# design 1

Figure 1. Routing congestion map (design 1).
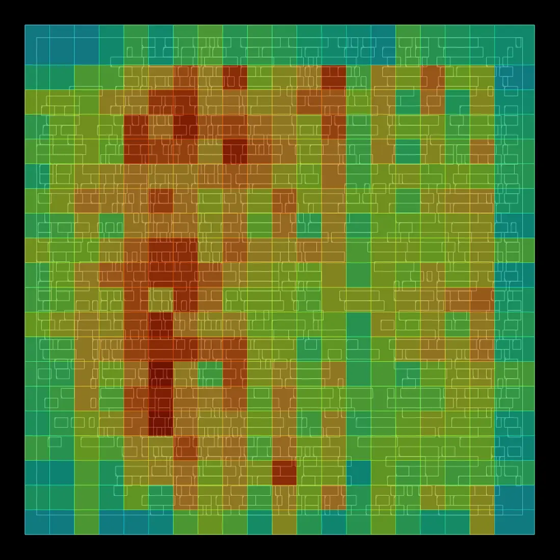

File: src/rtl/if_fetch_unit_pkg.sv
// if_fetch_unit_pkg: shared types and constants for the instruction fetch stage
package if_fetch_unit_pkg;
  localparam int XLEN = 32;
  localparam logic [XLEN-1:0] NOP_INSTR = 32'h0;
  localparam logic [XLEN-1:0] PC_INCR = 32'd4;
  typedef enum logic [1:0] {FETCH, WAIT, DISCARD} fetch_state_t;
  typedef struct packed {
    logic [XLEN-1:0] instr;
    logic [XLEN-1:0] next_pc;
  } fifo_entry_t;
endpackage

File: src/rtl/if_fetch_unit_if.sv
// if_fetch_unit_if: instruction memory req/ack bus between fetch unit and memory
interface if_fetch_unit_if;
  import if_fetch_unit_pkg::*;
  logic            IMem_Req;
  logic [XLEN-1:0] IMem_Addr;
  logic            IMem_Ack;
  logic [XLEN-1:0] IMem_Data;
  modport master(output IMem_Req, IMem_Addr, input IMem_Ack, IMem_Data);
  modport slave(input IMem_Req, IMem_Addr, output IMem_Ack, IMem_Data);
endinterface

File: src/rtl/if_fetch_unit_fifo.sv
// fetch_fifo: prefetch FIFO of {instr, next_pc} with push/pop/clear where clear wins
module fetch_fifo
  import if_fetch_unit_pkg::*;
#(
  parameter int DEPTH = 2
) (
  input  logic                   Clk,
  input  logic                   Reset_n,
  input  logic                   clear,
  input  logic                   push,
  input  logic                   pop,
  input  fifo_entry_t            din,
  output fifo_entry_t            dout,
  output logic [$clog2(DEPTH):0] count
);
  localparam int AW = $clog2(DEPTH);
  fifo_entry_t mem [DEPTH];
  logic [AW-1:0] wr_ptr, rd_ptr;
  always_ff @(posedge Clk or negedge Reset_n) begin
    if (!Reset_n) begin
      wr_ptr <= '0;
      rd_ptr <= '0;
      count  <= '0;
    end else if (clear) begin
      wr_ptr <= '0;
      rd_ptr <= '0;
      count  <= '0;
    end else begin
      wr_ptr <= wr_ptr + AW'(push);
      rd_ptr <= rd_ptr + AW'(pop);
      count  <= count + (AW+1)'(push) - (AW+1)'(pop);
    end
  end
  always_ff @(posedge Clk) begin
    if (push && !clear) mem[wr_ptr] <= din;
  end
  assign dout = mem[rd_ptr];
endmodule

File: src/rtl/if_fetch_unit.sv
// if_fetch_unit: PC, fetch FSM and prefetch FIFO feeding the IF/ID register
module if_fetch_unit
  import if_fetch_unit_pkg::*;
#(
  parameter logic [XLEN-1:0] RESET_PC   = 32'h0000_0000,
  parameter int              FIFO_DEPTH = 2
) (
  input  logic                   Clk,
  input  logic                   Reset_n,
  if_fetch_unit_if.master        imem,
  input  logic                   IFIDWrite,
  input  logic                   FlushSignal,
  input  logic                   BranchTaken,
  input  logic [XLEN-1:0]        BranchTarget,
  output logic [XLEN-1:0]        Instruction_Out,
  output logic [XLEN-1:0]        NextInstruction_Out
);
  localparam int CW = $clog2(FIFO_DEPTH) + 1;
  fetch_state_t    state;
  logic [XLEN-1:0] pc, addr_q;
  fifo_entry_t     head;
  logic [CW-1:0]   count;
  logic            empty, ack, push, pop, space;
  assign ack   = imem.IMem_Ack;
  assign empty = count == '0;
  assign space = count < CW'(FIFO_DEPTH);
  assign push  = state == WAIT && ack && !BranchTaken;
  assign pop   = !empty && !IFIDWrite && !FlushSignal && !BranchTaken;
  always_ff @(posedge Clk or negedge Reset_n) begin
    if (!Reset_n) begin
      state  <= FETCH;
      pc     <= RESET_PC;
      addr_q <= RESET_PC;
    end else begin
      if (state != DISCARD) addr_q <= pc;
      if (BranchTaken) pc <= BranchTarget & ~32'h3;
      else if (push) pc <= pc + PC_INCR;
      if (state != FETCH && ack) state <= FETCH;
      else if (state == WAIT && BranchTaken) state <= DISCARD;
      else if (state == FETCH && !BranchTaken && space) state <= WAIT;
    end
  end
  fetch_fifo #(.DEPTH(FIFO_DEPTH)) u_fifo (
    .Clk     (Clk),
    .Reset_n (Reset_n),
    .clear   (BranchTaken),
    .push    (push),
    .pop     (pop),
    .din     ('{instr: imem.IMem_Data, next_pc: pc + PC_INCR}),
    .dout    (head),
    .count   (count)
  );
  assign imem.IMem_Req     = state != FETCH;
  assign imem.IMem_Addr    = state == DISCARD ? addr_q : pc;
  assign Instruction_Out     = empty ? NOP_INSTR : head.instr;
  assign NextInstruction_Out = empty ? NOP_INSTR : head.next_pc;
endmodule

File: src/flat_wrapper.sv
// flat-port wrapper written by rule: the top's interface ports become plain ports
module if_fetch_unit_flat import if_fetch_unit_pkg::*;
#(
  parameter logic [XLEN-1:0] RESET_PC   = 32'h0000_0000,
  parameter int              FIFO_DEPTH = 2
)
  (Clk, Reset_n, IFIDWrite, FlushSignal, BranchTaken, BranchTarget, Instruction_Out, NextInstruction_Out, imem_IMem_Req, imem_IMem_Addr, imem_IMem_Ack, imem_IMem_Data);
  if_fetch_unit_if imem_i ();
  input  logic Clk;
  input  logic Reset_n;
  input  logic IFIDWrite;
  input  logic FlushSignal;
  input  logic BranchTaken;
  input  logic [XLEN-1:0] BranchTarget;
  output logic [XLEN-1:0] Instruction_Out;
  output logic [XLEN-1:0] NextInstruction_Out;
  output wire logic [$bits(imem_i.IMem_Req)-1:0] imem_IMem_Req;
  output wire logic [$bits(imem_i.IMem_Addr)-1:0] imem_IMem_Addr;
  input wire logic [$bits(imem_i.IMem_Ack)-1:0] imem_IMem_Ack;
  input wire logic [$bits(imem_i.IMem_Data)-1:0] imem_IMem_Data;
  assign imem_IMem_Req = imem_i.IMem_Req;
  assign imem_IMem_Addr = imem_i.IMem_Addr;
  assign imem_i.IMem_Ack = imem_IMem_Ack;
  assign imem_i.IMem_Data = imem_IMem_Data;
  if_fetch_unit #(.RESET_PC(RESET_PC), .FIFO_DEPTH(FIFO_DEPTH)) u_core (.Clk(Clk), .Reset_n(Reset_n), .imem(imem_i), .IFIDWrite(IFIDWrite), .FlushSignal(FlushSignal), .BranchTaken(BranchTaken), .BranchTarget(BranchTarget), .Instruction_Out(Instruction_Out), .NextInstruction_Out(NextInstruction_Out));
endmodule
File: config.mk
export PLATFORM = sky130hd
export DESIGN_NAME = if_fetch_unit_flat
export DESIGN_NICKNAME = d
export VERILOG_FILES = /design/src/rtl/if_fetch_unit_pkg.sv /design/src/rtl/if_fetch_unit_if.sv /design/src/rtl/if_fetch_unit_fifo.sv /design/src/rtl/if_fetch_unit.sv /design/src/flat_wrapper.sv
export SDC_FILE = /design/constraint.sdc
export NUM_CORES = 1
export LEC_CHECK = 0
export CAP_MARGIN = 20
export CELL_PAD_IN_SITES_DETAIL_PLACEMENT = 1
export CELL_PAD_IN_SITES_GLOBAL_PLACEMENT = 1
export CORE_MARGIN = 3
export CORE_UTILIZATION = 45
export CTS_CLUSTER_SIZE = 10
export DETAILED_ROUTE_END_ITERATION = 8
export PLACE_DENSITY = 0.95
export SKIP_CTS_REPAIR_TIMING = 1
export SLEW_MARGIN = 20
export SYNTH_ARGS = -nofsm -noshare
export SYNTH_HDL_FRONTEND = slang
export SYNTH_SLANG_ARGS = --single-unit
File: constraint.sdc
create_clock -name Clk -period 6 [get_ports Clk]
set_input_delay 0.6 -clock Clk [delete_from_list [all_inputs] [get_ports Clk]]
set_output_delay 0.6 -clock Clk [all_outputs]
set_load 0.01 [all_outputs]
# design 2

### src/rtl/uart_pkg.sv
// Shared UART definitions: FSM state encoding, parity selectors and line levels.
// Intended for both the transmitter and the matching receiver.
package uart_pkg;

    typedef enum logic [2:0] {
        IDLE   = 3'd0,
        START  = 3'd1,
        DATA   = 3'd2,
        PARITY = 3'd3,
        STOP   = 3'd4
    } uart_state_e;

    localparam logic PAR_EVEN    = 1'b0;
    localparam logic PAR_ODD     = 1'b1;
    localparam logic TX_IDLE_LVL = 1'b1;

endpackage

### src/rtl/uart_baud_gen.sv
// Per-bit clock divider: flags the last cycle of a serial bit and the cycle just before it.
module uart_baud_gen #(
    parameter int unsigned CLKS_PER_BIT = 16
) (
    input  logic CLK,
    input  logic RST,
    input  logic clr,
    input  logic en,
    output logic bit_end,
    output logic pre_end_c
);

    localparam int unsigned CW   = (CLKS_PER_BIT > 1) ? $clog2(CLKS_PER_BIT) : 1;
    localparam int unsigned LAST = CLKS_PER_BIT - 1;
    localparam int unsigned PRE  = (CLKS_PER_BIT > 1) ? CLKS_PER_BIT - 2 : 0;

    logic [CW-1:0] count_q, count_d;

    always_comb begin
        count_d = count_q;
        if (clr) begin
            count_d = '0;
        end else if (en) begin
            count_d = bit_end ? '0 : count_q + CW'(1);
        end
    end

    always_ff @(posedge CLK) begin
        if (RST) begin
            count_q <= '0;
        end else begin
            count_q <= count_d;
        end
    end

    assign bit_end = (count_q == CW'(LAST));
    // With one cycle per bit every cycle is both the last and the one before a bit end.
    assign pre_end_c = (CLKS_PER_BIT == 1) ? 1'b1 : (!bit_end && (count_q == CW'(PRE)));

endmodule

### src/rtl/uart_tx_param.sv
// Parametrised UART transmitter: start, LSB-first data, optional parity, 1 or 2 stop bits,
// gapless back-to-back frames and a frame-done pulse in the final stop-bit cycle.
module uart_tx_param
    import uart_pkg::*;
#(
    parameter int unsigned DATA_WIDTH   = 8,
    parameter int unsigned CLKS_PER_BIT = 16,
    parameter int unsigned STOP_BITS    = 1
) (
    input  logic                  CLK,
    input  logic                  RST,
    input  logic [DATA_WIDTH-1:0] P_DATA,
    input  logic                  Data_valid,
    input  logic                  PAR_EN,
    input  logic                  PAR_TYP,
    output logic                  TX_OUT,
    output logic                  busy,
    output logic                  frame_done
);

    localparam int unsigned   IW        = $clog2(DATA_WIDTH);
    localparam logic [IW-1:0] IDX_LAST  = IW'(DATA_WIDTH - 1);
    localparam logic          STOP_LAST = 1'(STOP_BITS - 1);

    if (STOP_BITS != 1 && STOP_BITS != 2) begin : g_bad_stop_bits
        $error("uart_tx_param: STOP_BITS must be 1 or 2");
    end
    if (DATA_WIDTH < 5 || DATA_WIDTH > 9) begin : g_bad_data_width
        $error("uart_tx_param: DATA_WIDTH must be 5..9");
    end

    uart_state_e           state_q, state_d;
    logic [IW-1:0]         idx_q, idx_d;
    logic                  stop_q, stop_d;
    logic [DATA_WIDTH-1:0] data_q, data_d;
    logic                  par_en_q, par_en_d;
    logic                  par_typ_q, par_typ_d;
    logic                  tx_q, tx_d;
    logic                  busy_q, busy_d;
    logic                  frame_done_q, frame_done_d;
    logic                  accept_c;
    logic                  bit_end;
    logic                  pre_end_c;

    uart_baud_gen #(
        .CLKS_PER_BIT(CLKS_PER_BIT)
    ) u_baud (
        .CLK      (CLK),
        .RST      (RST),
        .clr      (accept_c),
        .en       (state_q != IDLE),
        .bit_end  (bit_end),
        .pre_end_c(pre_end_c)
    );

    // Next state, latched frame config and the registered line/status values.
    always_comb begin
        state_d      = state_q;
        idx_d        = idx_q;
        stop_d       = stop_q;
        data_d       = data_q;
        par_en_d     = par_en_q;
        par_typ_d    = par_typ_q;
        tx_d         = TX_IDLE_LVL;
        busy_d       = 1'b0;
        frame_done_d = 1'b0;
        accept_c     = Data_valid && ((state_q == IDLE) || frame_done_q);

        case (state_q)
            IDLE: ;
            START: begin
                if (bit_end) state_d = DATA;
            end
            DATA: begin
                if (bit_end) begin
                    if (idx_q == IDX_LAST) begin
                        idx_d   = '0;
                        state_d = par_en_q ? PARITY : STOP;
                    end else begin
                        idx_d = idx_q + IW'(1);
                    end
                end
            end
            PARITY: begin
                if (bit_end) state_d = STOP;
            end
            STOP: begin
                if (bit_end) begin
                    if (stop_q == STOP_LAST) begin
                        stop_d  = 1'b0;
                        state_d = IDLE;
                    end else begin
                        stop_d = 1'b1;
                    end
                end
            end
            default: state_d = IDLE;
        endcase

        if (accept_c) begin
            state_d   = START;
            idx_d     = '0;
            stop_d    = 1'b0;
            data_d    = P_DATA;
            par_en_d  = PAR_EN;
            par_typ_d = PAR_TYP;
        end

        case (state_d)
            START:   tx_d = 1'b0;
            DATA:    tx_d = data_d[idx_d];
            PARITY:  tx_d = (^data_d) ^ (par_typ_d == PAR_ODD);
            default: tx_d = TX_IDLE_LVL;
        endcase

        busy_d = (state_d != IDLE);
        // Registered pulse: raise it one cycle ahead so it lands on the final stop-bit cycle.
        frame_done_d = (state_d == STOP) && (stop_d == STOP_LAST) && pre_end_c;
    end

    always_ff @(posedge CLK) begin
        if (RST) begin
            state_q      <= IDLE;
            idx_q        <= '0;
            stop_q       <= 1'b0;
            data_q       <= '0;
            par_en_q     <= 1'b0;
            par_typ_q    <= 1'b0;
            tx_q         <= TX_IDLE_LVL;
            busy_q       <= 1'b0;
            frame_done_q <= 1'b0;
        end else begin
            state_q      <= state_d;
            idx_q        <= idx_d;
            stop_q       <= stop_d;
            data_q       <= data_d;
            par_en_q     <= par_en_d;
            par_typ_q    <= par_typ_d;
            tx_q         <= tx_d;
            busy_q       <= busy_d;
            frame_done_q <= frame_done_d;
        end
    end

    assign TX_OUT     = tx_q;
    assign busy       = busy_q;
    assign frame_done = frame_done_q;

endmodule

### config.mk
export PLATFORM = sky130hd
export DESIGN_NAME = uart_tx_param
export DESIGN_NICKNAME = d
export VERILOG_FILES = /design/src/rtl/uart_pkg.sv /design/src/rtl/uart_baud_gen.sv /design/src/rtl/uart_tx_param.sv
export SDC_FILE = /design/constraint.sdc
export NUM_CORES = 1
export LEC_CHECK = 0
export ABC_CLOCK_PERIOD_IN_PS = 3500
export CAP_MARGIN = 20
export CORE_MARGIN = 2
export CORE_UTILIZATION = 50
export CTS_BUF_LIST = sky130_fd_sc_hd__clkbuf_16
export DETAILED_ROUTE_END_ITERATION = 10
export PLACE_DENSITY = 0.73
export SLEW_MARGIN = 20
export SYNTH_ARGS = -nofsm -noshare
export SYNTH_HDL_FRONTEND = slang
export SYNTH_SLANG_ARGS = --single-unit
### constraint.sdc
create_clock -name CLK -period 3.5 [get_ports CLK]
set_input_delay 0.875 -clock CLK [delete_from_list [all_inputs] [get_ports CLK]]
set_output_delay 0.875 -clock CLK [all_outputs]
set_load 0.005 [all_outputs]

==> screenshots <==
Wiring by layer.
picture 1
(3 px per µm) Two of the layers only.
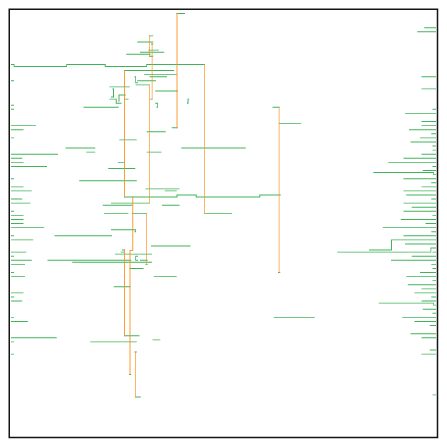
picture 2
(6 px per µm) Two of the layers only.
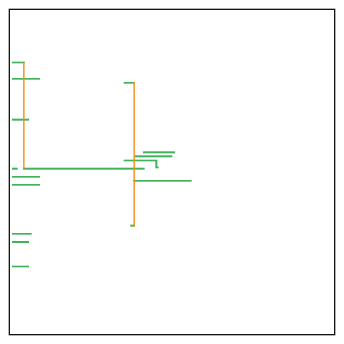
- design 1 = picture 1
- design 2 = picture 2
Of these, largest die: picture 1
Of these, most wire: picture 1

Figure 2. A small window of the routed layout (design 2).
Window x 12 to 42, y 23 to 53 µm. Cells in gray, sequential cells in the stronger gray; small squares are vias.
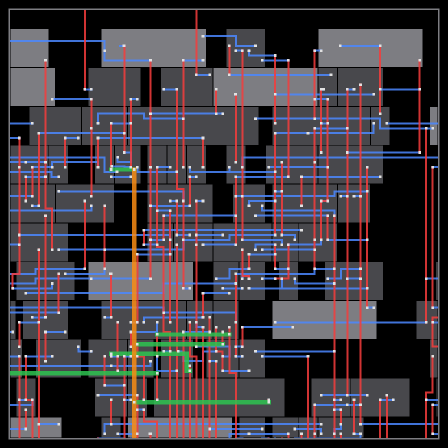
[blue] met1
[orange] met4
[green] met3
[red] met2
sequential cells in the window: 6
most frequent: nor2_1 (7), dfxtp_1 (6), xnor2_1 (5)
netlist names of flops here include: idx_q (3)
cells with their middle in the window: 64

==> flow_summary.ini, design 2 <==
; flow metrics
[clocking]
cts_max_level = 1
clock-sinks = 24
cts_buffer_depth = 2

[final_timing]
period_used_pct = 64.21
whs_ns = 0.4448
worstMarginPinSlew_ns = 0.5579
rsz0062_at_grt = no

[outcome]
run_status = finished clean

[drt]
wl_met3_um = 75
vias_per_cell = 5.662

[floorplan]
nWellTaps = 30

[synth]
fp_nets = 166

[power]
leakagePower_nw = 0.5538
switchingPower_uw = 143.9

[grt]
grt_pass1_wl_mm = 4.340

[cells_and_area]
register_area_um2 = 480.5
top_regs = data_q x8, u_baud.count_q x4

[critical_path]
arrival_ns = 2.38
cp_top_family = AND-OR/OR-AND gates

[place]
gp_congestion = 0.8828
hpwl_mm = 1.931
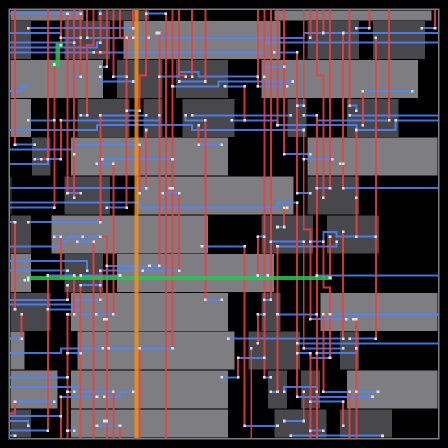
Figure 3: design 1, a small window of the routed layout.
Window x 56 to 86, y 85 to 115 µm. Cells in gray, sequential cells in the stronger gray; small squares are vias.
[blue] met1
[orange] met4
[green] met3
[red] met2
most frequent: edfxtp_1 (13), mux2i_1 (8), nor2_1 (7)
cells with their middle in the window: 39
sequential cells in the window: 14
netlist names of flops here include: u_core.u_fifo.mem (13), u_core.pc (1)

About Figure 1:
met3 usage: 3.931%
met1 capacity usage during global routing: 28.46%
grt peak-use layer: met2
met2 GRT Util: 36.84%
final core occ: 59.16%

==> flow_summary.ini, design 1 <==
; flow metrics
[outcome]
run_status = finished clean

[final_timing]
post-route-worst-setup-slack_ns = 2.610
period_used_pct = 56.51
whs_ns = 0.3559

[power]
switchingPower_uw = 784.8
power.internal_mw = 2.358
fin_total_pwr_mw = 3.143
powerComb_uw = 456

[synth]
top_logic_kind = simple AND/OR/NAND/NOR gates
post-synth-top-count-cell = edfxtp_1
yosys.stat.seqShare_pct = 64.35

[critical_path]
cp-start-kind = flop
regToRegSetupSlack_ns = 3.16
timing.critical_path.fanout_max = 20
cpPeakStageDelay_ns = 0.59
worst-setup-path-type = flop to output port
path_depth = 4

[place]
gp_congestion = 0.8425
placed_cells = 995

[floorplan]
nWellTaps = 229
die_h_um = 142.2
rows = 49
fp_util_pct = 46.18

[cells_and_area]
logic_area_um2 = 2768
inverters_excl_clock = 4
layout-drive-gt1-share_pct = 10.01
comb_area_share_pct = 25.87

[drt]
ant_nets = 0
drt_iter0_drc = 355
drc = 0
vias_per_cell = 5.596
first_pass_iters = 5

[grt]
antenna_found_initial = 0
grt_max_degree = 67
grt_usage_pct = 21.56
first_global_vias = 6015

# design 3

Figure 4. Routing congestion map (design 3).
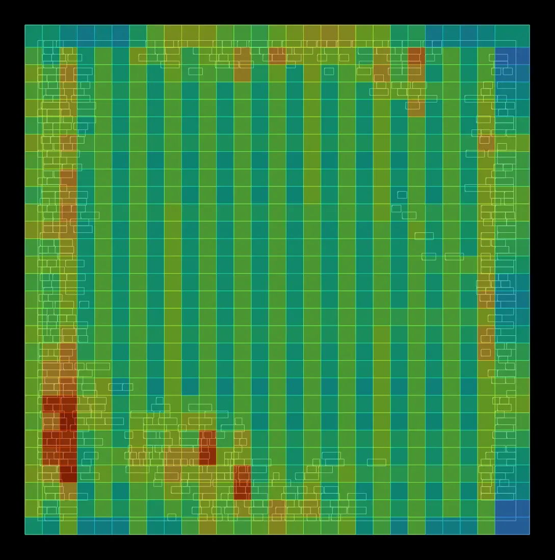

[src/rtl/sram_arb_pkg.sv]
// Shared types for the two-host SRAM port-A arbiter: TL-UL link structs, host ID and arbiter states.
package sram_arb_pkg;

    localparam int NumHosts = 2;

    typedef logic [0:0] host_id_t;

    typedef enum logic {ArbIdle, ArbLock} arb_state_e;

    typedef struct packed {
        logic        a_valid;
        logic [2:0]  a_opcode;
        logic [2:0]  a_param;
        logic [1:0]  a_size;
        logic [7:0]  a_source;
        logic [31:0] a_address;
        logic [3:0]  a_mask;
        logic [31:0] a_data;
        logic [15:0] a_user;
        logic        d_ready;
    } tl_h2d_t;

    typedef struct packed {
        logic        d_valid;
        logic [2:0]  d_opcode;
        logic [2:0]  d_param;
        logic [1:0]  d_size;
        logic [7:0]  d_source;
        logic        d_sink;
        logic [31:0] d_data;
        logic [15:0] d_user;
        logic        d_error;
        logic        a_ready;
    } tl_d2h_t;

endpackage

[src/rtl/sram_arb_id_fifo.sv]
// In-order FIFO of host IDs for requests the device has accepted but not yet answered.
module sram_arb_id_fifo
    import sram_arb_pkg::*;
#(
    parameter int Depth = 2
) (
    input  logic     clk_i,
    input  logic     rst_i,
    input  logic     push_i,
    input  host_id_t push_id_i,
    input  logic     pop_i,
    output host_id_t head_o,
    output logic     full_o,
    output logic     empty_o
);

    localparam int PtrW = (Depth > 1) ? $clog2(Depth) : 1;
    localparam int CntW = $clog2(Depth + 1);

    host_id_t        mem_q [Depth];
    host_id_t        mem_d [Depth];
    logic [PtrW-1:0] wr_q, wr_d, rd_q, rd_d;
    logic [CntW-1:0] cnt_q, cnt_d;

    always_comb begin
        mem_d = mem_q;
        wr_d  = wr_q;
        rd_d  = rd_q;
        cnt_d = cnt_q;
        if (push_i) begin
            mem_d[wr_q] = push_id_i;
            wr_d = (wr_q == PtrW'(Depth - 1)) ? '0 : wr_q + PtrW'(1);
        end
        if (pop_i) begin
            rd_d = (rd_q == PtrW'(Depth - 1)) ? '0 : rd_q + PtrW'(1);
        end
        unique case ({push_i, pop_i})
            2'b10:   cnt_d = cnt_q + CntW'(1);
            2'b01:   cnt_d = cnt_q - CntW'(1);
            default: cnt_d = cnt_q;
        endcase
    end

    always_ff @(posedge clk_i or posedge rst_i) begin
        if (rst_i) begin
            mem_q <= '{default: '0};
            wr_q  <= '0;
            rd_q  <= '0;
            cnt_q <= '0;
        end else begin
            mem_q <= mem_d;
            wr_q  <= wr_d;
            rd_q  <= rd_d;
            cnt_q <= cnt_d;
        end
    end

    assign head_o  = mem_q[rd_q];
    assign full_o  = (cnt_q == CntW'(Depth));
    assign empty_o = (cnt_q == '0);

endmodule

[src/rtl/sram_host_arb.sv]
// Round-robin arbiter sharing one TL-UL link to SRAM port A between two hosts, with in-order
// response routing. Define SRAM_HOST_ARB_PERF_EN to add grant/stall counters on perf_cnt_o.
module sram_host_arb
    import sram_arb_pkg::*;
#(
    parameter int MaxOutstanding = 2
`ifdef SRAM_HOST_ARB_PERF_EN
    ,
    parameter int PerfCntWidth = 16
`endif
) (
    input  logic    clk_i,
    input  logic    rst_i,
    input  tl_h2d_t tl_h0_i,
    output tl_d2h_t tl_h0_o,
    input  tl_h2d_t tl_h1_i,
    output tl_d2h_t tl_h1_o,
    output tl_h2d_t tl_dev_o,
    input  tl_d2h_t tl_dev_i,
    output logic    rsp_err_o
`ifdef SRAM_HOST_ARB_PERF_EN
    ,
    output logic [3*PerfCntWidth-1:0] perf_cnt_o
`endif
);

    arb_state_e          state_q, state_d;
    host_id_t            rr_q, rr_d, gnt_q, gnt_d;
    host_id_t            sel, head_id;
    logic                err_q, err_d;
    logic [NumHosts-1:0] host_vld;
    logic                sel_vld, dev_a_rdy, a_hs, d_rdy, d_hs;
    logic                fifo_full, fifo_empty;

    always_comb begin : arb
        state_d  = state_q;
        gnt_d    = gnt_q;
        rr_d     = rr_q;
        host_vld = {tl_h1_i.a_valid, tl_h0_i.a_valid} & {NumHosts{~rst_i}};
        if (state_q == ArbLock)  sel = gnt_q;
        else if (&host_vld)      sel = rr_q;
        else                     sel = host_id_t'(host_vld[1]);
        sel_vld   = host_vld[sel];
        // Full FIFO is a registered condition, so d_ready never reaches a_ready combinationally.
        dev_a_rdy = tl_dev_i.a_ready & ~fifo_full & ~rst_i;
        a_hs      = sel_vld & dev_a_rdy;
        unique case (state_q)
            ArbIdle: if (sel_vld && !a_hs) begin
                state_d = ArbLock;
                gnt_d   = sel;
            end
            ArbLock: if (a_hs) state_d = ArbIdle;
            default: state_d = ArbIdle;
        endcase
        if (a_hs) rr_d = ~sel;
    end

    always_comb begin : rsp_mux
        tl_h0_o = tl_dev_i;
        tl_h1_o = tl_dev_i;
        tl_h0_o.a_ready = dev_a_rdy & (sel == 1'b0);
        tl_h1_o.a_ready = dev_a_rdy & (sel == 1'b1);
        tl_h0_o.d_valid = tl_dev_i.d_valid & ~fifo_empty & (head_id == 1'b0);
        tl_h1_o.d_valid = tl_dev_i.d_valid & ~fifo_empty & (head_id == 1'b1);
        // With nothing outstanding, stray beats are swallowed and flagged.
        if (fifo_empty) d_rdy = ~rst_i;
        else            d_rdy = head_id[0] ? tl_h1_i.d_ready : tl_h0_i.d_ready;
        d_hs  = tl_dev_i.d_valid & d_rdy & ~fifo_empty;
        err_d = err_q | (tl_dev_i.d_valid & fifo_empty);
    end

    always_comb begin : req_mux
        tl_dev_o = sel[0] ? tl_h1_i : tl_h0_i;
        tl_dev_o.a_valid = sel_vld & ~fifo_full;
        tl_dev_o.d_ready = d_rdy;
    end

    sram_arb_id_fifo #(
        .Depth(MaxOutstanding)
    ) u_id_fifo (
        .clk_i    (clk_i),
        .rst_i    (rst_i),
        .push_i   (a_hs),
        .push_id_i(sel),
        .pop_i    (d_hs),
        .head_o   (head_id),
        .full_o   (fifo_full),
        .empty_o  (fifo_empty)
    );

    always_ff @(posedge clk_i or posedge rst_i) begin
        if (rst_i) begin
            state_q <= ArbIdle;
            rr_q    <= '0;
            gnt_q   <= '0;
            err_q   <= 1'b0;
        end else begin
            state_q <= state_d;
            rr_q    <= rr_d;
            gnt_q   <= gnt_d;
            err_q   <= err_d;
        end
    end

    assign rsp_err_o = err_q;

`ifdef SRAM_HOST_ARB_PERF_EN
    logic [PerfCntWidth-1:0] h0_cnt_q, h0_cnt_d, h1_cnt_q, h1_cnt_d, stall_cnt_q, stall_cnt_d;

    always_comb begin : perf
        h0_cnt_d    = h0_cnt_q;
        h1_cnt_d    = h1_cnt_q;
        stall_cnt_d = stall_cnt_q;
        if (a_hs && sel == 1'b0 && h0_cnt_q != '1) h0_cnt_d = h0_cnt_q + PerfCntWidth'(1);
        if (a_hs && sel == 1'b1 && h1_cnt_q != '1) h1_cnt_d = h1_cnt_q + PerfCntWidth'(1);
        if ((|host_vld) && !a_hs && stall_cnt_q != '1)
            stall_cnt_d = stall_cnt_q + PerfCntWidth'(1);
    end

    always_ff @(posedge clk_i or posedge rst_i) begin
        if (rst_i) begin
            h0_cnt_q    <= '0;
            h1_cnt_q    <= '0;
            stall_cnt_q <= '0;
        end else begin
            h0_cnt_q    <= h0_cnt_d;
            h1_cnt_q    <= h1_cnt_d;
            stall_cnt_q <= stall_cnt_d;
        end
    end

    assign perf_cnt_o = {stall_cnt_q, h1_cnt_q, h0_cnt_q};
`endif

endmodule

[config.mk]
export PLATFORM = sky130hd
export DESIGN_NAME = sram_host_arb
export DESIGN_NICKNAME = d
export VERILOG_FILES = /design/src/rtl/sram_arb_pkg.sv /design/src/rtl/sram_arb_id_fifo.sv /design/src/rtl/sram_host_arb.sv
export SDC_FILE = /design/constraint.sdc
export NUM_CORES = 1
export LEC_CHECK = 0
export CAP_MARGIN = 15
export CORE_AREA = 5 5 195 197
export DETAILED_ROUTE_END_ITERATION = 8
export DIE_AREA = 0 0 200 202
export SLEW_MARGIN = 0
export SYNTH_ARGS = -nofsm -noshare
export SYNTH_HDL_FRONTEND = slang
export SYNTH_SLANG_ARGS = --single-unit
[constraint.sdc]
create_clock -name clk_i -period 1.91 [get_ports clk_i]
set_input_delay 0.382 -clock clk_i [delete_from_list [all_inputs] [get_ports clk_i]]
set_output_delay 0.382 -clock clk_i [all_outputs]
set_load 0.1 [all_outputs]
# design 4

File: src/rtl/fma16_pkg.sv
`default_nettype none
// ============================================================================
// Module   : fma16_pkg
// Brief    : Shared types, encodings and constants for the binary16 pack pipe.
// Revision : 1.0 - initial release
// ============================================================================
package fma16_pkg;

    typedef enum logic [1:0] {
        RZ  = 2'b00,
        RNE = 2'b01,
        RM  = 2'b10,
        RP  = 2'b11
    } rmode_e;

    localparam int FLAG_NV = 3;
    localparam int FLAG_OF = 2;
    localparam int FLAG_UF = 1;
    localparam int FLAG_NX = 0;

    localparam logic [15:0] QNAN16    = 16'h7E00;
    localparam logic [14:0] INF16     = 15'h7C00;
    localparam logic [14:0] MAXNORM16 = 15'h7BFF;
    localparam int          BIAS      = 15;

    // Stage-1 exponent is clamped at zero, so it is stored unsigned with headroom.
    localparam int                EXP_W   = 12;
    localparam logic [EXP_W-1:0]  EXP_OVF = EXP_W'(2 * BIAS + 1);

    typedef struct packed {
        logic              sign;
        logic [EXP_W-1:0]  exp;
        logic [10:0]       sig;
        logic              g;
        logic              r;
        logic              s;
        logic              nan;
        logic              inf;
        logic              inv;
        logic              zero;
        logic              tiny;
        rmode_e            rm;
    } s1_t;

    function automatic logic round_up(input rmode_e rm, input logic sign,
                                      input logic lsb, input logic g,
                                      input logic r, input logic s);
        case (rm)
            RNE:     return g & (r | s | lsb);
            RM:      return sign & (g | r | s);
            RP:      return ~sign & (g | r | s);
            default: return 1'b0;
        endcase
    endfunction

endpackage
`default_nettype wire

File: src/rtl/fma16_pack_pipe_if.sv
`default_nettype none
// ============================================================================
// Module   : fma16_pack_pipe_if
// Brief    : Producer/consumer handshake and data bundle of the pack pipe.
// Revision : 1.0 - initial release
// ============================================================================
interface fma16_pack_pipe_if #(
    parameter int SW = 22,
    parameter int EW = 8
);
    logic          in_valid;
    logic          in_ready;
    logic          Ss;
    logic [EW-1:0] Se;
    logic [SW-1:0] Sm;
    logic          sticky;
    logic          in_nan;
    logic          in_inf;
    logic          in_invalid;
    logic [1:0]    roundmode;
    logic          out_valid;
    logic          out_ready;
    logic [15:0]   result;
    logic [3:0]    flags;

    modport master (
        output in_valid, Ss, Se, Sm, sticky, in_nan, in_inf, in_invalid,
               roundmode, out_ready,
        input  in_ready, out_valid, result, flags
    );

    modport slave (
        input  in_valid, Ss, Se, Sm, sticky, in_nan, in_inf, in_invalid,
               roundmode, out_ready,
        output in_ready, out_valid, result, flags
    );
endinterface
`default_nettype wire

File: src/rtl/fma16_lzc.sv
`default_nettype none
// ============================================================================
// Module   : fma16_lzc
// Brief    : Leading-zero counter; returns W when the input is all zeros.
// Revision : 1.0 - initial release
// ============================================================================
module fma16_lzc #(
    parameter int W  = 22,
    parameter int CW = $clog2(W + 1)
) (
    input  logic [W-1:0]  d,
    output logic [CW-1:0] cnt
);
    always_comb begin
        cnt = CW'(W);
        for (int i = 0; i < W; i++) begin
            if (d[i]) cnt = CW'(W - 1 - i);
        end
    end
endmodule
`default_nettype wire

File: src/rtl/fma16_pack_pipe.sv
`default_nettype none
// ============================================================================
// Module   : fma16_pack_pipe
// Brief    : Two-stage normalize / round / pack to binary16 with valid-ready.
// Revision : 1.0 - initial release
// ============================================================================
module fma16_pack_pipe
    import fma16_pkg::*;
#(
    parameter int SW = 22,
    parameter int EW = 8
) (
    input  logic              clk,
    input  logic              reset,
    fma16_pack_pipe_if.slave  bus
);
    localparam int LZW = $clog2(SW + 1);
    localparam int SHW = $clog2(SW + 12);
    localparam int WW  = 2 * SW + 11;

    logic s1_valid_q, s1_valid_d, out_valid_q, out_valid_d;
    s1_t  s1_q, s1_d, s1_in;
    logic [15:0] result_q, result_d, pk_result;
    logic [3:0]  flags_q, flags_d, pk_flags;
    logic        s2_adv, accept;

    assign s2_adv       = !out_valid_q || bus.out_ready;
    assign bus.in_ready = !reset && (!s1_valid_q || s2_adv);
    assign accept       = bus.in_valid && bus.in_ready;

    // ---------------- stage 1: normalize ----------------
    logic [LZW-1:0]    lz;
    logic [SW-1:0]     norm;
    logic signed [EW:0] e_norm;
    logic [EW+1:0]     sub_amt;
    logic [SHW-1:0]    sh;
    logic [WW-1:0]     wide;
    logic              sm_zero, subn, n_inc;

    fma16_lzc #(.W(SW), .CW(LZW)) u_lzc (.d(bus.Sm), .cnt(lz));

    always_comb begin
        sm_zero = (bus.Sm == '0);
        norm    = bus.Sm << lz;
        // Leading one at bit p gives E = Se + p - (SW-2) = Se + 1 - lz.
        e_norm  = sm_zero ? '0 : ({bus.Se[EW-1], bus.Se} + (EW+1)'(1) - (EW+1)'(lz));
        subn    = e_norm[EW] || (e_norm == '0);
        sub_amt = (EW+2)'(1) - {e_norm[EW], e_norm};
        sh      = '0;
        if (subn) begin
            sh = (sub_amt > (EW+2)'(SW + 11)) ? SHW'(SW + 11) : sub_amt[SHW-1:0];
        end
        wide  = {norm, {(SW + 11){1'b0}}} >> sh;
        // Tininess is judged on the normalized significand with unbounded exponent.
        n_inc = round_up(rmode_e'(bus.roundmode), bus.Ss, norm[SW-11], norm[SW-12],
                         norm[SW-13], (|norm[SW-14:0]) | bus.sticky);

        s1_in.sign = bus.Ss;
        s1_in.exp  = subn ? '0 : EXP_W'($unsigned(e_norm));
        s1_in.sig  = wide[WW-1 -: 11];
        s1_in.g    = wide[WW-12];
        s1_in.r    = wide[WW-13];
        s1_in.s    = (|wide[WW-14:0]) | bus.sticky;
        s1_in.nan  = bus.in_nan;
        s1_in.inf  = bus.in_inf;
        s1_in.inv  = bus.in_invalid;
        s1_in.zero = sm_zero && !bus.sticky;
        s1_in.tiny = e_norm[EW] || ((e_norm == '0) && !((&norm[SW-1:SW-11]) && n_inc));
        s1_in.rm   = rmode_e'(bus.roundmode);
    end

    // ---------------- stage 2: round and pack ----------------
    logic             inc, nx, ovf;
    logic [11:0]      sum;
    logic [EXP_W-1:0] exp_r;
    logic [9:0]       frac;

    always_comb begin
        inc   = round_up(s1_q.rm, s1_q.sign, s1_q.sig[0], s1_q.g, s1_q.r, s1_q.s);
        sum   = {1'b0, s1_q.sig} + {11'b0, inc};
        exp_r = s1_q.exp;
        frac  = sum[9:0];
        if (sum[11]) begin
            exp_r = s1_q.exp + EXP_W'(1);
            frac  = sum[10:1];
        end else if (sum[10] && (s1_q.exp == '0)) begin
            exp_r = EXP_W'(1);
        end
        nx  = s1_q.g | s1_q.r | s1_q.s;
        ovf = (exp_r >= EXP_OVF);

        pk_flags  = '0;
        pk_result = {s1_q.sign, exp_r[4:0], frac};
        if (s1_q.nan) begin
            pk_result         = QNAN16;
            pk_flags[FLAG_NV] = s1_q.inv;
        end else if (s1_q.inf) begin
            pk_result = {s1_q.sign, INF16};
        end else if (s1_q.zero) begin
            pk_result = {s1_q.sign, 15'h0000};
        end else if (ovf) begin
            pk_flags[FLAG_OF] = 1'b1;
            pk_flags[FLAG_NX] = 1'b1;
            case (s1_q.rm)
                RNE:     pk_result = {s1_q.sign, INF16};
                RM:      pk_result = {s1_q.sign, s1_q.sign ? INF16 : MAXNORM16};
                RP:      pk_result = {s1_q.sign, s1_q.sign ? MAXNORM16 : INF16};
                default: pk_result = {s1_q.sign, MAXNORM16};
            endcase
        end else begin
            pk_flags[FLAG_UF] = s1_q.tiny & nx;
            pk_flags[FLAG_NX] = nx;
        end
    end

    // ---------------- pipeline control ----------------
    always_comb begin
        s1_d        = accept ? s1_in : s1_q;
        s1_valid_d  = accept ? 1'b1 : (s2_adv ? 1'b0 : s1_valid_q);
        out_valid_d = s2_adv ? s1_valid_q : out_valid_q;
        result_d    = result_q;
        flags_d     = flags_q;
        if (s2_adv && s1_valid_q) begin
            result_d = pk_result;
            flags_d  = pk_flags;
        end
    end

    always_ff @(posedge clk) begin
        if (reset) begin
            s1_valid_q  <= 1'b0;
            out_valid_q <= 1'b0;
            s1_q        <= '0;
            result_q    <= 16'h0000;
            flags_q     <= 4'h0;
        end else begin
            s1_valid_q  <= s1_valid_d;
            out_valid_q <= out_valid_d;
            s1_q        <= s1_d;
            result_q    <= result_d;
            flags_q     <= flags_d;
        end
    end

    assign bus.out_valid = out_valid_q;
    assign bus.result    = result_q;
    assign bus.flags     = flags_q;

endmodule
`default_nettype wire

File: src/flat_wrapper.sv
// flat-port wrapper written by rule: the top's interface ports become plain ports
module fma16_pack_pipe_flat import fma16_pkg::*;
#(
    parameter int SW = 22,
    parameter int EW = 8
)
  (clk, reset, bus_in_valid, bus_Ss, bus_Se, bus_Sm, bus_sticky, bus_in_nan, bus_in_inf, bus_in_invalid, bus_roundmode, bus_out_ready, bus_in_ready, bus_out_valid, bus_result, bus_flags);
  fma16_pack_pipe_if #(.SW(SW), .EW(EW)) bus_i ();
  input  logic clk;
  input  logic reset;
  input wire logic [$bits(bus_i.in_valid)-1:0] bus_in_valid;
  input wire logic [$bits(bus_i.Ss)-1:0] bus_Ss;
  input wire logic [$bits(bus_i.Se)-1:0] bus_Se;
  input wire logic [$bits(bus_i.Sm)-1:0] bus_Sm;
  input wire logic [$bits(bus_i.sticky)-1:0] bus_sticky;
  input wire logic [$bits(bus_i.in_nan)-1:0] bus_in_nan;
  input wire logic [$bits(bus_i.in_inf)-1:0] bus_in_inf;
  input wire logic [$bits(bus_i.in_invalid)-1:0] bus_in_invalid;
  input wire logic [$bits(bus_i.roundmode)-1:0] bus_roundmode;
  input wire logic [$bits(bus_i.out_ready)-1:0] bus_out_ready;
  output wire logic [$bits(bus_i.in_ready)-1:0] bus_in_ready;
  output wire logic [$bits(bus_i.out_valid)-1:0] bus_out_valid;
  output wire logic [$bits(bus_i.result)-1:0] bus_result;
  output wire logic [$bits(bus_i.flags)-1:0] bus_flags;
  assign bus_i.in_valid = bus_in_valid;
  assign bus_i.Ss = bus_Ss;
  assign bus_i.Se = bus_Se;
  assign bus_i.Sm = bus_Sm;
  assign bus_i.sticky = bus_sticky;
  assign bus_i.in_nan = bus_in_nan;
  assign bus_i.in_inf = bus_in_inf;
  assign bus_i.in_invalid = bus_in_invalid;
  assign bus_i.roundmode = bus_roundmode;
  assign bus_i.out_ready = bus_out_ready;
  assign bus_in_ready = bus_i.in_ready;
  assign bus_out_valid = bus_i.out_valid;
  assign bus_result = bus_i.result;
  assign bus_flags = bus_i.flags;
  fma16_pack_pipe #(.SW(SW), .EW(EW)) u_core (.clk(clk), .reset(reset), .bus(bus_i));
endmodule
File: config.mk
export PLATFORM = sky130hd
export DESIGN_NAME = fma16_pack_pipe_flat
export DESIGN_NICKNAME = d
export VERILOG_FILES = /design/src/rtl/fma16_pkg.sv /design/src/rtl/fma16_pack_pipe_if.sv /design/src/rtl/fma16_lzc.sv /design/src/rtl/fma16_pack_pipe.sv /design/src/flat_wrapper.sv
export SDC_FILE = /design/constraint.sdc
export NUM_CORES = 1
export LEC_CHECK = 0
export CORE_AREA = 5 5 89 133
export DETAILED_ROUTE_END_ITERATION = 8
export DIE_AREA = 0 0 94 138
export PLACE_DENSITY = 0.82
export SLEW_MARGIN = 0
export SYNTH_ARGS = -nofsm -noshare
export SYNTH_HDL_FRONTEND = slang
export SYNTH_SLANG_ARGS = --single-unit
export TNS_END_PERCENT = 10
File: constraint.sdc
create_clock -name clk -period 21.2 [get_ports clk]
set_clock_uncertainty 0.1 [all_clocks]
set_input_delay 4.24 -clock clk [delete_from_list [all_inputs] [get_ports clk]]
set_output_delay 4.24 -clock clk [all_outputs]
set_load 0.005 [all_outputs]

==> layout pictures side by side <==
Selected gate families.
panel A
(3 px per µm)
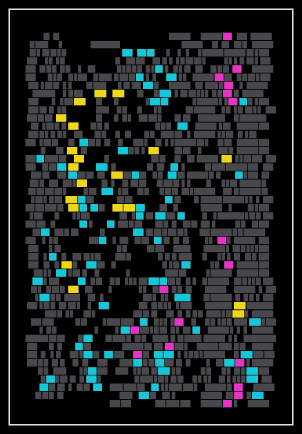
panel B
(2 px per µm)
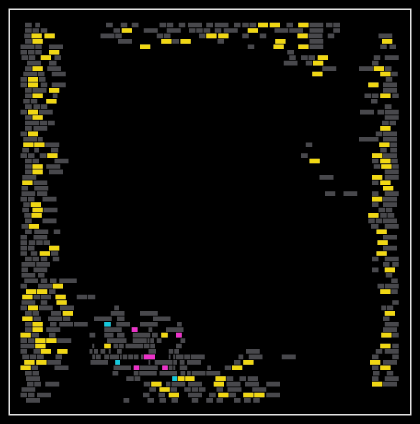
For design 3, see panel B.
For design 4, see panel A.
Of these, largest die: panel B

Key to panel A:
[yellow] multiplexers | cells: 20 | most used: mux2i_1
[magenta] XOR/XNOR gates | cells: 17 | most used: xor2_1
[cyan] AND-OR and OR-AND gates | cells: 73 | most used: o21a_1

Figure 5. Clock wires, drivers and flops (design 3).
(2 px per µm)
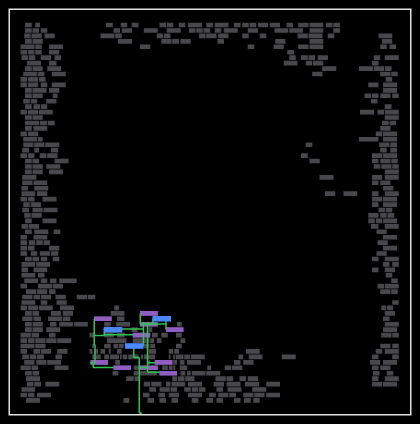
[purple] flip-flops | count: 10
[green] clock wires | length: 205 µm
[blue] cells driving clock nets | count: 3
routed clock nets: 4

About Figure 4:
met3 usage: 4.451%
wire per inst: 15.43 µm
met1 capacity usage during global routing: 6.199%
GRT Overall Usage: 6.724%
met2 GRT Util: 11.83%

==> flow_summary.ini, design 3 <==
; flow metrics
[outcome]
run_status = complete, but fails checks
violations = setup timing

[synth]
edf_count = 0
avgSynthCellArea_um2 = 9.178
topCellsByArea = buf_4, mux2_2, mux2_1
synth_top_cell_by_area = buf_4

[cells_and_area]
dominant_cells = non-clock buffers
logic_area_um2 = 1862
clockBufferCount = 4
nNetsFinal = 796
final_cell_count_no_fill = 988
comb_area_share_pct = 24.62
lay_top_count = clkdlybuf4s50_1
buf_share_pct = 63.05

[final_timing]
slew_headroom_pct = 81.79
final-setup-viol-count = 103
rsz0062_at_grt = yes
post-route-worst-setup-slack_ns = -0.4745

[min_path]
hp-start = rsp_err_o

[clocking]
cts_max_level = 1
ctsRootBufferMaster = clkbuf_16
insertion_delay_ns = 0.24
clock-sinks = 10
cts_buffer_depth = 2

[drt]
wl_met1_mm = 4.808
vias = 2961

[grt]
gr-max-usage-layer = met2

[critical_path]
r2r-end = u_id_fifo.cnt_q[1]
crit_chain = nand2b_4 > a32oi_4 > buf_6 > buf_12 > buf_12 > mux2_4 > buf_12
reg2reg_from = u_id_fifo.rd_q
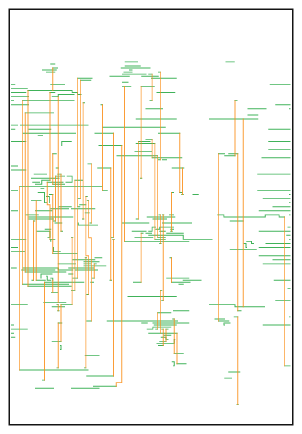
Figure 6: design 4, wiring by layer.
(3 px per µm) Two of the layers only.
[green] met3 | wire length: 1340 µm
[orange] met4 | wire length: 1740 µm

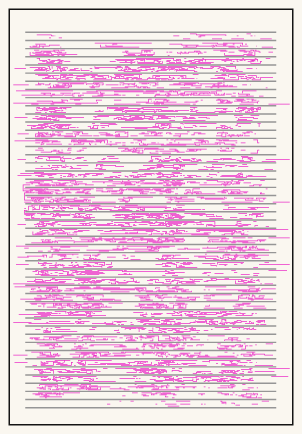
Figure 7: design 4, signal wires on met1.
(3 px per µm) Supply wires on this layer in gray.
nets with wire on the layer: 887
wire length on this layer: 7330 µm
longest straight run: 30.4 µm

==> flow_summary.ini, design 4 <==
; flow metrics
[outcome]
run_status = finished clean

[synth]
synth.area.mux_share_pct = 3.395
compound_area_share_pct = 37.22
synth_flop_count = 53
syn_inst = 868
syn_area_um2 = 6192
ys_area_um2 = 6192
topCellsByArea = dfxtp_1, nor2_1, a21oi_1

[cells_and_area]
lay_top_count = nor2_1
final_core_util_pct = 66.21
inverters_excl_clock = 22
final_cell_count_no_fill = 1031
seq_share_pct = 15.30
largest_register = u_core.s1_q

[power]
pg_seq_uw = 110
p_clk_uw = 93.8
clkPwrFrac_pct = 24.3
fin_total_pwr_uw = 386.0

[grt]
antenna_found_initial = 0

[floorplan]
ios = 63
rows = 46
die_w_um = 94

[drt]
drc = 0
wirelength_mm = 21.69
dr_wl_met2_mm = 11.27
drt_iter0_drc = 642

[min_path]
hp-class = flop to flop
whs_path_depth = 2

[place]
placed_cells = 1023
gp_congestion = 1.081
placed_cell_area_um2 = 6763
place_ws_ns = 9.392

[critical_path]
regToRegSetupSlack_ns = 16.87
path_depth = 20
cpPeakStageDelay_ns = 0.75
arrival_ns = 11.81

[job]
tool_warnings = 27

[final_timing]
setup_tns_ns = 0
finalHoldViolCount = 0
min_period_ns = 11.73
final-setup-viol-count = 0

# design 5

Figure 8. Selected gate families (design 5).
(4 px per µm)
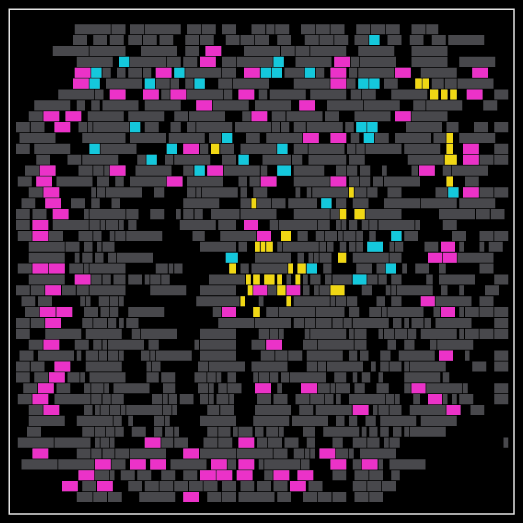

`src/rtl/pcm_float_feeder.sv`:
```
// ============================================================================
// Module      : pcm_float_feeder
// Description : Sign-extends I2S PCM samples and sequences them through the
//               multi-cycle FPU port (int-to-float, then optional gain
//               multiply), presenting the float result on a valid/ready stream.
// Revision    : 1.0 - initial release
// ============================================================================
`default_nettype none

module pcm_float_feeder #(
    parameter int         SAMPLE_W = 24,
    parameter int         CH_W     = 3,
    parameter logic [2:0] OP_I2F   = 3'd2,
    parameter logic [2:0] OP_MUL   = 3'd4,
    parameter int         TIMEOUT  = 64
) (
    input  logic                clk_clk,
    input  logic                reset_reset_n,
    input  logic [SAMPLE_W-1:0] pcm_data,
    input  logic [CH_W-1:0]     pcm_chan,
    input  logic                pcm_valid,
    output logic                pcm_ready,
    input  logic [31:0]         gain,
    output logic                fpu_clk_en,
    output logic                fpu_start,
    output logic [2:0]          fpu_n,
    output logic [31:0]         fpu_dataa,
    output logic [31:0]         fpu_datab,
    input  logic                fpu_done,
    input  logic [31:0]         fpu_result,
    output logic [31:0]         out_data,
    output logic [CH_W-1:0]     out_chan,
    output logic                out_valid,
    input  logic                out_ready,
    output logic                err_timeout
);

    localparam logic [31:0] c_GAIN_ONE = 32'h3F80_0000;
    localparam int          c_CNT_W    = ($clog2(TIMEOUT) > 8) ? $clog2(TIMEOUT) : 8;
    localparam logic [c_CNT_W-1:0] c_CNT_LAST = c_CNT_W'(TIMEOUT - 1);

    typedef enum logic [2:0] {
        S_IDLE     = 3'd0,
        S_CVT_GO   = 3'd1,
        S_CVT_WAIT = 3'd2,
        S_MUL_GO   = 3'd3,
        S_MUL_WAIT = 3'd4,
        S_OUT      = 3'd5
    } state_t;

    state_t               state_q;
    logic                 pcm_ready_q;
    logic                 fpu_clk_en_q;
    logic                 fpu_start_q;
    logic [2:0]           fpu_n_q;
    logic [31:0]          fpu_dataa_q;
    logic [31:0]          fpu_datab_q;
    logic [31:0]          out_data_q;
    logic [CH_W-1:0]      out_chan_q;
    logic                 out_valid_q;
    logic                 err_timeout_q;
    logic [31:0]          gain_q;
    logic [CH_W-1:0]      chan_q;
    logic [c_CNT_W-1:0]   wait_cnt_q;

    logic [31:0]          w_sample_ext;

    assign w_sample_ext = {{(32 - SAMPLE_W){pcm_data[SAMPLE_W-1]}}, pcm_data};

    // Every output comes straight from a register so the FPU sees clean,
    // glitch-free operands and a single-cycle start pulse.
    always_ff @(posedge clk_clk or negedge reset_reset_n) begin
        if (!reset_reset_n) begin
            state_q       <= S_IDLE;
            pcm_ready_q   <= 1'b0;
            fpu_clk_en_q  <= 1'b0;
            fpu_start_q   <= 1'b0;
            fpu_n_q       <= 3'd0;
            fpu_dataa_q   <= 32'd0;
            fpu_datab_q   <= 32'd0;
            out_data_q    <= 32'd0;
            out_chan_q    <= '0;
            out_valid_q   <= 1'b0;
            err_timeout_q <= 1'b0;
            gain_q        <= 32'd0;
            chan_q        <= '0;
            wait_cnt_q    <= '0;
        end else begin
            case (state_q)
                S_IDLE: begin
                    pcm_ready_q <= 1'b1;
                    if (pcm_valid && pcm_ready_q) begin
                        pcm_ready_q  <= 1'b0;
                        gain_q       <= gain;
                        chan_q       <= pcm_chan;
                        fpu_clk_en_q <= 1'b1;
                        fpu_start_q  <= 1'b1;
                        fpu_n_q      <= OP_I2F;
                        fpu_dataa_q  <= w_sample_ext;
                        fpu_datab_q  <= 32'd0;
                        state_q      <= S_CVT_GO;
                    end
                end

                S_CVT_GO: begin
                    fpu_start_q <= 1'b0;
                    wait_cnt_q  <= '0;
                    state_q     <= S_CVT_WAIT;
                end

                S_MUL_GO: begin
                    fpu_start_q <= 1'b0;
                    wait_cnt_q  <= '0;
                    state_q     <= S_MUL_WAIT;
                end

                S_CVT_WAIT, S_MUL_WAIT: begin
                    if (fpu_done) begin
                        if (state_q == S_CVT_WAIT && gain_q != c_GAIN_ONE) begin
                            fpu_start_q <= 1'b1;
                            fpu_n_q     <= OP_MUL;
                            fpu_dataa_q <= fpu_result;
                            fpu_datab_q <= gain_q;
                            state_q     <= S_MUL_GO;
                        end else begin
                            fpu_clk_en_q <= 1'b0;
                            out_data_q   <= fpu_result;
                            out_chan_q   <= chan_q;
                            out_valid_q  <= 1'b1;
                            state_q      <= S_OUT;
                        end
                    end else if (wait_cnt_q == c_CNT_LAST) begin
                        // Abandon the sample; the flag stays up until reset.
                        err_timeout_q <= 1'b1;
                        fpu_clk_en_q  <= 1'b0;
                        pcm_ready_q   <= 1'b1;
                        state_q       <= S_IDLE;
                    end else begin
                        wait_cnt_q <= wait_cnt_q + c_CNT_W'(1);
                    end
                end

                S_OUT: begin
                    if (out_ready) begin
                        out_valid_q <= 1'b0;
                        pcm_ready_q <= 1'b1;
                        state_q     <= S_IDLE;
                    end
                end

                default: begin
                    fpu_clk_en_q <= 1'b0;
                    fpu_start_q  <= 1'b0;
                    out_valid_q  <= 1'b0;
                    state_q      <= S_IDLE;
                end
            endcase
        end
    end

    assign pcm_ready   = pcm_ready_q;
    assign fpu_clk_en  = fpu_clk_en_q;
    assign fpu_start   = fpu_start_q;
    assign fpu_n       = fpu_n_q;
    assign fpu_dataa   = fpu_dataa_q;
    assign fpu_datab   = fpu_datab_q;
    assign out_data    = out_data_q;
    assign out_chan    = out_chan_q;
    assign out_valid   = out_valid_q;
    assign err_timeout = err_timeout_q;

endmodule

`default_nettype wire

```
`config.mk`:
```
export PLATFORM = sky130hd
export DESIGN_NAME = pcm_float_feeder
export DESIGN_NICKNAME = d
export VERILOG_FILES = /design/src/rtl/pcm_float_feeder.sv
export SDC_FILE = /design/constraint.sdc
export NUM_CORES = 1
export LEC_CHECK = 0
export CORE_UTILIZATION = 49
export DETAILED_ROUTE_END_ITERATION = 7
export HOLD_SLACK_MARGIN = 0.06
export PLACE_DENSITY = 0.81
export SETUP_SLACK_MARGIN = 0.02
export SYNTH_ARGS = -nofsm -noshare
export SYNTH_HDL_FRONTEND = slang
export SYNTH_SLANG_ARGS = --single-unit
export TNS_END_PERCENT = 10
```
`constraint.sdc`:
```
create_clock -name clk_clk -period 2.9 [get_ports clk_clk]
set_input_delay 0.58 -clock clk_clk [delete_from_list [all_inputs] [get_ports clk_clk]]
set_output_delay 0.58 -clock clk_clk [all_outputs]
set_load 0.005 [all_outputs]
```
# design 6

## src/rtl/ssd_scan_ctrl_pkg.sv

```systemverilog
// Shared constants and helpers for the seven-segment scan controller.
// Segment patterns are active-low, bit order {dp,g,f,e,d,c,b,a}.
package ssd_scan_ctrl_pkg;

    localparam logic [7:0] SS_0     = 8'hC0;
    localparam logic [7:0] SS_1     = 8'hF9;
    localparam logic [7:0] SS_2     = 8'hA4;
    localparam logic [7:0] SS_3     = 8'hB0;
    localparam logic [7:0] SS_4     = 8'h99;
    localparam logic [7:0] SS_5     = 8'h92;
    localparam logic [7:0] SS_6     = 8'h82;
    localparam logic [7:0] SS_7     = 8'hF8;
    localparam logic [7:0] SS_8     = 8'h80;
    localparam logic [7:0] SS_9     = 8'h90;
    localparam logic [7:0] SS_BLANK = 8'hFF;
    localparam logic [3:0] DIG_OFF  = 4'b1111;

    // True when digit i of d is a leading zero: it and every digit above it are 0.
    // Digit 0 is never treated as a leading zero so "0" still shows.
    function automatic logic lead_zero(input logic [15:0] d, input logic [1:0] i);
        logic z;
        case (i)
            2'd3:    z = (d[15:12] == 4'd0);
            2'd2:    z = (d[15:8]  == 8'd0);
            2'd1:    z = (d[15:4]  == 12'd0);
            default: z = 1'b0;
        endcase
        return z;
    endfunction

endpackage

```

## src/rtl/ssd_scan_ctrl_display_select.sv

```systemverilog
// BCD to seven-segment decoder shared by all four digit slots.
// Non-decimal codes fall back to the zero pattern.
module display_select
    import ssd_scan_ctrl_pkg::*;
(
    input  logic [3:0] bcd,
    output logic [7:0] seg
);

    // Pure lookup; no state.
    always_comb begin
        seg = SS_0;
        case (bcd)
            4'd0:    seg = SS_0;
            4'd1:    seg = SS_1;
            4'd2:    seg = SS_2;
            4'd3:    seg = SS_3;
            4'd4:    seg = SS_4;
            4'd5:    seg = SS_5;
            4'd6:    seg = SS_6;
            4'd7:    seg = SS_7;
            4'd8:    seg = SS_8;
            4'd9:    seg = SS_9;
            default: seg = SS_0;
        endcase
    end

endmodule

```

## src/rtl/ssd_scan_ctrl.sv

```systemverilog
// Time-multiplexed scan controller for a 4-digit seven-segment display.
// One shared decoder is stepped through the digits; new digit values are
// taken only at a frame boundary so a frame never mixes old and new data.
// Each slot change spends one cycle with all digits off to avoid ghosting.
module ssd_scan_ctrl
    import ssd_scan_ctrl_pkg::*;
#(
    parameter int SCAN_DIV = 100000,
    parameter int CNT_W    = 17
) (
    input  logic        clk,
    input  logic        rst_n,
    input  logic [15:0] digits_in,
    input  logic        load,
    input  logic        lz_en,
    input  logic [3:0]  blank_mask,
    output logic        load_ack,
    output logic        frame_done,
    output logic [3:0]  ssd_ctl,
    output logic [7:0]  ssd_out
);

    logic [CNT_W-1:0] cnt;
    logic [1:0]       idx;
    logic [15:0]      active;
    logic [15:0]      pend;
    logic             pend_vld;
    logic             tick_d;

    logic        tick;
    logic        boundary;
    logic [1:0]  idx_nxt;
    logic [15:0] active_nxt;
    logic [3:0]  sel_digit;
    logic [7:0]  dec_seg;
    logic [7:0]  pattern;

    assign tick     = (cnt == CNT_W'(SCAN_DIV - 1));
    assign boundary = tick && (idx == 2'd3);
    assign idx_nxt  = idx + 2'd1;

    // Digit set in force after this edge; the first slot of a new frame
    // already shows the freshly committed digits.
    always_comb begin
        active_nxt = active;
        if (boundary && load)
            active_nxt = digits_in;
        else if (boundary && pend_vld)
            active_nxt = pend;
    end

    // Pick the digit for the slot being entered.
    always_comb begin
        sel_digit = active_nxt[3:0];
        case (idx_nxt)
            2'd0:    sel_digit = active_nxt[3:0];
            2'd1:    sel_digit = active_nxt[7:4];
            2'd2:    sel_digit = active_nxt[11:8];
            default: sel_digit = active_nxt[15:12];
        endcase
    end

    display_select u_dec (
        .bcd (sel_digit),
        .seg (dec_seg)
    );

    // Blanking mux: forced blank beats leading-zero suppression beats decode.
    // Mask and lz_en are taken live at the slot change.
    always_comb begin
        pattern = dec_seg;
        if (blank_mask[idx_nxt])
            pattern = SS_BLANK;
        else if (lz_en && lead_zero(active_nxt, idx_nxt))
            pattern = SS_BLANK;
    end

    // Prescaler and scan index.
    always_ff @(posedge clk or negedge rst_n) begin
        if (!rst_n) begin
            cnt <= '0;
            idx <= 2'd0;
        end else if (tick) begin
            cnt <= '0;
            idx <= idx_nxt;
        end else begin
            cnt <= cnt + 1'b1;
        end
    end

    // Load handshake: hold the latest request until the frame boundary.
    always_ff @(posedge clk or negedge rst_n) begin
        if (!rst_n) begin
            active   <= 16'h0000;
            pend     <= 16'h0000;
            pend_vld <= 1'b0;
            load_ack <= 1'b0;
        end else begin
            load_ack <= boundary && (load || pend_vld);
            active   <= active_nxt;
            if (boundary) begin
                pend_vld <= 1'b0;
            end else if (load) begin
                pend     <= digits_in;
                pend_vld <= 1'b1;
            end
        end
    end

    // Display outputs: all digits off for one cycle after tick, enable the
    // new slot the cycle after that; frame_done follows the boundary.
    always_ff @(posedge clk or negedge rst_n) begin
        if (!rst_n) begin
            ssd_ctl    <= DIG_OFF;
            ssd_out    <= SS_BLANK;
            tick_d     <= 1'b0;
            frame_done <= 1'b0;
        end else begin
            tick_d     <= tick;
            frame_done <= boundary;
            if (tick) begin
                ssd_ctl <= DIG_OFF;
                ssd_out <= pattern;
            end else if (tick_d) begin
                ssd_ctl <= ~(4'b0001 << idx);
            end
        end
    end

endmodule

```

## config.mk

```make
export PLATFORM = sky130hd
export DESIGN_NAME = ssd_scan_ctrl
export DESIGN_NICKNAME = d
export VERILOG_FILES = /design/src/rtl/ssd_scan_ctrl_pkg.sv /design/src/rtl/ssd_scan_ctrl_display_select.sv /design/src/rtl/ssd_scan_ctrl.sv
export SDC_FILE = /design/constraint.sdc
export NUM_CORES = 1
export LEC_CHECK = 0
export ABC_AREA = 0
export CORE_AREA = 2 2 113 71
export DETAILED_ROUTE_END_ITERATION = 10
export DIE_AREA = 0 0 115 73
export GPL_TIMING_DRIVEN = 1
export PLACE_DENSITY = 0.75
export SLEW_MARGIN = 10
export SYNTH_ARGS = -nofsm -noshare
export SYNTH_HDL_FRONTEND = slang
export SYNTH_SLANG_ARGS = --single-unit
```

## constraint.sdc

```tcl
create_clock -name clk -period 2.7 [get_ports clk]
set_input_delay 0.675 -clock clk [delete_from_list [all_inputs] [get_ports clk]]
set_output_delay 0.675 -clock clk [all_outputs]
set_load 0.01 [all_outputs]
```

# design 7

**src/rtl/receive_ascii_as_binary.sv**
```systemverilog
// Purpose : parse MSB-first ASCII '0'/'1' strings, terminated by CR or LF,
//           into M-bit binary words for the perceptron weight/input loader.
// Latency : 1 clk from the terminator edge to out_valid / binary_out.
// Backpr. : one-entry output register; a word completed while it is still
//           full and not being drained is dropped and err_overrun pulses.
//
// Ports:
//   clk          system clock (baud_clk domain)
//   reset        asynchronous, active-high reset
//   ascii_in     received character from the UART
//   data_present ascii_in valid; one character consumed per edge where high
//   binary_out   completed word, right-aligned and zero-extended
//   out_valid    binary_out holds a word not yet taken downstream
//   out_ready    downstream takes binary_out on this edge
//   err_format   1-cycle pulse: illegal character inside a word
//   err_overflow 1-cycle pulse: more than M digits in a word
//   err_overrun  1-cycle pulse: finished word lost because output was full
module receive_ascii_as_binary #(
  parameter int M = 8
) (
  input  logic         clk,
  input  logic         reset,
  input  logic [7:0]   ascii_in,
  input  logic         data_present,
  output logic [M-1:0] binary_out,
  output logic         out_valid,
  input  logic         out_ready,
  output logic         err_format,
  output logic         err_overflow,
  output logic         err_overrun
);

  localparam int CW = $clog2(M + 1);

  typedef enum logic [1:0] {
    IDLE    = 2'd0,
    ACCUM   = 2'd1,
    DISCARD = 2'd2
  } state_t;

  state_t          state;
  logic [M-1:0]    acc;
  logic [CW-1:0]   count;

  // Character classification. Anything with bit 7 set can never match the
  // digit or terminator codes, so it falls into OTHER automatically.
  logic is_digit;
  logic is_term;
  logic digit_bit;

  always_comb begin
    is_digit  = (ascii_in == 8'h30) || (ascii_in == 8'h31);
    is_term   = (ascii_in == 8'h0A) || (ascii_in == 8'h0D);
    digit_bit = ascii_in[0];
  end

  // A word completes only on a terminator that follows at least one digit
  // of a clean (non-discarded) word.
  logic word_done;
  logic out_take;
  logic out_free;

  always_comb begin
    word_done = data_present && (state == ACCUM) && is_term;
    out_take  = out_valid && out_ready;
    // The output slot can accept a new word if it is empty, or if the
    // pending word is being taken on this same edge.
    out_free  = !out_valid || out_ready;
  end

  always_ff @(posedge clk or posedge reset) begin
    if (reset) begin
      state        <= IDLE;
      acc          <= '0;
      count        <= '0;
      binary_out   <= '0;
      out_valid    <= 1'b0;
      err_format   <= 1'b0;
      err_overflow <= 1'b0;
      err_overrun  <= 1'b0;
    end else begin
      // Error outputs are pulses: cleared every cycle unless re-raised below.
      err_format   <= 1'b0;
      err_overflow <= 1'b0;
      err_overrun  <= 1'b0;

      // ---------------- parser FSM ----------------
      if (data_present) begin
        case (state)
          IDLE: begin
            if (is_digit) begin
              acc   <= {{(M-1){1'b0}}, digit_bit};
              count <= CW'(1);
              state <= ACCUM;
            end else if (is_term) begin
              // Empty line or the LF half of CRLF: nothing to emit.
              state <= IDLE;
            end else begin
              err_format <= 1'b1;
              state      <= DISCARD;
            end
          end

          ACCUM: begin
            if (is_digit) begin
              if (count == CW'(M)) begin
                err_overflow <= 1'b1;
                state        <= DISCARD;
              end else begin
                acc   <= {acc[M-2:0], digit_bit};
                count <= count + CW'(1);
              end
            end else if (is_term) begin
              count <= '0;
              state <= IDLE;
            end else begin
              err_format <= 1'b1;
              state      <= DISCARD;
            end
          end

          DISCARD: begin
            // Swallow the rest of a bad word silently; only one error pulse
            // is reported per word.
            if (is_term) begin
              count <= '0;
              state <= IDLE;
            end
          end

          default: begin
            count <= '0;
            state <= IDLE;
          end
        endcase
      end

      // ---------------- output register ----------------
      if (word_done) begin
        if (out_free) begin
          binary_out <= acc;
          out_valid  <= 1'b1;
        end else begin
          // Slot is full and not draining: keep the old word, drop the new.
          err_overrun <= 1'b1;
        end
      end else if (out_take) begin
        // binary_out deliberately keeps its last value after the transfer.
        out_valid <= 1'b0;
      end
    end
  end

endmodule

```
**config.mk**
```make
export PLATFORM = sky130hd
export DESIGN_NAME = receive_ascii_as_binary
export DESIGN_NICKNAME = d
export VERILOG_FILES = /design/src/rtl/receive_ascii_as_binary.sv
export SDC_FILE = /design/constraint.sdc
export NUM_CORES = 1
export LEC_CHECK = 0
export ABC_AREA = 1
export CORE_ASPECT_RATIO = 0.8
export CORE_MARGIN = 1
export CORE_UTILIZATION = 55
export CTS_BUF_LIST = sky130_fd_sc_hd__clkbuf_8
export CTS_CLUSTER_SIZE = 14
export DETAILED_ROUTE_END_ITERATION = 10
export PLACE_DENSITY = 0.88
export RECOVER_POWER = 100
export SKIP_CTS_REPAIR_TIMING = 1
export SLEW_MARGIN = 20
export SYNTH_ARGS = -nofsm -noshare
export SYNTH_HDL_FRONTEND = slang
export SYNTH_SLANG_ARGS = --single-unit
```
**constraint.sdc**
```tcl
create_clock -name clk -period 4.3 [get_ports clk]
set_input_delay 0.86 -clock clk [delete_from_list [all_inputs] [get_ports clk]]
set_output_delay 0.86 -clock clk [all_outputs]
set_load 0.02 [all_outputs]
```

==> screenshots <==
A small window of the routed layout.
(a)
Window x 42 to 72, y 36 to 66 µm. Cells in gray, sequential cells in the stronger gray; small squares are vias.
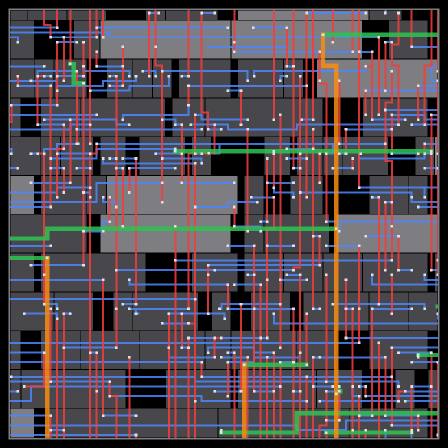
(b)
Window x 14 to 44, y 17 to 47 µm. Cells in gray, sequential cells in the stronger gray; small squares are vias.
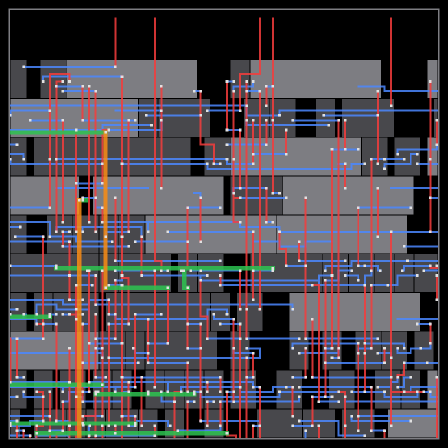
(c)
Window x 48 to 78, y 73 to 103 µm. Cells in gray, sequential cells in the stronger gray; small squares are vias.
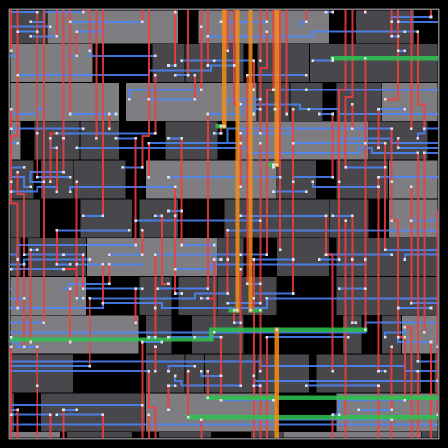
design 5: (c)
design 6: (a)
design 7: (b)

Key to (b):
[blue] met1
[red] met2
[orange] met4
[green] met3
sequential cells in the window: 11
netlist names of flops here include: acc (7), binary_out (3)
cells with their middle in the window: 82
most frequent: nand2_1 (14), o21ai_0 (13), inv_1 (12)

Figure 9. Wiring by layer (design 6).
(3 px per µm) Two of the layers only.
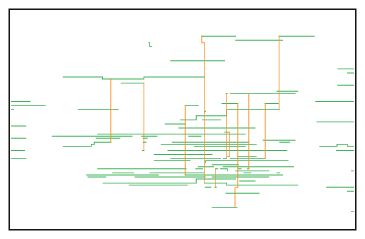
[green] met3 | wire length: 1030 µm
[orange] met4 | wire length: 256 µm

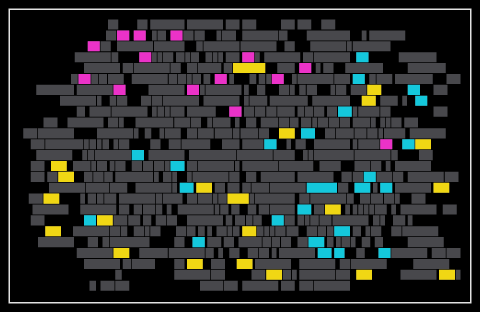
Figure 10: design 6, selected gate families.
(4 px per µm)
[magenta] XOR/XNOR gates | cells: 14 | most used: xnor2_1
[yellow] multiplexers | cells: 21 | most used: mux2_2
[cyan] AND-OR and OR-AND gates | cells: 24 | most used: o22a_1

==> flow_summary.ini, design 6 <==
; flow metrics
[outcome]
run_status = complete, but fails checks
violations = setup timing

[floorplan]
die_w_um = 115

[drt]
vias_per_cell = 5.835
wl_met1_mm = 4.814
first_pass_iters = 5

[synth]
synth-main-ff-cell = dfrtp_1
yosys_warnings = 0
ys_sh_simple_pct = 18.32

[clocking]
insertion_delay_ns = 0.34
cts_hold_buffers = 0

[final_timing]
final-setup-viol-count = 6
post-route-worst-setup-slack_ns = -0.1351

[grt]
gr-max-usage-layer = met2
grt_pass1_wl_mm = 16.80

[critical_path]
r2r_cells = 12
timing.critical_path.fanout_max = 5
crit_required_ns = 2.96

[cells_and_area]
final_core_util_pct = 70.87

[power]
pg_seq_mw = 1.04

[place]
placed_cells = 533
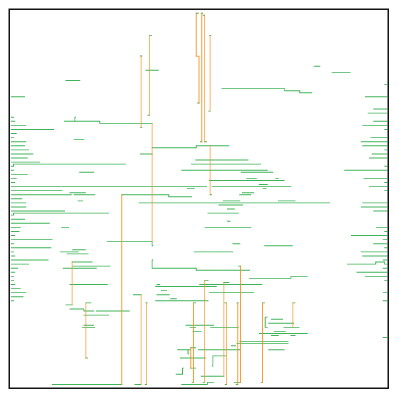
Figure 11: design 5, wiring by layer.
(3 px per µm) Two of the layers only.
[orange] met4 | wire length: 627 µm
[green] met3 | wire length: 1460 µm

## Picture notes: Figure 8
[yellow] NAND gates | cells: 33 | most used: nand3_1
[cyan] AND-OR and OR-AND gates | cells: 33 | most used: a21o_1
[magenta] multiplexers | cells: 95 | most used: mux2_2 | where: spread over the die

==> flow_summary.ini, design 5 <==
; flow metrics
[floorplan]
rows = 44
nWellTaps = 184

[place]
hpwl_mm = 14.14
gp_congestion = 0.7902

[synth]
syn_area_um2 = 7515
top_logic_kind = AND-OR/OR-AND gates
synth_flop_count = 152
ys_sh_simple_pct = 12.99
fa_ha_area_share_pct = 0.1665
ys_area_um2 = 7515
compound_area_share_pct = 17.47

[final_timing]
slew_headroom_pct = 52.17
whs_ns = 0.1569

[outcome]
run_status = finished clean

[cells_and_area]
nNetsFinal = 971
clkCellAreaFrac_pct = 5.739
lay_top_count = clkdlybuf4s50_1

[clocking]
cts_max_level = 4

[critical_path]
slowest_stage = or4_4
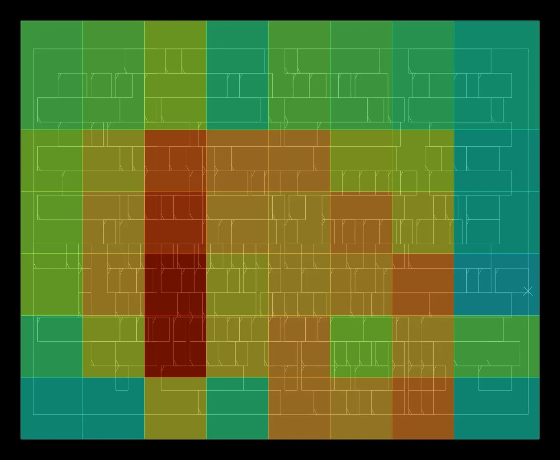
Figure 12: design 7, routing congestion map.
met1 capacity usage during global routing: 28.62%
met2 GRT Util: 39.77%
met3 usage: 4.213%
final core occ: 72.17%
grt peak-use layer: met2

==> flow_summary.ini, design 7 <==
; flow metrics
[final_timing]
finalHoldViolCount = 0
whs_ns = 0.4838
worstMarginPinSlew_ns = 0.8875

[cells_and_area]
flop-count = 26
seq_share_pct = 40.03
dominant_cells = flip-flops and latches
register_area_um2 = 650.6
top_regs = acc x8, binary_out x8, count x4
buf_share_pct = 14.16

[critical_path]
cp_top_family = simple AND/OR/NAND/NOR gates
r2r_cells = 7
cp.buffers_inverters = 1
path_depth = 8

[clocking]
clkTransAtPathRegs_ns = 0.09
insertion_delay_ns = 0.27

[drt]
wl_per_cell_um = 12.23
drc = 1

[grt]
grt_pass1_wl_mm = 4.560
grt_max_degree = 27

[floorplan]
core_um2 = 2252
nWellTaps = 25
ios = 24

[synth]
fp_nets = 183
synth-main-ff-cell = dfrtp_1
post-synth-top-count-cell = nand2_1
topCellsByArea = dfrtp_1, nand2_1, inv_1
avgSynthCellArea_um2 = 8.107
compound_area_share_pct = 11.42
syn_area_um2 = 1370
xor_area_share_pct = 0

[power]
clkPwrFrac_pct = 32.9
top_power_group = registers
switchingPower_uw = 176.8
leakagePower_nw = 0.8646
pg_seq_uw = 293

[place]
placed_cell_area_um2 = 1609

[outcome]
run_status = complete, but fails checks
violations = DRC

# design 8

Figure 13. Signal wires on met1 (design 8).
(4 px per µm) Supply wires on this layer in gray.
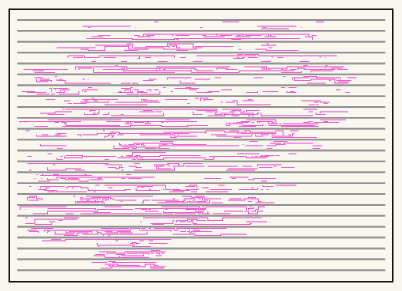

--- src/rtl/booth_divider.sv ---
// Sequential signed restoring divider: 2N-bit dividend by N-bit divisor.
// Truncating quotient/remainder with fixed N+2 cycle latency.
module booth_divider #(
   parameter int N = 4
) (
   input  logic           clk,
   input  logic           rst_n,
   input  logic           start,
   input  logic [2*N-1:0] dividend,
   input  logic [N-1:0]   divisor,
   output logic           busy,
   output logic           done,
   output logic [N-1:0]   quotient,
   output logic [N-1:0]   remainder,
   output logic           div_by_zero,
   output logic           overflow
);

   typedef enum logic [1:0] {IDLE, CALC, FIX, DONE} state_t;

   localparam int CW = $clog2(N + 1);
   localparam logic [N-1:0] QMAX = {1'b0, {(N-1){1'b1}}};
   localparam logic [N-1:0] QMIN = {1'b1, {(N-1){1'b0}}};

   state_t state, state_nx;

   logic [CW-1:0]  count;
   logic [N-1:0]   dmag, prem, pquo;
   logic           sign_q, sign_r, dz, pre_ovf;
   logic [N-1:0]   q_fix, r_fix;
   logic           dz_fix, ovf_fix;

   logic [2*N-1:0] a_mag;
   logic [N-1:0]   b_mag;
   logic [N:0]     shifted, diff;
   logic           step_ok, q_big;

   always_comb begin
      a_mag   = dividend[2*N-1] ? -dividend : dividend;
      b_mag   = divisor[N-1] ? -divisor : divisor;
      shifted = {prem, pquo[N-1]};
      diff    = shifted - {1'b0, dmag};
      // Borrow out of the N+1-bit subtract means the trial failed.
      step_ok = ~diff[N];
      q_big   = sign_q ? (pquo > QMIN) : (pquo > QMAX);
   end

   always_comb begin
      state_nx = state;
      unique case (state)
         IDLE: if (start) state_nx = CALC;
         CALC: if (count == CW'(1)) state_nx = FIX;
         FIX:  state_nx = DONE;
         DONE: state_nx = IDLE;
      endcase
   end

   always_ff @(posedge clk) begin
      if (!rst_n) begin
         state       <= IDLE;
         busy        <= 1'b0;
         done        <= 1'b0;
         quotient    <= '0;
         remainder   <= '0;
         div_by_zero <= 1'b0;
         overflow    <= 1'b0;
         count       <= '0;
         dmag        <= '0;
         prem        <= '0;
         pquo        <= '0;
         sign_q      <= 1'b0;
         sign_r      <= 1'b0;
         dz          <= 1'b0;
         pre_ovf     <= 1'b0;
         q_fix       <= '0;
         r_fix       <= '0;
         dz_fix      <= 1'b0;
         ovf_fix     <= 1'b0;
      end else begin
         state <= state_nx;
         done  <= 1'b0;
         unique case (state)
            IDLE: begin
               busy <= 1'b0;
               if (start) begin
                  dmag        <= b_mag;
                  prem        <= a_mag[2*N-1:N];
                  pquo        <= a_mag[N-1:0];
                  sign_q      <= dividend[2*N-1] ^ divisor[N-1];
                  sign_r      <= dividend[2*N-1];
                  dz          <= (b_mag == '0);
                  pre_ovf     <= (a_mag[2*N-1:N] >= b_mag);
                  count       <= CW'(N);
                  div_by_zero <= 1'b0;
                  overflow    <= 1'b0;
               end
            end
            CALC: begin
               busy  <= 1'b1;
               prem  <= step_ok ? diff[N-1:0] : shifted[N-1:0];
               pquo  <= {pquo[N-2:0], step_ok};
               count <= count - CW'(1);
            end
            FIX: begin
               busy    <= 1'b1;
               dz_fix  <= dz;
               ovf_fix <= ~dz & (pre_ovf | q_big);
               q_fix   <= sign_q ? -pquo : pquo;
               r_fix   <= sign_r ? -prem : prem;
            end
            DONE: begin
               busy        <= 1'b0;
               done        <= 1'b1;
               div_by_zero <= dz_fix;
               overflow    <= ovf_fix;
               quotient    <= (dz_fix | ovf_fix) ? '0 : q_fix;
               remainder   <= (dz_fix | ovf_fix) ? '0 : r_fix;
            end
         endcase
      end
   end

endmodule

--- config.mk ---
export PLATFORM = sky130hd
export DESIGN_NAME = booth_divider
export DESIGN_NICKNAME = d
export VERILOG_FILES = /design/src/rtl/booth_divider.sv
export SDC_FILE = /design/constraint.sdc
export NUM_CORES = 1
export LEC_CHECK = 0
export CORE_ASPECT_RATIO = 0.7
export CORE_MARGIN = 1.5
export CORE_UTILIZATION = 40
export DETAILED_ROUTE_END_ITERATION = 8
export DONT_BUFFER_PORTS = 1
export SYNTH_ARGS = -nofsm -noshare
export SYNTH_HDL_FRONTEND = slang
export SYNTH_SLANG_ARGS = --single-unit
--- constraint.sdc ---
create_clock -name clk -period 5.5 [get_ports clk]
set_clock_uncertainty 0.05 [all_clocks]
set_input_delay 1.65 -clock clk [delete_from_list [all_inputs] [get_ports clk]]
set_output_delay 1.65 -clock clk [all_outputs]
set_load 0.02 [all_outputs]
# design 9

**src/rtl/dcache_miss_controller.sv**
```systemverilog
// dcache_miss_controller: stalls the MEM stage on load misses and stores, fetching lines and
// forwarding write-through stores over a single-outstanding req/ready memory handshake.
module dcache_miss_controller #(
    parameter int ADDR_W = 32,
    parameter int LINE_W = 128,
    parameter int OFF_W  = 4,
    parameter int CNT_W  = 16
) (
    input  logic              clk,
    input  logic              rst,
    input  logic              cpu_read,
    input  logic              cpu_write,
    input  logic [ADDR_W-1:0] cpu_addr,
    input  logic [31:0]       cpu_wdata,
    input  logic              cache_hit,
    output logic              stall,
    output logic              mem_read_req,
    output logic              mem_write_req,
    output logic [ADDR_W-1:0] mem_addr,
    output logic [31:0]       mem_wdata,
    input  logic              mem_ready,
    input  logic [LINE_W-1:0] mem_rdata,
    output logic              fill_en,
    output logic [ADDR_W-1:0] fill_addr,
    output logic [LINE_W-1:0] fill_data,
    output logic              inv_en,
    output logic              busy,
    output logic [CNT_W-1:0]  miss_count
);
    typedef enum logic [2:0] {IDLE, RD_WAIT, FILL, WR_WAIT, WR_DONE} state_t;
    state_t state;
    logic wrHit;
    logic loadMiss;
    assign loadMiss = cpu_read & ~cache_hit;
    // WR_DONE is the one busy state that lets the pipeline advance past the store
    assign stall = (state == IDLE) ? (cpu_write | loadMiss) : (state != WR_DONE);
    assign busy  = state != IDLE;
    always_ff @(posedge clk or posedge rst) begin
        if (rst) begin
            state         <= IDLE;
            wrHit         <= 1'b0;
            mem_read_req  <= 1'b0;
            mem_write_req <= 1'b0;
            mem_addr      <= '0;
            mem_wdata     <= '0;
            fill_en       <= 1'b0;
            fill_addr     <= '0;
            fill_data     <= '0;
            inv_en        <= 1'b0;
            miss_count    <= '0;
        end else begin
            fill_en <= 1'b0;
            inv_en  <= 1'b0;
            case (state)
                IDLE: begin
                    if (cpu_write) begin
                        mem_addr      <= cpu_addr;
                        mem_wdata     <= cpu_wdata;
                        mem_write_req <= 1'b1;
                        wrHit         <= cache_hit;
                        state         <= WR_WAIT;
                    end else if (loadMiss) begin
                        mem_addr     <= {cpu_addr[ADDR_W-1:OFF_W], {OFF_W{1'b0}}};
                        mem_read_req <= 1'b1;
                        miss_count   <= (&miss_count) ? miss_count : miss_count + 1'b1;
                        state        <= RD_WAIT;
                    end
                end
                RD_WAIT: begin
                    if (mem_ready) begin
                        fill_data    <= mem_rdata;
                        fill_addr    <= mem_addr;
                        mem_read_req <= 1'b0;
                        fill_en      <= 1'b1;
                        state        <= FILL;
                    end
                end
                FILL: state <= IDLE;
                WR_WAIT: begin
                    if (mem_ready) begin
                        mem_write_req <= 1'b0;
                        state         <= WR_DONE;
                        if (wrHit) begin
                            inv_en    <= 1'b1;
                            fill_addr <= {mem_addr[ADDR_W-1:OFF_W], {OFF_W{1'b0}}};
                        end
                    end
                end
                WR_DONE: state <= IDLE;
                default: state <= IDLE;
            endcase
        end
    end
endmodule

```
**config.mk**
```make
export PLATFORM = sky130hd
export DESIGN_NAME = dcache_miss_controller
export DESIGN_NICKNAME = d
export VERILOG_FILES = /design/src/rtl/dcache_miss_controller.sv
export SDC_FILE = /design/constraint.sdc
export NUM_CORES = 1
export LEC_CHECK = 0
export CORE_AREA = 2 2 171 173
export DETAILED_ROUTE_END_ITERATION = 10
export DIE_AREA = 0 0 173 175
export HOLD_SLACK_MARGIN = 0.05
export PLACE_DENSITY = 0.67
export REMOVE_ABC_BUFFERS = 1
export SLEW_MARGIN = 20
export SYNTH_ARGS = -nofsm -noshare
export SYNTH_HDL_FRONTEND = slang
export SYNTH_SLANG_ARGS = --single-unit
export TNS_END_PERCENT = 100
```
**constraint.sdc**
```tcl
create_clock -name clk -period 19.1 [get_ports clk]
set_input_delay 2.865 -clock clk [delete_from_list [all_inputs] [get_ports clk]]
set_output_delay 2.865 -clock clk [all_outputs]
set_load 0.05 [all_outputs]
```

==> notes/layouts.md <==
Pictures saved along the way, in no particular order.

A small window of the routed layout.
image #1
Window x 72 to 102, y 107 to 137 µm. Cells in gray, sequential cells in the stronger gray; small squares are vias.
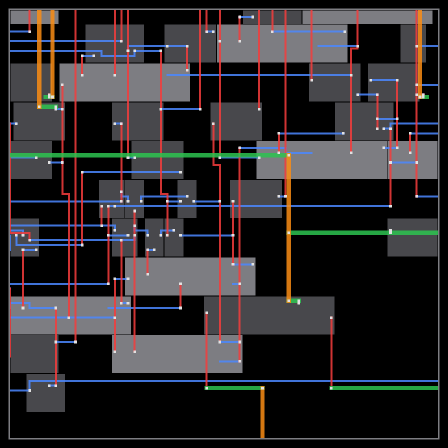
image #2
Window x 33 to 63, y 32 to 62 µm. Cells in gray, sequential cells in the stronger gray; small squares are vias.
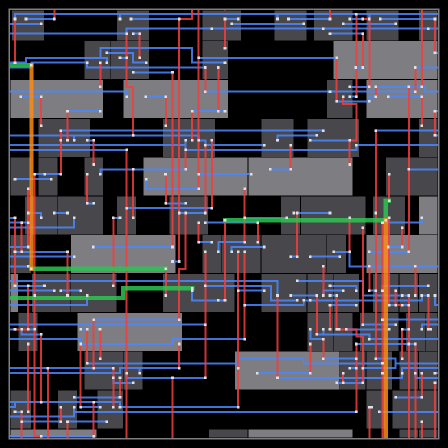
Design 9 is image #1.
Design 8 is image #2.

Key to image #1:
[blue] met1
[green] met3
[red] met2
[orange] met4
netlist names of flops here include: fill_addr (3), fill_data (2)
most frequent: clkdlybuf4s50_1 (10), dfrtp_1 (6), nand2_1 (4)
cells with their middle in the window: 28
sequential cells in the window: 6

Figure 14. Routing congestion map (design 9).
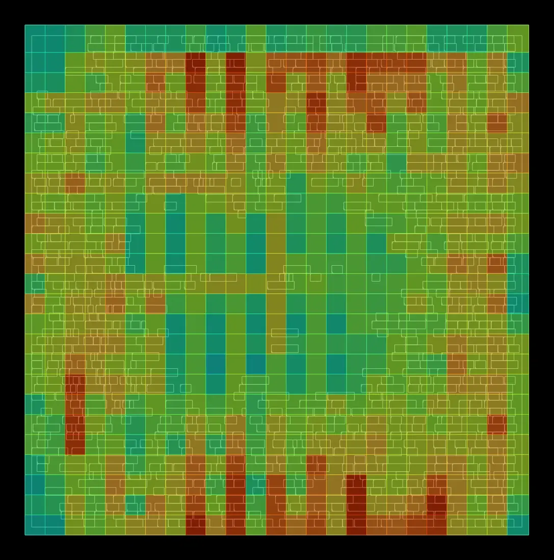
GRT Overall Usage: 17.71%
final core occ: 53.64%
grt peak-use layer: met2
met2 GRT Util: 30.62%
wire per inst: 18.91 µm

==> flow_summary.ini, design 9 <==
; flow metrics
[final_timing]
post-route-worst-setup-slack_ns = 11.30
final-setup-viol-count = 0
worstMarginPinSlew_ns = 1.068

[cells_and_area]
comb_cells = 314
final_cell_count_no_fill = 1446
comb_area_share_pct = 20.53
fin_area_um2 = 15230
final_cell_mix = clkdlybuf4s50_1, dfrtp_1, mux2_2
n_antenna_cell = 1

[synth]
post-synth-top-count-cell = dfrtp_1
compound_area_share_pct = 0.9723

[power]
clkPwrFrac_pct = 15.8
top_power_group = combinational logic

[critical_path]
crit_chain = clkdlybuf4s50_1 > nor2b_1 > o21ai_4 > buf_4 > nand2_1 > clkdlybuf4s50_1
crit_required_ns = 16.23
cp.buffers_inverters = 3

[outcome]
run_status = finished clean

[place]
placed_cell_area_um2 = 14300
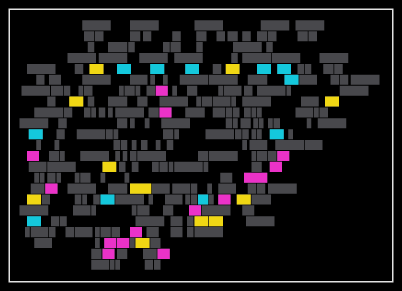
Figure 15: design 8, selected gate families.
(4 px per µm)
[magenta] XOR/XNOR gates | cells: 14 | most used: xor2_1
[cyan] AND-OR and OR-AND gates | cells: 11 | most used: o211a_1
[yellow] multiplexers | cells: 11 | most used: mux2i_1

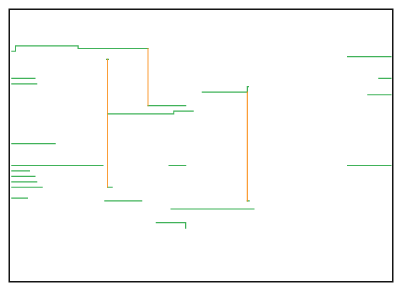
Figure 16: design 8, wiring by layer.
(4 px per µm) Two of the layers only.
[orange] met4 | wire length: 73.4 µm
[green] met3 | wire length: 229 µm

About Figure 13:
nets with wire on the layer: 278
share of all routed wire: 54%
wire length on this layer: 2670 µm

==> flow_summary.ini, design 8 <==
; flow metrics
[cells_and_area]
fin_area_um2 = 2522
layout-drive-gt1-share_pct = 4.511
buf_share_pct = 0
clkCellAreaFrac_pct = 3.472
comb_area_share_pct = 55.56
n_antenna_cell = 0
inverters_excl_clock = 21

[grt]
grtUsageMet3_pct = 4.279
grt_usage_pct = 17.07
gr-max-usage-layer = met2
gr-total-overflow = 0

[critical_path]
timing.critical_path.fanout_max = 4
crit_chain = inv_1 > ha_1 > a21boi_0 > xor2_1 > inv_1 > ha_1 > nand2b_1 > a21oi_1 > nor2b_1 > o21ai_0 > a21oi_1
cp_top_family = AND-OR/OR-AND gates
worst-setup-path-type = input pin to flop

[synth]
ys_sh_simple_pct = 18.16
yosysUniqueCellTypes = 38
yosys_warnings = 0

[clocking]
tritoncts = done
cts_setup_buffers = 0

[drt]
highest_layer = met4
wirelength_mm = 4.931

[final_timing]
final-setup-viol-count = 0
whs_ns = 0.4207
finalMaxSlewViolations = 0

[place]
portBuffers = 0

[outcome]
run_status = finished clean

[floorplan]
nWellTaps = 75

# design 10

Figure 17. A small window of the routed layout (design 10).
Window x 37 to 67, y 58 to 88 µm. Cells in gray, sequential cells in the stronger gray; small squares are vias.
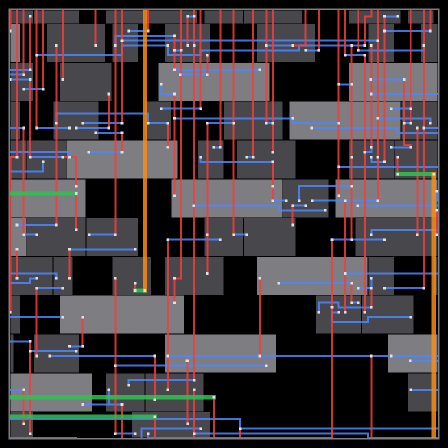

`config.mk`:
```
export PLATFORM = sky130hd
export DESIGN_NAME = rggen_register_access_initiator
export DESIGN_NICKNAME = d
export VERILOG_FILES = /design/src/rtl/rggen_rtl_pkg.sv /design/src/rtl/rggen_access_timeout_counter.sv /design/src/rtl/rggen_register_access_initiator.sv
export SDC_FILE = /design/constraint.sdc
export NUM_CORES = 1
export LEC_CHECK = 0
export CORE_MARGIN = 2
export CORE_UTILIZATION = 33
export CTS_CLUSTER_SIZE = 12
export DETAILED_ROUTE_END_ITERATION = 10
export GPL_TIMING_DRIVEN = 0
export PLACE_DENSITY_LB_ADDON = 0.2
export SYNTH_ARGS = -nofsm -noshare
export SYNTH_HDL_FRONTEND = slang
export SYNTH_HIERARCHICAL = 1
export SYNTH_SLANG_ARGS = --single-unit
```
`constraint.sdc`:
```
create_clock -name i_clk -period 1.4 [get_ports i_clk]
set_clock_uncertainty 0.1 [all_clocks]
set_input_delay 0.42 -clock i_clk [delete_from_list [all_inputs] [get_ports i_clk]]
set_output_delay 0.42 -clock i_clk [all_outputs]
set_load 0.01 [all_outputs]
```
`src/rtl/rggen_rtl_pkg.sv`:
```
// Shared types and helpers for the register-access initiator.
// Status codes, access direction and byte-strobe to bit-mask expansion.
package rggen_rtl_pkg;

   typedef enum logic [1:0] {
      RGGEN_OKAY   = 2'b00,
      RGGEN_EXOKAY = 2'b01,
      RGGEN_SLVERR = 2'b10,
      RGGEN_DECERR = 2'b11
   } rggen_status;

   typedef enum logic {
      RGGEN_READ  = 1'b0,
      RGGEN_WRITE = 1'b1
   } rggen_access;

   localparam int RGGEN_MAX_STROBES = 8;

   function automatic logic [63:0] rggen_expand_strobe(
      input logic [RGGEN_MAX_STROBES-1:0] strobe
   );
      logic [63:0] mask;
      mask = '0;
      for (int i = 0; i < RGGEN_MAX_STROBES; i++) begin
         mask[8*i+:8] = {8{strobe[i]}};
      end
      return mask;
   endfunction

endpackage

```
`src/rtl/rggen_access_timeout_counter.sv`:
```
// Responder wait counter; o_expired flags that the count hit i_limit.
// Only built when RGGEN_REGISTER_ACCESS_TIMEOUT_EN is defined.
module rggen_access_timeout_counter #(
   parameter int WIDTH = 16
) (
   input  logic             i_clk,
   input  logic             i_rst,
   input  logic             i_clear,
   input  logic             i_enable,
   input  logic [WIDTH-1:0] i_limit,
   output logic             o_expired
);

   logic [WIDTH-1:0] count_q;

   assign o_expired = (count_q == i_limit);

   // Count enabled cycles; saturate at the limit so it never wraps.
   always_ff @(posedge i_clk) begin
      if (i_rst || i_clear) begin
         count_q <= '0;
      end else if (i_enable && !o_expired) begin
         count_q <= count_q + WIDTH'(1);
      end
   end

endmodule

```
`src/rtl/rggen_register_access_initiator.sv`:
```
// Host request -> single register access -> host response.
// Optional responder timeout: RGGEN_REGISTER_ACCESS_TIMEOUT_EN.
module rggen_register_access_initiator
   import rggen_rtl_pkg::*;
#(
   parameter int ADDRESS_WIDTH  = 16,
   parameter int DATA_WIDTH     = 32,
   parameter int TIMEOUT_CYCLES = 256
) (
   input  logic                    i_clk,
   input  logic                    i_rst,
   input  logic                    i_req_valid,
   output logic                    o_req_ready,
   input  logic                    i_req_write,
   input  logic [ADDRESS_WIDTH-1:0] i_req_address,
   input  logic [DATA_WIDTH-1:0]   i_req_write_data,
   input  logic [DATA_WIDTH/8-1:0] i_req_strobe,
   output logic                    o_reg_valid,
   output logic                    o_reg_write,
   output logic [ADDRESS_WIDTH-1:0] o_reg_address,
   output logic [DATA_WIDTH-1:0]   o_reg_write_data,
   output logic [DATA_WIDTH-1:0]   o_reg_write_mask,
   input  logic                    i_reg_ready,
   input  logic [1:0]              i_reg_status,
   input  logic [DATA_WIDTH-1:0]   i_reg_read_data,
   output logic                    o_rsp_valid,
   input  logic                    i_rsp_ready,
   output logic [1:0]              o_rsp_status,
   output logic [DATA_WIDTH-1:0]   o_rsp_read_data
);

   localparam int ALIGN_BITS = $clog2(DATA_WIDTH / 8);
   localparam logic [ADDRESS_WIDTH-1:0] ADDR_MASK =
      ~((ADDRESS_WIDTH'(1) << ALIGN_BITS) - ADDRESS_WIDTH'(1));

   typedef enum logic [1:0] {
      IDLE,
      ACCESS,
      RESPONSE
   } state_e;

   state_e                   state_q;
   logic                     req_ready_q;
   logic                     reg_valid_q;
   logic                     rsp_valid_q;
   rggen_access              access_q;
   logic [ADDRESS_WIDTH-1:0] address_q;
   logic [DATA_WIDTH-1:0]    write_data_q;
   logic [DATA_WIDTH-1:0]    write_mask_q;
   logic [DATA_WIDTH-1:0]    read_data_q;
   rggen_status              status_q;
   logic                     timeout_expired;

`ifdef RGGEN_REGISTER_ACCESS_TIMEOUT_EN
   rggen_access_timeout_counter #(
      .WIDTH (16)
   ) u_timeout (
      .i_clk     (i_clk),
      .i_rst     (i_rst),
      .i_clear   ((state_q == IDLE) && i_req_valid),
      .i_enable  ((state_q == ACCESS) && !i_reg_ready),
      .i_limit   (16'(TIMEOUT_CYCLES - 1)),
      .o_expired (timeout_expired)
   );
`else
   localparam int unused_timeout_cycles = TIMEOUT_CYCLES;
   assign timeout_expired = 1'b0;
`endif

   // Transaction FSM with all host/responder-facing outputs registered.
   always_ff @(posedge i_clk) begin
      if (i_rst) begin
         state_q      <= IDLE;
         req_ready_q  <= 1'b1;
         reg_valid_q  <= 1'b0;
         rsp_valid_q  <= 1'b0;
         access_q     <= RGGEN_READ;
         address_q    <= '0;
         write_data_q <= '0;
         write_mask_q <= '0;
         read_data_q  <= '0;
         status_q     <= RGGEN_OKAY;
      end else begin
         unique case (state_q)
            IDLE: begin
               if (i_req_valid) begin
                  state_q      <= ACCESS;
                  req_ready_q  <= 1'b0;
                  reg_valid_q  <= 1'b1;
                  access_q     <= i_req_write ? RGGEN_WRITE : RGGEN_READ;
                  address_q    <= i_req_address & ADDR_MASK;
                  write_data_q <= i_req_write_data;
                  write_mask_q <= DATA_WIDTH'(
                     rggen_expand_strobe(8'(i_req_strobe)));
               end
            end
            ACCESS: begin
               if (i_reg_ready) begin
                  state_q     <= RESPONSE;
                  reg_valid_q <= 1'b0;
                  rsp_valid_q <= 1'b1;
                  status_q    <= rggen_status'(i_reg_status);
                  read_data_q <= (access_q == RGGEN_WRITE) ?
                                 '0 : i_reg_read_data;
               end else if (timeout_expired) begin
                  state_q     <= RESPONSE;
                  reg_valid_q <= 1'b0;
                  rsp_valid_q <= 1'b1;
                  status_q    <= RGGEN_SLVERR;
                  read_data_q <= '0;
               end
            end
            RESPONSE: begin
               if (i_rsp_ready) begin
                  state_q     <= IDLE;
                  rsp_valid_q <= 1'b0;
                  req_ready_q <= 1'b1;
               end
            end
            default: begin
               state_q <= IDLE;
            end
         endcase
      end
   end

   assign o_req_ready      = req_ready_q;
   assign o_reg_valid      = reg_valid_q;
   assign o_reg_write      = (access_q == RGGEN_WRITE);
   assign o_reg_address    = address_q;
   assign o_reg_write_data = write_data_q;
   assign o_reg_write_mask = write_mask_q;
   assign o_rsp_valid      = rsp_valid_q;
   assign o_rsp_status     = status_q;
   assign o_rsp_read_data  = read_data_q;

endmodule

```
# design 11

--- config.mk ---
export PLATFORM = sky130hd
export DESIGN_NAME = i2s_adc_receiver_flat
export DESIGN_NICKNAME = d
export VERILOG_FILES = /design/src/rtl/i2s_adc_if.sv /design/src/rtl/i2s_adc_receiver.sv /design/src/flat_wrapper.sv
export SDC_FILE = /design/constraint.sdc
export NUM_CORES = 1
export LEC_CHECK = 0
export CELL_PAD_IN_SITES_DETAIL_PLACEMENT = 0
export CELL_PAD_IN_SITES_GLOBAL_PLACEMENT = 1
export CORE_MARGIN = 1
export CORE_UTILIZATION = 40
export DETAILED_ROUTE_END_ITERATION = 10
export GPL_ROUTABILITY_DRIVEN = 0
export PLACE_DENSITY_LB_ADDON = 0.1
export SLEW_MARGIN = 20
export SYNTH_ARGS = -nofsm -noshare
export SYNTH_HDL_FRONTEND = slang
export SYNTH_SLANG_ARGS = --single-unit
export TNS_END_PERCENT = 1
--- constraint.sdc ---
create_clock -name clk -period 1.55 [get_ports clk]
set_input_delay 0.31 -clock clk [delete_from_list [all_inputs] [get_ports clk]]
set_output_delay 0.31 -clock clk [all_outputs]
set_load 0.1 [all_outputs]
--- src/rtl/i2s_adc_if.sv ---
// Bus between the I2S ADC receiver and its environment: codec serial inputs,
// the record-mode enable, and the parallel sample handed to the SRAM writer.
interface i2s_adc_if #(
  parameter int DATA_WIDTH = 16
) ();
  logic                  enable;
  logic                  adc_lrck;
  logic                  adc_dat;
  logic [DATA_WIDTH-1:0] data;
  logic                  ready;
  logic                  frame_err;
  logic                  busy;

  modport master (
    input  enable, adc_lrck, adc_dat,
    output data, ready, frame_err, busy
  );

  modport slave (
    output enable, adc_lrck, adc_dat,
    input  data, ready, frame_err, busy
  );
endinterface

--- src/rtl/i2s_adc_receiver.sv ---
// Deserialises one channel of the WM8731 ADC stream (I2S or left-justified)
// into parallel samples, in the bit-clock domain, with a one-cycle ready strobe.
module i2s_adc_receiver #(
  parameter int DATA_WIDTH = 16,
  parameter int CHANNEL    = 0,
  parameter int DELAY      = 1
) (
  input  logic clk,
  input  logic rst,
  i2s_adc_if.master bus
);
  localparam int   CW     = $clog2(DATA_WIDTH + 1);
  localparam logic CH_LVL = 1'(CHANNEL != 0);

  typedef enum logic [2:0] {S_IDLE, S_WAIT, S_SKIP, S_SHIFT, S_DONE} state_t;

  state_t                state, state_nxt;
  logic                  lrck_prev;
  logic [CW-1:0]         cnt, cnt_nxt;
  logic [DATA_WIDTH-1:0] shreg, shreg_nxt;
  logic [DATA_WIDTH-1:0] data_q, data_nxt;
  logic                  ready_q, ready_nxt;
  logic                  err_q, err_nxt;
  logic                  in_ch, ce;

  assign in_ch = (bus.adc_lrck == CH_LVL);
  assign ce    = in_ch && (lrck_prev != CH_LVL);

  // NOTE: every signal gets a default before the case so no path can infer a latch.
  always_comb begin
    state_nxt = state;
    cnt_nxt   = cnt;
    shreg_nxt = shreg;
    data_nxt  = data_q;
    ready_nxt = 1'b0;
    err_nxt   = 1'b0;
    if (!bus.enable) begin
      state_nxt = S_IDLE;
    end else begin
      unique case (state)
        S_IDLE: state_nxt = S_WAIT;
        S_WAIT: begin
          if (ce) begin
            if (DELAY != 0) begin
              // The bit on the wire now is the other channel's LSB.
              state_nxt = S_SKIP;
            end else begin
              shreg_nxt = {shreg[DATA_WIDTH-2:0], bus.adc_dat};
              cnt_nxt   = CW'(1);
              state_nxt = S_SHIFT;
            end
          end
        end
        S_SKIP: begin
          shreg_nxt = {shreg[DATA_WIDTH-2:0], bus.adc_dat};
          cnt_nxt   = CW'(1);
          state_nxt = S_SHIFT;
        end
        S_SHIFT: begin
          if (!in_ch) begin
            err_nxt   = 1'b1;
            state_nxt = S_WAIT;
          end else begin
            shreg_nxt = {shreg[DATA_WIDTH-2:0], bus.adc_dat};
            cnt_nxt   = cnt + CW'(1);
            if (cnt == CW'(DATA_WIDTH - 1)) state_nxt = S_DONE;
          end
        end
        S_DONE: begin
          data_nxt  = shreg;
          ready_nxt = 1'b1;
          state_nxt = S_WAIT;
        end
        default: state_nxt = S_IDLE;
      endcase
    end
  end

  // NOTE: registers update with non-blocking assignments so all of them see pre-edge values.
  always_ff @(posedge clk or posedge rst) begin
    if (rst) begin
      state     <= S_IDLE;
      lrck_prev <= 1'b0;
      cnt       <= '0;
      shreg     <= '0;
      data_q    <= '0;
      ready_q   <= 1'b0;
      err_q     <= 1'b0;
    end else begin
      state     <= state_nxt;
      lrck_prev <= bus.adc_lrck;
      cnt       <= cnt_nxt;
      shreg     <= shreg_nxt;
      data_q    <= data_nxt;
      ready_q   <= ready_nxt;
      err_q     <= err_nxt;
    end
  end

  assign bus.data      = data_q;
  assign bus.ready     = ready_q;
  assign bus.frame_err = err_q;
  assign bus.busy      = (state == S_SKIP) || (state == S_SHIFT);
endmodule

--- src/flat_wrapper.sv ---
// flat-port wrapper written by rule: the top's interface ports become plain ports
module i2s_adc_receiver_flat 
#(
  parameter int DATA_WIDTH = 16,
  parameter int CHANNEL    = 0,
  parameter int DELAY      = 1
)
  (clk, rst, bus_enable, bus_adc_lrck, bus_adc_dat, bus_data, bus_ready, bus_frame_err, bus_busy);
  i2s_adc_if #(.DATA_WIDTH(DATA_WIDTH)) bus_i ();
  input  logic clk;
  input  logic rst;
  input wire logic [$bits(bus_i.enable)-1:0] bus_enable;
  input wire logic [$bits(bus_i.adc_lrck)-1:0] bus_adc_lrck;
  input wire logic [$bits(bus_i.adc_dat)-1:0] bus_adc_dat;
  output wire logic [$bits(bus_i.data)-1:0] bus_data;
  output wire logic [$bits(bus_i.ready)-1:0] bus_ready;
  output wire logic [$bits(bus_i.frame_err)-1:0] bus_frame_err;
  output wire logic [$bits(bus_i.busy)-1:0] bus_busy;
  assign bus_i.enable = bus_enable;
  assign bus_i.adc_lrck = bus_adc_lrck;
  assign bus_i.adc_dat = bus_adc_dat;
  assign bus_data = bus_i.data;
  assign bus_ready = bus_i.ready;
  assign bus_frame_err = bus_i.frame_err;
  assign bus_busy = bus_i.busy;
  i2s_adc_receiver #(.DATA_WIDTH(DATA_WIDTH), .CHANNEL(CHANNEL), .DELAY(DELAY)) u_core (.clk(clk), .rst(rst), .bus(bus_i));
endmodule
# design 12

===== config.mk =====
export PLATFORM = sky130hd
export DESIGN_NAME = sw_debounce_sync
export DESIGN_NICKNAME = d
export VERILOG_FILES = /design/src/rtl/sw_cond_pkg.sv /design/src/rtl/sw_debounce_bit.sv /design/src/rtl/sw_debounce_sync.sv
export SDC_FILE = /design/constraint.sdc
export NUM_CORES = 1
export LEC_CHECK = 0
export CAP_MARGIN = 40
export CORE_ASPECT_RATIO = 1.1
export CORE_MARGIN = 2
export CORE_UTILIZATION = 39
export CTS_BUF_LIST = sky130_fd_sc_hd__clkbuf_4 sky130_fd_sc_hd__clkbuf_8 sky130_fd_sc_hd__clkbuf_16
export DETAILED_ROUTE_END_ITERATION = 10
export DONT_BUFFER_PORTS = 1
export HOLD_SLACK_MARGIN = 0.15
export SLEW_MARGIN = 10
export SYNTH_ARGS = -nofsm -noshare
export SYNTH_HDL_FRONTEND = slang
export SYNTH_SLANG_ARGS = --single-unit
export TNS_END_PERCENT = 1

===== constraint.sdc =====
create_clock -name clk -period 2.7 [get_ports clk]
set_input_delay 0.405 -clock clk [delete_from_list [all_inputs] [get_ports clk]]
set_output_delay 0.405 -clock clk [all_outputs]
set_load 0.01 [all_outputs]

===== src/rtl/sw_cond_pkg.sv =====
// -----------------------------------------------------------------------------
// sw_cond_pkg
// Shared constants for the switch-conditioning stage in front of the lab1
// switch-to-LED logic.
//   SW_WIDTH_DEFAULT     : default number of conditioned switch bits
//   DEBOUNCE_20MS_100MHZ : 20 ms qualification window at a 100 MHz clk
//   DEBOUNCE_SIM         : short qualification window for simulation
//   cnt_width()          : stability-counter width for a given window length
// -----------------------------------------------------------------------------
package sw_cond_pkg;

    localparam int SW_WIDTH_DEFAULT     = 4;
    localparam int DEBOUNCE_20MS_100MHZ = 2000000;
    localparam int DEBOUNCE_SIM         = 4;

    // The counter only has to reach cycles-1, so clog2(cycles) bits suffice.
    function automatic int cnt_width(input int cycles);
        return $clog2(cycles);
    endfunction

endpackage


===== src/rtl/sw_debounce_bit.sv =====
// -----------------------------------------------------------------------------
// sw_debounce_bit
// One switch bit: 2-flop synchroniser, stability counter, accepted-level flop
// and (optionally) registered rise/fall pulses.
// Optional feature macro: SW_EDGE_PULSE_EN (adds o_rise/o_fall/o_accept and
// their registers; absent otherwise).
// Ports:
//   clk       : system clock
//   rst       : asynchronous active-high reset
//   i_sw_raw  : raw switch level, asynchronous to clk
//   o_stable  : debounced level
//   o_rise    : one-cycle pulse on accepted 0->1      (SW_EDGE_PULSE_EN)
//   o_fall    : one-cycle pulse on accepted 1->0      (SW_EDGE_PULSE_EN)
//   o_accept  : combinational, high on the accepting edge's cycle
//               (lets the parent register its OR alongside the pulses)
// -----------------------------------------------------------------------------
module sw_debounce_bit #(
    parameter int DEBOUNCE_CYCLES = 4,
    parameter int CNT_W           = 2
) (
    input  logic clk,
    input  logic rst,
    input  logic i_sw_raw,
    output logic o_stable
`ifdef SW_EDGE_PULSE_EN
    ,
    output logic o_rise,
    output logic o_fall,
    output logic o_accept
`endif
);

    localparam logic [CNT_W-1:0] CNT_MAX = CNT_W'(DEBOUNCE_CYCLES - 1);

    logic             r_s1;
    logic             r_s2;
    logic [CNT_W-1:0] r_cnt;
    logic             r_stable;
    logic             w_mismatch;
    logic             w_terminal;
    logic             w_accept;

    assign w_mismatch = r_s2 ^ r_stable;
    assign w_terminal = (r_cnt == CNT_MAX);
    // Accept only after the new level has been seen DEBOUNCE_CYCLES edges in a row.
    assign w_accept   = w_mismatch & w_terminal;

    always_ff @(posedge clk or posedge rst) begin
        if (rst) begin
            r_s1     <= 1'b0;
            r_s2     <= 1'b0;
            r_cnt    <= '0;
            r_stable <= 1'b0;
        end else begin
            r_s1 <= i_sw_raw;
            r_s2 <= r_s1;
            if (!w_mismatch) begin
                r_cnt <= '0;
            end else if (w_terminal) begin
                r_cnt    <= '0;
                r_stable <= r_s2;
            end else begin
                r_cnt <= r_cnt + 1'b1;
            end
        end
    end

    assign o_stable = r_stable;

`ifdef SW_EDGE_PULSE_EN
    logic r_rise;
    logic r_fall;

    // Registered on the same edge as r_stable, so each pulse lines up with
    // the first cycle of the new level.
    always_ff @(posedge clk or posedge rst) begin
        if (rst) begin
            r_rise <= 1'b0;
            r_fall <= 1'b0;
        end else begin
            r_rise <= w_accept & r_s2;
            r_fall <= w_accept & ~r_s2;
        end
    end

    assign o_rise   = r_rise;
    assign o_fall   = r_fall;
    assign o_accept = w_accept;
`endif

endmodule


===== src/rtl/sw_debounce_sync.sv =====
// -----------------------------------------------------------------------------
// sw_debounce_sync
// Synchronises and debounces WIDTH board slide switches independently and
// drives the clean sw_stable bus consumed by the downstream LED stage.
// Optional feature macro: SW_EDGE_PULSE_EN. When undefined, sw_rise, sw_fall
// and sw_changed are tied to 0 and their registers are not built.
// Ports:
//   clk        : system clock
//   rst        : asynchronous active-high reset
//   sw_raw     : raw switch levels [WIDTH]
//   sw_stable  : debounced levels [WIDTH]
//   sw_rise    : per-bit one-cycle pulse on accepted 0->1 [WIDTH]
//   sw_fall    : per-bit one-cycle pulse on accepted 1->0 [WIDTH]
//   sw_changed : OR of sw_rise | sw_fall, registered with them
// -----------------------------------------------------------------------------
module sw_debounce_sync
    import sw_cond_pkg::*;
#(
    parameter int WIDTH           = SW_WIDTH_DEFAULT,
    parameter int DEBOUNCE_CYCLES = DEBOUNCE_20MS_100MHZ
) (
    input  logic             clk,
    input  logic             rst,
    input  logic [WIDTH-1:0] sw_raw,
    output logic [WIDTH-1:0] sw_stable,
    output logic [WIDTH-1:0] sw_rise,
    output logic [WIDTH-1:0] sw_fall,
    output logic             sw_changed
);

    localparam int CNT_W = cnt_width(DEBOUNCE_CYCLES);

`ifdef SW_EDGE_PULSE_EN
    logic [WIDTH-1:0] w_rise;
    logic [WIDTH-1:0] w_fall;
    logic [WIDTH-1:0] w_accept;
    logic             r_changed;
`endif

    for (genvar g = 0; g < WIDTH; g++) begin : g_bit
        sw_debounce_bit #(
            .DEBOUNCE_CYCLES (DEBOUNCE_CYCLES),
            .CNT_W           (CNT_W)
        ) u_bit (
            .clk      (clk),
            .rst      (rst),
            .i_sw_raw (sw_raw[g]),
            .o_stable (sw_stable[g])
`ifdef SW_EDGE_PULSE_EN
            ,
            .o_rise   (w_rise[g]),
            .o_fall   (w_fall[g]),
            .o_accept (w_accept[g])
`endif
        );
    end

`ifdef SW_EDGE_PULSE_EN
    // Any bit accepting this edge means some pulse is set next cycle.
    always_ff @(posedge clk or posedge rst) begin
        if (rst) begin
            r_changed <= 1'b0;
        end else begin
            r_changed <= |w_accept;
        end
    end

    assign sw_rise    = w_rise;
    assign sw_fall    = w_fall;
    assign sw_changed = r_changed;
`else
    assign sw_rise    = '0;
    assign sw_fall    = '0;
    assign sw_changed = 1'b0;
`endif

endmodule


Figure 18. Selected gate families (design 11).
(6 px per µm)
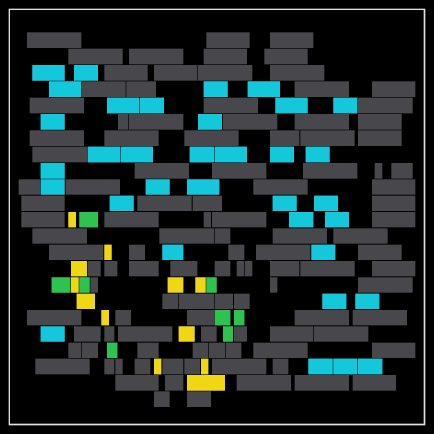
[green] inverting AOI/OAI gates | cells: 8
[yellow] NAND gates | cells: 12 | most used: nand2_1
[cyan] multiplexers | cells: 34 | most used: mux2_2

==> flow_summary.ini, design 11 <==
; flow metrics
[power]
vdd_drop_max_mv = 0.4822
fin_total_pwr_mw = 2.083

[outcome]
run_status = finished clean

[synth]
syn_area_um2 = 1793
fa_ha_area_share_pct = 1.396
compound_area_share_pct = 2.791

[critical_path]
cpPeakStageDelay_ns = 0.41
slowest_stage = dfrtp_1
cp_top_family = flip-flops
r2r-end = u_core.state[0]

[clocking]
cts-resized-gates = 2
cts_buffer_depth = 2

[cells_and_area]
comb_cells = 70
layout-drive-gt1-share_pct = 48.17

[floorplan]
dieArea_um2 = 4754

[final_timing]
finalHoldViolCount = 0
fmaxAchievable_mhz = 652.3
post-route-worst-setup-slack_ns = 0.01695

[place]
portBuffers = 23
hpwl_mm = 2.151

[drt]
vias = 1073
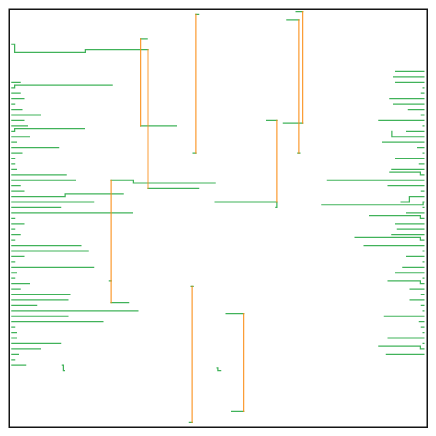
Figure 19: design 10, wiring by layer.
(4 px per µm) Two of the layers only.
[green] met3 | wire length: 883 µm
[orange] met4 | wire length: 262 µm

Notes on Figure 17 above:
[orange] met4
[blue] met1
[green] met3
[red] met2
sequential cells in the window: 11
netlist names of flops here include: o_rsp_read_data (7), o_reg_write_data (2)
most frequent: dfxtp_2 (9)
cells with their middle in the window: 46

==> flow_summary.ini, design 10 <==
; flow metrics
[critical_path]
crit_required_ns = 0.88
r2r-end = o_reg_write_data[24]
arrival_ns = 1.07
cp-start-kind = flop
slowest_stage = dfxtp_4

[clocking]
tritoncts = done
clock-sinks = 90
cts-resized-gates = 696

[synth]
synth.area.mux_share_pct = 0.6054
fa_ha_area_share_pct = 0
avgSynthCellArea_um2 = 9.289

[grt]
gr-max-usage-layer = met2

[final_timing]
finalMaxSlewViolations = 0
final-setup-viol-count = 62
post-route-worst-setup-slack_ns = -0.1943

[drt]
wl_met1_mm = 4.431

[outcome]
violations = setup timing
run_status = complete, but fails checks

[min_path]
whs_path_depth = 2

[cells_and_area]
logic_area_um2 = 1637
areaGrowthSynthToFinish_pct = 103.7
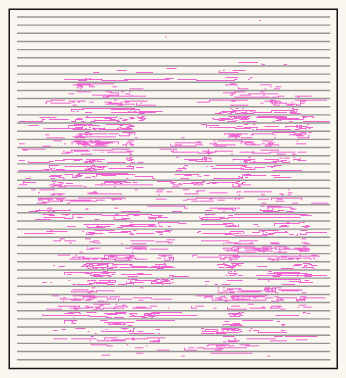
Figure 20: design 12, signal wires on met1.
(3 px per µm) Supply wires on this layer in gray.
main direction: horizontal
longest straight run: 24.4 µm
nets with wire on the layer: 453
wire length on this layer: 3940 µm
share of all routed wire: 46%

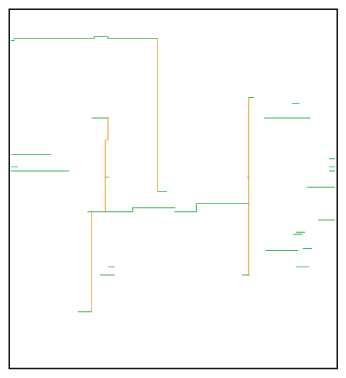
Figure 21: design 12, wiring by layer.
(3 px per µm) Two of the layers only.
[green] met3 | wire length: 227 µm
[orange] met4 | wire length: 176 µm

==> flow_summary.ini, design 12 <==
; flow metrics
[outcome]
run_status = finished clean

[synth]
fa_ha_area_share_pct = 1.062
topCellsByArea = dfrtp_1, xor2_1, nor2_1
compound_area_share_pct = 7.169
syn_area_um2 = 4712
yosys_warnings = 0
top_cells_by_count = dfrtp_1, nor2_1, nand3_1

[cells_and_area]
flop-count = 96

[place]
portBuffers = 0

[clocking]
tritoncts = done
clock-sinks = 96
cts_max_level = 3

[drt]
dr_wl_met2_mm = 4.186

[critical_path]
reg2reg_from = g_bit[3].u_bit.r_cnt[0]
cp-start-kind = flop

[power]
vdd_drop_max_mv = 0.2849

[final_timing]
min_period_ns = 2.013

# design 13

Figure 22. Signal wires on met1 (design 13).
(1 px per µm) Supply wires on this layer in gray.
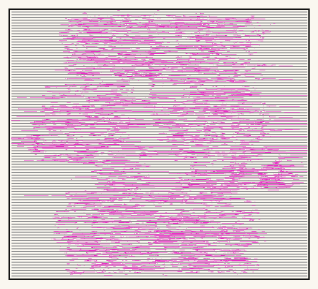

File: src/rtl/ase_cfg_fifo_if.sv
// Handshake/status bundle for ase_cfg_fifo: producer/consumer side is master, FIFO is slave.
interface ase_cfg_fifo_if #(
  parameter int DATA_WIDTH  = 64,
  parameter int DEPTH_BASE2 = 3
);
  logic                   flush;
  logic                   wr_en;
  logic [DATA_WIDTH-1:0]  data_in;
  logic                   rd_en;
  logic [DATA_WIDTH-1:0]  data_out;
  logic                   data_out_v;
  logic                   full;
  logic                   alm_full;
  logic                   empty;
  logic                   alm_empty;
  logic [DEPTH_BASE2:0]   count;
  logic                   overflow;
  logic                   underflow;

  modport master (
    output flush, wr_en, data_in, rd_en,
    input  data_out, data_out_v, full, alm_full, empty, alm_empty, count, overflow, underflow
  );

  modport slave (
    input  flush, wr_en, data_in, rd_en,
    output data_out, data_out_v, full, alm_full, empty, alm_empty, count, overflow, underflow
  );
endinterface

File: src/rtl/ase_cfg_fifo.sv
// Synchronous FIFO with standard/FWFT read, occupancy count, almost flags and flush.
// Define ASE_FIFO_STICKY_ERR_EN to hold overflow/underflow until rst or flush.
module ase_cfg_fifo #(
  parameter int DATA_WIDTH      = 64,
  parameter int DEPTH_BASE2     = 3,
  parameter int ALMFULL_THRESH  = 5,
  parameter int ALMEMPTY_THRESH = 1,
  parameter int FWFT            = 0
) (
  input logic          clk,
  input logic          rst,
  ase_cfg_fifo_if.slave io
);
  localparam int DEPTH = 2 ** DEPTH_BASE2;
  localparam int CW    = DEPTH_BASE2 + 1;
  localparam logic [CW-1:0] DEPTH_C = CW'(DEPTH);
  localparam logic [CW-1:0] AF_T    = CW'(ALMFULL_THRESH);
  localparam logic [CW-1:0] AE_T    = CW'(ALMEMPTY_THRESH);

  logic [DATA_WIDTH-1:0]  mem [DEPTH];
  logic [DEPTH_BASE2-1:0] wr_addr, rd_addr;
  logic [CW-1:0]          count_q, count_next;
  logic                   full_q, empty_q, alm_full_q, alm_empty_q;
  logic                   overflow_q, underflow_q;
  logic                   wr_ok, rd_ok;

  // Flags are registered, so accept decisions see last edge's full/empty.
  assign wr_ok = io.wr_en & ~full_q  & ~io.flush;
  assign rd_ok = io.rd_en & ~empty_q & ~io.flush;

  always_comb begin
    count_next = count_q;
    if (io.flush)
      count_next = '0;
    else if (wr_ok && !rd_ok)
      count_next = count_q + 1'b1;
    else if (!wr_ok && rd_ok)
      count_next = count_q - 1'b1;
  end

  // Storage is never cleared; only the pointers are.
  always_ff @(posedge clk) begin
    if (!rst && wr_ok)
      mem[wr_addr] <= io.data_in;
  end

  always_ff @(posedge clk) begin
    if (rst) begin
      wr_addr     <= '0;
      rd_addr     <= '0;
      count_q     <= '0;
      full_q      <= 1'b0;
      empty_q     <= 1'b1;
      alm_full_q  <= (AF_T == '0);
      alm_empty_q <= 1'b1;
      overflow_q  <= 1'b0;
      underflow_q <= 1'b0;
    end else begin
      if (io.flush) begin
        wr_addr <= '0;
        rd_addr <= '0;
      end else begin
        if (wr_ok) wr_addr <= wr_addr + 1'b1;
        if (rd_ok) rd_addr <= rd_addr + 1'b1;
      end
      count_q     <= count_next;
      full_q      <= (count_next == DEPTH_C);
      empty_q     <= (count_next == '0);
      alm_full_q  <= (count_next >= AF_T);
      alm_empty_q <= (count_next <= AE_T);
      if (io.flush) begin
        overflow_q  <= 1'b0;
        underflow_q <= 1'b0;
      end else begin
`ifdef ASE_FIFO_STICKY_ERR_EN
        overflow_q  <= overflow_q  | (io.wr_en & full_q);
        underflow_q <= underflow_q | (io.rd_en & empty_q);
`else
        overflow_q  <= io.wr_en & full_q;
        underflow_q <= io.rd_en & empty_q;
`endif
      end
    end
  end

  generate
    if (FWFT != 0) begin : g_fwft
      // Head entry is presented directly; rd_en acts as pop-acknowledge.
      assign io.data_out   = mem[rd_addr];
      assign io.data_out_v = ~empty_q;
    end else begin : g_std
      logic [DATA_WIDTH-1:0] dout_q;
      logic                  dout_v_q;
      always_ff @(posedge clk) begin
        if (rst) begin
          dout_q   <= '0;
          dout_v_q <= 1'b0;
        end else begin
          dout_v_q <= rd_ok;
          if (rd_ok) dout_q <= mem[rd_addr];
        end
      end
      assign io.data_out   = dout_q;
      assign io.data_out_v = dout_v_q;
    end
  endgenerate

  assign io.full      = full_q;
  assign io.alm_full  = alm_full_q;
  assign io.empty     = empty_q;
  assign io.alm_empty = alm_empty_q;
  assign io.count     = count_q;
  assign io.overflow  = overflow_q;
  assign io.underflow = underflow_q;
endmodule
File: src/flat_wrapper.sv
// flat-port wrapper written by rule: the top's interface ports become plain ports
module ase_cfg_fifo_flat 
#(
  parameter int DATA_WIDTH      = 64,
  parameter int DEPTH_BASE2     = 3,
  parameter int ALMFULL_THRESH  = 5,
  parameter int ALMEMPTY_THRESH = 1,
  parameter int FWFT            = 0
)
  (clk, rst, io_flush, io_wr_en, io_data_in, io_rd_en, io_data_out, io_data_out_v, io_full, io_alm_full, io_empty, io_alm_empty, io_count, io_overflow, io_underflow);
  ase_cfg_fifo_if #(.DATA_WIDTH(DATA_WIDTH), .DEPTH_BASE2(DEPTH_BASE2)) io_i ();
  input logic clk;
  input logic rst;
  input wire logic [$bits(io_i.flush)-1:0] io_flush;
  input wire logic [$bits(io_i.wr_en)-1:0] io_wr_en;
  input wire logic [$bits(io_i.data_in)-1:0] io_data_in;
  input wire logic [$bits(io_i.rd_en)-1:0] io_rd_en;
  output wire logic [$bits(io_i.data_out)-1:0] io_data_out;
  output wire logic [$bits(io_i.data_out_v)-1:0] io_data_out_v;
  output wire logic [$bits(io_i.full)-1:0] io_full;
  output wire logic [$bits(io_i.alm_full)-1:0] io_alm_full;
  output wire logic [$bits(io_i.empty)-1:0] io_empty;
  output wire logic [$bits(io_i.alm_empty)-1:0] io_alm_empty;
  output wire logic [$bits(io_i.count)-1:0] io_count;
  output wire logic [$bits(io_i.overflow)-1:0] io_overflow;
  output wire logic [$bits(io_i.underflow)-1:0] io_underflow;
  assign io_i.flush = io_flush;
  assign io_i.wr_en = io_wr_en;
  assign io_i.data_in = io_data_in;
  assign io_i.rd_en = io_rd_en;
  assign io_data_out = io_i.data_out;
  assign io_data_out_v = io_i.data_out_v;
  assign io_full = io_i.full;
  assign io_alm_full = io_i.alm_full;
  assign io_empty = io_i.empty;
  assign io_alm_empty = io_i.alm_empty;
  assign io_count = io_i.count;
  assign io_overflow = io_i.overflow;
  assign io_underflow = io_i.underflow;
  ase_cfg_fifo #(.DATA_WIDTH(DATA_WIDTH), .DEPTH_BASE2(DEPTH_BASE2), .ALMFULL_THRESH(ALMFULL_THRESH), .ALMEMPTY_THRESH(ALMEMPTY_THRESH), .FWFT(FWFT)) u_core (.clk(clk), .rst(rst), .io(io_i));
endmodule
File: config.mk
export PLATFORM = sky130hd
export DESIGN_NAME = ase_cfg_fifo_flat
export DESIGN_NICKNAME = d
export VERILOG_FILES = /design/src/rtl/ase_cfg_fifo_if.sv /design/src/rtl/ase_cfg_fifo.sv /design/src/flat_wrapper.sv
export SDC_FILE = /design/constraint.sdc
export NUM_CORES = 1
export LEC_CHECK = 0
export CORE_ASPECT_RATIO = 0.9
export CORE_UTILIZATION = 28
export CTS_CLUSTER_SIZE = 16
export DETAILED_ROUTE_END_ITERATION = 8
export GPL_TIMING_DRIVEN = 0
export PLACE_DENSITY_LB_ADDON = 0.2
export RECOVER_POWER = 25
export SLEW_MARGIN = 5
export SYNTH_ARGS = -nofsm -noshare
export SYNTH_HDL_FRONTEND = slang
export SYNTH_SLANG_ARGS = --single-unit
File: constraint.sdc
create_clock -name clk -period 10.3 [get_ports clk]
set_input_delay 2.06 -clock clk [delete_from_list [all_inputs] [get_ports clk]]
set_output_delay 2.06 -clock clk [all_outputs]
set_load 0.02 [all_outputs]
# design 14

### config.mk
export PLATFORM = sky130hd
export DESIGN_NAME = cpu_monitor
export DESIGN_NICKNAME = d
export VERILOG_FILES = /design/src/rtl/cpu_monitor_pkg.sv /design/src/rtl/cpu_monitor_mem_port_mux.sv /design/src/rtl/cpu_monitor.sv
export SDC_FILE = /design/constraint.sdc
export NUM_CORES = 1
export LEC_CHECK = 0
export CELL_PAD_IN_SITES_DETAIL_PLACEMENT = 0
export CELL_PAD_IN_SITES_GLOBAL_PLACEMENT = 1
export CORE_ASPECT_RATIO = 0.75
export CORE_MARGIN = 1.5
export CORE_UTILIZATION = 39
export CTS_CLUSTER_SIZE = 10
export DETAILED_ROUTE_END_ITERATION = 8
export PLACE_DENSITY = 0.86
export SLEW_MARGIN = 30
export SYNTH_ARGS = -nofsm -noshare
export SYNTH_HDL_FRONTEND = slang
export SYNTH_SLANG_ARGS = --single-unit
### constraint.sdc
create_clock -name clk -period 3.1 [get_ports clk]
set_input_delay 0.62 -clock clk [delete_from_list [all_inputs] [get_ports clk]]
set_output_delay 0.62 -clock clk [all_outputs]
set_load 0.1 [all_outputs]
### src/rtl/cpu_monitor_pkg.sv
// Shared constants for the CPU monitor: host command/reply bytes, FSM state
// encoding and RAM ownership, also usable by host-side test vectors.
package cpu_monitor_pkg;

    localparam logic [7:0] CMD_ADDR    = 8'h41;
    localparam logic [7:0] CMD_WRITE   = 8'h57;
    localparam logic [7:0] CMD_READ    = 8'h52;
    localparam logic [7:0] CMD_HALT    = 8'h48;
    localparam logic [7:0] CMD_GO      = 8'h47;

    localparam logic [7:0] RSP_ADDR    = 8'h61;
    localparam logic [7:0] RSP_WRITE   = 8'h77;
    localparam logic [7:0] RSP_HALT    = 8'h68;
    localparam logic [7:0] RSP_GO      = 8'h67;
    localparam logic [7:0] RSP_BUSY    = 8'h21;
    localparam logic [7:0] RSP_UNKNOWN = 8'h3F;

    typedef enum logic [3:0] {
        ST_IDLE    = 4'd0,
        ST_ADDR_HI = 4'd1,
        ST_ADDR_LO = 4'd2,
        ST_WCNT    = 4'd3,
        ST_WDATA   = 4'd4,
        ST_RCNT    = 4'd5,
        ST_RREQ    = 4'd6,
        ST_RWAIT1  = 4'd7,
        ST_RWAIT2  = 4'd8,
        ST_RSEND   = 4'd9,
        ST_HWAIT   = 4'd10,
        ST_GO      = 4'd11,
        ST_ACK     = 4'd12
    } state_e;

    typedef enum logic {
        OWN_CPU = 1'b0,
        OWN_MON = 1'b1
    } owner_e;

    // A transfer length byte of zero stands for 256 bytes.
    function automatic logic [8:0] count_of(input logic [7:0] n);
        return (n == 8'd0) ? 9'd256 : {1'b0, n};
    endfunction

endpackage

### src/rtl/cpu_monitor_mem_port_mux.sv
// Owner-selected RAM port: the CPU passes straight through, or the monitor's
// registered address/data/strobe drive the RAM.
module mem_port_mux
    import cpu_monitor_pkg::*;
#(
    parameter int addr_width = 9
) (
    input  owner_e                  owner_i,
    input  logic [addr_width-1:0]   cpu_raddr_i,
    input  logic [addr_width-1:0]   cpu_waddr_i,
    input  logic [7:0]              cpu_data_i,
    input  logic                    cpu_write_i,
    input  logic [addr_width-1:0]   mon_raddr_i,
    input  logic [addr_width-1:0]   mon_waddr_i,
    input  logic [7:0]              mon_data_i,
    input  logic                    mon_write_i,
    output logic [addr_width-1:0]   mem_raddr_o,
    output logic [addr_width-1:0]   mem_waddr_o,
    output logic [7:0]              mem_data_o,
    output logic                    mem_write_o
);

    always_comb begin
        if (owner_i == OWN_CPU) begin
            mem_raddr_o = cpu_raddr_i;
            mem_waddr_o = cpu_waddr_i;
            mem_data_o  = cpu_data_i;
            mem_write_o = cpu_write_i;
        end else begin
            mem_raddr_o = mon_raddr_i;
            mem_waddr_o = mon_waddr_i;
            mem_data_o  = mon_data_i;
            mem_write_o = mon_write_i;
        end
    end

endmodule

### src/rtl/cpu_monitor.sv
// Host-link monitor: halts/restarts the CPU and loads or dumps program RAM
// over a byte stream. dbg_state_o exposes the command FSM state.
module cpu_monitor
    import cpu_monitor_pkg::*;
#(
    parameter int addr_width = 9
) (
    input  logic                    clk,
    input  logic                    reset,
    input  logic [7:0]              rx_data,
    input  logic                    rx_valid,
    output logic [7:0]              tx_data,
    output logic                    tx_valid,
    input  logic                    tx_busy,
    output logic                    cpu_reset,
    output logic                    cpu_halt,
    input  logic                    cpu_halted,
    output logic [addr_width-1:0]   start_address,
    input  logic [addr_width-1:0]   cpu_raddr,
    input  logic [addr_width-1:0]   cpu_waddr,
    input  logic [7:0]              cpu_data_in,
    input  logic                    cpu_write,
    output logic [addr_width-1:0]   mem_raddr,
    output logic [addr_width-1:0]   mem_waddr,
    output logic [7:0]              mem_data_in,
    output logic                    mem_write,
    input  logic [7:0]              mem_data_out,
    output logic [3:0]              dbg_state_o
);

    state_e                 state_q, state_d;
    owner_e                 owner_q, owner_d;
    logic [addr_width-1:0]  ptr_q, ptr_d;
    logic [addr_width-1:0]  start_q, start_d;
    logic [addr_width-1:0]  raddr_q, raddr_d;
    logic [addr_width-1:0]  waddr_q, waddr_d;
    logic [8:0]             cnt_q, cnt_d;
    logic [7:0]             hi_q, hi_d;
    logic [7:0]             reply_q, reply_d;
    logic [7:0]             wdata_q, wdata_d;
    logic [7:0]             tx_data_q, tx_data_d;
    logic                   tx_valid_q, tx_valid_d;
    logic                   write_q, write_d;
    logic                   halt_q, halt_d;
    logic                   cpu_reset_q, cpu_reset_d;

    always_ff @(posedge clk) begin
        if (!reset) begin
            state_q     <= ST_IDLE;
            owner_q     <= OWN_MON;
            ptr_q       <= '0;
            start_q     <= '0;
            raddr_q     <= '0;
            waddr_q     <= '0;
            cnt_q       <= '0;
            hi_q        <= '0;
            reply_q     <= '0;
            wdata_q     <= '0;
            tx_data_q   <= '0;
            tx_valid_q  <= 1'b0;
            write_q     <= 1'b0;
            halt_q      <= 1'b1;
            cpu_reset_q <= 1'b1;
        end else begin
            state_q     <= state_d;
            owner_q     <= owner_d;
            ptr_q       <= ptr_d;
            start_q     <= start_d;
            raddr_q     <= raddr_d;
            waddr_q     <= waddr_d;
            cnt_q       <= cnt_d;
            hi_q        <= hi_d;
            reply_q     <= reply_d;
            wdata_q     <= wdata_d;
            tx_data_q   <= tx_data_d;
            tx_valid_q  <= tx_valid_d;
            write_q     <= write_d;
            halt_q      <= halt_d;
            cpu_reset_q <= cpu_reset_d;
        end
    end

    always_comb begin
        state_d     = state_q;
        owner_d     = owner_q;
        ptr_d       = ptr_q;
        start_d     = start_q;
        raddr_d     = raddr_q;
        waddr_d     = waddr_q;
        cnt_d       = cnt_q;
        hi_d        = hi_q;
        reply_d     = reply_q;
        wdata_d     = wdata_q;
        tx_data_d   = tx_data_q;
        tx_valid_d  = 1'b0;
        write_d     = 1'b0;
        halt_d      = halt_q;
        cpu_reset_d = 1'b0;

        case (state_q)
            ST_IDLE: begin
                if (rx_valid) begin
                    // Memory commands are refused while the CPU owns the RAM.
                    reply_d = RSP_BUSY;
                    case (rx_data)
                        CMD_ADDR:  state_d = (owner_q == OWN_MON) ? ST_ADDR_HI : ST_ACK;
                        CMD_WRITE: state_d = (owner_q == OWN_MON) ? ST_WCNT : ST_ACK;
                        CMD_READ:  state_d = (owner_q == OWN_MON) ? ST_RCNT : ST_ACK;
                        CMD_HALT: begin
                            halt_d  = 1'b1;
                            state_d = ST_HWAIT;
                        end
                        CMD_GO: begin
                            start_d     = ptr_q;
                            cpu_reset_d = 1'b1;
                            halt_d      = 1'b0;
                            owner_d     = OWN_CPU;
                            state_d     = ST_GO;
                        end
                        default: begin
                            reply_d = RSP_UNKNOWN;
                            state_d = ST_ACK;
                        end
                    endcase
                end
            end
            ST_ADDR_HI: begin
                if (rx_valid) begin
                    hi_d    = rx_data;
                    state_d = ST_ADDR_LO;
                end
            end
            ST_ADDR_LO: begin
                if (rx_valid) begin
                    ptr_d   = addr_width'({hi_q, rx_data});
                    reply_d = RSP_ADDR;
                    state_d = ST_ACK;
                end
            end
            ST_WCNT: begin
                if (rx_valid) begin
                    cnt_d   = count_of(rx_data);
                    state_d = ST_WDATA;
                end
            end
            ST_WDATA: begin
                if (rx_valid) begin
                    waddr_d = ptr_q;
                    wdata_d = rx_data;
                    write_d = 1'b1;
                    ptr_d   = ptr_q + addr_width'(1);
                    cnt_d   = cnt_q - 9'd1;
                    if (cnt_q == 9'd1) begin
                        reply_d = RSP_WRITE;
                        state_d = ST_ACK;
                    end
                end
            end
            ST_RCNT: begin
                if (rx_valid) begin
                    cnt_d   = count_of(rx_data);
                    state_d = ST_RREQ;
                end
            end
            ST_RREQ: begin
                raddr_d = ptr_q;
                state_d = ST_RWAIT1;
            end
            ST_RWAIT1: state_d = ST_RWAIT2;
            ST_RWAIT2: state_d = ST_RSEND;
            ST_RSEND: begin
                if (!tx_busy) begin
                    tx_data_d  = mem_data_out;
                    tx_valid_d = 1'b1;
                    ptr_d      = ptr_q + addr_width'(1);
                    cnt_d      = cnt_q - 9'd1;
                    state_d    = (cnt_q == 9'd1) ? ST_IDLE : ST_RREQ;
                end
            end
            ST_HWAIT: begin
                if (cpu_halted) begin
                    owner_d = OWN_MON;
                    reply_d = RSP_HALT;
                    state_d = ST_ACK;
                end
            end
            ST_GO: begin
                reply_d = RSP_GO;
                state_d = ST_ACK;
            end
            ST_ACK: begin
                if (!tx_busy) begin
                    tx_data_d  = reply_q;
                    tx_valid_d = 1'b1;
                    state_d    = ST_IDLE;
                end
            end
            default: state_d = ST_IDLE;
        endcase
    end

    mem_port_mux #(.addr_width(addr_width)) u_mux (
        .owner_i     (owner_q),
        .cpu_raddr_i (cpu_raddr),
        .cpu_waddr_i (cpu_waddr),
        .cpu_data_i  (cpu_data_in),
        .cpu_write_i (cpu_write),
        .mon_raddr_i (raddr_q),
        .mon_waddr_i (waddr_q),
        .mon_data_i  (wdata_q),
        .mon_write_i (write_q),
        .mem_raddr_o (mem_raddr),
        .mem_waddr_o (mem_waddr),
        .mem_data_o  (mem_data_in),
        .mem_write_o (mem_write)
    );

    assign tx_data       = tx_data_q;
    assign tx_valid      = tx_valid_q;
    assign cpu_reset     = cpu_reset_q;
    assign cpu_halt      = halt_q;
    assign start_address = start_q;
    assign dbg_state_o   = state_q;

endmodule

# design 15

$ cat src/rtl/load_unit_pkg.sv
// Shared RV32I data-memory definitions.
// Holds the funct3 codes for loads and stores, the load FSM state
// encoding, and small helpers that classify a load request.
package load_unit_pkg;

  // Store funct3 codes (byte-enable path)
  localparam logic [2:0] F3_SB  = 3'b000;
  localparam logic [2:0] F3_SH  = 3'b001;
  localparam logic [2:0] F3_SW  = 3'b010;

  // Load funct3 codes
  localparam logic [2:0] F3_LB  = 3'b000;
  localparam logic [2:0] F3_LH  = 3'b001;
  localparam logic [2:0] F3_LW  = 3'b010;
  localparam logic [2:0] F3_LBU = 3'b100;
  localparam logic [2:0] F3_LHU = 3'b101;

  typedef enum logic [1:0] {
    ST_IDLE   = 2'd0,
    ST_REQ_LO = 2'd1,
    ST_REQ_HI = 2'd2,
    ST_DONE   = 2'd3
  } load_state_e;

  function automatic logic load_is_legal(input logic [2:0] f3);
    return (f3 == F3_LB) || (f3 == F3_LH) || (f3 == F3_LW) ||
           (f3 == F3_LBU) || (f3 == F3_LHU);
  endfunction

  // A load crosses a word boundary when its last byte lands in the next word.
  function automatic logic load_crosses(input logic [2:0] f3, input logic [1:0] off);
    return (((f3 == F3_LH) || (f3 == F3_LHU)) && (off == 2'd3)) ||
           ((f3 == F3_LW) && (off != 2'd0));
  endfunction

endpackage

$ cat src/rtl/load_extract.sv
// Combinational align-and-extend for loads.
// Ports:
//   lo_i     : word at the low (first) address
//   hi_i     : following word, only meaningful for crossing loads
//   offset_i : byte offset of the load within the low word
//   funct3_i : load type
//   data_o   : aligned, sign/zero-extended result (0 for illegal funct3)
module load_extract
  import load_unit_pkg::*;
(
  input  logic [31:0] lo_i,
  input  logic [31:0] hi_i,
  input  logic [1:0]  offset_i,
  input  logic [2:0]  funct3_i,
  output logic [31:0] data_o
);

  logic [5:0]  shamt;
  logic [63:0] shifted;

  assign shamt   = {offset_i, 3'b000};
  assign shifted = {hi_i, lo_i} >> shamt;

  function automatic logic [31:0] sext8(input logic [7:0] b);
    logic signed [7:0] s;
    s = b;
    return 32'(s);
  endfunction

  function automatic logic [31:0] sext16(input logic [15:0] h);
    logic signed [15:0] s;
    s = h;
    return 32'(s);
  endfunction

  always_comb begin
    data_o = 32'h0;
    case (funct3_i)
      F3_LB:   data_o = sext8(shifted[7:0]);
      F3_LH:   data_o = sext16(shifted[15:0]);
      F3_LW:   data_o = shifted[31:0];
      F3_LBU:  data_o = {24'h0, shifted[7:0]};
      F3_LHU:  data_o = {16'h0, shifted[15:0]};
      default: data_o = 32'h0;
    endcase
  end

endmodule

$ cat src/rtl/load_unit.sv
// RV32I load sequencer.
// Issues one or two word reads to data memory, aligns and extends the
// addressed bytes, and reports the result with a one-cycle valid pulse.
// Ports:
//   clk_i, rst_i          : clock, synchronous active-high reset
//   start_i, funct3_i,
//   addr_i                : load request (taken only while idle)
//   busy_o                : high while a memory read is outstanding
//   mem_req_o, mem_addr_o : word-aligned read request, held until ack
//   mem_ack_i, mem_rdata_i: read response
//   data_o, valid_o, err_o: load result, valid pulse, error flag
module load_unit
  import load_unit_pkg::*;
#(
  parameter int ADDR_W   = 32,
  parameter bit SPLIT_EN = 1'b1
) (
  input  logic              clk_i,
  input  logic              rst_i,
  input  logic              start_i,
  input  logic [2:0]        funct3_i,
  input  logic [ADDR_W-1:0] addr_i,
  output logic              busy_o,
  output logic              mem_req_o,
  output logic [ADDR_W-1:0] mem_addr_o,
  input  logic              mem_ack_i,
  input  logic [31:0]       mem_rdata_i,
  output logic [31:0]       data_o,
  output logic              valid_o,
  output logic              err_o
);

  load_state_e       state_q;
  logic [2:0]        funct3_q;
  logic [1:0]        off_q;
  logic              cross_q;
  logic [31:0]       lo_buf_q;
  logic [31:0]       hi_buf_q;
  logic              busy_q;
  logic              req_q;
  logic [ADDR_W-1:0] addr_q;
  logic [31:0]       data_q;
  logic              valid_q;
  logic              err_q;

  logic              cross_d;
  logic              reject_d;
  logic [31:0]       lo_d;
  logic [31:0]       hi_d;
  logic [31:0]       ext_d;

  assign cross_d  = load_crosses(funct3_i, addr_i[1:0]);
  assign reject_d = !load_is_legal(funct3_i) || (cross_d && !SPLIT_EN);

  // The word being acknowledged feeds the extractor directly so the result
  // can be registered on the same edge that enters DONE.
  assign lo_d = (state_q == ST_REQ_LO) ? mem_rdata_i : lo_buf_q;
  assign hi_d = (state_q == ST_REQ_HI) ? mem_rdata_i : hi_buf_q;

  load_extract u_extract (
    .lo_i     (lo_d),
    .hi_i     (hi_d),
    .offset_i (off_q),
    .funct3_i (funct3_q),
    .data_o   (ext_d)
  );

  always_ff @(posedge clk_i) begin
    if (rst_i) begin
      state_q  <= ST_IDLE;
      funct3_q <= 3'b000;
      off_q    <= 2'b00;
      cross_q  <= 1'b0;
      lo_buf_q <= 32'h0;
      hi_buf_q <= 32'h0;
      busy_q   <= 1'b0;
      req_q    <= 1'b0;
      addr_q   <= '0;
      data_q   <= 32'h0;
      valid_q  <= 1'b0;
      err_q    <= 1'b0;
    end else begin
      valid_q <= 1'b0;
      case (state_q)
        ST_IDLE: begin
          if (start_i) begin
            funct3_q <= funct3_i;
            off_q    <= addr_i[1:0];
            cross_q  <= cross_d;
            if (reject_d) begin
              state_q <= ST_DONE;
              valid_q <= 1'b1;
              err_q   <= 1'b1;
              data_q  <= 32'h0;
            end else begin
              state_q <= ST_REQ_LO;
              busy_q  <= 1'b1;
              req_q   <= 1'b1;
              addr_q  <= {addr_i[ADDR_W-1:2], 2'b00};
            end
          end
        end
        ST_REQ_LO: begin
          if (mem_ack_i) begin
            lo_buf_q <= mem_rdata_i;
            if (cross_q) begin
              state_q <= ST_REQ_HI;
              addr_q  <= addr_q + ADDR_W'(4);
            end else begin
              state_q <= ST_DONE;
              busy_q  <= 1'b0;
              req_q   <= 1'b0;
              valid_q <= 1'b1;
              err_q   <= 1'b0;
              data_q  <= ext_d;
            end
          end
        end
        ST_REQ_HI: begin
          if (mem_ack_i) begin
            hi_buf_q <= mem_rdata_i;
            state_q  <= ST_DONE;
            busy_q   <= 1'b0;
            req_q    <= 1'b0;
            valid_q  <= 1'b1;
            err_q    <= 1'b0;
            data_q   <= ext_d;
          end
        end
        ST_DONE: begin
          state_q <= ST_IDLE;
        end
        default: begin
          state_q <= ST_IDLE;
          busy_q  <= 1'b0;
          req_q   <= 1'b0;
        end
      endcase
    end
  end

  assign busy_o     = busy_q;
  assign mem_req_o  = req_q;
  assign mem_addr_o = addr_q;
  assign data_o     = data_q;
  assign valid_o    = valid_q;
  assign err_o      = err_q;

endmodule

$ cat config.mk
export PLATFORM = sky130hd
export DESIGN_NAME = load_unit
export DESIGN_NICKNAME = d
export VERILOG_FILES = /design/src/rtl/load_unit_pkg.sv /design/src/rtl/load_extract.sv /design/src/rtl/load_unit.sv
export SDC_FILE = /design/constraint.sdc
export NUM_CORES = 1
export LEC_CHECK = 0
export ABC_CLOCK_PERIOD_IN_PS = 2500
export CAP_MARGIN = 20
export CORE_MARGIN = 3
export CORE_UTILIZATION = 51
export CTS_BUF_LIST = sky130_fd_sc_hd__clkbuf_8 sky130_fd_sc_hd__clkbuf_16
export CTS_CLUSTER_SIZE = 25
export DETAILED_ROUTE_END_ITERATION = 10
export PLACE_DENSITY = 0.78
export SLEW_MARGIN = 30
export SYNTH_ARGS = -nofsm -noshare
export SYNTH_HDL_FRONTEND = slang
export SYNTH_SLANG_ARGS = --single-unit
$ cat constraint.sdc
create_clock -name clk_i -period 2.5 [get_ports clk_i]
set_input_delay 0.375 -clock clk_i [delete_from_list [all_inputs] [get_ports clk_i]]
set_output_delay 0.375 -clock clk_i [all_outputs]
set_load 0.01 [all_outputs]
# design 16

==> src/rtl/escalonador_animacao.sv <==
// Animation scheduler: picks the current (state, frame) image and streams its 1024 bytes
// from image memory to the display driver, one byte per valid/ready handshake.
module escalonador_animacao #(
    parameter int QUADROS_MAX      = 4,
    parameter int TICKS_POR_QUADRO = 8
) (
    input  logic       clk,
    input  logic       rst_n,
    input  logic [3:0] estado,
    input  logic       tick_quadro,
    output logic       mem_rd,
    output logic [3:0] estado_img,
    output logic [2:0] quadro_img,
    output logic [9:0] end_byte,
    input  logic [7:0] mem_dado,
    output logic [7:0] saida_dado,
    output logic       saida_valido,
    input  logic       saida_pronto,
    output logic       quadro_fim,
    output logic       ocupado
);

    localparam int             TW         = (TICKS_POR_QUADRO > 1) ? $clog2(TICKS_POR_QUADRO) : 1;
    localparam logic [TW-1:0]  TICK_ULT   = TW'(TICKS_POR_QUADRO - 1);
    localparam logic [2:0]     QUADRO_ULT = 3'(QUADROS_MAX - 1);
    localparam logic [9:0]     BYTE_ULT   = 10'd1023;

    typedef enum logic [1:0] {OCIOSO, LENDO, ENVIANDO, FIM} fsm_t;

    fsm_t          fsm_q, fsm_d;
    logic [3:0]    estado_reg;
    logic [2:0]    quadro_cnt;
    logic [TW-1:0] tick_cnt;
    logic          pendente;
    logic          estado_ok;
    logic          estado_novo;
    logic          tick_fim;

    always_comb begin
        estado_ok = 1'b0;
        case (estado)
            4'b0000, 4'b0001, 4'b0010, 4'b0100, 4'b1000: estado_ok = 1'b1;
            default:                                      estado_ok = 1'b0;
        endcase
    end

    assign estado_novo = estado_ok && (estado != estado_reg);
    assign tick_fim    = tick_quadro && (tick_cnt == TICK_ULT);

    // A state change restarts the animation and wins over a tick in the same cycle.
    always_ff @(posedge clk or negedge rst_n) begin
        if (!rst_n) begin
            estado_reg <= 4'b0000;
            quadro_cnt <= 3'd0;
            tick_cnt   <= '0;
        end else if (estado_novo) begin
            estado_reg <= estado;
            quadro_cnt <= 3'd0;
            tick_cnt   <= '0;
        end else if (tick_quadro) begin
            if (tick_fim) begin
                tick_cnt   <= '0;
                quadro_cnt <= (quadro_cnt == QUADRO_ULT) ? 3'd0 : quadro_cnt + 3'd1;
            end else begin
                tick_cnt <= tick_cnt + TW'(1);
            end
        end
    end

    // Set beats clear so an event arriving while OCIOSO takes a request is not lost.
    always_ff @(posedge clk or negedge rst_n) begin
        if (!rst_n) begin
            pendente <= 1'b1;
        end else if (estado_novo || tick_fim) begin
            pendente <= 1'b1;
        end else if (fsm_q == OCIOSO) begin
            pendente <= 1'b0;
        end
    end

    always_ff @(posedge clk or negedge rst_n) begin
        if (!rst_n) begin
            fsm_q <= OCIOSO;
        end else begin
            fsm_q <= fsm_d;
        end
    end

    always_comb begin
        fsm_d = fsm_q;
        case (fsm_q)
            OCIOSO:   if (pendente) fsm_d = LENDO;
            LENDO:    fsm_d = ENVIANDO;
            ENVIANDO: if (saida_pronto) fsm_d = (end_byte == BYTE_ULT) ? FIM : LENDO;
            FIM:      fsm_d = OCIOSO;
            default:  fsm_d = OCIOSO;
        endcase
    end

    // Image selection is latched only at transfer start so a frame is never mixed.
    always_ff @(posedge clk or negedge rst_n) begin
        if (!rst_n) begin
            estado_img   <= 4'b0000;
            quadro_img   <= 3'd0;
            end_byte     <= 10'd0;
            saida_dado   <= 8'd0;
            saida_valido <= 1'b0;
        end else begin
            case (fsm_q)
                OCIOSO: begin
                    if (pendente) begin
                        estado_img <= estado_reg;
                        quadro_img <= quadro_cnt;
                        end_byte   <= 10'd0;
                    end
                end
                LENDO: begin
                    saida_dado   <= mem_dado;
                    saida_valido <= 1'b1;
                end
                ENVIANDO: begin
                    if (saida_pronto) begin
                        saida_valido <= 1'b0;
                        if (end_byte != BYTE_ULT) end_byte <= end_byte + 10'd1;
                    end
                end
                default: ;
            endcase
        end
    end

    assign mem_rd     = (fsm_q == LENDO);
    assign quadro_fim = (fsm_q == FIM);
    assign ocupado    = (fsm_q != OCIOSO);

endmodule

==> config.mk <==
export PLATFORM = sky130hd
export DESIGN_NAME = escalonador_animacao
export DESIGN_NICKNAME = d
export VERILOG_FILES = /design/src/rtl/escalonador_animacao.sv
export SDC_FILE = /design/constraint.sdc
export NUM_CORES = 1
export LEC_CHECK = 0
export CORE_AREA = 10 10 79 81
export DETAILED_ROUTE_END_ITERATION = 8
export DIE_AREA = 0 0 89 91
export GPL_TIMING_DRIVEN = 1
export PLACE_DENSITY = 0.75
export RECOVER_POWER = 25
export SKIP_CTS_REPAIR_TIMING = 1
export SYNTH_ARGS = -nofsm -noshare
export SYNTH_HDL_FRONTEND = slang
export SYNTH_SLANG_ARGS = --single-unit
==> constraint.sdc <==
create_clock -name clk -period 1.5 [get_ports clk]
set_input_delay 0.3 -clock clk [delete_from_list [all_inputs] [get_ports clk]]
set_output_delay 0.3 -clock clk [all_outputs]
set_load 0.01 [all_outputs]

## Gallery

Routing congestion map.
Plate I
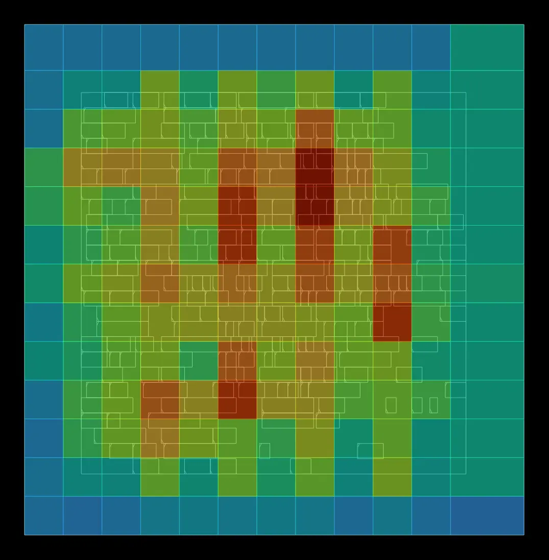
Plate II
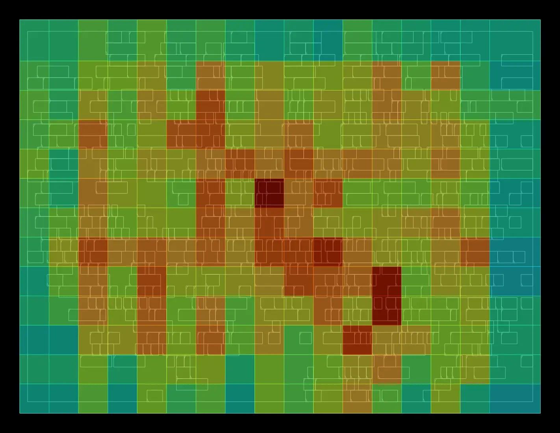
Plate III
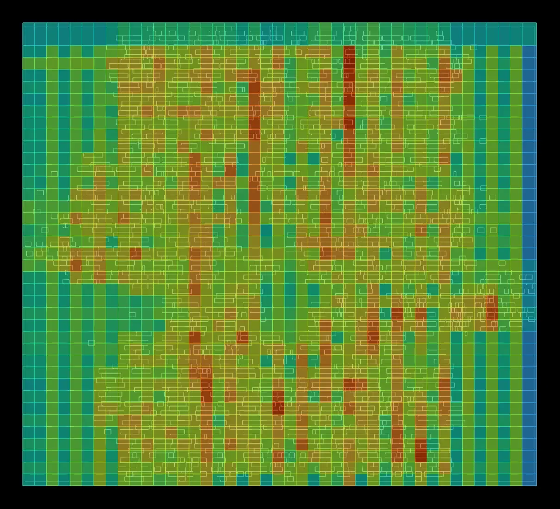
Plate IV
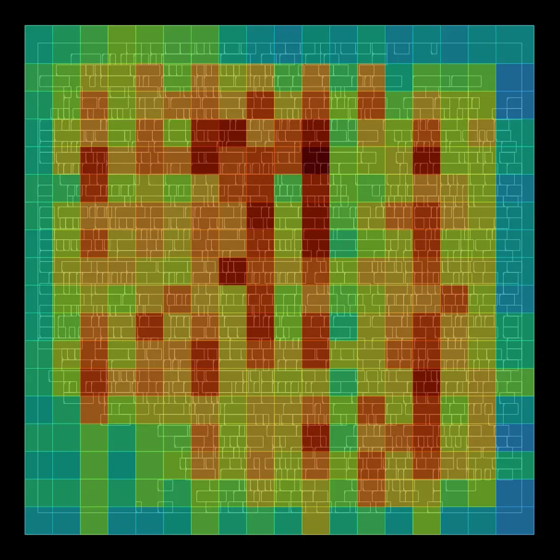
- design 15 = Plate IV
- design 14 = Plate II
- design 16 = Plate I
- design 13 = Plate III

Figure 23. Selected gate families (design 13).
(1.5 px per µm)
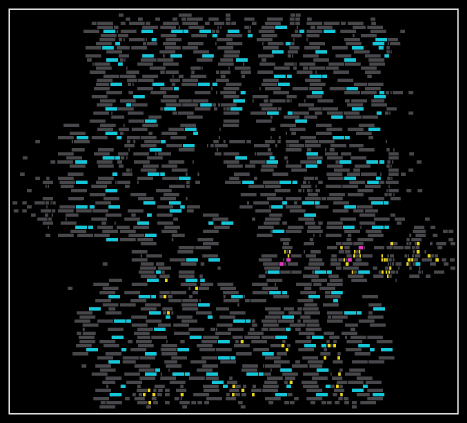
[magenta] XOR/XNOR gates | cells: 4
[yellow] NAND gates | cells: 52 | most used: nand2b_1
[cyan] multiplexers | cells: 193 | most used: mux4_2

About Figure 22:
longest straight run: 103 µm
main direction: horizontal
share of all routed wire: 45%
wire length on this layer: 24.6 mm
nets with wire on the layer: 1304

==> flow_summary.ini, design 13 <==
; flow metrics
[drt]
first_pass_iters = 5
wl_met3_mm = 2.576
ant_nets = 0
vias = 10870

[synth]
top_logic_kind = multiplexers
ys_area_um2 = 22110
synth_top_cell_by_area = edfxtp_1
post-synth-top-count-cell = edfxtp_1
edf_count = 512
fa_ha_area_share_pct = 0.2716

[clocking]
cts_buffers = 67
clock-sinks = 593

[critical_path]
path_depth = 7
slowest_stage = nor3_2
regToRegSetupSlack_ns = 7.60
cp.buffers_inverters = 4
cp_top_family = simple AND/OR/NAND/NOR gates

[cells_and_area]
clockBufferCount = 96
inverters_excl_clock = 3
fin_area_um2 = 27620
areaGrowthSynthToFinish_pct = 24.89

[final_timing]
worstMarginPinSlew_ns = 1.037

[power]
powerComb_uw = 160

[outcome]
run_status = finished clean

[floorplan]
core_um2 = 78040

[min_path]
hp-start = u_core.io.data_out[19]
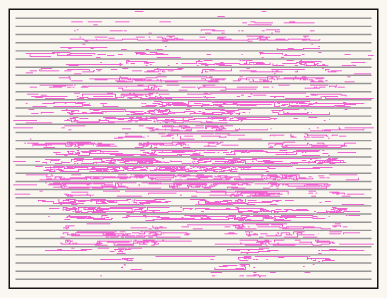
Figure 24: design 14, signal wires on met1.
(3 px per µm) Supply wires on this layer in gray.
longest straight run: 36.8 µm
wire length on this layer: 5500 µm
nets with wire on the layer: 574
share of all routed wire: 46%

==> flow_summary.ini, design 14 <==
; flow metrics
[critical_path]
end_kind = flop
timing.critical_path.fanout_max = 25
cpPeakStageDelay_ns = 0.68
arrival_ns = 2.79
cp-startpoint = dbg_state_o[1]
cp_top_family = simple AND/OR/NAND/NOR gates
path_depth = 5
cp-start-kind = flop

[synth]
yosys_cells = 519
compound_area_share_pct = 19.53
syn_inst = 519
yosys_warnings = 0
ys_sh_simple_pct = 26.19
xor_area_share_pct = 0.4205
yosys.stat.seqShare_pct = 37.01
edf_count = 0
fa_ha_area_share_pct = 0.9012

[final_timing]
fin_skew_ns = 0.004855
setup_tns_ns = 0
finalMaxSlewViolations = 0

[min_path]
hp-start = raddr_q[3]

[clocking]
cts_max_level = 3
clock-sinks = 77

[grt]
antenna_found_initial = 0
grt_max_degree = 47
grtUsageMet3_pct = 7.081

[drt]
wl_per_cell_um = 16.06
drt_iter0_drc = 369

[power]
combPwrFrac_pct = 44.0
leakagePower_nw = 2.259
p_per_area_nw_per_um2 = 791.9
top_power_group = combinational logic

[outcome]
run_status = finished clean

[cells_and_area]
clkCellAreaFrac_pct = 5.576
logic_area_um2 = 2395
comb_cells = 393
dominant_cells = combinational gates
seq_share_pct = 26.63
n_antenna_cell = 0

[floorplan]
nWellTaps = 136
die_h_um = 92.50

[place]
hpwl_mm = 8.575
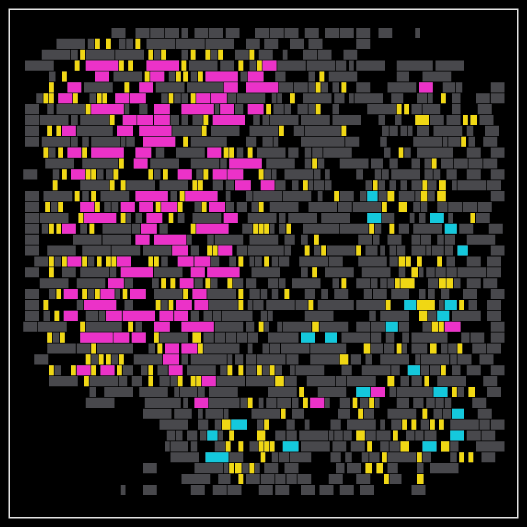
Figure 25: design 15, selected gate families.
(4 px per µm)
[yellow] NAND gates | cells: 239 | most used: nand2_1 | where: spread over the die
[magenta] multiplexers | cells: 96 | most used: mux2i_1
[cyan] AND-OR and OR-AND gates | cells: 21 | most used: a22o_1

==> flow_summary.ini, design 15 <==
; flow metrics
[place]
portBuffers = 136
placed_cells = 1182

[cells_and_area]
dominant_cells = combinational gates
inverters_excl_clock = 17
clockBufferCount = 17
register_area_um2 = 2584
layout-drive-gt1-share_pct = 12.95
final_cell_mix = nand2_1, clkdlybuf4s50_1, dfxtp_1

[power]
combPwrFrac_pct = 44.7
switchingPower_mw = 3.643
pwr-share-seq_pct = 30.7
powerComb_mw = 4.21

[outcome]
run_status = finished clean

[final_timing]
whs_ns = 0.4485
period_used_pct = 93.20
slew_headroom_pct = 56.01
final-setup-viol-count = 0

[drt]
dr_wl_met2_mm = 9.783
vias = 7338
ant_nets = 0

[clocking]
ctsRootBufferMaster = clkbuf_16
clock-sinks = 129
cts_buffers = 17
cts_setup_buffers = 0
cts_max_level = 4

[min_path]
whs_path_depth = 2
whs_endpoint = data_o[8]

[floorplan]
dieArea_um2 = 16070
ios = 139

[synth]
top_logic_kind = simple AND/OR/NAND/NOR gates
topCellsByArea = dfxtp_1, nand2_1, a21oi_1

[grt]
grt_max_degree = 122

[critical_path]
regToRegSetupSlack_ns = 0.17
r2r_cells = 8
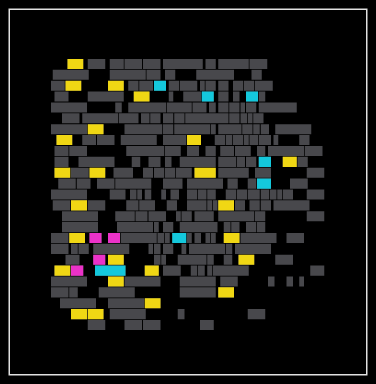
Figure 26: design 16, selected gate families.
(4 px per µm)
[yellow] multiplexers | cells: 24 | most used: mux2_2
[cyan] AND-OR and OR-AND gates | cells: 7 | most used: a211o_1
[magenta] XOR/XNOR gates | cells: 4 | most used: xor2_1

==> flow_summary.ini, design 16 <==
; flow metrics
[floorplan]
die_w_um = 89
ios = 45
dieArea_um2 = 8099
rows = 25

[grt]
grtUsageMet3_pct = 6.345

[outcome]
run_status = complete, but fails checks
violations = setup timing

[clocking]
ctsRootBufferMaster = clkbuf_8
cts_max_level = 2

[final_timing]
post-route-worst-setup-slack_ns = -0.04834
final-setup-viol-count = 5

[critical_path]
cpPeakStageDelay_ns = 0.45
regToRegSetupSlack_ns = -0.04
worst-setup-path-type = flop to output port

[power]
combPwrFrac_pct = 48.9
leakagePower_nw = 1.736

[synth]
yosys.area.top_type_share_pct = 51.63

[drt]
wl_met1_mm = 2.113

[cells_and_area]
flop-count = 39

# design 17

Figure 27. Selected gate families (design 17).
(4 px per µm)
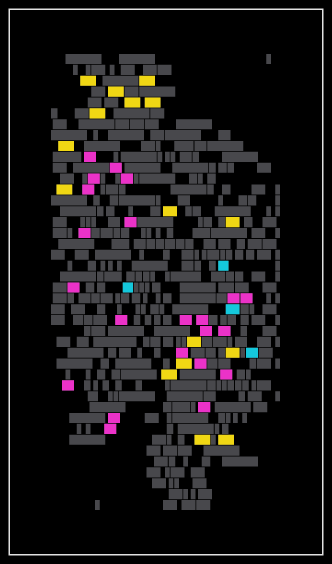

## src/rtl/spi_cmd_sequencer_pkg.sv

```systemverilog
// Shared types and constants for the SPI command sequencer: FSM states,
// control-register bit layout and register-select encodings.
package pkg_global;

  localparam int bits_n = 8;

  typedef enum logic [2:0] {
    IDLE = 3'd0,
    LOAD = 3'd1,
    CTRL = 3'd2,
    POLL = 3'd3,
    READ = 3'd4,
    DONE = 3'd5
  } seq_state_e;

  localparam int SEND_BIT = 0;
  localparam int CS_BIT   = 1;
  localparam int ALL1_BIT = 2;
  localparam int ALL0_BIT = 3;
  localparam int NTX_LSB  = 4;
  localparam int NTX_MSB  = 12;
  localparam int NRX_LSB  = 16;
  localparam int NRX_MSB  = 25;
  localparam int NTX_W    = NTX_MSB - NTX_LSB + 1;

  localparam logic REG_SEL_CTRL = 1'b0;
  localparam logic REG_SEL_DATA = 1'b1;

  // Control word that starts a transmit-only burst of n_tx_end+1 bytes.
  function automatic logic [31:0] make_ctrl(input logic [NTX_W-1:0] n_tx_end);
    logic [31:0] w;
    w                   = '0;
    w[SEND_BIT]         = 1'b1;
    w[CS_BIT]           = 1'b1;
    w[ALL1_BIT]         = 1'b0;
    w[ALL0_BIT]         = 1'b0;
    w[NTX_MSB:NTX_LSB]  = n_tx_end;
    w[NRX_MSB:NRX_LSB]  = '0;
    return w;
  endfunction

endpackage

```

## src/rtl/spi_cmd_sequencer_if.sv

```systemverilog
// Bundle of the sequencer's command, byte-stream and SPI-register signals.
interface spi_cmd_sequencer_if #(
  parameter int ADDR_W = pkg_global::bits_n
) ();
  import pkg_global::*;

  // Streams use valid/ready: a byte moves on a rising edge where both are 1;
  // the source holds valid and data stable until that edge.
  logic              start_i;
  logic [ADDR_W-1:0] len_i;
  logic              tx_valid_i;
  logic [7:0]        tx_data_i;
  logic              tx_ready_o;
  logic              rx_valid_o;
  logic [7:0]        rx_data_o;
  logic              rx_ready_i;
  logic              busy_o;
  logic              done_o;
  logic              err_o;
  logic              spi_we_o;
  logic              spi_reg_sel_o;
  logic [ADDR_W-1:0] spi_addr_o;
  logic [31:0]       spi_wdata_o;
  logic [31:0]       spi_rdata_i;
  seq_state_e        state_dbg_o;

  modport slave (
    input  start_i, len_i, tx_valid_i, tx_data_i, rx_ready_i, spi_rdata_i,
    output tx_ready_o, rx_valid_o, rx_data_o, busy_o, done_o, err_o,
           spi_we_o, spi_reg_sel_o, spi_addr_o, spi_wdata_o, state_dbg_o
  );

  modport master (
    output start_i, len_i, tx_valid_i, tx_data_i, rx_ready_i, spi_rdata_i,
    input  tx_ready_o, rx_valid_o, rx_data_o, busy_o, done_o, err_o,
           spi_we_o, spi_reg_sel_o, spi_addr_o, spi_wdata_o, state_dbg_o
  );

endinterface

```

## src/rtl/spi_cmd_sequencer_timeout.sv

```systemverilog
// Saturating cycle counter used to bound the time spent polling the SPI core.
module module_seq_timeout #(
  parameter int MAX_CNT = 65535,
  parameter int W       = $clog2(MAX_CNT + 1)
) (
  input  logic         clk_i,
  input  logic         rst_i,
  input  logic         clr_i,
  input  logic         en_i,
  output logic [W-1:0] count_o,
  output logic         expired_o
);

  logic [W-1:0] count_q;

  always_ff @(posedge clk_i or negedge rst_i) begin
    if (!rst_i) begin
      count_q <= '0;
    end else if (clr_i) begin
      count_q <= '0;
    end else if (en_i && count_q != W'(MAX_CNT)) begin
      count_q <= count_q + W'(1);
    end
  end

  assign count_o   = count_q;
  assign expired_o = (count_q == W'(MAX_CNT));

endmodule

```

## src/rtl/spi_cmd_sequencer.sv

```systemverilog
// Loads a byte burst into the SPI data RAM, kicks the control register,
// polls for completion, then streams the received bytes back out.
module spi_cmd_sequencer
  import pkg_global::*;
#(
  parameter int ADDR_W      = bits_n,
  parameter int TIMEOUT_CYC = 65535
) (
  input  logic                clk_i,
  input  logic                rst_i,
  spi_cmd_sequencer_if.slave  bus
);

  localparam int TMO_W = $clog2(TIMEOUT_CYC + 1);

  seq_state_e        state_q, state_d;
  logic [ADDR_W-1:0] len_q, idx_q;
  logic              err_q, rx_valid_q;
  logic [7:0]        rx_data_q;
  logic [TMO_W-1:0]  poll_cnt;
  logic              tmo_expired;
  logic              last_byte, send_clear, timeout_hit;

  logic              tx_ready_d, we_d, sel_d, done_d;
  logic [ADDR_W-1:0] addr_d;
  logic [31:0]       wdata_d;
  logic              unused_rdata;

  assign last_byte   = (idx_q == len_q - ADDR_W'(1));
  // The first POLL cycle (count 0) still sees the stale control register.
  assign send_clear  = (state_q == POLL) && (poll_cnt != '0) && !bus.spi_rdata_i[SEND_BIT];
  assign timeout_hit = (state_q == POLL) && tmo_expired && !send_clear;
  assign unused_rdata = ^bus.spi_rdata_i[31:8];

  module_seq_timeout #(.MAX_CNT(TIMEOUT_CYC), .W(TMO_W)) u_timeout (
    .clk_i     (clk_i),
    .rst_i     (rst_i),
    .clr_i     (state_q != POLL),
    .en_i      (state_q == POLL),
    .count_o   (poll_cnt),
    .expired_o (tmo_expired)
  );

  always_ff @(posedge clk_i or negedge rst_i) begin
    if (!rst_i) state_q <= IDLE;
    else        state_q <= state_d;
  end

  always_comb begin
    state_d    = state_q;
    tx_ready_d = 1'b0;
    we_d       = 1'b0;
    sel_d      = REG_SEL_CTRL;
    addr_d     = '0;
    wdata_d    = '0;
    done_d     = 1'b0;
    case (state_q)
      IDLE: if (bus.start_i && bus.len_i != '0) state_d = LOAD;
      LOAD: begin
        tx_ready_d = 1'b1;
        sel_d      = REG_SEL_DATA;
        addr_d     = idx_q;
        if (bus.tx_valid_i) begin
          we_d    = 1'b1;
          wdata_d = {24'h0, bus.tx_data_i};
          if (last_byte) state_d = CTRL;
        end
      end
      CTRL: begin
        we_d    = 1'b1;
        wdata_d = make_ctrl(NTX_W'(len_q - ADDR_W'(1)));
        state_d = POLL;
      end
      POLL: begin
        if (send_clear) begin
          state_d = READ;
        end else if (timeout_hit) begin
          done_d  = 1'b1;
          state_d = IDLE;
        end
      end
      READ: begin
        sel_d  = REG_SEL_DATA;
        addr_d = idx_q;
        if (rx_valid_q && bus.rx_ready_i && last_byte) state_d = DONE;
      end
      DONE: begin
        done_d  = 1'b1;
        state_d = IDLE;
      end
      default: state_d = IDLE;
    endcase
  end

  always_ff @(posedge clk_i or negedge rst_i) begin
    if (!rst_i) begin
      len_q      <= '0;
      idx_q      <= '0;
      err_q      <= 1'b0;
      rx_valid_q <= 1'b0;
      rx_data_q  <= '0;
    end else begin
      case (state_q)
        IDLE: begin
          if (bus.start_i) begin
            if (bus.len_i != '0) begin
              len_q <= bus.len_i;
              idx_q <= '0;
              err_q <= 1'b0;
            end else begin
              err_q <= 1'b1;
            end
          end
        end
        LOAD: if (bus.tx_valid_i) idx_q <= last_byte ? '0 : idx_q + ADDR_W'(1);
        POLL: begin
          if (send_clear)       idx_q <= '0;
          else if (timeout_hit) err_q <= 1'b1;
        end
        READ: begin
          // Capture one cycle after the address is presented; hold until taken.
          if (!rx_valid_q) begin
            rx_data_q  <= bus.spi_rdata_i[7:0];
            rx_valid_q <= 1'b1;
          end else if (bus.rx_ready_i) begin
            rx_valid_q <= 1'b0;
            if (!last_byte) idx_q <= idx_q + ADDR_W'(1);
          end
        end
        default: ;
      endcase
    end
  end

  assign bus.tx_ready_o    = tx_ready_d;
  assign bus.rx_valid_o    = rx_valid_q;
  assign bus.rx_data_o     = rx_data_q;
  assign bus.busy_o        = (state_q != IDLE);
  assign bus.done_o        = done_d;
  assign bus.err_o         = err_q;
  assign bus.spi_we_o      = we_d;
  assign bus.spi_reg_sel_o = sel_d;
  assign bus.spi_addr_o    = addr_d;
  assign bus.spi_wdata_o   = wdata_d;
  assign bus.state_dbg_o   = state_q;

endmodule

```

## src/flat_wrapper.sv

```systemverilog
// flat-port wrapper written by rule: the top's interface ports become plain ports
module spi_cmd_sequencer_flat import pkg_global::*;
#(
  parameter int ADDR_W      = bits_n,
  parameter int TIMEOUT_CYC = 65535
)
  (clk_i, rst_i, bus_start_i, bus_len_i, bus_tx_valid_i, bus_tx_data_i, bus_rx_ready_i, bus_spi_rdata_i, bus_tx_ready_o, bus_rx_valid_o, bus_rx_data_o, bus_busy_o, bus_done_o, bus_err_o, bus_spi_we_o, bus_spi_reg_sel_o, bus_spi_addr_o, bus_spi_wdata_o, bus_state_dbg_o);
  spi_cmd_sequencer_if #(.ADDR_W(ADDR_W)) bus_i ();
  input  logic clk_i;
  input  logic rst_i;
  input wire logic [$bits(bus_i.start_i)-1:0] bus_start_i;
  input wire logic [$bits(bus_i.len_i)-1:0] bus_len_i;
  input wire logic [$bits(bus_i.tx_valid_i)-1:0] bus_tx_valid_i;
  input wire logic [$bits(bus_i.tx_data_i)-1:0] bus_tx_data_i;
  input wire logic [$bits(bus_i.rx_ready_i)-1:0] bus_rx_ready_i;
  input wire logic [$bits(bus_i.spi_rdata_i)-1:0] bus_spi_rdata_i;
  output wire logic [$bits(bus_i.tx_ready_o)-1:0] bus_tx_ready_o;
  output wire logic [$bits(bus_i.rx_valid_o)-1:0] bus_rx_valid_o;
  output wire logic [$bits(bus_i.rx_data_o)-1:0] bus_rx_data_o;
  output wire logic [$bits(bus_i.busy_o)-1:0] bus_busy_o;
  output wire logic [$bits(bus_i.done_o)-1:0] bus_done_o;
  output wire logic [$bits(bus_i.err_o)-1:0] bus_err_o;
  output wire logic [$bits(bus_i.spi_we_o)-1:0] bus_spi_we_o;
  output wire logic [$bits(bus_i.spi_reg_sel_o)-1:0] bus_spi_reg_sel_o;
  output wire logic [$bits(bus_i.spi_addr_o)-1:0] bus_spi_addr_o;
  output wire logic [$bits(bus_i.spi_wdata_o)-1:0] bus_spi_wdata_o;
  output wire logic [$bits(bus_i.state_dbg_o)-1:0] bus_state_dbg_o;
  assign bus_i.start_i = bus_start_i;
  assign bus_i.len_i = bus_len_i;
  assign bus_i.tx_valid_i = bus_tx_valid_i;
  assign bus_i.tx_data_i = bus_tx_data_i;
  assign bus_i.rx_ready_i = bus_rx_ready_i;
  assign bus_i.spi_rdata_i = bus_spi_rdata_i;
  assign bus_tx_ready_o = bus_i.tx_ready_o;
  assign bus_rx_valid_o = bus_i.rx_valid_o;
  assign bus_rx_data_o = bus_i.rx_data_o;
  assign bus_busy_o = bus_i.busy_o;
  assign bus_done_o = bus_i.done_o;
  assign bus_err_o = bus_i.err_o;
  assign bus_spi_we_o = bus_i.spi_we_o;
  assign bus_spi_reg_sel_o = bus_i.spi_reg_sel_o;
  assign bus_spi_addr_o = bus_i.spi_addr_o;
  assign bus_spi_wdata_o = bus_i.spi_wdata_o;
  assign bus_state_dbg_o = bus_i.state_dbg_o;
  spi_cmd_sequencer #(.ADDR_W(ADDR_W), .TIMEOUT_CYC(TIMEOUT_CYC)) u_core (.clk_i(clk_i), .rst_i(rst_i), .bus(bus_i));
endmodule
```

## config.mk

```make
export PLATFORM = sky130hd
export DESIGN_NAME = spi_cmd_sequencer_flat
export DESIGN_NICKNAME = d
export VERILOG_FILES = /design/src/rtl/spi_cmd_sequencer_pkg.sv /design/src/rtl/spi_cmd_sequencer_if.sv /design/src/rtl/spi_cmd_sequencer_timeout.sv /design/src/rtl/spi_cmd_sequencer.sv /design/src/flat_wrapper.sv
export SDC_FILE = /design/constraint.sdc
export NUM_CORES = 1
export LEC_CHECK = 0
export CAP_MARGIN = 40
export CORE_AREA = 10 10 68 126
export CTS_CLUSTER_SIZE = 10
export DETAILED_ROUTE_END_ITERATION = 7
export DIE_AREA = 0 0 78 136
export GPL_ROUTABILITY_DRIVEN = 0
export PLACE_DENSITY = 0.8
export SLEW_MARGIN = 15
export SYNTH_ARGS = -nofsm -noshare
export SYNTH_HDL_FRONTEND = slang
export SYNTH_SLANG_ARGS = --single-unit
```

## constraint.sdc

```tcl
create_clock -name clk_i -period 6.1 [get_ports clk_i]
set_input_delay 0.61 -clock clk_i [delete_from_list [all_inputs] [get_ports clk_i]]
set_output_delay 0.61 -clock clk_i [all_outputs]
set_load 0.03 [all_outputs]
```

# design 18

[config.mk]
export PLATFORM = sky130hd
export DESIGN_NAME = divider_scale_unit
export DESIGN_NICKNAME = d
export VERILOG_FILES = /design/src/rtl/divider_pkg.sv /design/src/rtl/div_restoring_step.sv /design/src/rtl/divider_scale_unit.sv
export SDC_FILE = /design/constraint.sdc
export NUM_CORES = 1
export LEC_CHECK = 0
export CAP_MARGIN = 20
export CORE_MARGIN = 10
export CORE_UTILIZATION = 45
export DETAILED_ROUTE_END_ITERATION = 12
export SETUP_SLACK_MARGIN = 0.4
export SYNTH_ARGS = -nofsm -noshare
export SYNTH_HDL_FRONTEND = slang
export SYNTH_SLANG_ARGS = --single-unit
export TNS_END_PERCENT = 100
[constraint.sdc]
create_clock -name clk -period 6.66 [get_ports clk]
set_input_delay 1.332 -clock clk [delete_from_list [all_inputs] [get_ports clk]]
set_output_delay 1.332 -clock clk [all_outputs]
set_load 0.1 [all_outputs]
[src/rtl/divider_pkg.sv]
// Shared constants and FSM encoding for the histogram-equalisation divider.
package divider_pkg;

   localparam int DEF_DATA_W       = 16;
   localparam int DEF_OUT_W        = 8;
   localparam int DEF_LEVELS_MAX   = 255;
   localparam int DEF_TOTAL_PIXELS = 16384;
   localparam int DEF_NUM_W        = DEF_DATA_W + DEF_OUT_W;
   localparam int DEF_CNT_W        = $clog2(DEF_NUM_W + 1);

   typedef enum logic [1:0] {
      ST_IDLE = 2'd0,
      ST_LOAD = 2'd1,
      ST_CALC = 2'd2,
      ST_DONE = 2'd3
   } div_state_e;

endpackage : divider_pkg

[src/rtl/div_restoring_step.sv]
// One combinational restoring-division iteration: shift in a numerator bit, subtract if it fits.
module div_restoring_step #(
   parameter int DEN_W = 17
) (
   input  logic [DEN_W-1:0] rem_i,
   input  logic             num_msb_i,
   input  logic [DEN_W-1:0] den_i,
   output logic [DEN_W-1:0] rem_o,
   output logic             q_bit_o
);

   logic [DEN_W:0]   trial_s;
   logic [DEN_W-1:0] diff_s;

   // The subtracted remainder is always below den, so DEN_W bits hold it exactly.
   always_comb begin
      trial_s = {rem_i, num_msb_i};
      diff_s  = trial_s[DEN_W-1:0] - den_i;
      if (trial_s >= {1'b0, den_i}) begin
         rem_o   = diff_s;
         q_bit_o = 1'b1;
      end else begin
         rem_o   = trial_s[DEN_W-1:0];
         q_bit_o = 1'b0;
      end
   end

endmodule : div_restoring_step

[src/rtl/divider_scale_unit.sv]
// Sequential equalisation divider: ((cdf - cdf_min) * LEVELS_MAX) / (TOTAL_PIXELS - cdf_min).
// Define DIVIDER_ROUND_EN for round-to-nearest instead of truncation (same latency).
module divider_scale_unit
   import divider_pkg::*;
#(
   parameter int DATA_W       = DEF_DATA_W,
   parameter int OUT_W        = DEF_OUT_W,
   parameter int LEVELS_MAX   = DEF_LEVELS_MAX,
   parameter int TOTAL_PIXELS = DEF_TOTAL_PIXELS
) (
   input  logic              clk,
   input  logic              reset,
   input  logic              enable,
   input  logic              sc_mem_rd_done,
   input  logic [DATA_W-1:0] rd_data1,
   input  logic [DATA_W-1:0] rd_data2,
   output logic              div_done,
   output logic [OUT_W-1:0]  div_quotient,
   output logic              div_busy
);

   localparam int NUM_W = DATA_W + OUT_W;
   localparam int DEN_W = DATA_W + 1;
   localparam int CNT_W = $clog2(NUM_W + 1);

   localparam logic [NUM_W-1:0] LEVELS_NUM = NUM_W'(LEVELS_MAX);
   localparam logic [DEN_W-1:0] TOTAL_DEN  = DEN_W'(TOTAL_PIXELS);
   localparam logic [CNT_W-1:0] CNT_LAST   = CNT_W'(NUM_W - 1);

   div_state_e        state_q;
   logic [DATA_W-1:0] cdf_q;
   logic [DATA_W-1:0] cdf_min_q;
   logic [NUM_W-1:0]  num_q;
   logic [DEN_W-1:0]  den_q;
   logic [DEN_W-1:0]  rem_q;
   logic [NUM_W-1:0]  quo_q;
   logic [CNT_W-1:0]  cnt_q;

   logic [NUM_W-1:0]  num_d;
   logic [DEN_W-1:0]  den_d;
   logic [DEN_W-1:0]  rem_step_s;
   logic              q_bit_s;
   logic [NUM_W-1:0]  quo_next_s;

   function automatic logic [OUT_W-1:0] sat_level(input logic [NUM_W-1:0] q);
      if (q > LEVELS_NUM) begin
         return LEVELS_NUM[OUT_W-1:0];
      end else begin
         return q[OUT_W-1:0];
      end
   endfunction

   // Numerator and denominator derived from the captured operands, registered in LOAD.
   always_comb begin
      num_d = {NUM_W{1'b0}};
      den_d = TOTAL_DEN - {1'b0, cdf_min_q};
      if (cdf_q > cdf_min_q) begin
         num_d = NUM_W'(cdf_q - cdf_min_q) * LEVELS_NUM;
      end else begin
         num_d = {NUM_W{1'b0}};
      end
`ifdef DIVIDER_ROUND_EN
      if ((den_d != {DEN_W{1'b0}}) && (num_d != {NUM_W{1'b0}})) begin
         num_d = num_d + NUM_W'(den_d >> 1);
      end else begin
         num_d = num_d;
      end
`endif
   end

   div_restoring_step #(
      .DEN_W (DEN_W)
   ) u_step (
      .rem_i     (rem_q),
      .num_msb_i (num_q[NUM_W-1]),
      .den_i     (den_q),
      .rem_o     (rem_step_s),
      .q_bit_o   (q_bit_s)
   );

   assign quo_next_s = {quo_q[NUM_W-2:0], q_bit_s};

   // Control FSM with registered outputs; the numerator shifts out MSB-first during CALC.
   always_ff @(posedge clk) begin
      if (reset) begin
         state_q      <= ST_IDLE;
         cdf_q        <= {DATA_W{1'b0}};
         cdf_min_q    <= {DATA_W{1'b0}};
         num_q        <= {NUM_W{1'b0}};
         den_q        <= {DEN_W{1'b0}};
         rem_q        <= {DEN_W{1'b0}};
         quo_q        <= {NUM_W{1'b0}};
         cnt_q        <= {CNT_W{1'b0}};
         div_done     <= 1'b0;
         div_busy     <= 1'b0;
         div_quotient <= {OUT_W{1'b0}};
      end else begin
         case (state_q)
            ST_IDLE: begin
               div_done <= 1'b0;
               div_busy <= 1'b0;
               if (enable && sc_mem_rd_done) begin
                  cdf_q     <= rd_data1;
                  cdf_min_q <= rd_data2;
                  div_busy  <= 1'b1;
                  state_q   <= ST_LOAD;
               end
            end
            ST_LOAD: begin
               num_q <= num_d;
               den_q <= den_d;
               rem_q <= {DEN_W{1'b0}};
               quo_q <= {NUM_W{1'b0}};
               cnt_q <= {CNT_W{1'b0}};
               if (den_d == {DEN_W{1'b0}}) begin
                  div_quotient <= {OUT_W{1'b0}};
                  div_done     <= 1'b1;
                  state_q      <= ST_DONE;
               end else begin
                  state_q <= ST_CALC;
               end
            end
            ST_CALC: begin
               rem_q <= rem_step_s;
               num_q <= num_q << 1;
               quo_q <= quo_next_s;
               cnt_q <= cnt_q + {{(CNT_W-1){1'b0}}, 1'b1};
               if (cnt_q == CNT_LAST) begin
                  div_quotient <= sat_level(quo_next_s);
                  div_done     <= 1'b1;
                  state_q      <= ST_DONE;
               end
            end
            ST_DONE: begin
               div_done <= 1'b0;
               div_busy <= 1'b0;
               state_q  <= ST_IDLE;
            end
            default: begin
               div_done <= 1'b0;
               div_busy <= 1'b0;
               state_q  <= ST_IDLE;
            end
         endcase
      end
   end

endmodule : divider_scale_unit

# design 19

[config.mk]
export PLATFORM = sky130hd
export DESIGN_NAME = uci_commander
export DESIGN_NICKNAME = d
export VERILOG_FILES = /design/src/rtl/uci_commander_pkg.sv /design/src/rtl/uci_commander_line_parser.sv /design/src/rtl/uci_commander.sv
export SDC_FILE = /design/constraint.sdc
export NUM_CORES = 2
export LEC_CHECK = 0
export CORE_MARGIN = 2
export CORE_UTILIZATION = 57
export CTS_CLUSTER_DIAMETER = 40
export DETAILED_ROUTE_END_ITERATION = 12
export GPL_ROUTABILITY_DRIVEN = 1
export PLACE_DENSITY = 0.79
export SYNTH_ARGS = -nofsm -noshare
export SYNTH_HDL_FRONTEND = slang
export SYNTH_SLANG_ARGS = --single-unit
[constraint.sdc]
create_clock -name clk_in -period 10.5 [get_ports clk_in]
set_input_delay 2.1 -clock clk_in [delete_from_list [all_inputs] [get_ports clk_in]]
set_output_delay 2.1 -clock clk_in [all_outputs]
set_load 0.05 [all_outputs]
[src/rtl/uci_commander_pkg.sv]
// Shared types and constants for the UCI commander and its line parser.
package uci_commander_pkg;

  typedef enum logic [2:0] {
    SPECIAL_UNKNOWN        = 3'd0,
    SPECIAL_PROMOTE_KNIGHT = 3'd1,
    SPECIAL_PROMOTE_BISHOP = 3'd2,
    SPECIAL_PROMOTE_ROOK   = 3'd3,
    SPECIAL_PROMOTE_QUEEN  = 3'd4
  } special_e;

  // Files and ranks are 0-based: a/1 = 0, h/8 = 7.
  typedef struct packed {
    logic [2:0] src_fil;
    logic [2:0] src_rnk;
    logic [2:0] dst_fil;
    logic [2:0] dst_rnk;
    special_e   special;
  } move_t;

  typedef enum logic [2:0] {
    StIdle, StSendPos, StSendKw, StSendMove, StSendNl, StSendGo, StWaitBest, StDone
  } cmd_state_e;

  localparam logic [7:0] NEW_LINE = 8'h0A;
  localparam logic [7:0] CR       = 8'h0D;

  // Strings are right-aligned and zero-padded to 32 bytes so one helper can index them.
  localparam int unsigned StrBytes = 32;
  localparam logic [8*StrBytes-1:0] STR_POSITION = {{(8*15){1'b0}}, "position startpos"};
  localparam logic [8*StrBytes-1:0] STR_MOVES    = {{(8*26){1'b0}}, " moves"};
  localparam logic [8*StrBytes-1:0] STR_GO       = {{(8*30){1'b0}}, "go"};
  localparam logic [8*StrBytes-1:0] STR_BESTMOVE = {{(8*23){1'b0}}, "bestmove "};

  // Character i (0 = first) of a len-byte string constant.
  function automatic logic [7:0] str_char(input logic [8*StrBytes-1:0] s, input int unsigned len,
                                          input int unsigned i);
    return s[8*(len-1-i) +: 8];
  endfunction

  function automatic logic is_file(input logic [7:0] c);
    return (c >= "a") && (c <= "h");
  endfunction

  function automatic logic is_rank(input logic [7:0] c);
    return (c >= "1") && (c <= "8");
  endfunction

  function automatic logic [7:0] promo_char(input special_e sp);
    case (sp)
      SPECIAL_PROMOTE_KNIGHT: return "n";
      SPECIAL_PROMOTE_BISHOP: return "b";
      SPECIAL_PROMOTE_ROOK:   return "r";
      SPECIAL_PROMOTE_QUEEN:  return "q";
      default:                return 8'h00;
    endcase
  endfunction

  function automatic special_e char_promo(input logic [7:0] c);
    case (c)
      "n":     return SPECIAL_PROMOTE_KNIGHT;
      "b":     return SPECIAL_PROMOTE_BISHOP;
      "r":     return SPECIAL_PROMOTE_ROOK;
      "q":     return SPECIAL_PROMOTE_QUEEN;
      default: return SPECIAL_UNKNOWN;
    endcase
  endfunction

endpackage

[src/rtl/uci_commander_line_parser.sv]
// uci_line_parser: buffers the head of each engine line and classifies it on newline.
module uci_line_parser
  import uci_commander_pkg::*;
#(
  parameter int unsigned LINE_LEN = 16
) (
  input  logic       clk,
  input  logic       rst,
  input  logic [7:0] data,
  input  logic       data_valid,
  output logic       line_done,
  output logic       is_bestmove,
  output logic       is_null,
  output logic       malformed,
  output move_t      move
);

  localparam int unsigned WinLen = 16;
  localparam int unsigned LenW   = 8;
  localparam int unsigned IdxW   = (LINE_LEN > 1) ? $clog2(LINE_LEN) : 1;

  logic [7:0]      line_q [LINE_LEN];
  logic [LenW-1:0] len_q;
  logic [7:0]      win [WinLen];
  logic            storing, end13, end14, end15, prefix, null_mv, coords_ok, has_promo;

  assign storing = data_valid && (data != CR) && (data != NEW_LINE) &&
                   (len_q < LenW'(LINE_LEN));

  // Line length: saturating, cleared by newline, CR ignored.
  always_ff @(posedge clk or posedge rst) begin
    if (rst) begin
      len_q <= '0;
    end else if (data_valid && (data != CR)) begin
      if (data == NEW_LINE)  len_q <= '0;
      else if (len_q != '1) len_q <= len_q + 1'b1;
    end
  end

  // Line head storage.
  always_ff @(posedge clk) begin
    if (storing) line_q[len_q[IdxW-1:0]] <= data;
  end

  // Fixed parse window; positions past the received length read as NUL.
  for (genvar g = 0; g < WinLen; g++) begin : g_win
    if (g < LINE_LEN) begin : g_stored
      assign win[g] = (len_q > LenW'(g)) ? line_q[g] : 8'h00;
    end else begin : g_absent
      assign win[g] = 8'h00;
    end
  end

  assign end13 = (len_q == LenW'(13)) || (win[13] == " ");
  assign end14 = (len_q == LenW'(14)) || (win[14] == " ");
  assign end15 = (len_q == LenW'(15)) || (win[15] == " ");

  // Classify the buffered line; outputs qualify only with the newline byte.
  always_comb begin
    prefix    = {win[0], win[1], win[2], win[3], win[4], win[5], win[6], win[7], win[8]} ==
                STR_BESTMOVE[71:0];
    null_mv   = (({win[9], win[10], win[11], win[12]} == "0000") && end13) ||
                (({win[9], win[10], win[11], win[12], win[13], win[14]} == "(none)") && end15);
    coords_ok = is_file(win[9]) && is_rank(win[10]) && is_file(win[11]) && is_rank(win[12]);
    has_promo = (char_promo(win[13]) != SPECIAL_UNKNOWN) && end14;

    line_done   = data_valid && (data == NEW_LINE);
    is_null     = line_done && prefix && null_mv;
    is_bestmove = line_done && prefix && !null_mv;
    malformed   = is_bestmove && !(coords_ok && (end13 || has_promo));

    // 'a' and '1' both have low bits 3'b001, so the 0-based index is low bits minus one.
    move.src_fil = win[9][2:0] - 3'd1;
    move.src_rnk = win[10][2:0] - 3'd1;
    move.dst_fil = win[11][2:0] - 3'd1;
    move.dst_rnk = win[12][2:0] - 3'd1;
    move.special = has_promo ? char_promo(win[13]) : SPECIAL_UNKNOWN;
  end

endmodule

[src/rtl/uci_commander.sv]
// uci_commander: UCI host initiator sending position/go and collecting bestmove replies.
// Define UCI_CMD_TIMEOUT_EN to enable the WAIT_BEST watchdog.
module uci_commander
  import uci_commander_pkg::*;
#(
  parameter int unsigned MAX_PLY        = 128,
  parameter int unsigned LINE_LEN       = 16,
  parameter int unsigned TIMEOUT_CYCLES = 100_000_000
) (
  input  logic                         clk_in,
  input  logic                         rst_in,
  input  logic                         start_in,
  input  logic                         stop_in,
  output logic [7:0]                   char_out,
  output logic                         char_out_valid,
  input  logic                         char_out_ready,
  input  logic [7:0]                   char_in,
  input  logic                         char_in_valid,
  output logic                         char_in_ready,
  output move_t                        move_out,
  output logic                         move_out_valid,
  output logic [$clog2(MAX_PLY+1)-1:0] ply_count,
  output logic                         busy,
  output logic                         done,
  output logic                         error
);

  localparam int unsigned PlyW = $clog2(MAX_PLY+1);
  localparam int unsigned HIdxW = (MAX_PLY > 1) ? $clog2(MAX_PLY) : 1;

  if (TIMEOUT_CYCLES == 0) begin : g_bad_timeout
    $error("TIMEOUT_CYCLES must be nonzero");
  end

  cmd_state_e      state_q, state_d;
  logic [4:0]      cidx_q, cidx_d;
  logic [PlyW-1:0] midx_q, midx_d, ply_q, ply_d, midx_nxt;
  logic            stop_q, stop_d, error_q, error_d, mv_valid_q, mv_valid_d, in_ready_q;
  move_t           move_q, move_d, cur_mv, p_move;
  move_t           hist_q [MAX_PLY];
  logic            store, last, timeout, exit_stop;
  logic            p_done, p_best, p_null, p_bad;

  uci_line_parser #(.LINE_LEN(LINE_LEN)) u_parser (
    .clk         (clk_in),
    .rst         (rst_in),
    .data        (char_in),
    .data_valid  (char_in_valid),
    .line_done   (p_done),
    .is_bestmove (p_best),
    .is_null     (p_null),
    .malformed   (p_bad),
    .move        (p_move)
  );

`ifdef UCI_CMD_TIMEOUT_EN
  localparam int unsigned TimW = $clog2(TIMEOUT_CYCLES+1);
  logic [TimW-1:0] timer_q;

  // Watchdog counts only while waiting for a reply.
  always_ff @(posedge clk_in or posedge rst_in) begin
    if (rst_in)                     timer_q <= '0;
    else if (state_q == StWaitBest) timer_q <= timer_q + 1'b1;
    else                            timer_q <= '0;
  end
  assign timeout = (state_q == StWaitBest) && (timer_q == TimW'(TIMEOUT_CYCLES - 1));
`else
  assign timeout = 1'b0;
`endif

  assign cur_mv    = hist_q[midx_q[HIdxW-1:0]];
  assign midx_nxt  = midx_q + 1'b1;
  assign exit_stop = stop_q || stop_in;

  // Next state and byte generation; transmit states advance only on a handshake.
  always_comb begin
    state_d = state_q; cidx_d = cidx_q; midx_d = midx_q; ply_d = ply_q;
    stop_d = stop_q; error_d = error_q; move_d = move_q; mv_valid_d = 1'b0;
    store = 1'b0; last = 1'b0; char_out_valid = 1'b0; char_out = 8'h00;
    if (stop_in && busy) stop_d = 1'b1;
    unique case (state_q)
      StIdle, StDone: begin
        if (start_in) begin
          state_d = StSendPos;
          cidx_d  = '0;
        end
      end
      StSendPos: begin
        char_out_valid = 1'b1;
        char_out       = str_char(STR_POSITION, 17, 32'(cidx_q));
        if (char_out_ready) begin
          cidx_d = cidx_q + 1'b1;
          if (cidx_q == 5'd16) begin
            cidx_d  = '0;
            state_d = (ply_q == '0) ? StSendNl : StSendKw;
          end
        end
      end
      StSendKw: begin
        char_out_valid = 1'b1;
        char_out       = str_char(STR_MOVES, 6, 32'(cidx_q));
        if (char_out_ready) begin
          cidx_d = cidx_q + 1'b1;
          if (cidx_q == 5'd5) begin
            cidx_d  = '0;
            midx_d  = '0;
            state_d = StSendMove;
          end
        end
      end
      StSendMove: begin
        char_out_valid = 1'b1;
        case (cidx_q)
          5'd0:    char_out = " ";
          5'd1:    char_out = 8'h61 + {5'd0, cur_mv.src_fil};
          5'd2:    char_out = 8'h31 + {5'd0, cur_mv.src_rnk};
          5'd3:    char_out = 8'h61 + {5'd0, cur_mv.dst_fil};
          5'd4:    char_out = 8'h31 + {5'd0, cur_mv.dst_rnk};
          default: char_out = promo_char(cur_mv.special);
        endcase
        last = (cidx_q == 5'd5) || ((cidx_q == 5'd4) && (cur_mv.special == SPECIAL_UNKNOWN));
        if (char_out_ready) begin
          cidx_d = cidx_q + 1'b1;
          if (last) begin
            cidx_d = '0;
            midx_d = midx_nxt;
            if (midx_nxt == ply_q) state_d = StSendNl;
          end
        end
      end
      StSendNl: begin
        char_out_valid = 1'b1;
        char_out       = NEW_LINE;
        if (char_out_ready) state_d = StSendGo;
      end
      StSendGo: begin
        char_out_valid = 1'b1;
        char_out       = (cidx_q == 5'd2) ? NEW_LINE : str_char(STR_GO, 2, 32'(cidx_q));
        if (char_out_ready) begin
          cidx_d = cidx_q + 1'b1;
          if (cidx_q == 5'd2) begin
            cidx_d  = '0;
            state_d = StWaitBest;
          end
        end
      end
      StWaitBest: begin
        if (timeout) begin
          error_d = 1'b1;
          state_d = StDone;
          stop_d  = 1'b0;
        end else if (p_null || (p_best && (p_bad || (ply_q == PlyW'(MAX_PLY))))) begin
          if (p_bad) error_d = 1'b1;
          state_d = StDone;
          stop_d  = 1'b0;
        end else if (p_best) begin
          store      = 1'b1;
          ply_d      = ply_q + 1'b1;
          move_d     = p_move;
          mv_valid_d = 1'b1;
          cidx_d     = '0;
          state_d    = exit_stop ? StDone : StSendPos;
          stop_d     = 1'b0;
        end
      end
      default: state_d = StIdle;
    endcase
  end

  // Control and status registers.
  always_ff @(posedge clk_in or posedge rst_in) begin
    if (rst_in) begin
      state_q    <= StIdle;
      cidx_q     <= '0;
      midx_q     <= '0;
      ply_q      <= '0;
      stop_q     <= 1'b0;
      error_q    <= 1'b0;
      move_q     <= '0;
      mv_valid_q <= 1'b0;
      in_ready_q <= 1'b0;
    end else begin
      state_q    <= state_d;
      cidx_q     <= cidx_d;
      midx_q     <= midx_d;
      ply_q      <= ply_d;
      stop_q     <= stop_d;
      error_q    <= error_d;
      move_q     <= move_d;
      mv_valid_q <= mv_valid_d;
      in_ready_q <= 1'b1;
    end
  end

  // Move history; validity is tracked by ply_q alone.
  always_ff @(posedge clk_in) begin
    if (store) hist_q[ply_q[HIdxW-1:0]] <= p_move;
  end

  assign char_in_ready  = in_ready_q;
  assign move_out       = move_q;
  assign move_out_valid = mv_valid_q;
  assign ply_count      = ply_q;
  assign busy           = (state_q != StIdle) && (state_q != StDone);
  assign done           = (state_q == StDone);
  assign error          = error_q;

endmodule

Figure 28. Signal wires on met1 (design 17).
(4 px per µm) Supply wires on this layer in gray.
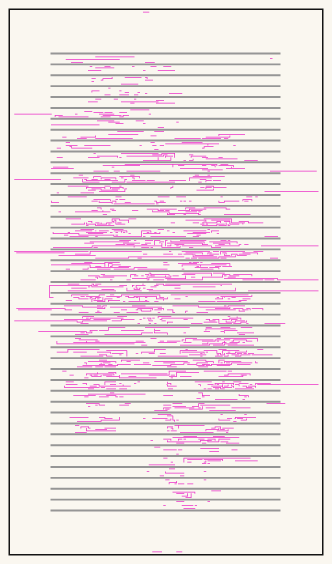
main direction: horizontal
wire length on this layer: 2920 µm
share of all routed wire: 36%

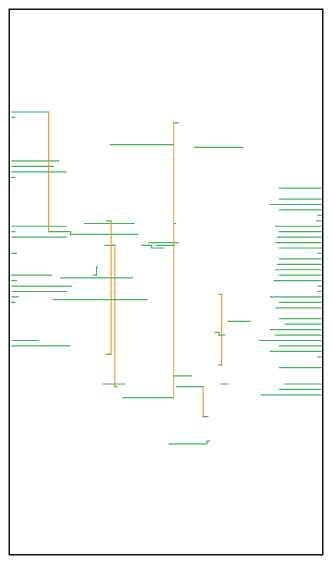
Figure 29: design 17, wiring by layer.
(4 px per µm) Two of the layers only.
[orange] met4 | wire length: 192 µm
[green] met3 | wire length: 641 µm

## Picture notes: Figure 27
[magenta] XOR/XNOR gates | cells: 22 | most used: xor2_1
[yellow] multiplexers | cells: 16 | most used: mux2_2
[cyan] AND-OR and OR-AND gates | cells: 4 | most used: o21a_1

==> flow_summary.ini, design 17 <==
; flow metrics
[final_timing]
final-setup-viol-count = 0
finalMaxSlewViolations = 0

[drt]
ant_nets = 0
wl_per_cell_um = 17.09
drc = 0

[outcome]
run_status = finished clean

[synth]
yosysUniqueCellTypes = 54
xor_area_share_pct = 6.737
ys_sh_simple_pct = 24.58
edf_count = 0
ys_area_um2 = 2860

[cells_and_area]
dominant_cells = combinational gates
buf_share_pct = 18.70

[critical_path]
timing.critical_path.fanout_max = 11
crit_chain = ha_1 > and4_1 > nand4_1 > nor4_1 > o21a_1 > clkdlybuf4s50_1

[grt]
gr-total-overflow = 0

[floorplan]
nWellTaps = 88
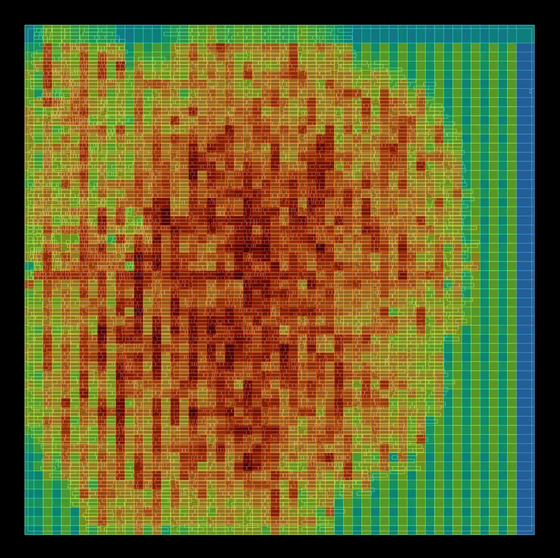
Figure 30: design 19, routing congestion map.
wire per inst: 34.86 µm
grt peak-use layer: met2
met2 GRT Util: 46.70%
GRT Overall Usage: 31.16%
met1 capacity usage during global routing: 41.90%

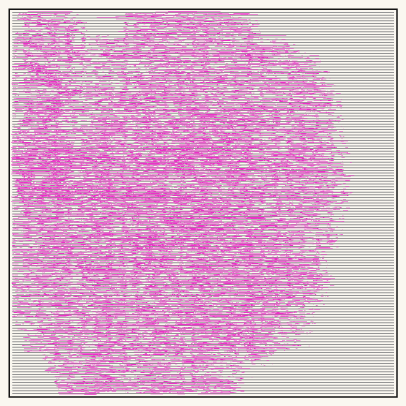
Figure 31: design 19, signal wires on met1.
(1 px per µm) Supply wires on this layer in gray.
main direction: horizontal
wire length on this layer: 77.4 mm
longest straight run: 117 µm
share of all routed wire: 34%

==> flow_summary.ini, design 19 <==
; flow metrics
[critical_path]
slowest_stage = o41ai_1
worst-setup-path-type = flop to output port
path_depth = 12

[synth]
fp_nets = 4299
post-synth-top-count-cell = edfxtp_1

[floorplan]
nWellTaps = 1917

[place]
gp_congestion = 0.9096
placed_cell_area_um2 = 86840
placed_cells = 6207

[cells_and_area]
n_antenna_cell = 3
final_cell_mix = edfxtp_1, mux4_2, buf_4
inverters_excl_clock = 39

[job]
drv_cap = 0

[outcome]
run_status = finished clean

[min_path]
hp-start = error

[grt]
grt_pass1_wl_mm = 328.3
grt_max_degree = 110

[drt]
wirelength_mm = 229.6
ant_nets = 0

[clocking]
cts_max_level = 4
ctsRootBufferMaster = clkbuf_16

[final_timing]
whs_ns = 0.4773
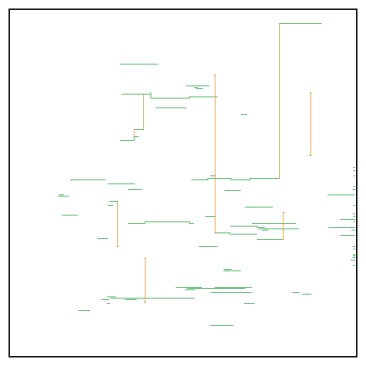
Figure 32: design 18, wiring by layer.
(2 px per µm) Two of the layers only.
[green] met3 | wire length: 664 µm
[orange] met4 | wire length: 267 µm

==> flow_summary.ini, design 18 <==
; flow metrics
[outcome]
run_status = finished clean

[synth]
syn_area_um2 = 10530
synth_flop_count = 130
xor_area_share_pct = 6.142
yosys.area.top_type_share_pct = 24.71

[final_timing]
whs_ns = 0.4520
finalHoldViolCount = 0
rsz0062_at_grt = yes

[cells_and_area]
comb_area_share_pct = 59.28
top_regs = num_q x24, quo_q x23
buf_share_pct = 7.380
seq_share_pct = 20.33
n_antenna_cell = 0
dominant_cells = combinational gates

[critical_path]
slowest_stage = fa_1
r2r_cells = 27
crit_path_frequent_cell = fa_1
worst-setup-path-type = flop to flop
path_depth = 27

[place]
hpwl_mm = 18.95

[clocking]
cts_hold_buffers = 0
cts_buffer_depth = 2
clkTransAtPathRegs_ns = 0.06

[drt]
highest_layer = met4
ant_nets = 0
first_pass_iters = 7
dr_wl_met2_mm = 12.70
vias = 8828

[grt]
grtUsageMet3_pct = 2.440

[min_path]
hp-start = rem_q[16]

==> layout pictures side by side <==
A small window of the routed layout.
shot_01.png
Window x 71 to 101, y 106 to 136 µm. Cells in gray, sequential cells in the stronger gray; small squares are vias.
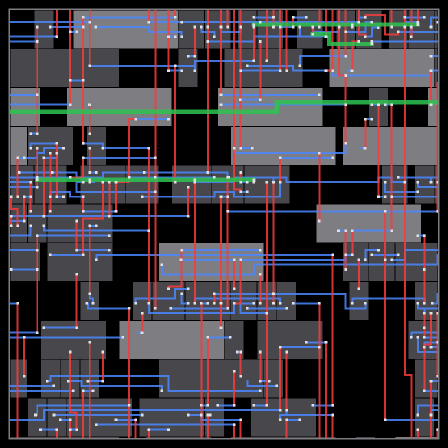
shot_02.png
Window x 178 to 208, y 255 to 285 µm. Cells in gray, sequential cells in the stronger gray; small squares are vias.
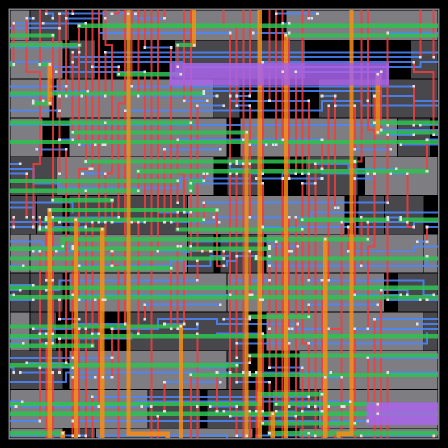
shot_03.png
Window x 24 to 54, y 80 to 110 µm. Cells in gray, sequential cells in the stronger gray; small squares are vias.
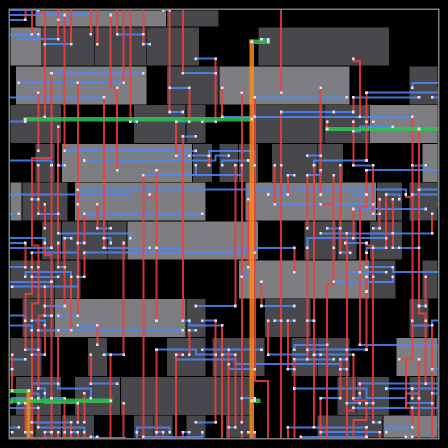
shot_01.png: design 18
shot_03.png: design 17
shot_02.png: design 19


# design 20

Figure 33. Routing congestion map (design 20).
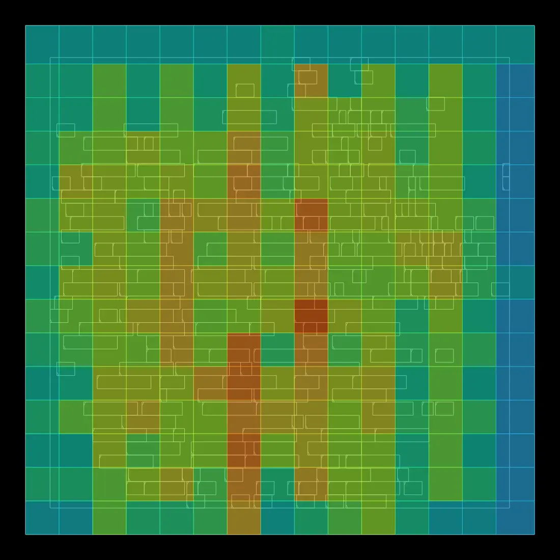

$ cat src/rtl/noc_pkg.sv
// Shared NoC definitions: flit layout, flit types, crossbar port encoding and XY routing.
// Used by the input port and the crossbar so both agree on field positions and port codes.
package noc_pkg;

    localparam int FLIT_W  = 16;
    localparam int COORD_W = 3;

    localparam int TYPE_HI = 15;
    localparam int TYPE_LO = 14;
    localparam int DX_HI   = 13;
    localparam int DX_LO   = 11;
    localparam int DY_HI   = 10;
    localparam int DY_LO   = 8;
    localparam int PL_HI   = 7;
    localparam int PL_LO   = 0;

    typedef enum logic [1:0] {
        FT_BODY     = 2'b00,
        FT_HEAD     = 2'b01,
        FT_TAIL     = 2'b10,
        FT_HEADTAIL = 2'b11
    } flit_type_e;

    typedef enum logic [2:0] {
        PORT_N = 3'd0,
        PORT_S = 3'd1,
        PORT_E = 3'd2,
        PORT_W = 3'd3,
        PORT_L = 3'd4
    } port_e;

    typedef enum logic [1:0] {
        S_IDLE  = 2'd0,
        S_ROUTE = 2'd1,
        S_SEND  = 2'd2
    } inport_state_e;

    // Dimension-ordered routing: resolve X first, then Y, else deliver locally.
    function automatic port_e xy_route(input logic [COORD_W-1:0] dx,
                                       input logic [COORD_W-1:0] dy,
                                       input logic [COORD_W-1:0] mx,
                                       input logic [COORD_W-1:0] my);
        if (dx > mx)      return PORT_E;
        else if (dx < mx) return PORT_W;
        else if (dy > my) return PORT_N;
        else if (dy < my) return PORT_S;
        else              return PORT_L;
    endfunction

endpackage

$ cat src/rtl/noc_fifo.sv
// Synchronous flit FIFO with registered occupancy count; full/empty derive from the count only.
module noc_fifo #(
    parameter int DEPTH = 4,
    parameter int WIDTH = 16
) (
    input  logic             clk,
    input  logic             rst_n,
    input  logic             push,
    input  logic             pop,
    input  logic [WIDTH-1:0] wdata,
    output logic [WIDTH-1:0] rdata,
    output logic             full,
    output logic             empty
);

    localparam int AW = (DEPTH > 1) ? $clog2(DEPTH) : 1;
    localparam int CW = $clog2(DEPTH + 1);

    logic [AW-1:0]    wr_ptr_q, wr_ptr_d;
    logic [AW-1:0]    rd_ptr_q, rd_ptr_d;
    logic [CW-1:0]    count_q, count_d;
    logic [WIDTH-1:0] mem_q [DEPTH];
    logic             push_ok, pop_ok;

    assign full    = (count_q == CW'(DEPTH));
    assign empty   = (count_q == '0);
    assign push_ok = push && !full;
    assign pop_ok  = pop && !empty;
    assign rdata   = mem_q[rd_ptr_q];

    always_comb begin
        wr_ptr_d = wr_ptr_q;
        rd_ptr_d = rd_ptr_q;
        if (push_ok) wr_ptr_d = wr_ptr_q + AW'(1);
        if (pop_ok)  rd_ptr_d = rd_ptr_q + AW'(1);
        count_d = count_q + CW'(push_ok) - CW'(pop_ok);
    end

    always_ff @(posedge clk or negedge rst_n) begin
        if (!rst_n) begin
            wr_ptr_q <= '0;
            rd_ptr_q <= '0;
            count_q  <= '0;
        end else begin
            wr_ptr_q <= wr_ptr_d;
            rd_ptr_q <= rd_ptr_d;
            count_q  <= count_d;
        end
    end

    // Storage needs no reset: entries are only observed while counted as valid.
    always_ff @(posedge clk) begin
        if (push_ok) mem_q[wr_ptr_q] <= wdata;
    end

endmodule

$ cat src/rtl/noc_input_port.sv
// NoC router input port: flit FIFO plus IDLE/ROUTE/SEND packet FSM with XY route computation.
// Optional NOC_INPORT_ERRCHK_EN drops non-head flits seen in IDLE and raises a sticky err_o.
//   state   | meaning
//   S_IDLE  | waiting for a head flit at the FIFO head; route latched on leaving
//   S_ROUTE | requesting the arbiter for route_port
//   S_SEND  | granted; forwarding flits until a tail is popped
module noc_input_port
    import noc_pkg::*;
#(
    parameter int DEPTH = 4,
    parameter int MY_X  = 0,
    parameter int MY_Y  = 0
) (
    input  logic              clk,
    input  logic              rst_n,
    input  logic              in_valid,
    input  logic [FLIT_W-1:0] in_flit,
    output logic              in_ready,
    output logic              route_req,
    output logic [2:0]        route_port,
    input  logic              grant,
    output logic              flit_valid_o,
    output logic [FLIT_W-1:0] flit_o,
    input  logic              out_ready,
    output logic              err_o
);

    localparam logic [COORD_W-1:0] MY_X_C = COORD_W'(MY_X);
    localparam logic [COORD_W-1:0] MY_Y_C = COORD_W'(MY_Y);

    inport_state_e     state_q, state_d;
    port_e             route_q, route_d;
    logic              fifo_full, fifo_empty, fifo_push, fifo_pop;
    logic [FLIT_W-1:0] fifo_rdata;
    logic              drop_head;
    logic              send_fire;

    assign in_ready   = !fifo_full;
    assign fifo_push  = in_valid && in_ready;
    assign route_port = route_q;

    noc_fifo #(.DEPTH(DEPTH), .WIDTH(FLIT_W)) u_fifo (
        .clk   (clk),
        .rst_n (rst_n),
        .push  (fifo_push),
        .pop   (fifo_pop),
        .wdata (in_flit),
        .rdata (fifo_rdata),
        .full  (fifo_full),
        .empty (fifo_empty)
    );

`ifdef NOC_INPORT_ERRCHK_EN
    logic err_q, err_d;

    assign drop_head = !fifo_rdata[TYPE_LO];
    assign err_d     = err_q || (state_q == S_IDLE && !fifo_empty && drop_head);
    assign err_o     = err_q;

    always_ff @(posedge clk or negedge rst_n) begin
        if (!rst_n) err_q <= 1'b0;
        else        err_q <= err_d;
    end
`else
    assign drop_head = 1'b0;
    assign err_o     = 1'b0;
`endif

    always_comb begin
        state_d      = state_q;
        route_d      = route_q;
        route_req    = 1'b0;
        flit_valid_o = 1'b0;
        flit_o       = '0;
        fifo_pop     = 1'b0;
        send_fire    = 1'b0;
        unique case (state_q)
            S_IDLE: begin
                if (!fifo_empty) begin
                    if (drop_head) begin
                        fifo_pop = 1'b1;
                    end else begin
                        route_d = xy_route(fifo_rdata[DX_HI:DX_LO], fifo_rdata[DY_HI:DY_LO],
                                           MY_X_C, MY_Y_C);
                        state_d = S_ROUTE;
                    end
                end
            end
            S_ROUTE: begin
                route_req = 1'b1;
                if (grant) state_d = S_SEND;
            end
            S_SEND: begin
                route_req    = 1'b1;
                send_fire    = grant && !fifo_empty;
                flit_valid_o = send_fire;
                if (send_fire) flit_o = fifo_rdata;
                fifo_pop     = send_fire && out_ready;
                // Tail and head+tail both carry type bit 1 set.
                if (fifo_pop && fifo_rdata[TYPE_HI]) state_d = S_IDLE;
            end
            default: state_d = S_IDLE;
        endcase
    end

    always_ff @(posedge clk or negedge rst_n) begin
        if (!rst_n) begin
            state_q <= S_IDLE;
            route_q <= PORT_N;
        end else begin
            state_q <= state_d;
            route_q <= route_d;
        end
    end

endmodule

$ cat config.mk
export PLATFORM = sky130hd
export DESIGN_NAME = noc_input_port
export DESIGN_NICKNAME = d
export VERILOG_FILES = /design/src/rtl/noc_pkg.sv /design/src/rtl/noc_fifo.sv /design/src/rtl/noc_input_port.sv
export SDC_FILE = /design/constraint.sdc
export NUM_CORES = 1
export LEC_CHECK = 0
export CAP_MARGIN = 10
export CORE_MARGIN = 5
export CORE_UTILIZATION = 35
export CTS_CLUSTER_DIAMETER = 200
export CTS_CLUSTER_SIZE = 24
export DETAILED_ROUTE_END_ITERATION = 16
export SKIP_LAST_GASP = 1
export SYNTH_ARGS = -nofsm -noshare
export SYNTH_HDL_FRONTEND = slang
export SYNTH_SLANG_ARGS = --single-unit
$ cat constraint.sdc
create_clock -name clk -period 3.1 [get_ports clk]
set_input_delay 0.31 -clock clk [delete_from_list [all_inputs] [get_ports clk]]
set_output_delay 0.31 -clock clk [all_outputs]
set_load 0.02 [all_outputs]
# design 21

--- src/rtl/pq_sorted_array.sv ---
`default_nettype none
// ============================================================================
// pq_sorted_array - sorted-array min priority queue, FIFO among equal keys.
// Remove-by-id support compiled only with PQ_DROP_EN defined.  Rev 1.0
// ============================================================================
module pq_sorted_array #(
    parameter int DEPTH  = 8,
    parameter int TIME_W = 16,
    parameter int ID_W   = 16
) (
    input  logic                       clk_i,
    input  logic                       rst_ni,
    input  logic                       push_i,
    input  logic [TIME_W-1:0]          push_data_i,
    input  logic [ID_W-1:0]            push_id_i,
    input  logic                       pop_i,
    input  logic                       drop_i,
    input  logic [ID_W-1:0]            drop_id_i,
    output logic                       head_valid_o,
    output logic [TIME_W-1:0]          head_data_o,
    output logic [ID_W-1:0]            head_id_o,
    output logic [$clog2(DEPTH+1)-1:0] cnt_o,
    output logic                       full_o,
    output logic                       empty_o,
    output logic                       drop_hit_o,
    output logic                       err_o
);

    localparam int CNT_W = $clog2(DEPTH+1);

    logic [TIME_W-1:0] data_q  [DEPTH];
    logic [ID_W-1:0]   id_q    [DEPTH];
    logic [TIME_W-1:0] data_rm [DEPTH];
    logic [ID_W-1:0]   id_rm   [DEPTH];
    logic [TIME_W-1:0] data_nx [DEPTH];
    logic [ID_W-1:0]   id_nx   [DEPTH];

    logic             is_full;
    logic             is_empty;
    logic             do_pop;
    logic             do_push;
    logic             illegal;
    logic             hit;
    logic             rm;
    logic [CNT_W-1:0] rm_idx;
    logic [CNT_W-1:0] cnt_rm;
    logic [CNT_W-1:0] ins_pos;
    logic [CNT_W-1:0] cnt_nx;

    always_comb begin
        is_full  = (cnt_o == CNT_W'(DEPTH));
        is_empty = (cnt_o == '0);
        do_pop   = pop_i && !is_empty;
        do_push  = push_i && (!is_full || do_pop);
        illegal  = (push_i && !pop_i && is_full) || (pop_i && is_empty);
        hit      = 1'b0;
        rm_idx   = '0;
`ifdef PQ_DROP_EN
        if (drop_i) begin
            if (push_i || pop_i) begin
                illegal = 1'b1;
            end else begin
                // Scan downward so the lowest matching index wins.
                for (int i = DEPTH-1; i >= 0; i--) begin
                    if (i < int'(cnt_o) && id_q[i] == drop_id_i) begin
                        hit    = 1'b1;
                        rm_idx = CNT_W'(i);
                    end
                end
            end
        end
`endif
        // A pop removes cell 0 (rm_idx stays 0); a drop removes the matched cell.
        rm     = do_pop || hit;
        cnt_rm = rm ? cnt_o - 1'b1 : cnt_o;

        data_rm = data_q;
        id_rm   = id_q;
        for (int i = 0; i < DEPTH-1; i++) begin
            if (rm && i >= int'(rm_idx)) begin
                data_rm[i] = data_q[i+1];
                id_rm[i]   = id_q[i+1];
            end
        end

        // Insert after every entry whose key is <= the new key (FIFO among ties).
        ins_pos = '0;
        for (int i = 0; i < DEPTH; i++) begin
            if (i < int'(cnt_rm) && data_rm[i] <= push_data_i) begin
                ins_pos = CNT_W'(i+1);
            end
        end

        data_nx = data_rm;
        id_nx   = id_rm;
        if (do_push) begin
            for (int i = 1; i < DEPTH; i++) begin
                if (i > int'(ins_pos)) begin
                    data_nx[i] = data_rm[i-1];
                    id_nx[i]   = id_rm[i-1];
                end
            end
            for (int i = 0; i < DEPTH; i++) begin
                if (i == int'(ins_pos)) begin
                    data_nx[i] = push_data_i;
                    id_nx[i]   = push_id_i;
                end
            end
        end
        cnt_nx = do_push ? cnt_rm + 1'b1 : cnt_rm;
    end

    always_ff @(posedge clk_i or negedge rst_ni) begin
        if (!rst_ni) begin
            cnt_o        <= '0;
            full_o       <= 1'b0;
            empty_o      <= 1'b1;
            head_valid_o <= 1'b0;
            head_data_o  <= '0;
            head_id_o    <= '0;
            err_o        <= 1'b0;
            for (int i = 0; i < DEPTH; i++) begin
                data_q[i] <= '0;
                id_q[i]   <= '0;
            end
        end else begin
            data_q       <= data_nx;
            id_q         <= id_nx;
            cnt_o        <= cnt_nx;
            full_o       <= (cnt_nx == CNT_W'(DEPTH));
            empty_o      <= (cnt_nx == '0);
            head_valid_o <= (cnt_nx != '0);
            head_data_o  <= (cnt_nx != '0) ? data_nx[0] : '0;
            head_id_o    <= (cnt_nx != '0) ? id_nx[0] : '0;
            err_o        <= illegal;
        end
    end

`ifdef PQ_DROP_EN
    always_ff @(posedge clk_i or negedge rst_ni) begin
        if (!rst_ni) begin
            drop_hit_o <= 1'b0;
        end else begin
            drop_hit_o <= hit;
        end
    end
`else
    logic unused_drop;
    assign unused_drop = ^{drop_i, drop_id_i, hit, rm_idx};
    assign drop_hit_o  = 1'b0;
`endif

endmodule
`default_nettype wire

--- config.mk ---
export PLATFORM = sky130hd
export DESIGN_NAME = pq_sorted_array
export DESIGN_NICKNAME = d
export VERILOG_FILES = /design/src/rtl/pq_sorted_array.sv
export SDC_FILE = /design/constraint.sdc
export NUM_CORES = 1
export LEC_CHECK = 0
export CORE_AREA = 4 4 226 228
export CTS_CLUSTER_SIZE = 10
export DETAILED_ROUTE_END_ITERATION = 10
export DIE_AREA = 0 0 230 232
export PLACE_DENSITY = 0.63
export SLEW_MARGIN = 20
export SYNTH_ARGS = -nofsm -noshare
export SYNTH_HDL_FRONTEND = slang
export SYNTH_SLANG_ARGS = --single-unit
--- constraint.sdc ---
create_clock -name clk_i -period 7.37 [get_ports clk_i]
set_input_delay 1.474 -clock clk_i [delete_from_list [all_inputs] [get_ports clk_i]]
set_output_delay 1.474 -clock clk_i [all_outputs]
set_load 0.02 [all_outputs]
# design 22

### config.mk
export PLATFORM = sky130hd
export DESIGN_NAME = compare_serial_flat
export DESIGN_NICKNAME = d
export VERILOG_FILES = /design/src/rtl/compare_serial_if.sv /design/src/rtl/compare_serial.sv /design/src/flat_wrapper.sv
export SDC_FILE = /design/constraint.sdc
export NUM_CORES = 1
export LEC_CHECK = 0
export ABC_CLOCK_PERIOD_IN_PS = 2050
export CORE_ASPECT_RATIO = 0.9
export CORE_MARGIN = 10
export CORE_UTILIZATION = 45
export DETAILED_ROUTE_END_ITERATION = 8
export HOLD_SLACK_MARGIN = 0.1
export PLACE_DENSITY_LB_ADDON = 0.25
export REMOVE_ABC_BUFFERS = 1
export SLEW_MARGIN = 20
export SYNTH_ARGS = -nofsm -noshare
export SYNTH_HDL_FRONTEND = slang
export SYNTH_SLANG_ARGS = --single-unit
export TNS_END_PERCENT = 20
### constraint.sdc
create_clock -name clk -period 2.05 [get_ports clk]
set_input_delay 0.205 -clock clk [delete_from_list [all_inputs] [get_ports clk]]
set_output_delay 0.205 -clock clk [all_outputs]
set_load 0.05 [all_outputs]
### src/rtl/compare_serial_if.sv
// Operand/result handshake bundle for the serial magnitude comparator.
// Producer drives the operand side and out_ready; the comparator drives the rest.
interface compare_serial_if #(
  parameter int W = 4
);
  logic         in_valid;
  logic         in_ready;
  logic [W-1:0] a;
  logic [W-1:0] b;
  logic         out_valid;
  logic         out_ready;
  logic [W-1:0] y;
  logic         gt;
  logic         eq;
  logic         lt;

  modport master (
    output in_valid, a, b, out_ready,
    input  in_ready, out_valid, y, gt, eq, lt
  );

  modport slave (
    input  in_valid, a, b, out_ready,
    output in_ready, out_valid, y, gt, eq, lt
  );
endinterface

### src/rtl/compare_serial.sv
// Serial MSB-first magnitude comparator: latency 1..W edges after accept, stops at first differing bit.
// Result is held in DONE until out_ready; no new operands are taken until the block is back in IDLE.
module compare_serial #(
  parameter int W = 4
) (
  input  logic             clk,
  input  logic             rst_n,
  compare_serial_if.slave  bus
);
  localparam int IW = (W > 1) ? $clog2(W) : 1;

  typedef enum logic [1:0] {S_IDLE, S_SCAN, S_DONE} state_t;

  state_t        r_state;
  state_t        w_next;
  logic [W-1:0]  r_a;
  logic [W-1:0]  r_b;
  logic [IW-1:0] r_idx;
  logic [W-1:0]  r_y;
  logic          r_gt;
  logic          r_eq;
  logic          r_lt;
  logic          w_bit_diff;
  logic          w_in_ready;
  logic          w_out_valid;

  assign w_bit_diff = r_a[r_idx] ^ r_b[r_idx];

  always_ff @(posedge clk or negedge rst_n) begin
    if (!rst_n) begin
      r_state <= S_IDLE;
    end else begin
      r_state <= w_next;
    end
  end

  always_comb begin
    w_next = r_state;
    case (r_state)
      S_IDLE:  if (bus.in_valid) w_next = S_SCAN;
      S_SCAN:  if (w_bit_diff || (r_idx == '0)) w_next = S_DONE;
      S_DONE:  if (bus.out_ready) w_next = S_IDLE;
      default: w_next = S_IDLE;
    endcase
  end

  // Handshake outputs come from state alone, so there is no input-to-output path.
  always_comb begin
    w_in_ready  = 1'b0;
    w_out_valid = 1'b0;
    case (r_state)
      S_IDLE:  w_in_ready  = 1'b1;
      S_DONE:  w_out_valid = 1'b1;
      default: ;
    endcase
  end

  always_ff @(posedge clk or negedge rst_n) begin
    if (!rst_n) begin
      r_a   <= '0;
      r_b   <= '0;
      r_idx <= '0;
      r_y   <= '0;
      r_gt  <= 1'b0;
      r_eq  <= 1'b0;
      r_lt  <= 1'b0;
    end else begin
      case (r_state)
        S_IDLE: begin
          if (bus.in_valid) begin
            r_a   <= bus.a;
            r_b   <= bus.b;
            r_idx <= IW'(W - 1);
          end
        end
        S_SCAN: begin
          // The operand holding the 1 at the first differing bit is the larger one.
          if (w_bit_diff) begin
            r_gt <= r_a[r_idx];
            r_lt <= r_b[r_idx];
            r_eq <= 1'b0;
            r_y  <= r_a[r_idx] ? r_a : r_b;
          end else if (r_idx == '0) begin
            r_gt <= 1'b0;
            r_lt <= 1'b0;
            r_eq <= 1'b1;
            r_y  <= W'(1);
          end else begin
            r_idx <= r_idx - IW'(1);
          end
        end
        default: ;
      endcase
    end
  end

  assign bus.in_ready  = w_in_ready;
  assign bus.out_valid = w_out_valid;
  assign bus.y         = r_y;
  assign bus.gt        = r_gt;
  assign bus.eq        = r_eq;
  assign bus.lt        = r_lt;
endmodule

### src/flat_wrapper.sv
// flat-port wrapper written by rule: the top's interface ports become plain ports
module compare_serial_flat 
#(
  parameter int W = 4
)
  (clk, rst_n, bus_in_valid, bus_a, bus_b, bus_out_ready, bus_in_ready, bus_out_valid, bus_y, bus_gt, bus_eq, bus_lt);
  compare_serial_if #(.W(W)) bus_i ();
  input  logic clk;
  input  logic rst_n;
  input wire logic [$bits(bus_i.in_valid)-1:0] bus_in_valid;
  input wire logic [$bits(bus_i.a)-1:0] bus_a;
  input wire logic [$bits(bus_i.b)-1:0] bus_b;
  input wire logic [$bits(bus_i.out_ready)-1:0] bus_out_ready;
  output wire logic [$bits(bus_i.in_ready)-1:0] bus_in_ready;
  output wire logic [$bits(bus_i.out_valid)-1:0] bus_out_valid;
  output wire logic [$bits(bus_i.y)-1:0] bus_y;
  output wire logic [$bits(bus_i.gt)-1:0] bus_gt;
  output wire logic [$bits(bus_i.eq)-1:0] bus_eq;
  output wire logic [$bits(bus_i.lt)-1:0] bus_lt;
  assign bus_i.in_valid = bus_in_valid;
  assign bus_i.a = bus_a;
  assign bus_i.b = bus_b;
  assign bus_i.out_ready = bus_out_ready;
  assign bus_in_ready = bus_i.in_ready;
  assign bus_out_valid = bus_i.out_valid;
  assign bus_y = bus_i.y;
  assign bus_gt = bus_i.gt;
  assign bus_eq = bus_i.eq;
  assign bus_lt = bus_i.lt;
  compare_serial #(.W(W)) u_core (.clk(clk), .rst_n(rst_n), .bus(bus_i));
endmodule
Figure 34. Selected gate families (design 22).
(6 px per µm)
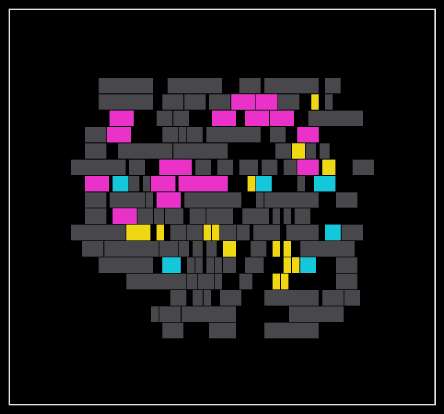
[magenta] multiplexers | cells: 15 | most used: mux2_2
[cyan] AND-OR and OR-AND gates | cells: 6 | most used: o21a_1
[yellow] NAND gates | cells: 15 | most used: nand2_1

==> flow_summary.ini, design 22 <==
; flow metrics
[cells_and_area]
comb_cells = 72
nNetsFinal = 150
logic_area_um2 = 564.3
clockBufferCount = 3
lay_top_count = clkdlybuf4s50_1

[final_timing]
setup_tns_ns = 0

[critical_path]
arrival_ns = 2.18
cp.buffers_inverters = 0
end_kind = flop
cp-startpoint = u_core.r_idx[1]
r2r-end = u_core.bus.y[0]

[power]
top_power_group = combinational logic
switchingPower_mw = 1.213
p_per_area_nw_per_um2 = 1882
vdd_drop_max_mv = 1.176

[drt]
highest_layer = met4
first_pass_iters = 5

[outcome]
run_status = finished clean

[synth]
synth_flop_count = 19
yosys.stat.seqShare_pct = 45.62
synth_top_cell_by_area = dfrtp_1

[grt]
grt_usage_pct = 11.06

[floorplan]
nWellTaps = 27

[clocking]
clock-sinks = 19
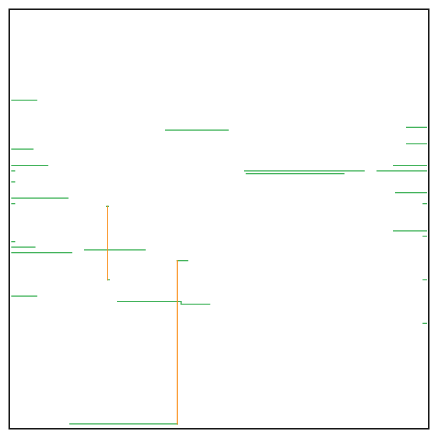
Figure 35: design 20, wiring by layer.
(4 px per µm) Two of the layers only.
[orange] met4 | wire length: 59.2 µm
[green] met3 | wire length: 253 µm

About Figure 33:
GRT Overall Usage: 10.28%
grt peak-use layer: met2

==> flow_summary.ini, design 20 <==
; flow metrics
[outcome]
run_status = finished clean

[synth]
synth_top_cell_by_area = edfxtp_1
yosys.stat.seqShare_pct = 70.30
avgSynthCellArea_um2 = 18.83
syn_area_um2 = 3125
syn_inst = 166
yosysUniqueCellTypes = 30

[cells_and_area]
seq_share_pct = 56.66
clkCellAreaFrac_pct = 4.937
flop-count = 75
final_cell_mix = edfxtp_1, clkdlybuf4s50_1, and2_1
areaGrowthSynthToFinish_pct = 24.06

[final_timing]
min_period_ns = 2.621
whs_ns = 0.3132
rsz0062_at_grt = no

[drt]
first_pass_iters = 4
highest_layer = met4
wl_per_cell_um = 16.16

[floorplan]
core_um2 = 8721

[critical_path]
cp-startpoint = u_fifo.count_q[1]
cpPeakStageDelay_ns = 0.55
arrival_ns = 2.31

[power]
netSwitchingFraction_pct = 30.20
clkPwrFrac_pct = 22.0

[clocking]
insertion_delay_ns = 0.33

[grt]
grtUsageMet1_pct = 13.73
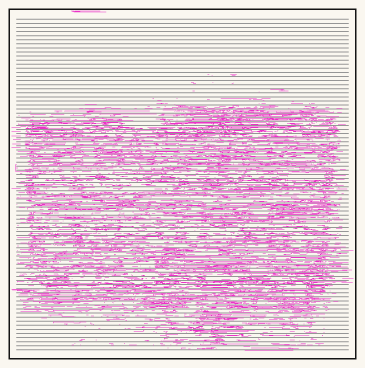
Figure 36: design 21, signal wires on met1.
(1.5 px per µm) Supply wires on this layer in gray.
longest straight run: 77.3 µm
share of all routed wire: 42%
nets with wire on the layer: 2143
main direction: horizontal

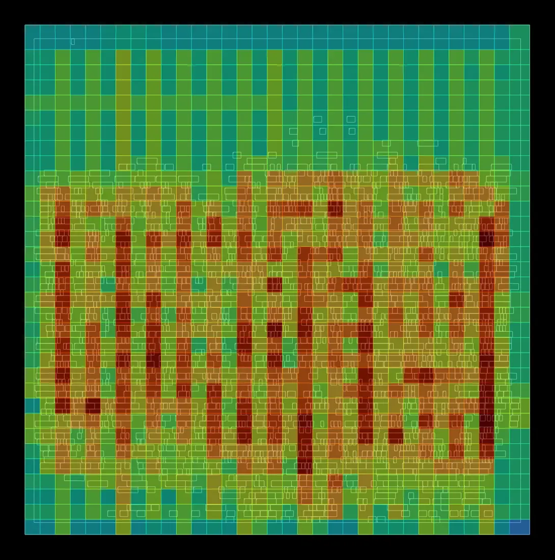
Figure 37: design 21, routing congestion map.
grt peak-use layer: met2
wire per inst: 18.75 µm
GRT Overall Usage: 19.51%
met2 GRT Util: 34.71%

==> flow_summary.ini, design 21 <==
; flow metrics
[outcome]
run_status = finished clean

[critical_path]
r2r_cells = 18
regToRegSetupSlack_ns = 1.41
crit_chain = clkdlybuf4s50_1 > o21ai_4 > buf_12 > mux2i_1 > inv_1 > ha_1 > and3_1 > nand3_1 > o31ai_1 > a211oi_1 > o21ai_4 > nor4b_4 > buf_4 > nand3_4 > mux2i_1 > and2_1
worst-setup-path-type = input pin to flop

[final_timing]
period_used_pct = 84.01

[synth]
topCellsByArea = dfrtp_1, nand2_1, ha_1
yosys_cells = 2145
syn_area_um2 = 18430
top_cells_by_count = nand2_1, dfrtp_1, nor2_1
yosysUniqueCellTypes = 67
syn_inst = 2145

[clocking]
cts_max_level = 2
cts_setup_buffers = 0

[floorplan]
fp_util_pct = 37.73
dieArea_um2 = 53360

[place]
portBuffers = 75

[power]
top_power_group = combinational logic
powerComb_mw = 6.10

[cells_and_area]
final_cell_mix = nand2_1, dfrtp_1, nor2_1
fillers = 4871
register_area_um2 = 7408
layout.non_clock_buffers = 121

[drt]
wl_met1_mm = 22.18

[grt]
gr-total-overflow = 0

[min_path]
whs_path_depth = 2

==> gallery <==
A small window of the routed layout.
picture 1
Window x 100 to 130, y 147 to 177 µm. Cells in gray, sequential cells in the stronger gray; small squares are vias.
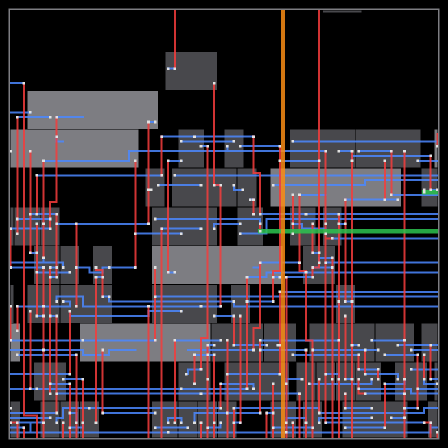
picture 2
Window x 37 to 67, y 58 to 88 µm. Cells in gray, sequential cells in the stronger gray; small squares are vias.
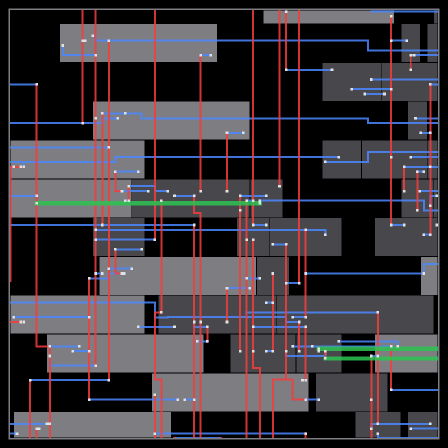
picture 3
Window x 20 to 50, y 31 to 61 µm. Cells in gray, sequential cells in the stronger gray; small squares are vias.
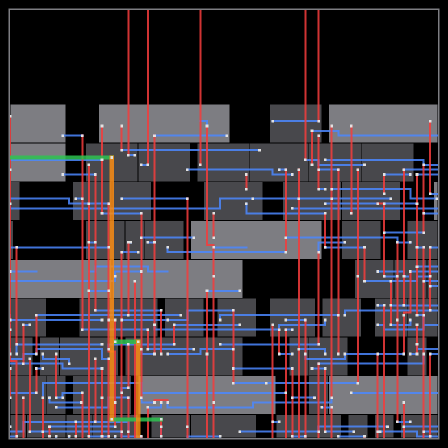
Picture 1 is design 21.
Picture 3 is design 22.
Picture 2 is design 20.

Key to picture 3:
[orange] met4
[green] met3
[blue] met1
[red] met2
cells with their middle in the window: 53
netlist names of flops here include: u_core.bus.y (2), u_core.r_b (2), u_core.r_idx (2)
most frequent: buf_4 (9), mux2_2 (6), dfrtp_1 (6)
sequential cells in the window: 7


# design 23

Figure 38. A small window of the routed layout (design 23).
Window x 46 to 76, y 29 to 59 µm. Cells in gray, sequential cells in the stronger gray; small squares are vias.
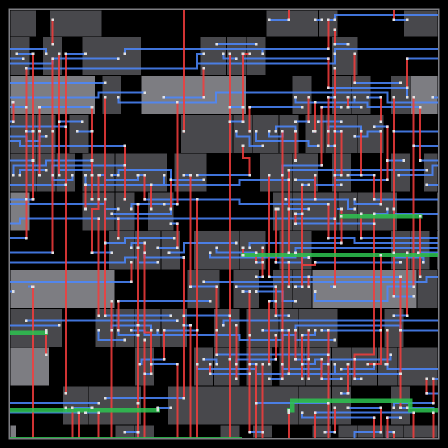

==> src/rtl/cdm_pkg.sv <==
// Shared types and constants for the carry-disregard sequential multiplier.
package cdm_pkg;

    localparam int DIGIT_W = 4;

    typedef enum logic [1:0] {
        IDLE,
        BUSY,
        DONE
    } state_e;

    function automatic int cdm_num_digits(input int width);
        return width / DIGIT_W;
    endfunction

endpackage

==> src/rtl/cdm_digit_pp.sv <==
// One 4-bit-digit partial product A*d, optionally with its low APPROX_COLS
// columns formed as a carry-free OR of the rows.
module cdm_digit_pp
    import cdm_pkg::*;
#(
    parameter int WIDTH       = 8,
    parameter int APPROX_COLS = 6
) (
    input  logic [WIDTH-1:0]         a,
    input  logic [DIGIT_W-1:0]       d,
    input  logic                     approx,
    output logic [WIDTH+DIGIT_W-1:0] p
);

    localparam int PW = WIDTH + DIGIT_W;

    logic [PW-1:0]              low_mask;
    logic [DIGIT_W-1:0][PW-1:0] rows;
    logic [PW-1:0]              exact_sum;
    logic [PW-1:0]              low_or;
    logic [PW-1:0]              high_sum;

    for (genvar j = 0; j < PW; j++) begin : g_mask
        assign low_mask[j] = (j < APPROX_COLS) ? 1'b1 : 1'b0;
    end

    always_comb begin
        exact_sum = '0;
        low_or    = '0;
        high_sum  = '0;
        for (int i = 0; i < DIGIT_W; i++) begin
            rows[i]   = d[i] ? (PW'(a) << i) : '0;
            exact_sum = exact_sum + rows[i];
            low_or    = low_or | (rows[i] & low_mask);
            // Masked rows carry zeros in the low columns, so no carry ever
            // crosses into the OR-ed region and the two parts merge by OR.
            high_sum  = high_sum + (rows[i] & ~low_mask);
        end
        p = approx ? (high_sum | low_or) : exact_sum;
    end

endmodule

==> src/rtl/cdm_seq_approx_mul.sv <==
// Iterative WIDTH x WIDTH multiplier: one B digit per cycle, digit products
// optionally carry-disregarded, exact shifted accumulation.
module cdm_seq_approx_mul
    import cdm_pkg::*;
#(
    parameter int WIDTH       = 8,
    parameter int APPROX_COLS = 6
) (
    input  logic               clk,
    input  logic               rst,
    input  logic               in_valid,
    output logic               in_ready,
    input  logic [WIDTH-1:0]   in_a,
    input  logic [WIDTH-1:0]   in_b,
    input  logic               in_approx,
    output logic               out_valid,
    input  logic               out_ready,
    output logic [2*WIDTH-1:0] out_r
);

    localparam int NDIG  = cdm_num_digits(WIDTH);
    localparam int CNT_W = (NDIG > 1) ? $clog2(NDIG) : 1;
    localparam int PW    = WIDTH + DIGIT_W;
    localparam int RW    = 2 * WIDTH;

    state_e             state_q, state_d;
    logic [WIDTH-1:0]   a_q, a_d;
    logic [WIDTH-1:0]   b_q, b_d;
    logic               approx_q, approx_d;
    logic [RW-1:0]      acc_q, acc_d;
    logic [CNT_W-1:0]   cnt_q, cnt_d;

    logic [DIGIT_W-1:0] digit;
    logic [PW-1:0]      pp;
    logic [RW-1:0]      pp_sh;
    logic               last_digit;

    assign digit      = b_q[int'(cnt_q)*DIGIT_W +: DIGIT_W];
    assign pp_sh      = RW'(pp) << (int'(cnt_q) * DIGIT_W);
    assign last_digit = (cnt_q == CNT_W'(NDIG - 1));

    cdm_digit_pp #(
        .WIDTH       (WIDTH),
        .APPROX_COLS (APPROX_COLS)
    ) u_pp (
        .a      (a_q),
        .d      (digit),
        .approx (approx_q),
        .p      (pp)
    );

    always_comb begin
        state_d   = state_q;
        a_d       = a_q;
        b_d       = b_q;
        approx_d  = approx_q;
        acc_d     = acc_q;
        cnt_d     = cnt_q;
        in_ready  = 1'b0;
        out_valid = 1'b0;
        out_r     = '0;
        case (state_q)
            IDLE: begin
                in_ready = 1'b1;
                if (in_valid) begin
                    a_d      = in_a;
                    b_d      = in_b;
                    approx_d = in_approx;
                    acc_d    = '0;
                    cnt_d    = '0;
                    state_d  = BUSY;
                end
            end
            BUSY: begin
                // Approximate digit products never exceed exact ones, so
                // the accumulator cannot overflow RW bits.
                acc_d = acc_q + pp_sh;
                if (last_digit) begin
                    state_d = DONE;
                end else begin
                    cnt_d = cnt_q + 1'b1;
                end
            end
            DONE: begin
                out_valid = 1'b1;
                out_r     = acc_q;
                if (out_ready) begin
                    state_d = IDLE;
                end
            end
            default: state_d = IDLE;
        endcase
    end

    always_ff @(posedge clk) begin
        if (rst) begin
            state_q  <= IDLE;
            a_q      <= '0;
            b_q      <= '0;
            approx_q <= 1'b0;
            acc_q    <= '0;
            cnt_q    <= '0;
        end else begin
            state_q  <= state_d;
            a_q      <= a_d;
            b_q      <= b_d;
            approx_q <= approx_d;
            acc_q    <= acc_d;
            cnt_q    <= cnt_d;
        end
    end

endmodule
==> config.mk <==
export PLATFORM = sky130hd
export DESIGN_NAME = cdm_seq_approx_mul
export DESIGN_NICKNAME = d
export VERILOG_FILES = /design/src/rtl/cdm_pkg.sv /design/src/rtl/cdm_digit_pp.sv /design/src/rtl/cdm_seq_approx_mul.sv
export SDC_FILE = /design/constraint.sdc
export NUM_CORES = 1
export LEC_CHECK = 0
export ABC_AREA = 1
export CAP_MARGIN = 30
export CORE_ASPECT_RATIO = 0.5
export CORE_MARGIN = 2
export CORE_UTILIZATION = 50
export DETAILED_ROUTE_END_ITERATION = 16
export PLACE_DENSITY = 0.7
export SYNTH_ARGS = -nofsm -noshare
export SYNTH_HDL_FRONTEND = slang
export SYNTH_SLANG_ARGS = --single-unit
==> constraint.sdc <==
create_clock -name clk -period 6.4 [get_ports clk]
set_clock_uncertainty 0.1 [all_clocks]
set_input_delay 1.28 -clock clk [delete_from_list [all_inputs] [get_ports clk]]
set_output_delay 1.28 -clock clk [all_outputs]
set_load 0.02 [all_outputs]
# design 24

## src/rtl/execute_stage.sv

```systemverilog
// Pipeline stage 3: ALU, BEQ/JUMP resolution and the wrong-path squash counter; all outputs registered (1 cycle).
// Optional operand forwarding from the previous live write-back slot is enabled with `define EXEC_FORWARD_EN.
module execute_stage #(
  parameter int SQUASH_DEPTH = 2,
  parameter int W            = 16
) (
  input  logic         CLK,
  input  logic         RST,
  input  logic         STAGE3IN,
  input  logic [W-1:0] IRIN,
  input  logic [W-1:0] PCIN,
  input  logic [W-1:0] DATAIN1,
  input  logic [W-1:0] DATAIN2,
  input  logic [W-1:0] DATAIN3,
  output logic [W-1:0] IROUT,
  output logic [W-1:0] PCOUT,
  output logic [W-1:0] RESULT,
  output logic [W-1:0] STOREDATA,
  output logic [3:0]   WREG,
  output logic         WEN,
  output logic         MEMREAD,
  output logic         MEMWRITE,
  output logic         BRANCH,
  output logic [W-1:0] BRTARGET,
  output logic         VALIDOUT
);

  localparam logic [3:0] OP_ADD  = 4'h0;
  localparam logic [3:0] OP_SUB  = 4'h1;
  localparam logic [3:0] OP_AND  = 4'h2;
  localparam logic [3:0] OP_OR   = 4'h3;
  localparam logic [3:0] OP_SLT  = 4'h4;
  localparam logic [3:0] OP_ADDI = 4'h5;
  localparam logic [3:0] OP_LW   = 4'h6;
  localparam logic [3:0] OP_SW   = 4'h7;
  localparam logic [3:0] OP_BEQ  = 4'h8;
  localparam logic [3:0] OP_JUMP = 4'h9;

  localparam int SQW = (SQUASH_DEPTH < 1) ? 1 : $clog2(SQUASH_DEPTH + 1);

  logic [SQW-1:0] squash;
  logic           live;
  logic [3:0]     op;
  logic [W-1:0]   opa, opb, rs, rt;

  logic [W-1:0] n_result, n_storedata, n_brtarget;
  logic [3:0]   n_wreg;
  logic         n_wen, n_memread, n_memwrite, n_branch;

  logic unused_bits;
  assign unused_bits = ^{DATAIN3[W-1:4], IRIN[11:0]};

  assign op   = IRIN[15:12];
  assign live = STAGE3IN && (squash == '0);

`ifdef EXEC_FORWARD_EN
  logic [3:0]   fwd_reg;
  logic [W-1:0] fwd_result;
  logic         fwd_vld;

  // Only the immediately preceding live slot is remembered; a live slot without WEN drops it.
  always_ff @(posedge CLK or posedge RST) begin
    if (RST) begin
      fwd_reg    <= '0;
      fwd_result <= '0;
      fwd_vld    <= 1'b0;
    end else if (live) begin
      fwd_reg    <= n_wreg;
      fwd_result <= n_result;
      fwd_vld    <= n_wen;
    end
  end

  always_comb begin
    opa = DATAIN2;
    opb = DATAIN3;
    rs  = DATAIN1;
    rt  = DATAIN2;
    if (fwd_vld && IRIN[7:4] == fwd_reg) begin
      opa = fwd_result;
      rt  = fwd_result;
    end
    if (fwd_vld && IRIN[3:0] == fwd_reg) opb = fwd_result;
    if (fwd_vld && IRIN[11:8] == fwd_reg) rs = fwd_result;
  end
`else
  always_comb begin
    opa = DATAIN2;
    opb = DATAIN3;
    rs  = DATAIN1;
    rt  = DATAIN2;
  end
`endif

  always_comb begin
    n_result    = '0;
    n_storedata = '0;
    n_brtarget  = '0;
    n_wreg      = '0;
    n_wen       = 1'b0;
    n_memread   = 1'b0;
    n_memwrite  = 1'b0;
    n_branch    = 1'b0;
    if (live) begin
      unique case (op)
        OP_ADD, OP_SUB, OP_AND, OP_OR, OP_SLT: begin
          n_wreg = DATAIN1[3:0];
          n_wen  = 1'b1;
          case (op)
            OP_ADD:  n_result = opa + opb;
            OP_SUB:  n_result = opa - opb;
            OP_AND:  n_result = opa & opb;
            OP_OR:   n_result = opa | opb;
            default: n_result = ($signed(opa) < $signed(opb)) ? W'(1) : '0;
          endcase
        end
        OP_ADDI: begin
          n_result = {{(W-8){1'b0}}, DATAIN2[7:0]};
          n_wreg   = DATAIN1[3:0];
          n_wen    = 1'b1;
        end
        OP_LW: begin
          n_result  = {{(W-8){1'b0}}, DATAIN2[7:0]};
          n_wreg    = DATAIN1[3:0];
          n_memread = 1'b1;
        end
        OP_SW: begin
          n_result    = {{(W-8){1'b0}}, DATAIN2[7:0]};
          n_storedata = DATAIN1;
          n_memwrite  = 1'b1;
        end
        OP_BEQ: begin
          if (rs == rt) begin
            n_branch   = 1'b1;
            n_brtarget = PCIN + W'(1) + {{(W-4){DATAIN3[3]}}, DATAIN3[3:0]};
          end
        end
        OP_JUMP: begin
          n_branch   = 1'b1;
          n_brtarget = {{(W-8){1'b0}}, DATAIN1[7:0]};
        end
        default: ;
      endcase
    end
  end

  // Bubbles leave the squash count alone so only real wrong-path slots are consumed.
  always_ff @(posedge CLK or posedge RST) begin
    if (RST) begin
      squash <= '0;
    end else if (STAGE3IN && squash != '0) begin
      squash <= squash - SQW'(1);
    end else if (n_branch) begin
      squash <= SQW'(SQUASH_DEPTH);
    end
  end

  always_ff @(posedge CLK or posedge RST) begin
    if (RST) begin
      IROUT     <= '0;
      PCOUT     <= '0;
      RESULT    <= '0;
      STOREDATA <= '0;
      WREG      <= '0;
      WEN       <= 1'b0;
      MEMREAD   <= 1'b0;
      MEMWRITE  <= 1'b0;
      BRANCH    <= 1'b0;
      BRTARGET  <= '0;
      VALIDOUT  <= 1'b0;
    end else begin
      IROUT     <= live ? IRIN : '0;
      PCOUT     <= live ? PCIN : '0;
      RESULT    <= n_result;
      STOREDATA <= n_storedata;
      WREG      <= n_wreg;
      WEN       <= n_wen;
      MEMREAD   <= n_memread;
      MEMWRITE  <= n_memwrite;
      BRANCH    <= n_branch;
      BRTARGET  <= n_brtarget;
      VALIDOUT  <= live;
    end
  end

endmodule

```

## config.mk

```make
export PLATFORM = sky130hd
export DESIGN_NAME = execute_stage
export DESIGN_NICKNAME = d
export VERILOG_FILES = /design/src/rtl/execute_stage.sv
export SDC_FILE = /design/constraint.sdc
export NUM_CORES = 1
export LEC_CHECK = 0
export CAP_MARGIN = 40
export CORE_MARGIN = 1.5
export CORE_UTILIZATION = 44
export DETAILED_ROUTE_END_ITERATION = 8
export GPL_TIMING_DRIVEN = 0
export PLACE_DENSITY_LB_ADDON = 0.05
export SLEW_MARGIN = 20
export SYNTH_ARGS = -nofsm -noshare
export SYNTH_HDL_FRONTEND = slang
export SYNTH_SLANG_ARGS = --single-unit
```

## constraint.sdc

```tcl
create_clock -name CLK -period 3.2 [get_ports CLK]
set_clock_uncertainty 0.2 [all_clocks]
set_input_delay 0.64 -clock CLK [delete_from_list [all_inputs] [get_ports CLK]]
set_output_delay 0.64 -clock CLK [all_outputs]
set_load 0.02 [all_outputs]
```

# design 25

[src/rtl/fir_seq_ctrl.sv]
// Sequencer for a time-multiplexed FIR: clears the delay line, accepts samples,
// walks taps newest-first and hands one result per sample. Option: FIR_SEQ_CTRL_STALL_CNT_EN.
module fir_seq_ctrl #(
    parameter int WIDTH = 16,
    parameter int TAPS  = 8,
    localparam int AW   = $clog2(TAPS)
) (
    input  logic             clk,
    input  logic             rst,
    input  logic             x_valid,
    output logic             x_ready,
    input  logic [WIDTH-1:0] x_in,
    output logic             buf_we,
    output logic [AW-1:0]    buf_waddr,
    output logic [WIDTH-1:0] buf_wdata,
    output logic [AW-1:0]    buf_raddr,
    output logic [AW-1:0]    coef_raddr,
    output logic             mac_en,
    output logic             mac_clr,
    output logic             acc_latch,
    output logic             y_valid,
    input  logic             y_ready,
    output logic             busy
`ifdef FIR_SEQ_CTRL_STALL_CNT_EN
    ,
    output logic [15:0]      stall_cnt
`endif
);

    typedef enum logic [2:0] {
        INIT  = 3'd0,
        IDLE  = 3'd1,
        RUN   = 3'd2,
        FLUSH = 3'd3,
        LATCH = 3'd4,
        OUT   = 3'd5
    } state_t;

    localparam logic [AW-1:0] LAST_IDX = AW'(TAPS - 1);

    state_t          state_r;
    logic [AW-1:0]   sweep_r;
    logic [AW-1:0]   wr_ptr_r;
    logic [AW-1:0]   base_r;
    logic [AW-1:0]   k_r;
    logic [AW-1:0]   k_inc_s;
    logic            accept_s;

    // Buffer write port is combinational so an accepted sample lands in its own cycle.
    always_comb begin
        accept_s  = (state_r == IDLE) && x_valid && x_ready;
        k_inc_s   = k_r + AW'(1);
        buf_we    = 1'b0;
        buf_waddr = wr_ptr_r;
        buf_wdata = '0;
        if (!rst) begin
            buf_we = 1'b0;
        end else if (state_r == INIT) begin
            buf_we    = 1'b1;
            buf_waddr = sweep_r;
        end else if (accept_s) begin
            buf_we    = 1'b1;
            buf_wdata = x_in;
        end else begin
            buf_we = 1'b0;
        end
    end

    // Control FSM; every registered output is set for the state being entered.
    always_ff @(posedge clk or negedge rst) begin
        if (!rst) begin
            state_r    <= INIT;
            sweep_r    <= '0;
            wr_ptr_r   <= '0;
            base_r     <= '0;
            k_r        <= '0;
            x_ready    <= 1'b0;
            buf_raddr  <= '0;
            coef_raddr <= '0;
            mac_en     <= 1'b0;
            mac_clr    <= 1'b0;
            acc_latch  <= 1'b0;
            y_valid    <= 1'b0;
            busy       <= 1'b0;
        end else begin
            case (state_r)
                INIT: begin
                    if (sweep_r == LAST_IDX) begin
                        state_r <= IDLE;
                        x_ready <= 1'b1;
                        busy    <= 1'b0;
                    end else begin
                        sweep_r <= sweep_r + AW'(1);
                        busy    <= 1'b1;
                    end
                end
                IDLE: begin
                    if (accept_s) begin
                        state_r    <= RUN;
                        base_r     <= wr_ptr_r;
                        wr_ptr_r   <= wr_ptr_r + AW'(1);
                        k_r        <= '0;
                        buf_raddr  <= wr_ptr_r;
                        coef_raddr <= '0;
                        x_ready    <= 1'b0;
                        busy       <= 1'b1;
                    end else begin
                        x_ready <= 1'b1;
                        busy    <= 1'b0;
                    end
                end
                RUN: begin
                    // MAC strobes trail the read addresses by the datapath read latency.
                    mac_en  <= 1'b1;
                    mac_clr <= (k_r == '0);
                    if (k_r == LAST_IDX) begin
                        state_r <= FLUSH;
                    end else begin
                        k_r        <= k_inc_s;
                        buf_raddr  <= base_r - k_inc_s;
                        coef_raddr <= k_inc_s;
                    end
                end
                FLUSH: begin
                    mac_en    <= 1'b0;
                    mac_clr   <= 1'b0;
                    acc_latch <= 1'b1;
                    state_r   <= LATCH;
                end
                LATCH: begin
                    acc_latch <= 1'b0;
                    y_valid   <= 1'b1;
                    state_r   <= OUT;
                end
                OUT: begin
                    if (y_ready) begin
                        y_valid <= 1'b0;
                        x_ready <= 1'b1;
                        busy    <= 1'b0;
                        state_r <= IDLE;
                    end else begin
                        y_valid <= 1'b1;
                    end
                end
                default: begin
                    state_r   <= INIT;
                    sweep_r   <= '0;
                    x_ready   <= 1'b0;
                    mac_en    <= 1'b0;
                    mac_clr   <= 1'b0;
                    acc_latch <= 1'b0;
                    y_valid   <= 1'b0;
                    busy      <= 1'b1;
                end
            endcase
        end
    end

`ifdef FIR_SEQ_CTRL_STALL_CNT_EN
    // Saturating count of cycles the result waits on the consumer.
    always_ff @(posedge clk or negedge rst) begin
        if (!rst) begin
            stall_cnt <= 16'h0000;
        end else if (y_valid && !y_ready && (stall_cnt != 16'hFFFF)) begin
            stall_cnt <= stall_cnt + 16'h0001;
        end else begin
            stall_cnt <= stall_cnt;
        end
    end
`endif

endmodule

[config.mk]
export PLATFORM = sky130hd
export DESIGN_NAME = fir_seq_ctrl
export DESIGN_NICKNAME = d
export VERILOG_FILES = /design/src/rtl/fir_seq_ctrl.sv
export SDC_FILE = /design/constraint.sdc
export NUM_CORES = 1
export LEC_CHECK = 0
export CAP_MARGIN = 20
export CORE_MARGIN = 2
export CORE_UTILIZATION = 30
export CTS_CLUSTER_DIAMETER = 100
export DETAILED_ROUTE_END_ITERATION = 16
export PLACE_DENSITY = 0.61
export SYNTH_ARGS = -nofsm -noshare
export SYNTH_HDL_FRONTEND = slang
export SYNTH_SLANG_ARGS = --single-unit
[constraint.sdc]
create_clock -name clk -period 1.9 [get_ports clk]
set_clock_uncertainty 0.15 [all_clocks]
set_input_delay 0.475 -clock clk [delete_from_list [all_inputs] [get_ports clk]]
set_output_delay 0.475 -clock clk [all_outputs]
set_load 0.005 [all_outputs]
Figure 39. A small window of the routed layout (design 24).
Window x 46 to 76, y 70 to 100 µm. Cells in gray, sequential cells in the stronger gray; small squares are vias.
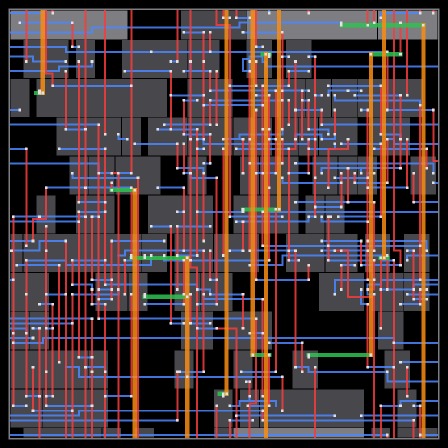
[blue] met1
[orange] met4
[red] met2
[green] met3
sequential cells in the window: 2
cells with their middle in the window: 74
netlist names of flops here include: BRTARGET (1), RESULT (1)
most frequent: o21ai_0 (9), ha_1 (8), nor2_1 (7)

==> flow_summary.ini, design 24 <==
; flow metrics
[synth]
syn_area_um2 = 6206
fa_ha_area_share_pct = 14.88
topCellsByArea = dfrtp_1, ha_1, and3_1
yosys.stat.seqShare_pct = 36.69
ys_sh_simple_pct = 19.13

[final_timing]
post-route-worst-setup-slack_ns = 0.1043
setup_tns_ns = 0
fmaxAchievable_mhz = 323.0

[place]
placed_cells = 1041
hpwl_mm = 15.54

[floorplan]
die_w_um = 121.8
die_h_um = 121.8
dieArea_um2 = 14830

[power]
vdd_drop_max_mv = 0.2241
fin_total_pwr_mw = 3.458

[cells_and_area]
comb_cells = 512
areaGrowthSynthToFinish_pct = 38.17
comb_area_share_pct = 43.02
flop-count = 91

[grt]
antenna_found_initial = 0
grt_pass1_wl_mm = 29.94

[drt]
wirelength_mm = 19.43
wl_met3_mm = 1.014

[clocking]
insertion_delay_ns = 0.35
ctsRootBufferMaster = clkbuf_16
cts_setup_buffers = 1

[critical_path]
regToRegSetupSlack_ns = 0.67
cp-start-kind = input pin
reg2reg_from = squash[0]

[outcome]
run_status = finished clean
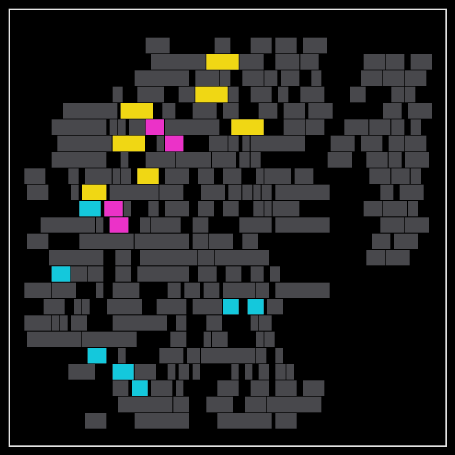
Figure 40: design 25, selected gate families.
(6 px per µm)
[yellow] multiplexers | cells: 7 | most used: mux2_4
[magenta] XOR/XNOR gates | cells: 4
[cyan] AND-OR and OR-AND gates | cells: 7 | most used: a21o_1

==> flow_summary.ini, design 25 <==
; flow metrics
[outcome]
run_status = complete, but fails checks
violations = setup timing

[critical_path]
crit_path_frequent_cell = buf_6
r2r-end = buf_raddr[2]
end_kind = output port
cp_top_family = simple AND/OR/NAND/NOR gates

[drt]
wl_per_cell_um = 14.38
highest_layer = met4

[final_timing]
min_period_ns = 2.265
finalHoldViolCount = 0
final-setup-viol-count = 20
post-route-worst-setup-slack_ns = -0.3653
fmaxAchievable_mhz = 441.4

[cells_and_area]
comb_area_share_pct = 35.10
clockBufferCount = 3
clkCellAreaFrac_pct = 1.729
seq_share_pct = 25.20
final_core_util_pct = 53.74
areaGrowthSynthToFinish_pct = 69.39
n_antenna_cell = 0
nNetsFinal = 255

[place]
placed_cell_area_um2 = 2110

[floorplan]
fp_util_pct = 31.73

[power]
combPwrFrac_pct = 60.0

[synth]
avgSynthCellArea_um2 = 10.00
syn_inst = 141

[clocking]
ctsRootBufferMaster = clkbuf_8

[grt]
grt_usage_pct = 15.71
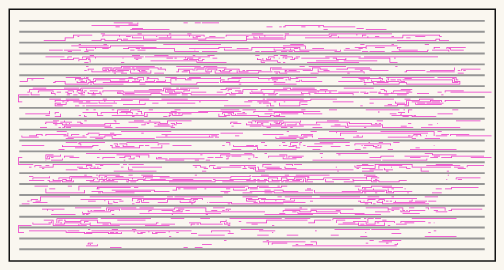
Figure 41: design 23, signal wires on met1.
(4 px per µm) Supply wires on this layer in gray.
share of all routed wire: 54%
nets with wire on the layer: 578
longest straight run: 42.3 µm
main direction: horizontal

## Picture notes: Figure 38
[blue] met1
[red] met2
[green] met3
cells with their middle in the window: 86
sequential cells in the window: 4
netlist names of flops here include: b_q (2)
most frequent: nand2_1 (23), inv_1 (8), nand3_1 (8)

==> flow_summary.ini, design 23 <==
; flow metrics
[outcome]
run_status = finished clean

[final_timing]
whs_ns = 0.3606
min_period_ns = 5.201
slew_headroom_pct = 55.08
worstMarginPinSlew_ns = 0.6693
rsz0062_at_grt = no

[synth]
yosys.stat.seqShare_pct = 21.02
ys_sh_simple_pct = 28.32
ys_area_um2 = 3428

[critical_path]
reg2reg_from = cnt_q
regToRegSetupSlack_ns = 1.20
cp.buffers_inverters = 5

[floorplan]
fp_util_pct = 51.57
ios = 39
rows = 21
dieArea_um2 = 7575

[clocking]
cts_hold_buffers = 0
cts_buffers = 5
cts_max_level = 2

[cells_and_area]
largest_register = acc_q
largest_register_ffs = 16
clockBufferCount = 7
clkCellAreaFrac_pct = 4.492
flop-count = 36

[drt]
vias = 3229

[power]
pg_seq_uw = 255
pwr-share-seq_pct = 31.4

[min_path]
whs_path_depth = 2

[grt]
grt_pass1_wl_mm = 14.33


==> screenshots <==
A small window of the routed layout.
panel A
Window x 30 to 60, y 49 to 79 µm. Cells in gray, sequential cells in the stronger gray; small squares are vias.
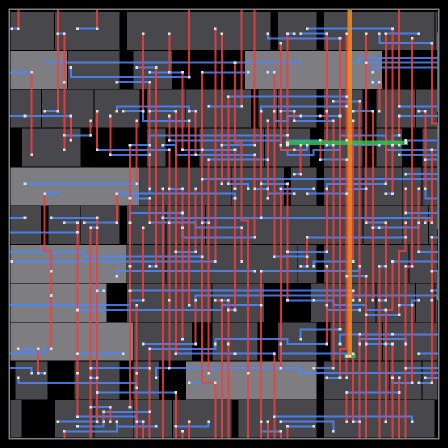
panel B
Window x 48 to 78, y 74 to 104 µm. Cells in gray, sequential cells in the stronger gray; small squares are vias.
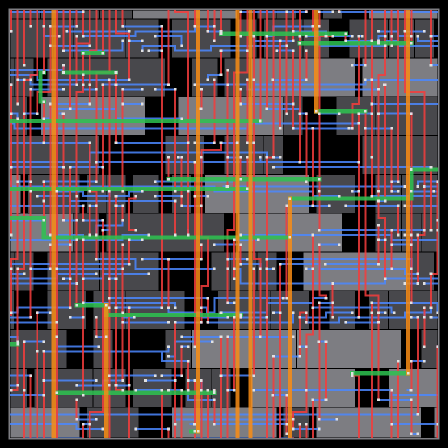
panel C
Window x 46 to 76, y 50 to 80 µm. Cells in gray, sequential cells in the stronger gray; small squares are vias.
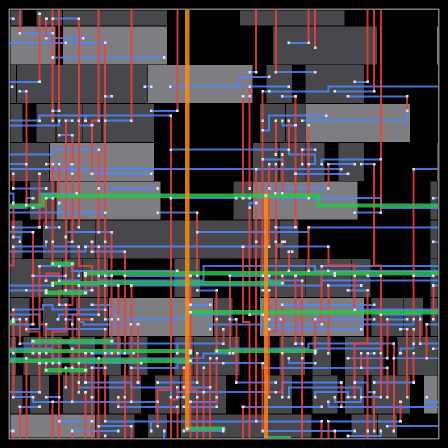
panel D
Window x 19 to 49, y 33 to 63 µm. Cells in gray, sequential cells in the stronger gray; small squares are vias.
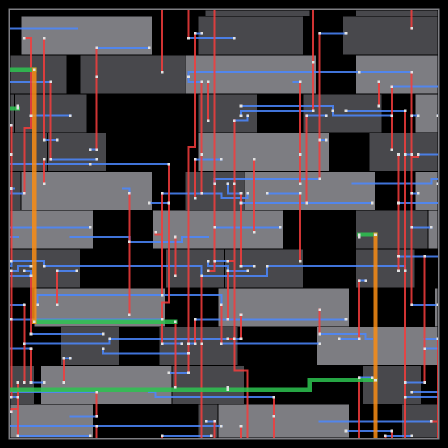
panel E
Window x 32 to 62, y 82 to 112 µm. Cells in gray, sequential cells in the stronger gray; small squares are vias.
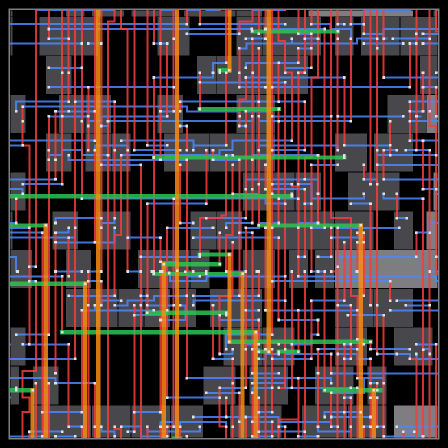
panel F
Window x 134 to 164, y 173 to 203 µm. Cells in gray, sequential cells in the stronger gray; small squares are vias.
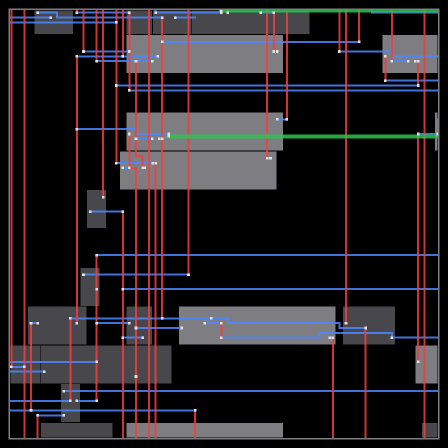
For design 11, see panel D.
For design 14, see panel C.
For design 16, see panel A.
For design 13, see panel F.
For design 4, see panel E.
For design 15, see panel B.


==> layout pictures side by side <==
Signal wires on met1.
picture 1
(6 px per µm) Supply wires on this layer in gray.
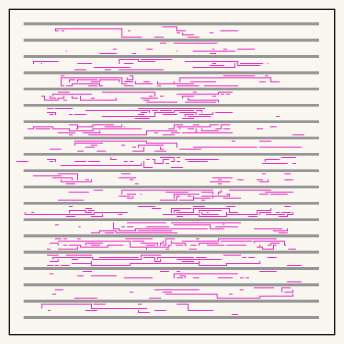
picture 2
(4 px per µm) Supply wires on this layer in gray.
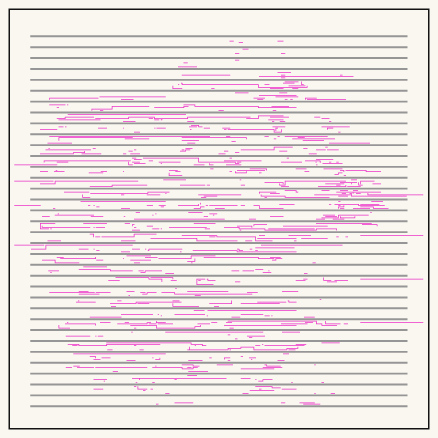
picture 3
(3 px per µm) Supply wires on this layer in gray.
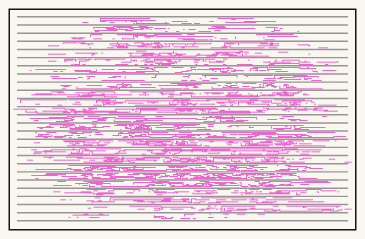
picture 4
(6 px per µm) Supply wires on this layer in gray.
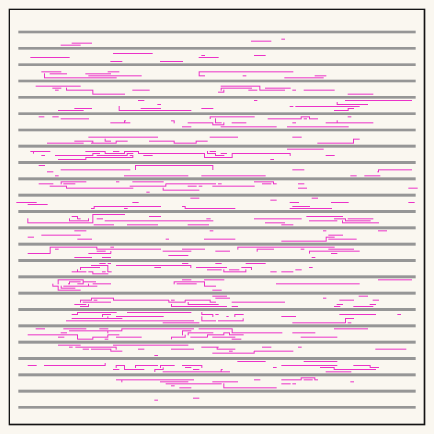
picture 5
(4 px per µm) Supply wires on this layer in gray.
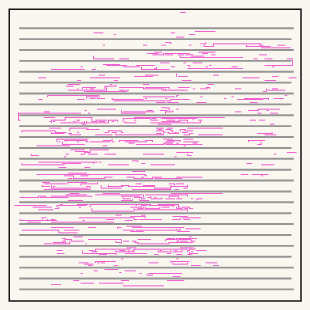
picture 6
(3 px per µm) Supply wires on this layer in gray.
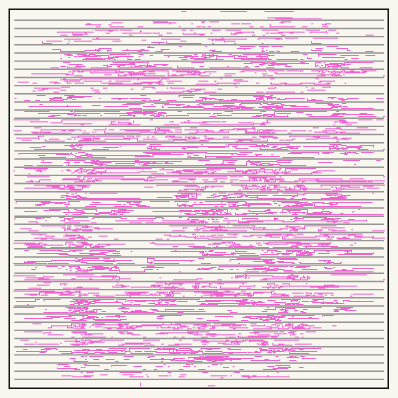
- smallest die: picture 1
- largest die: picture 6
For design 25, see picture 5.
For design 20, see picture 2.
For design 2, see picture 1.
For design 11, see picture 4.
For design 6, see picture 3.
For design 5, see picture 6.

Key to picture 1:
share of all routed wire: 45%
wire length on this layer: 1170 µm
longest straight run: 15.2 µm

Power and IR drop assume default switching activity.
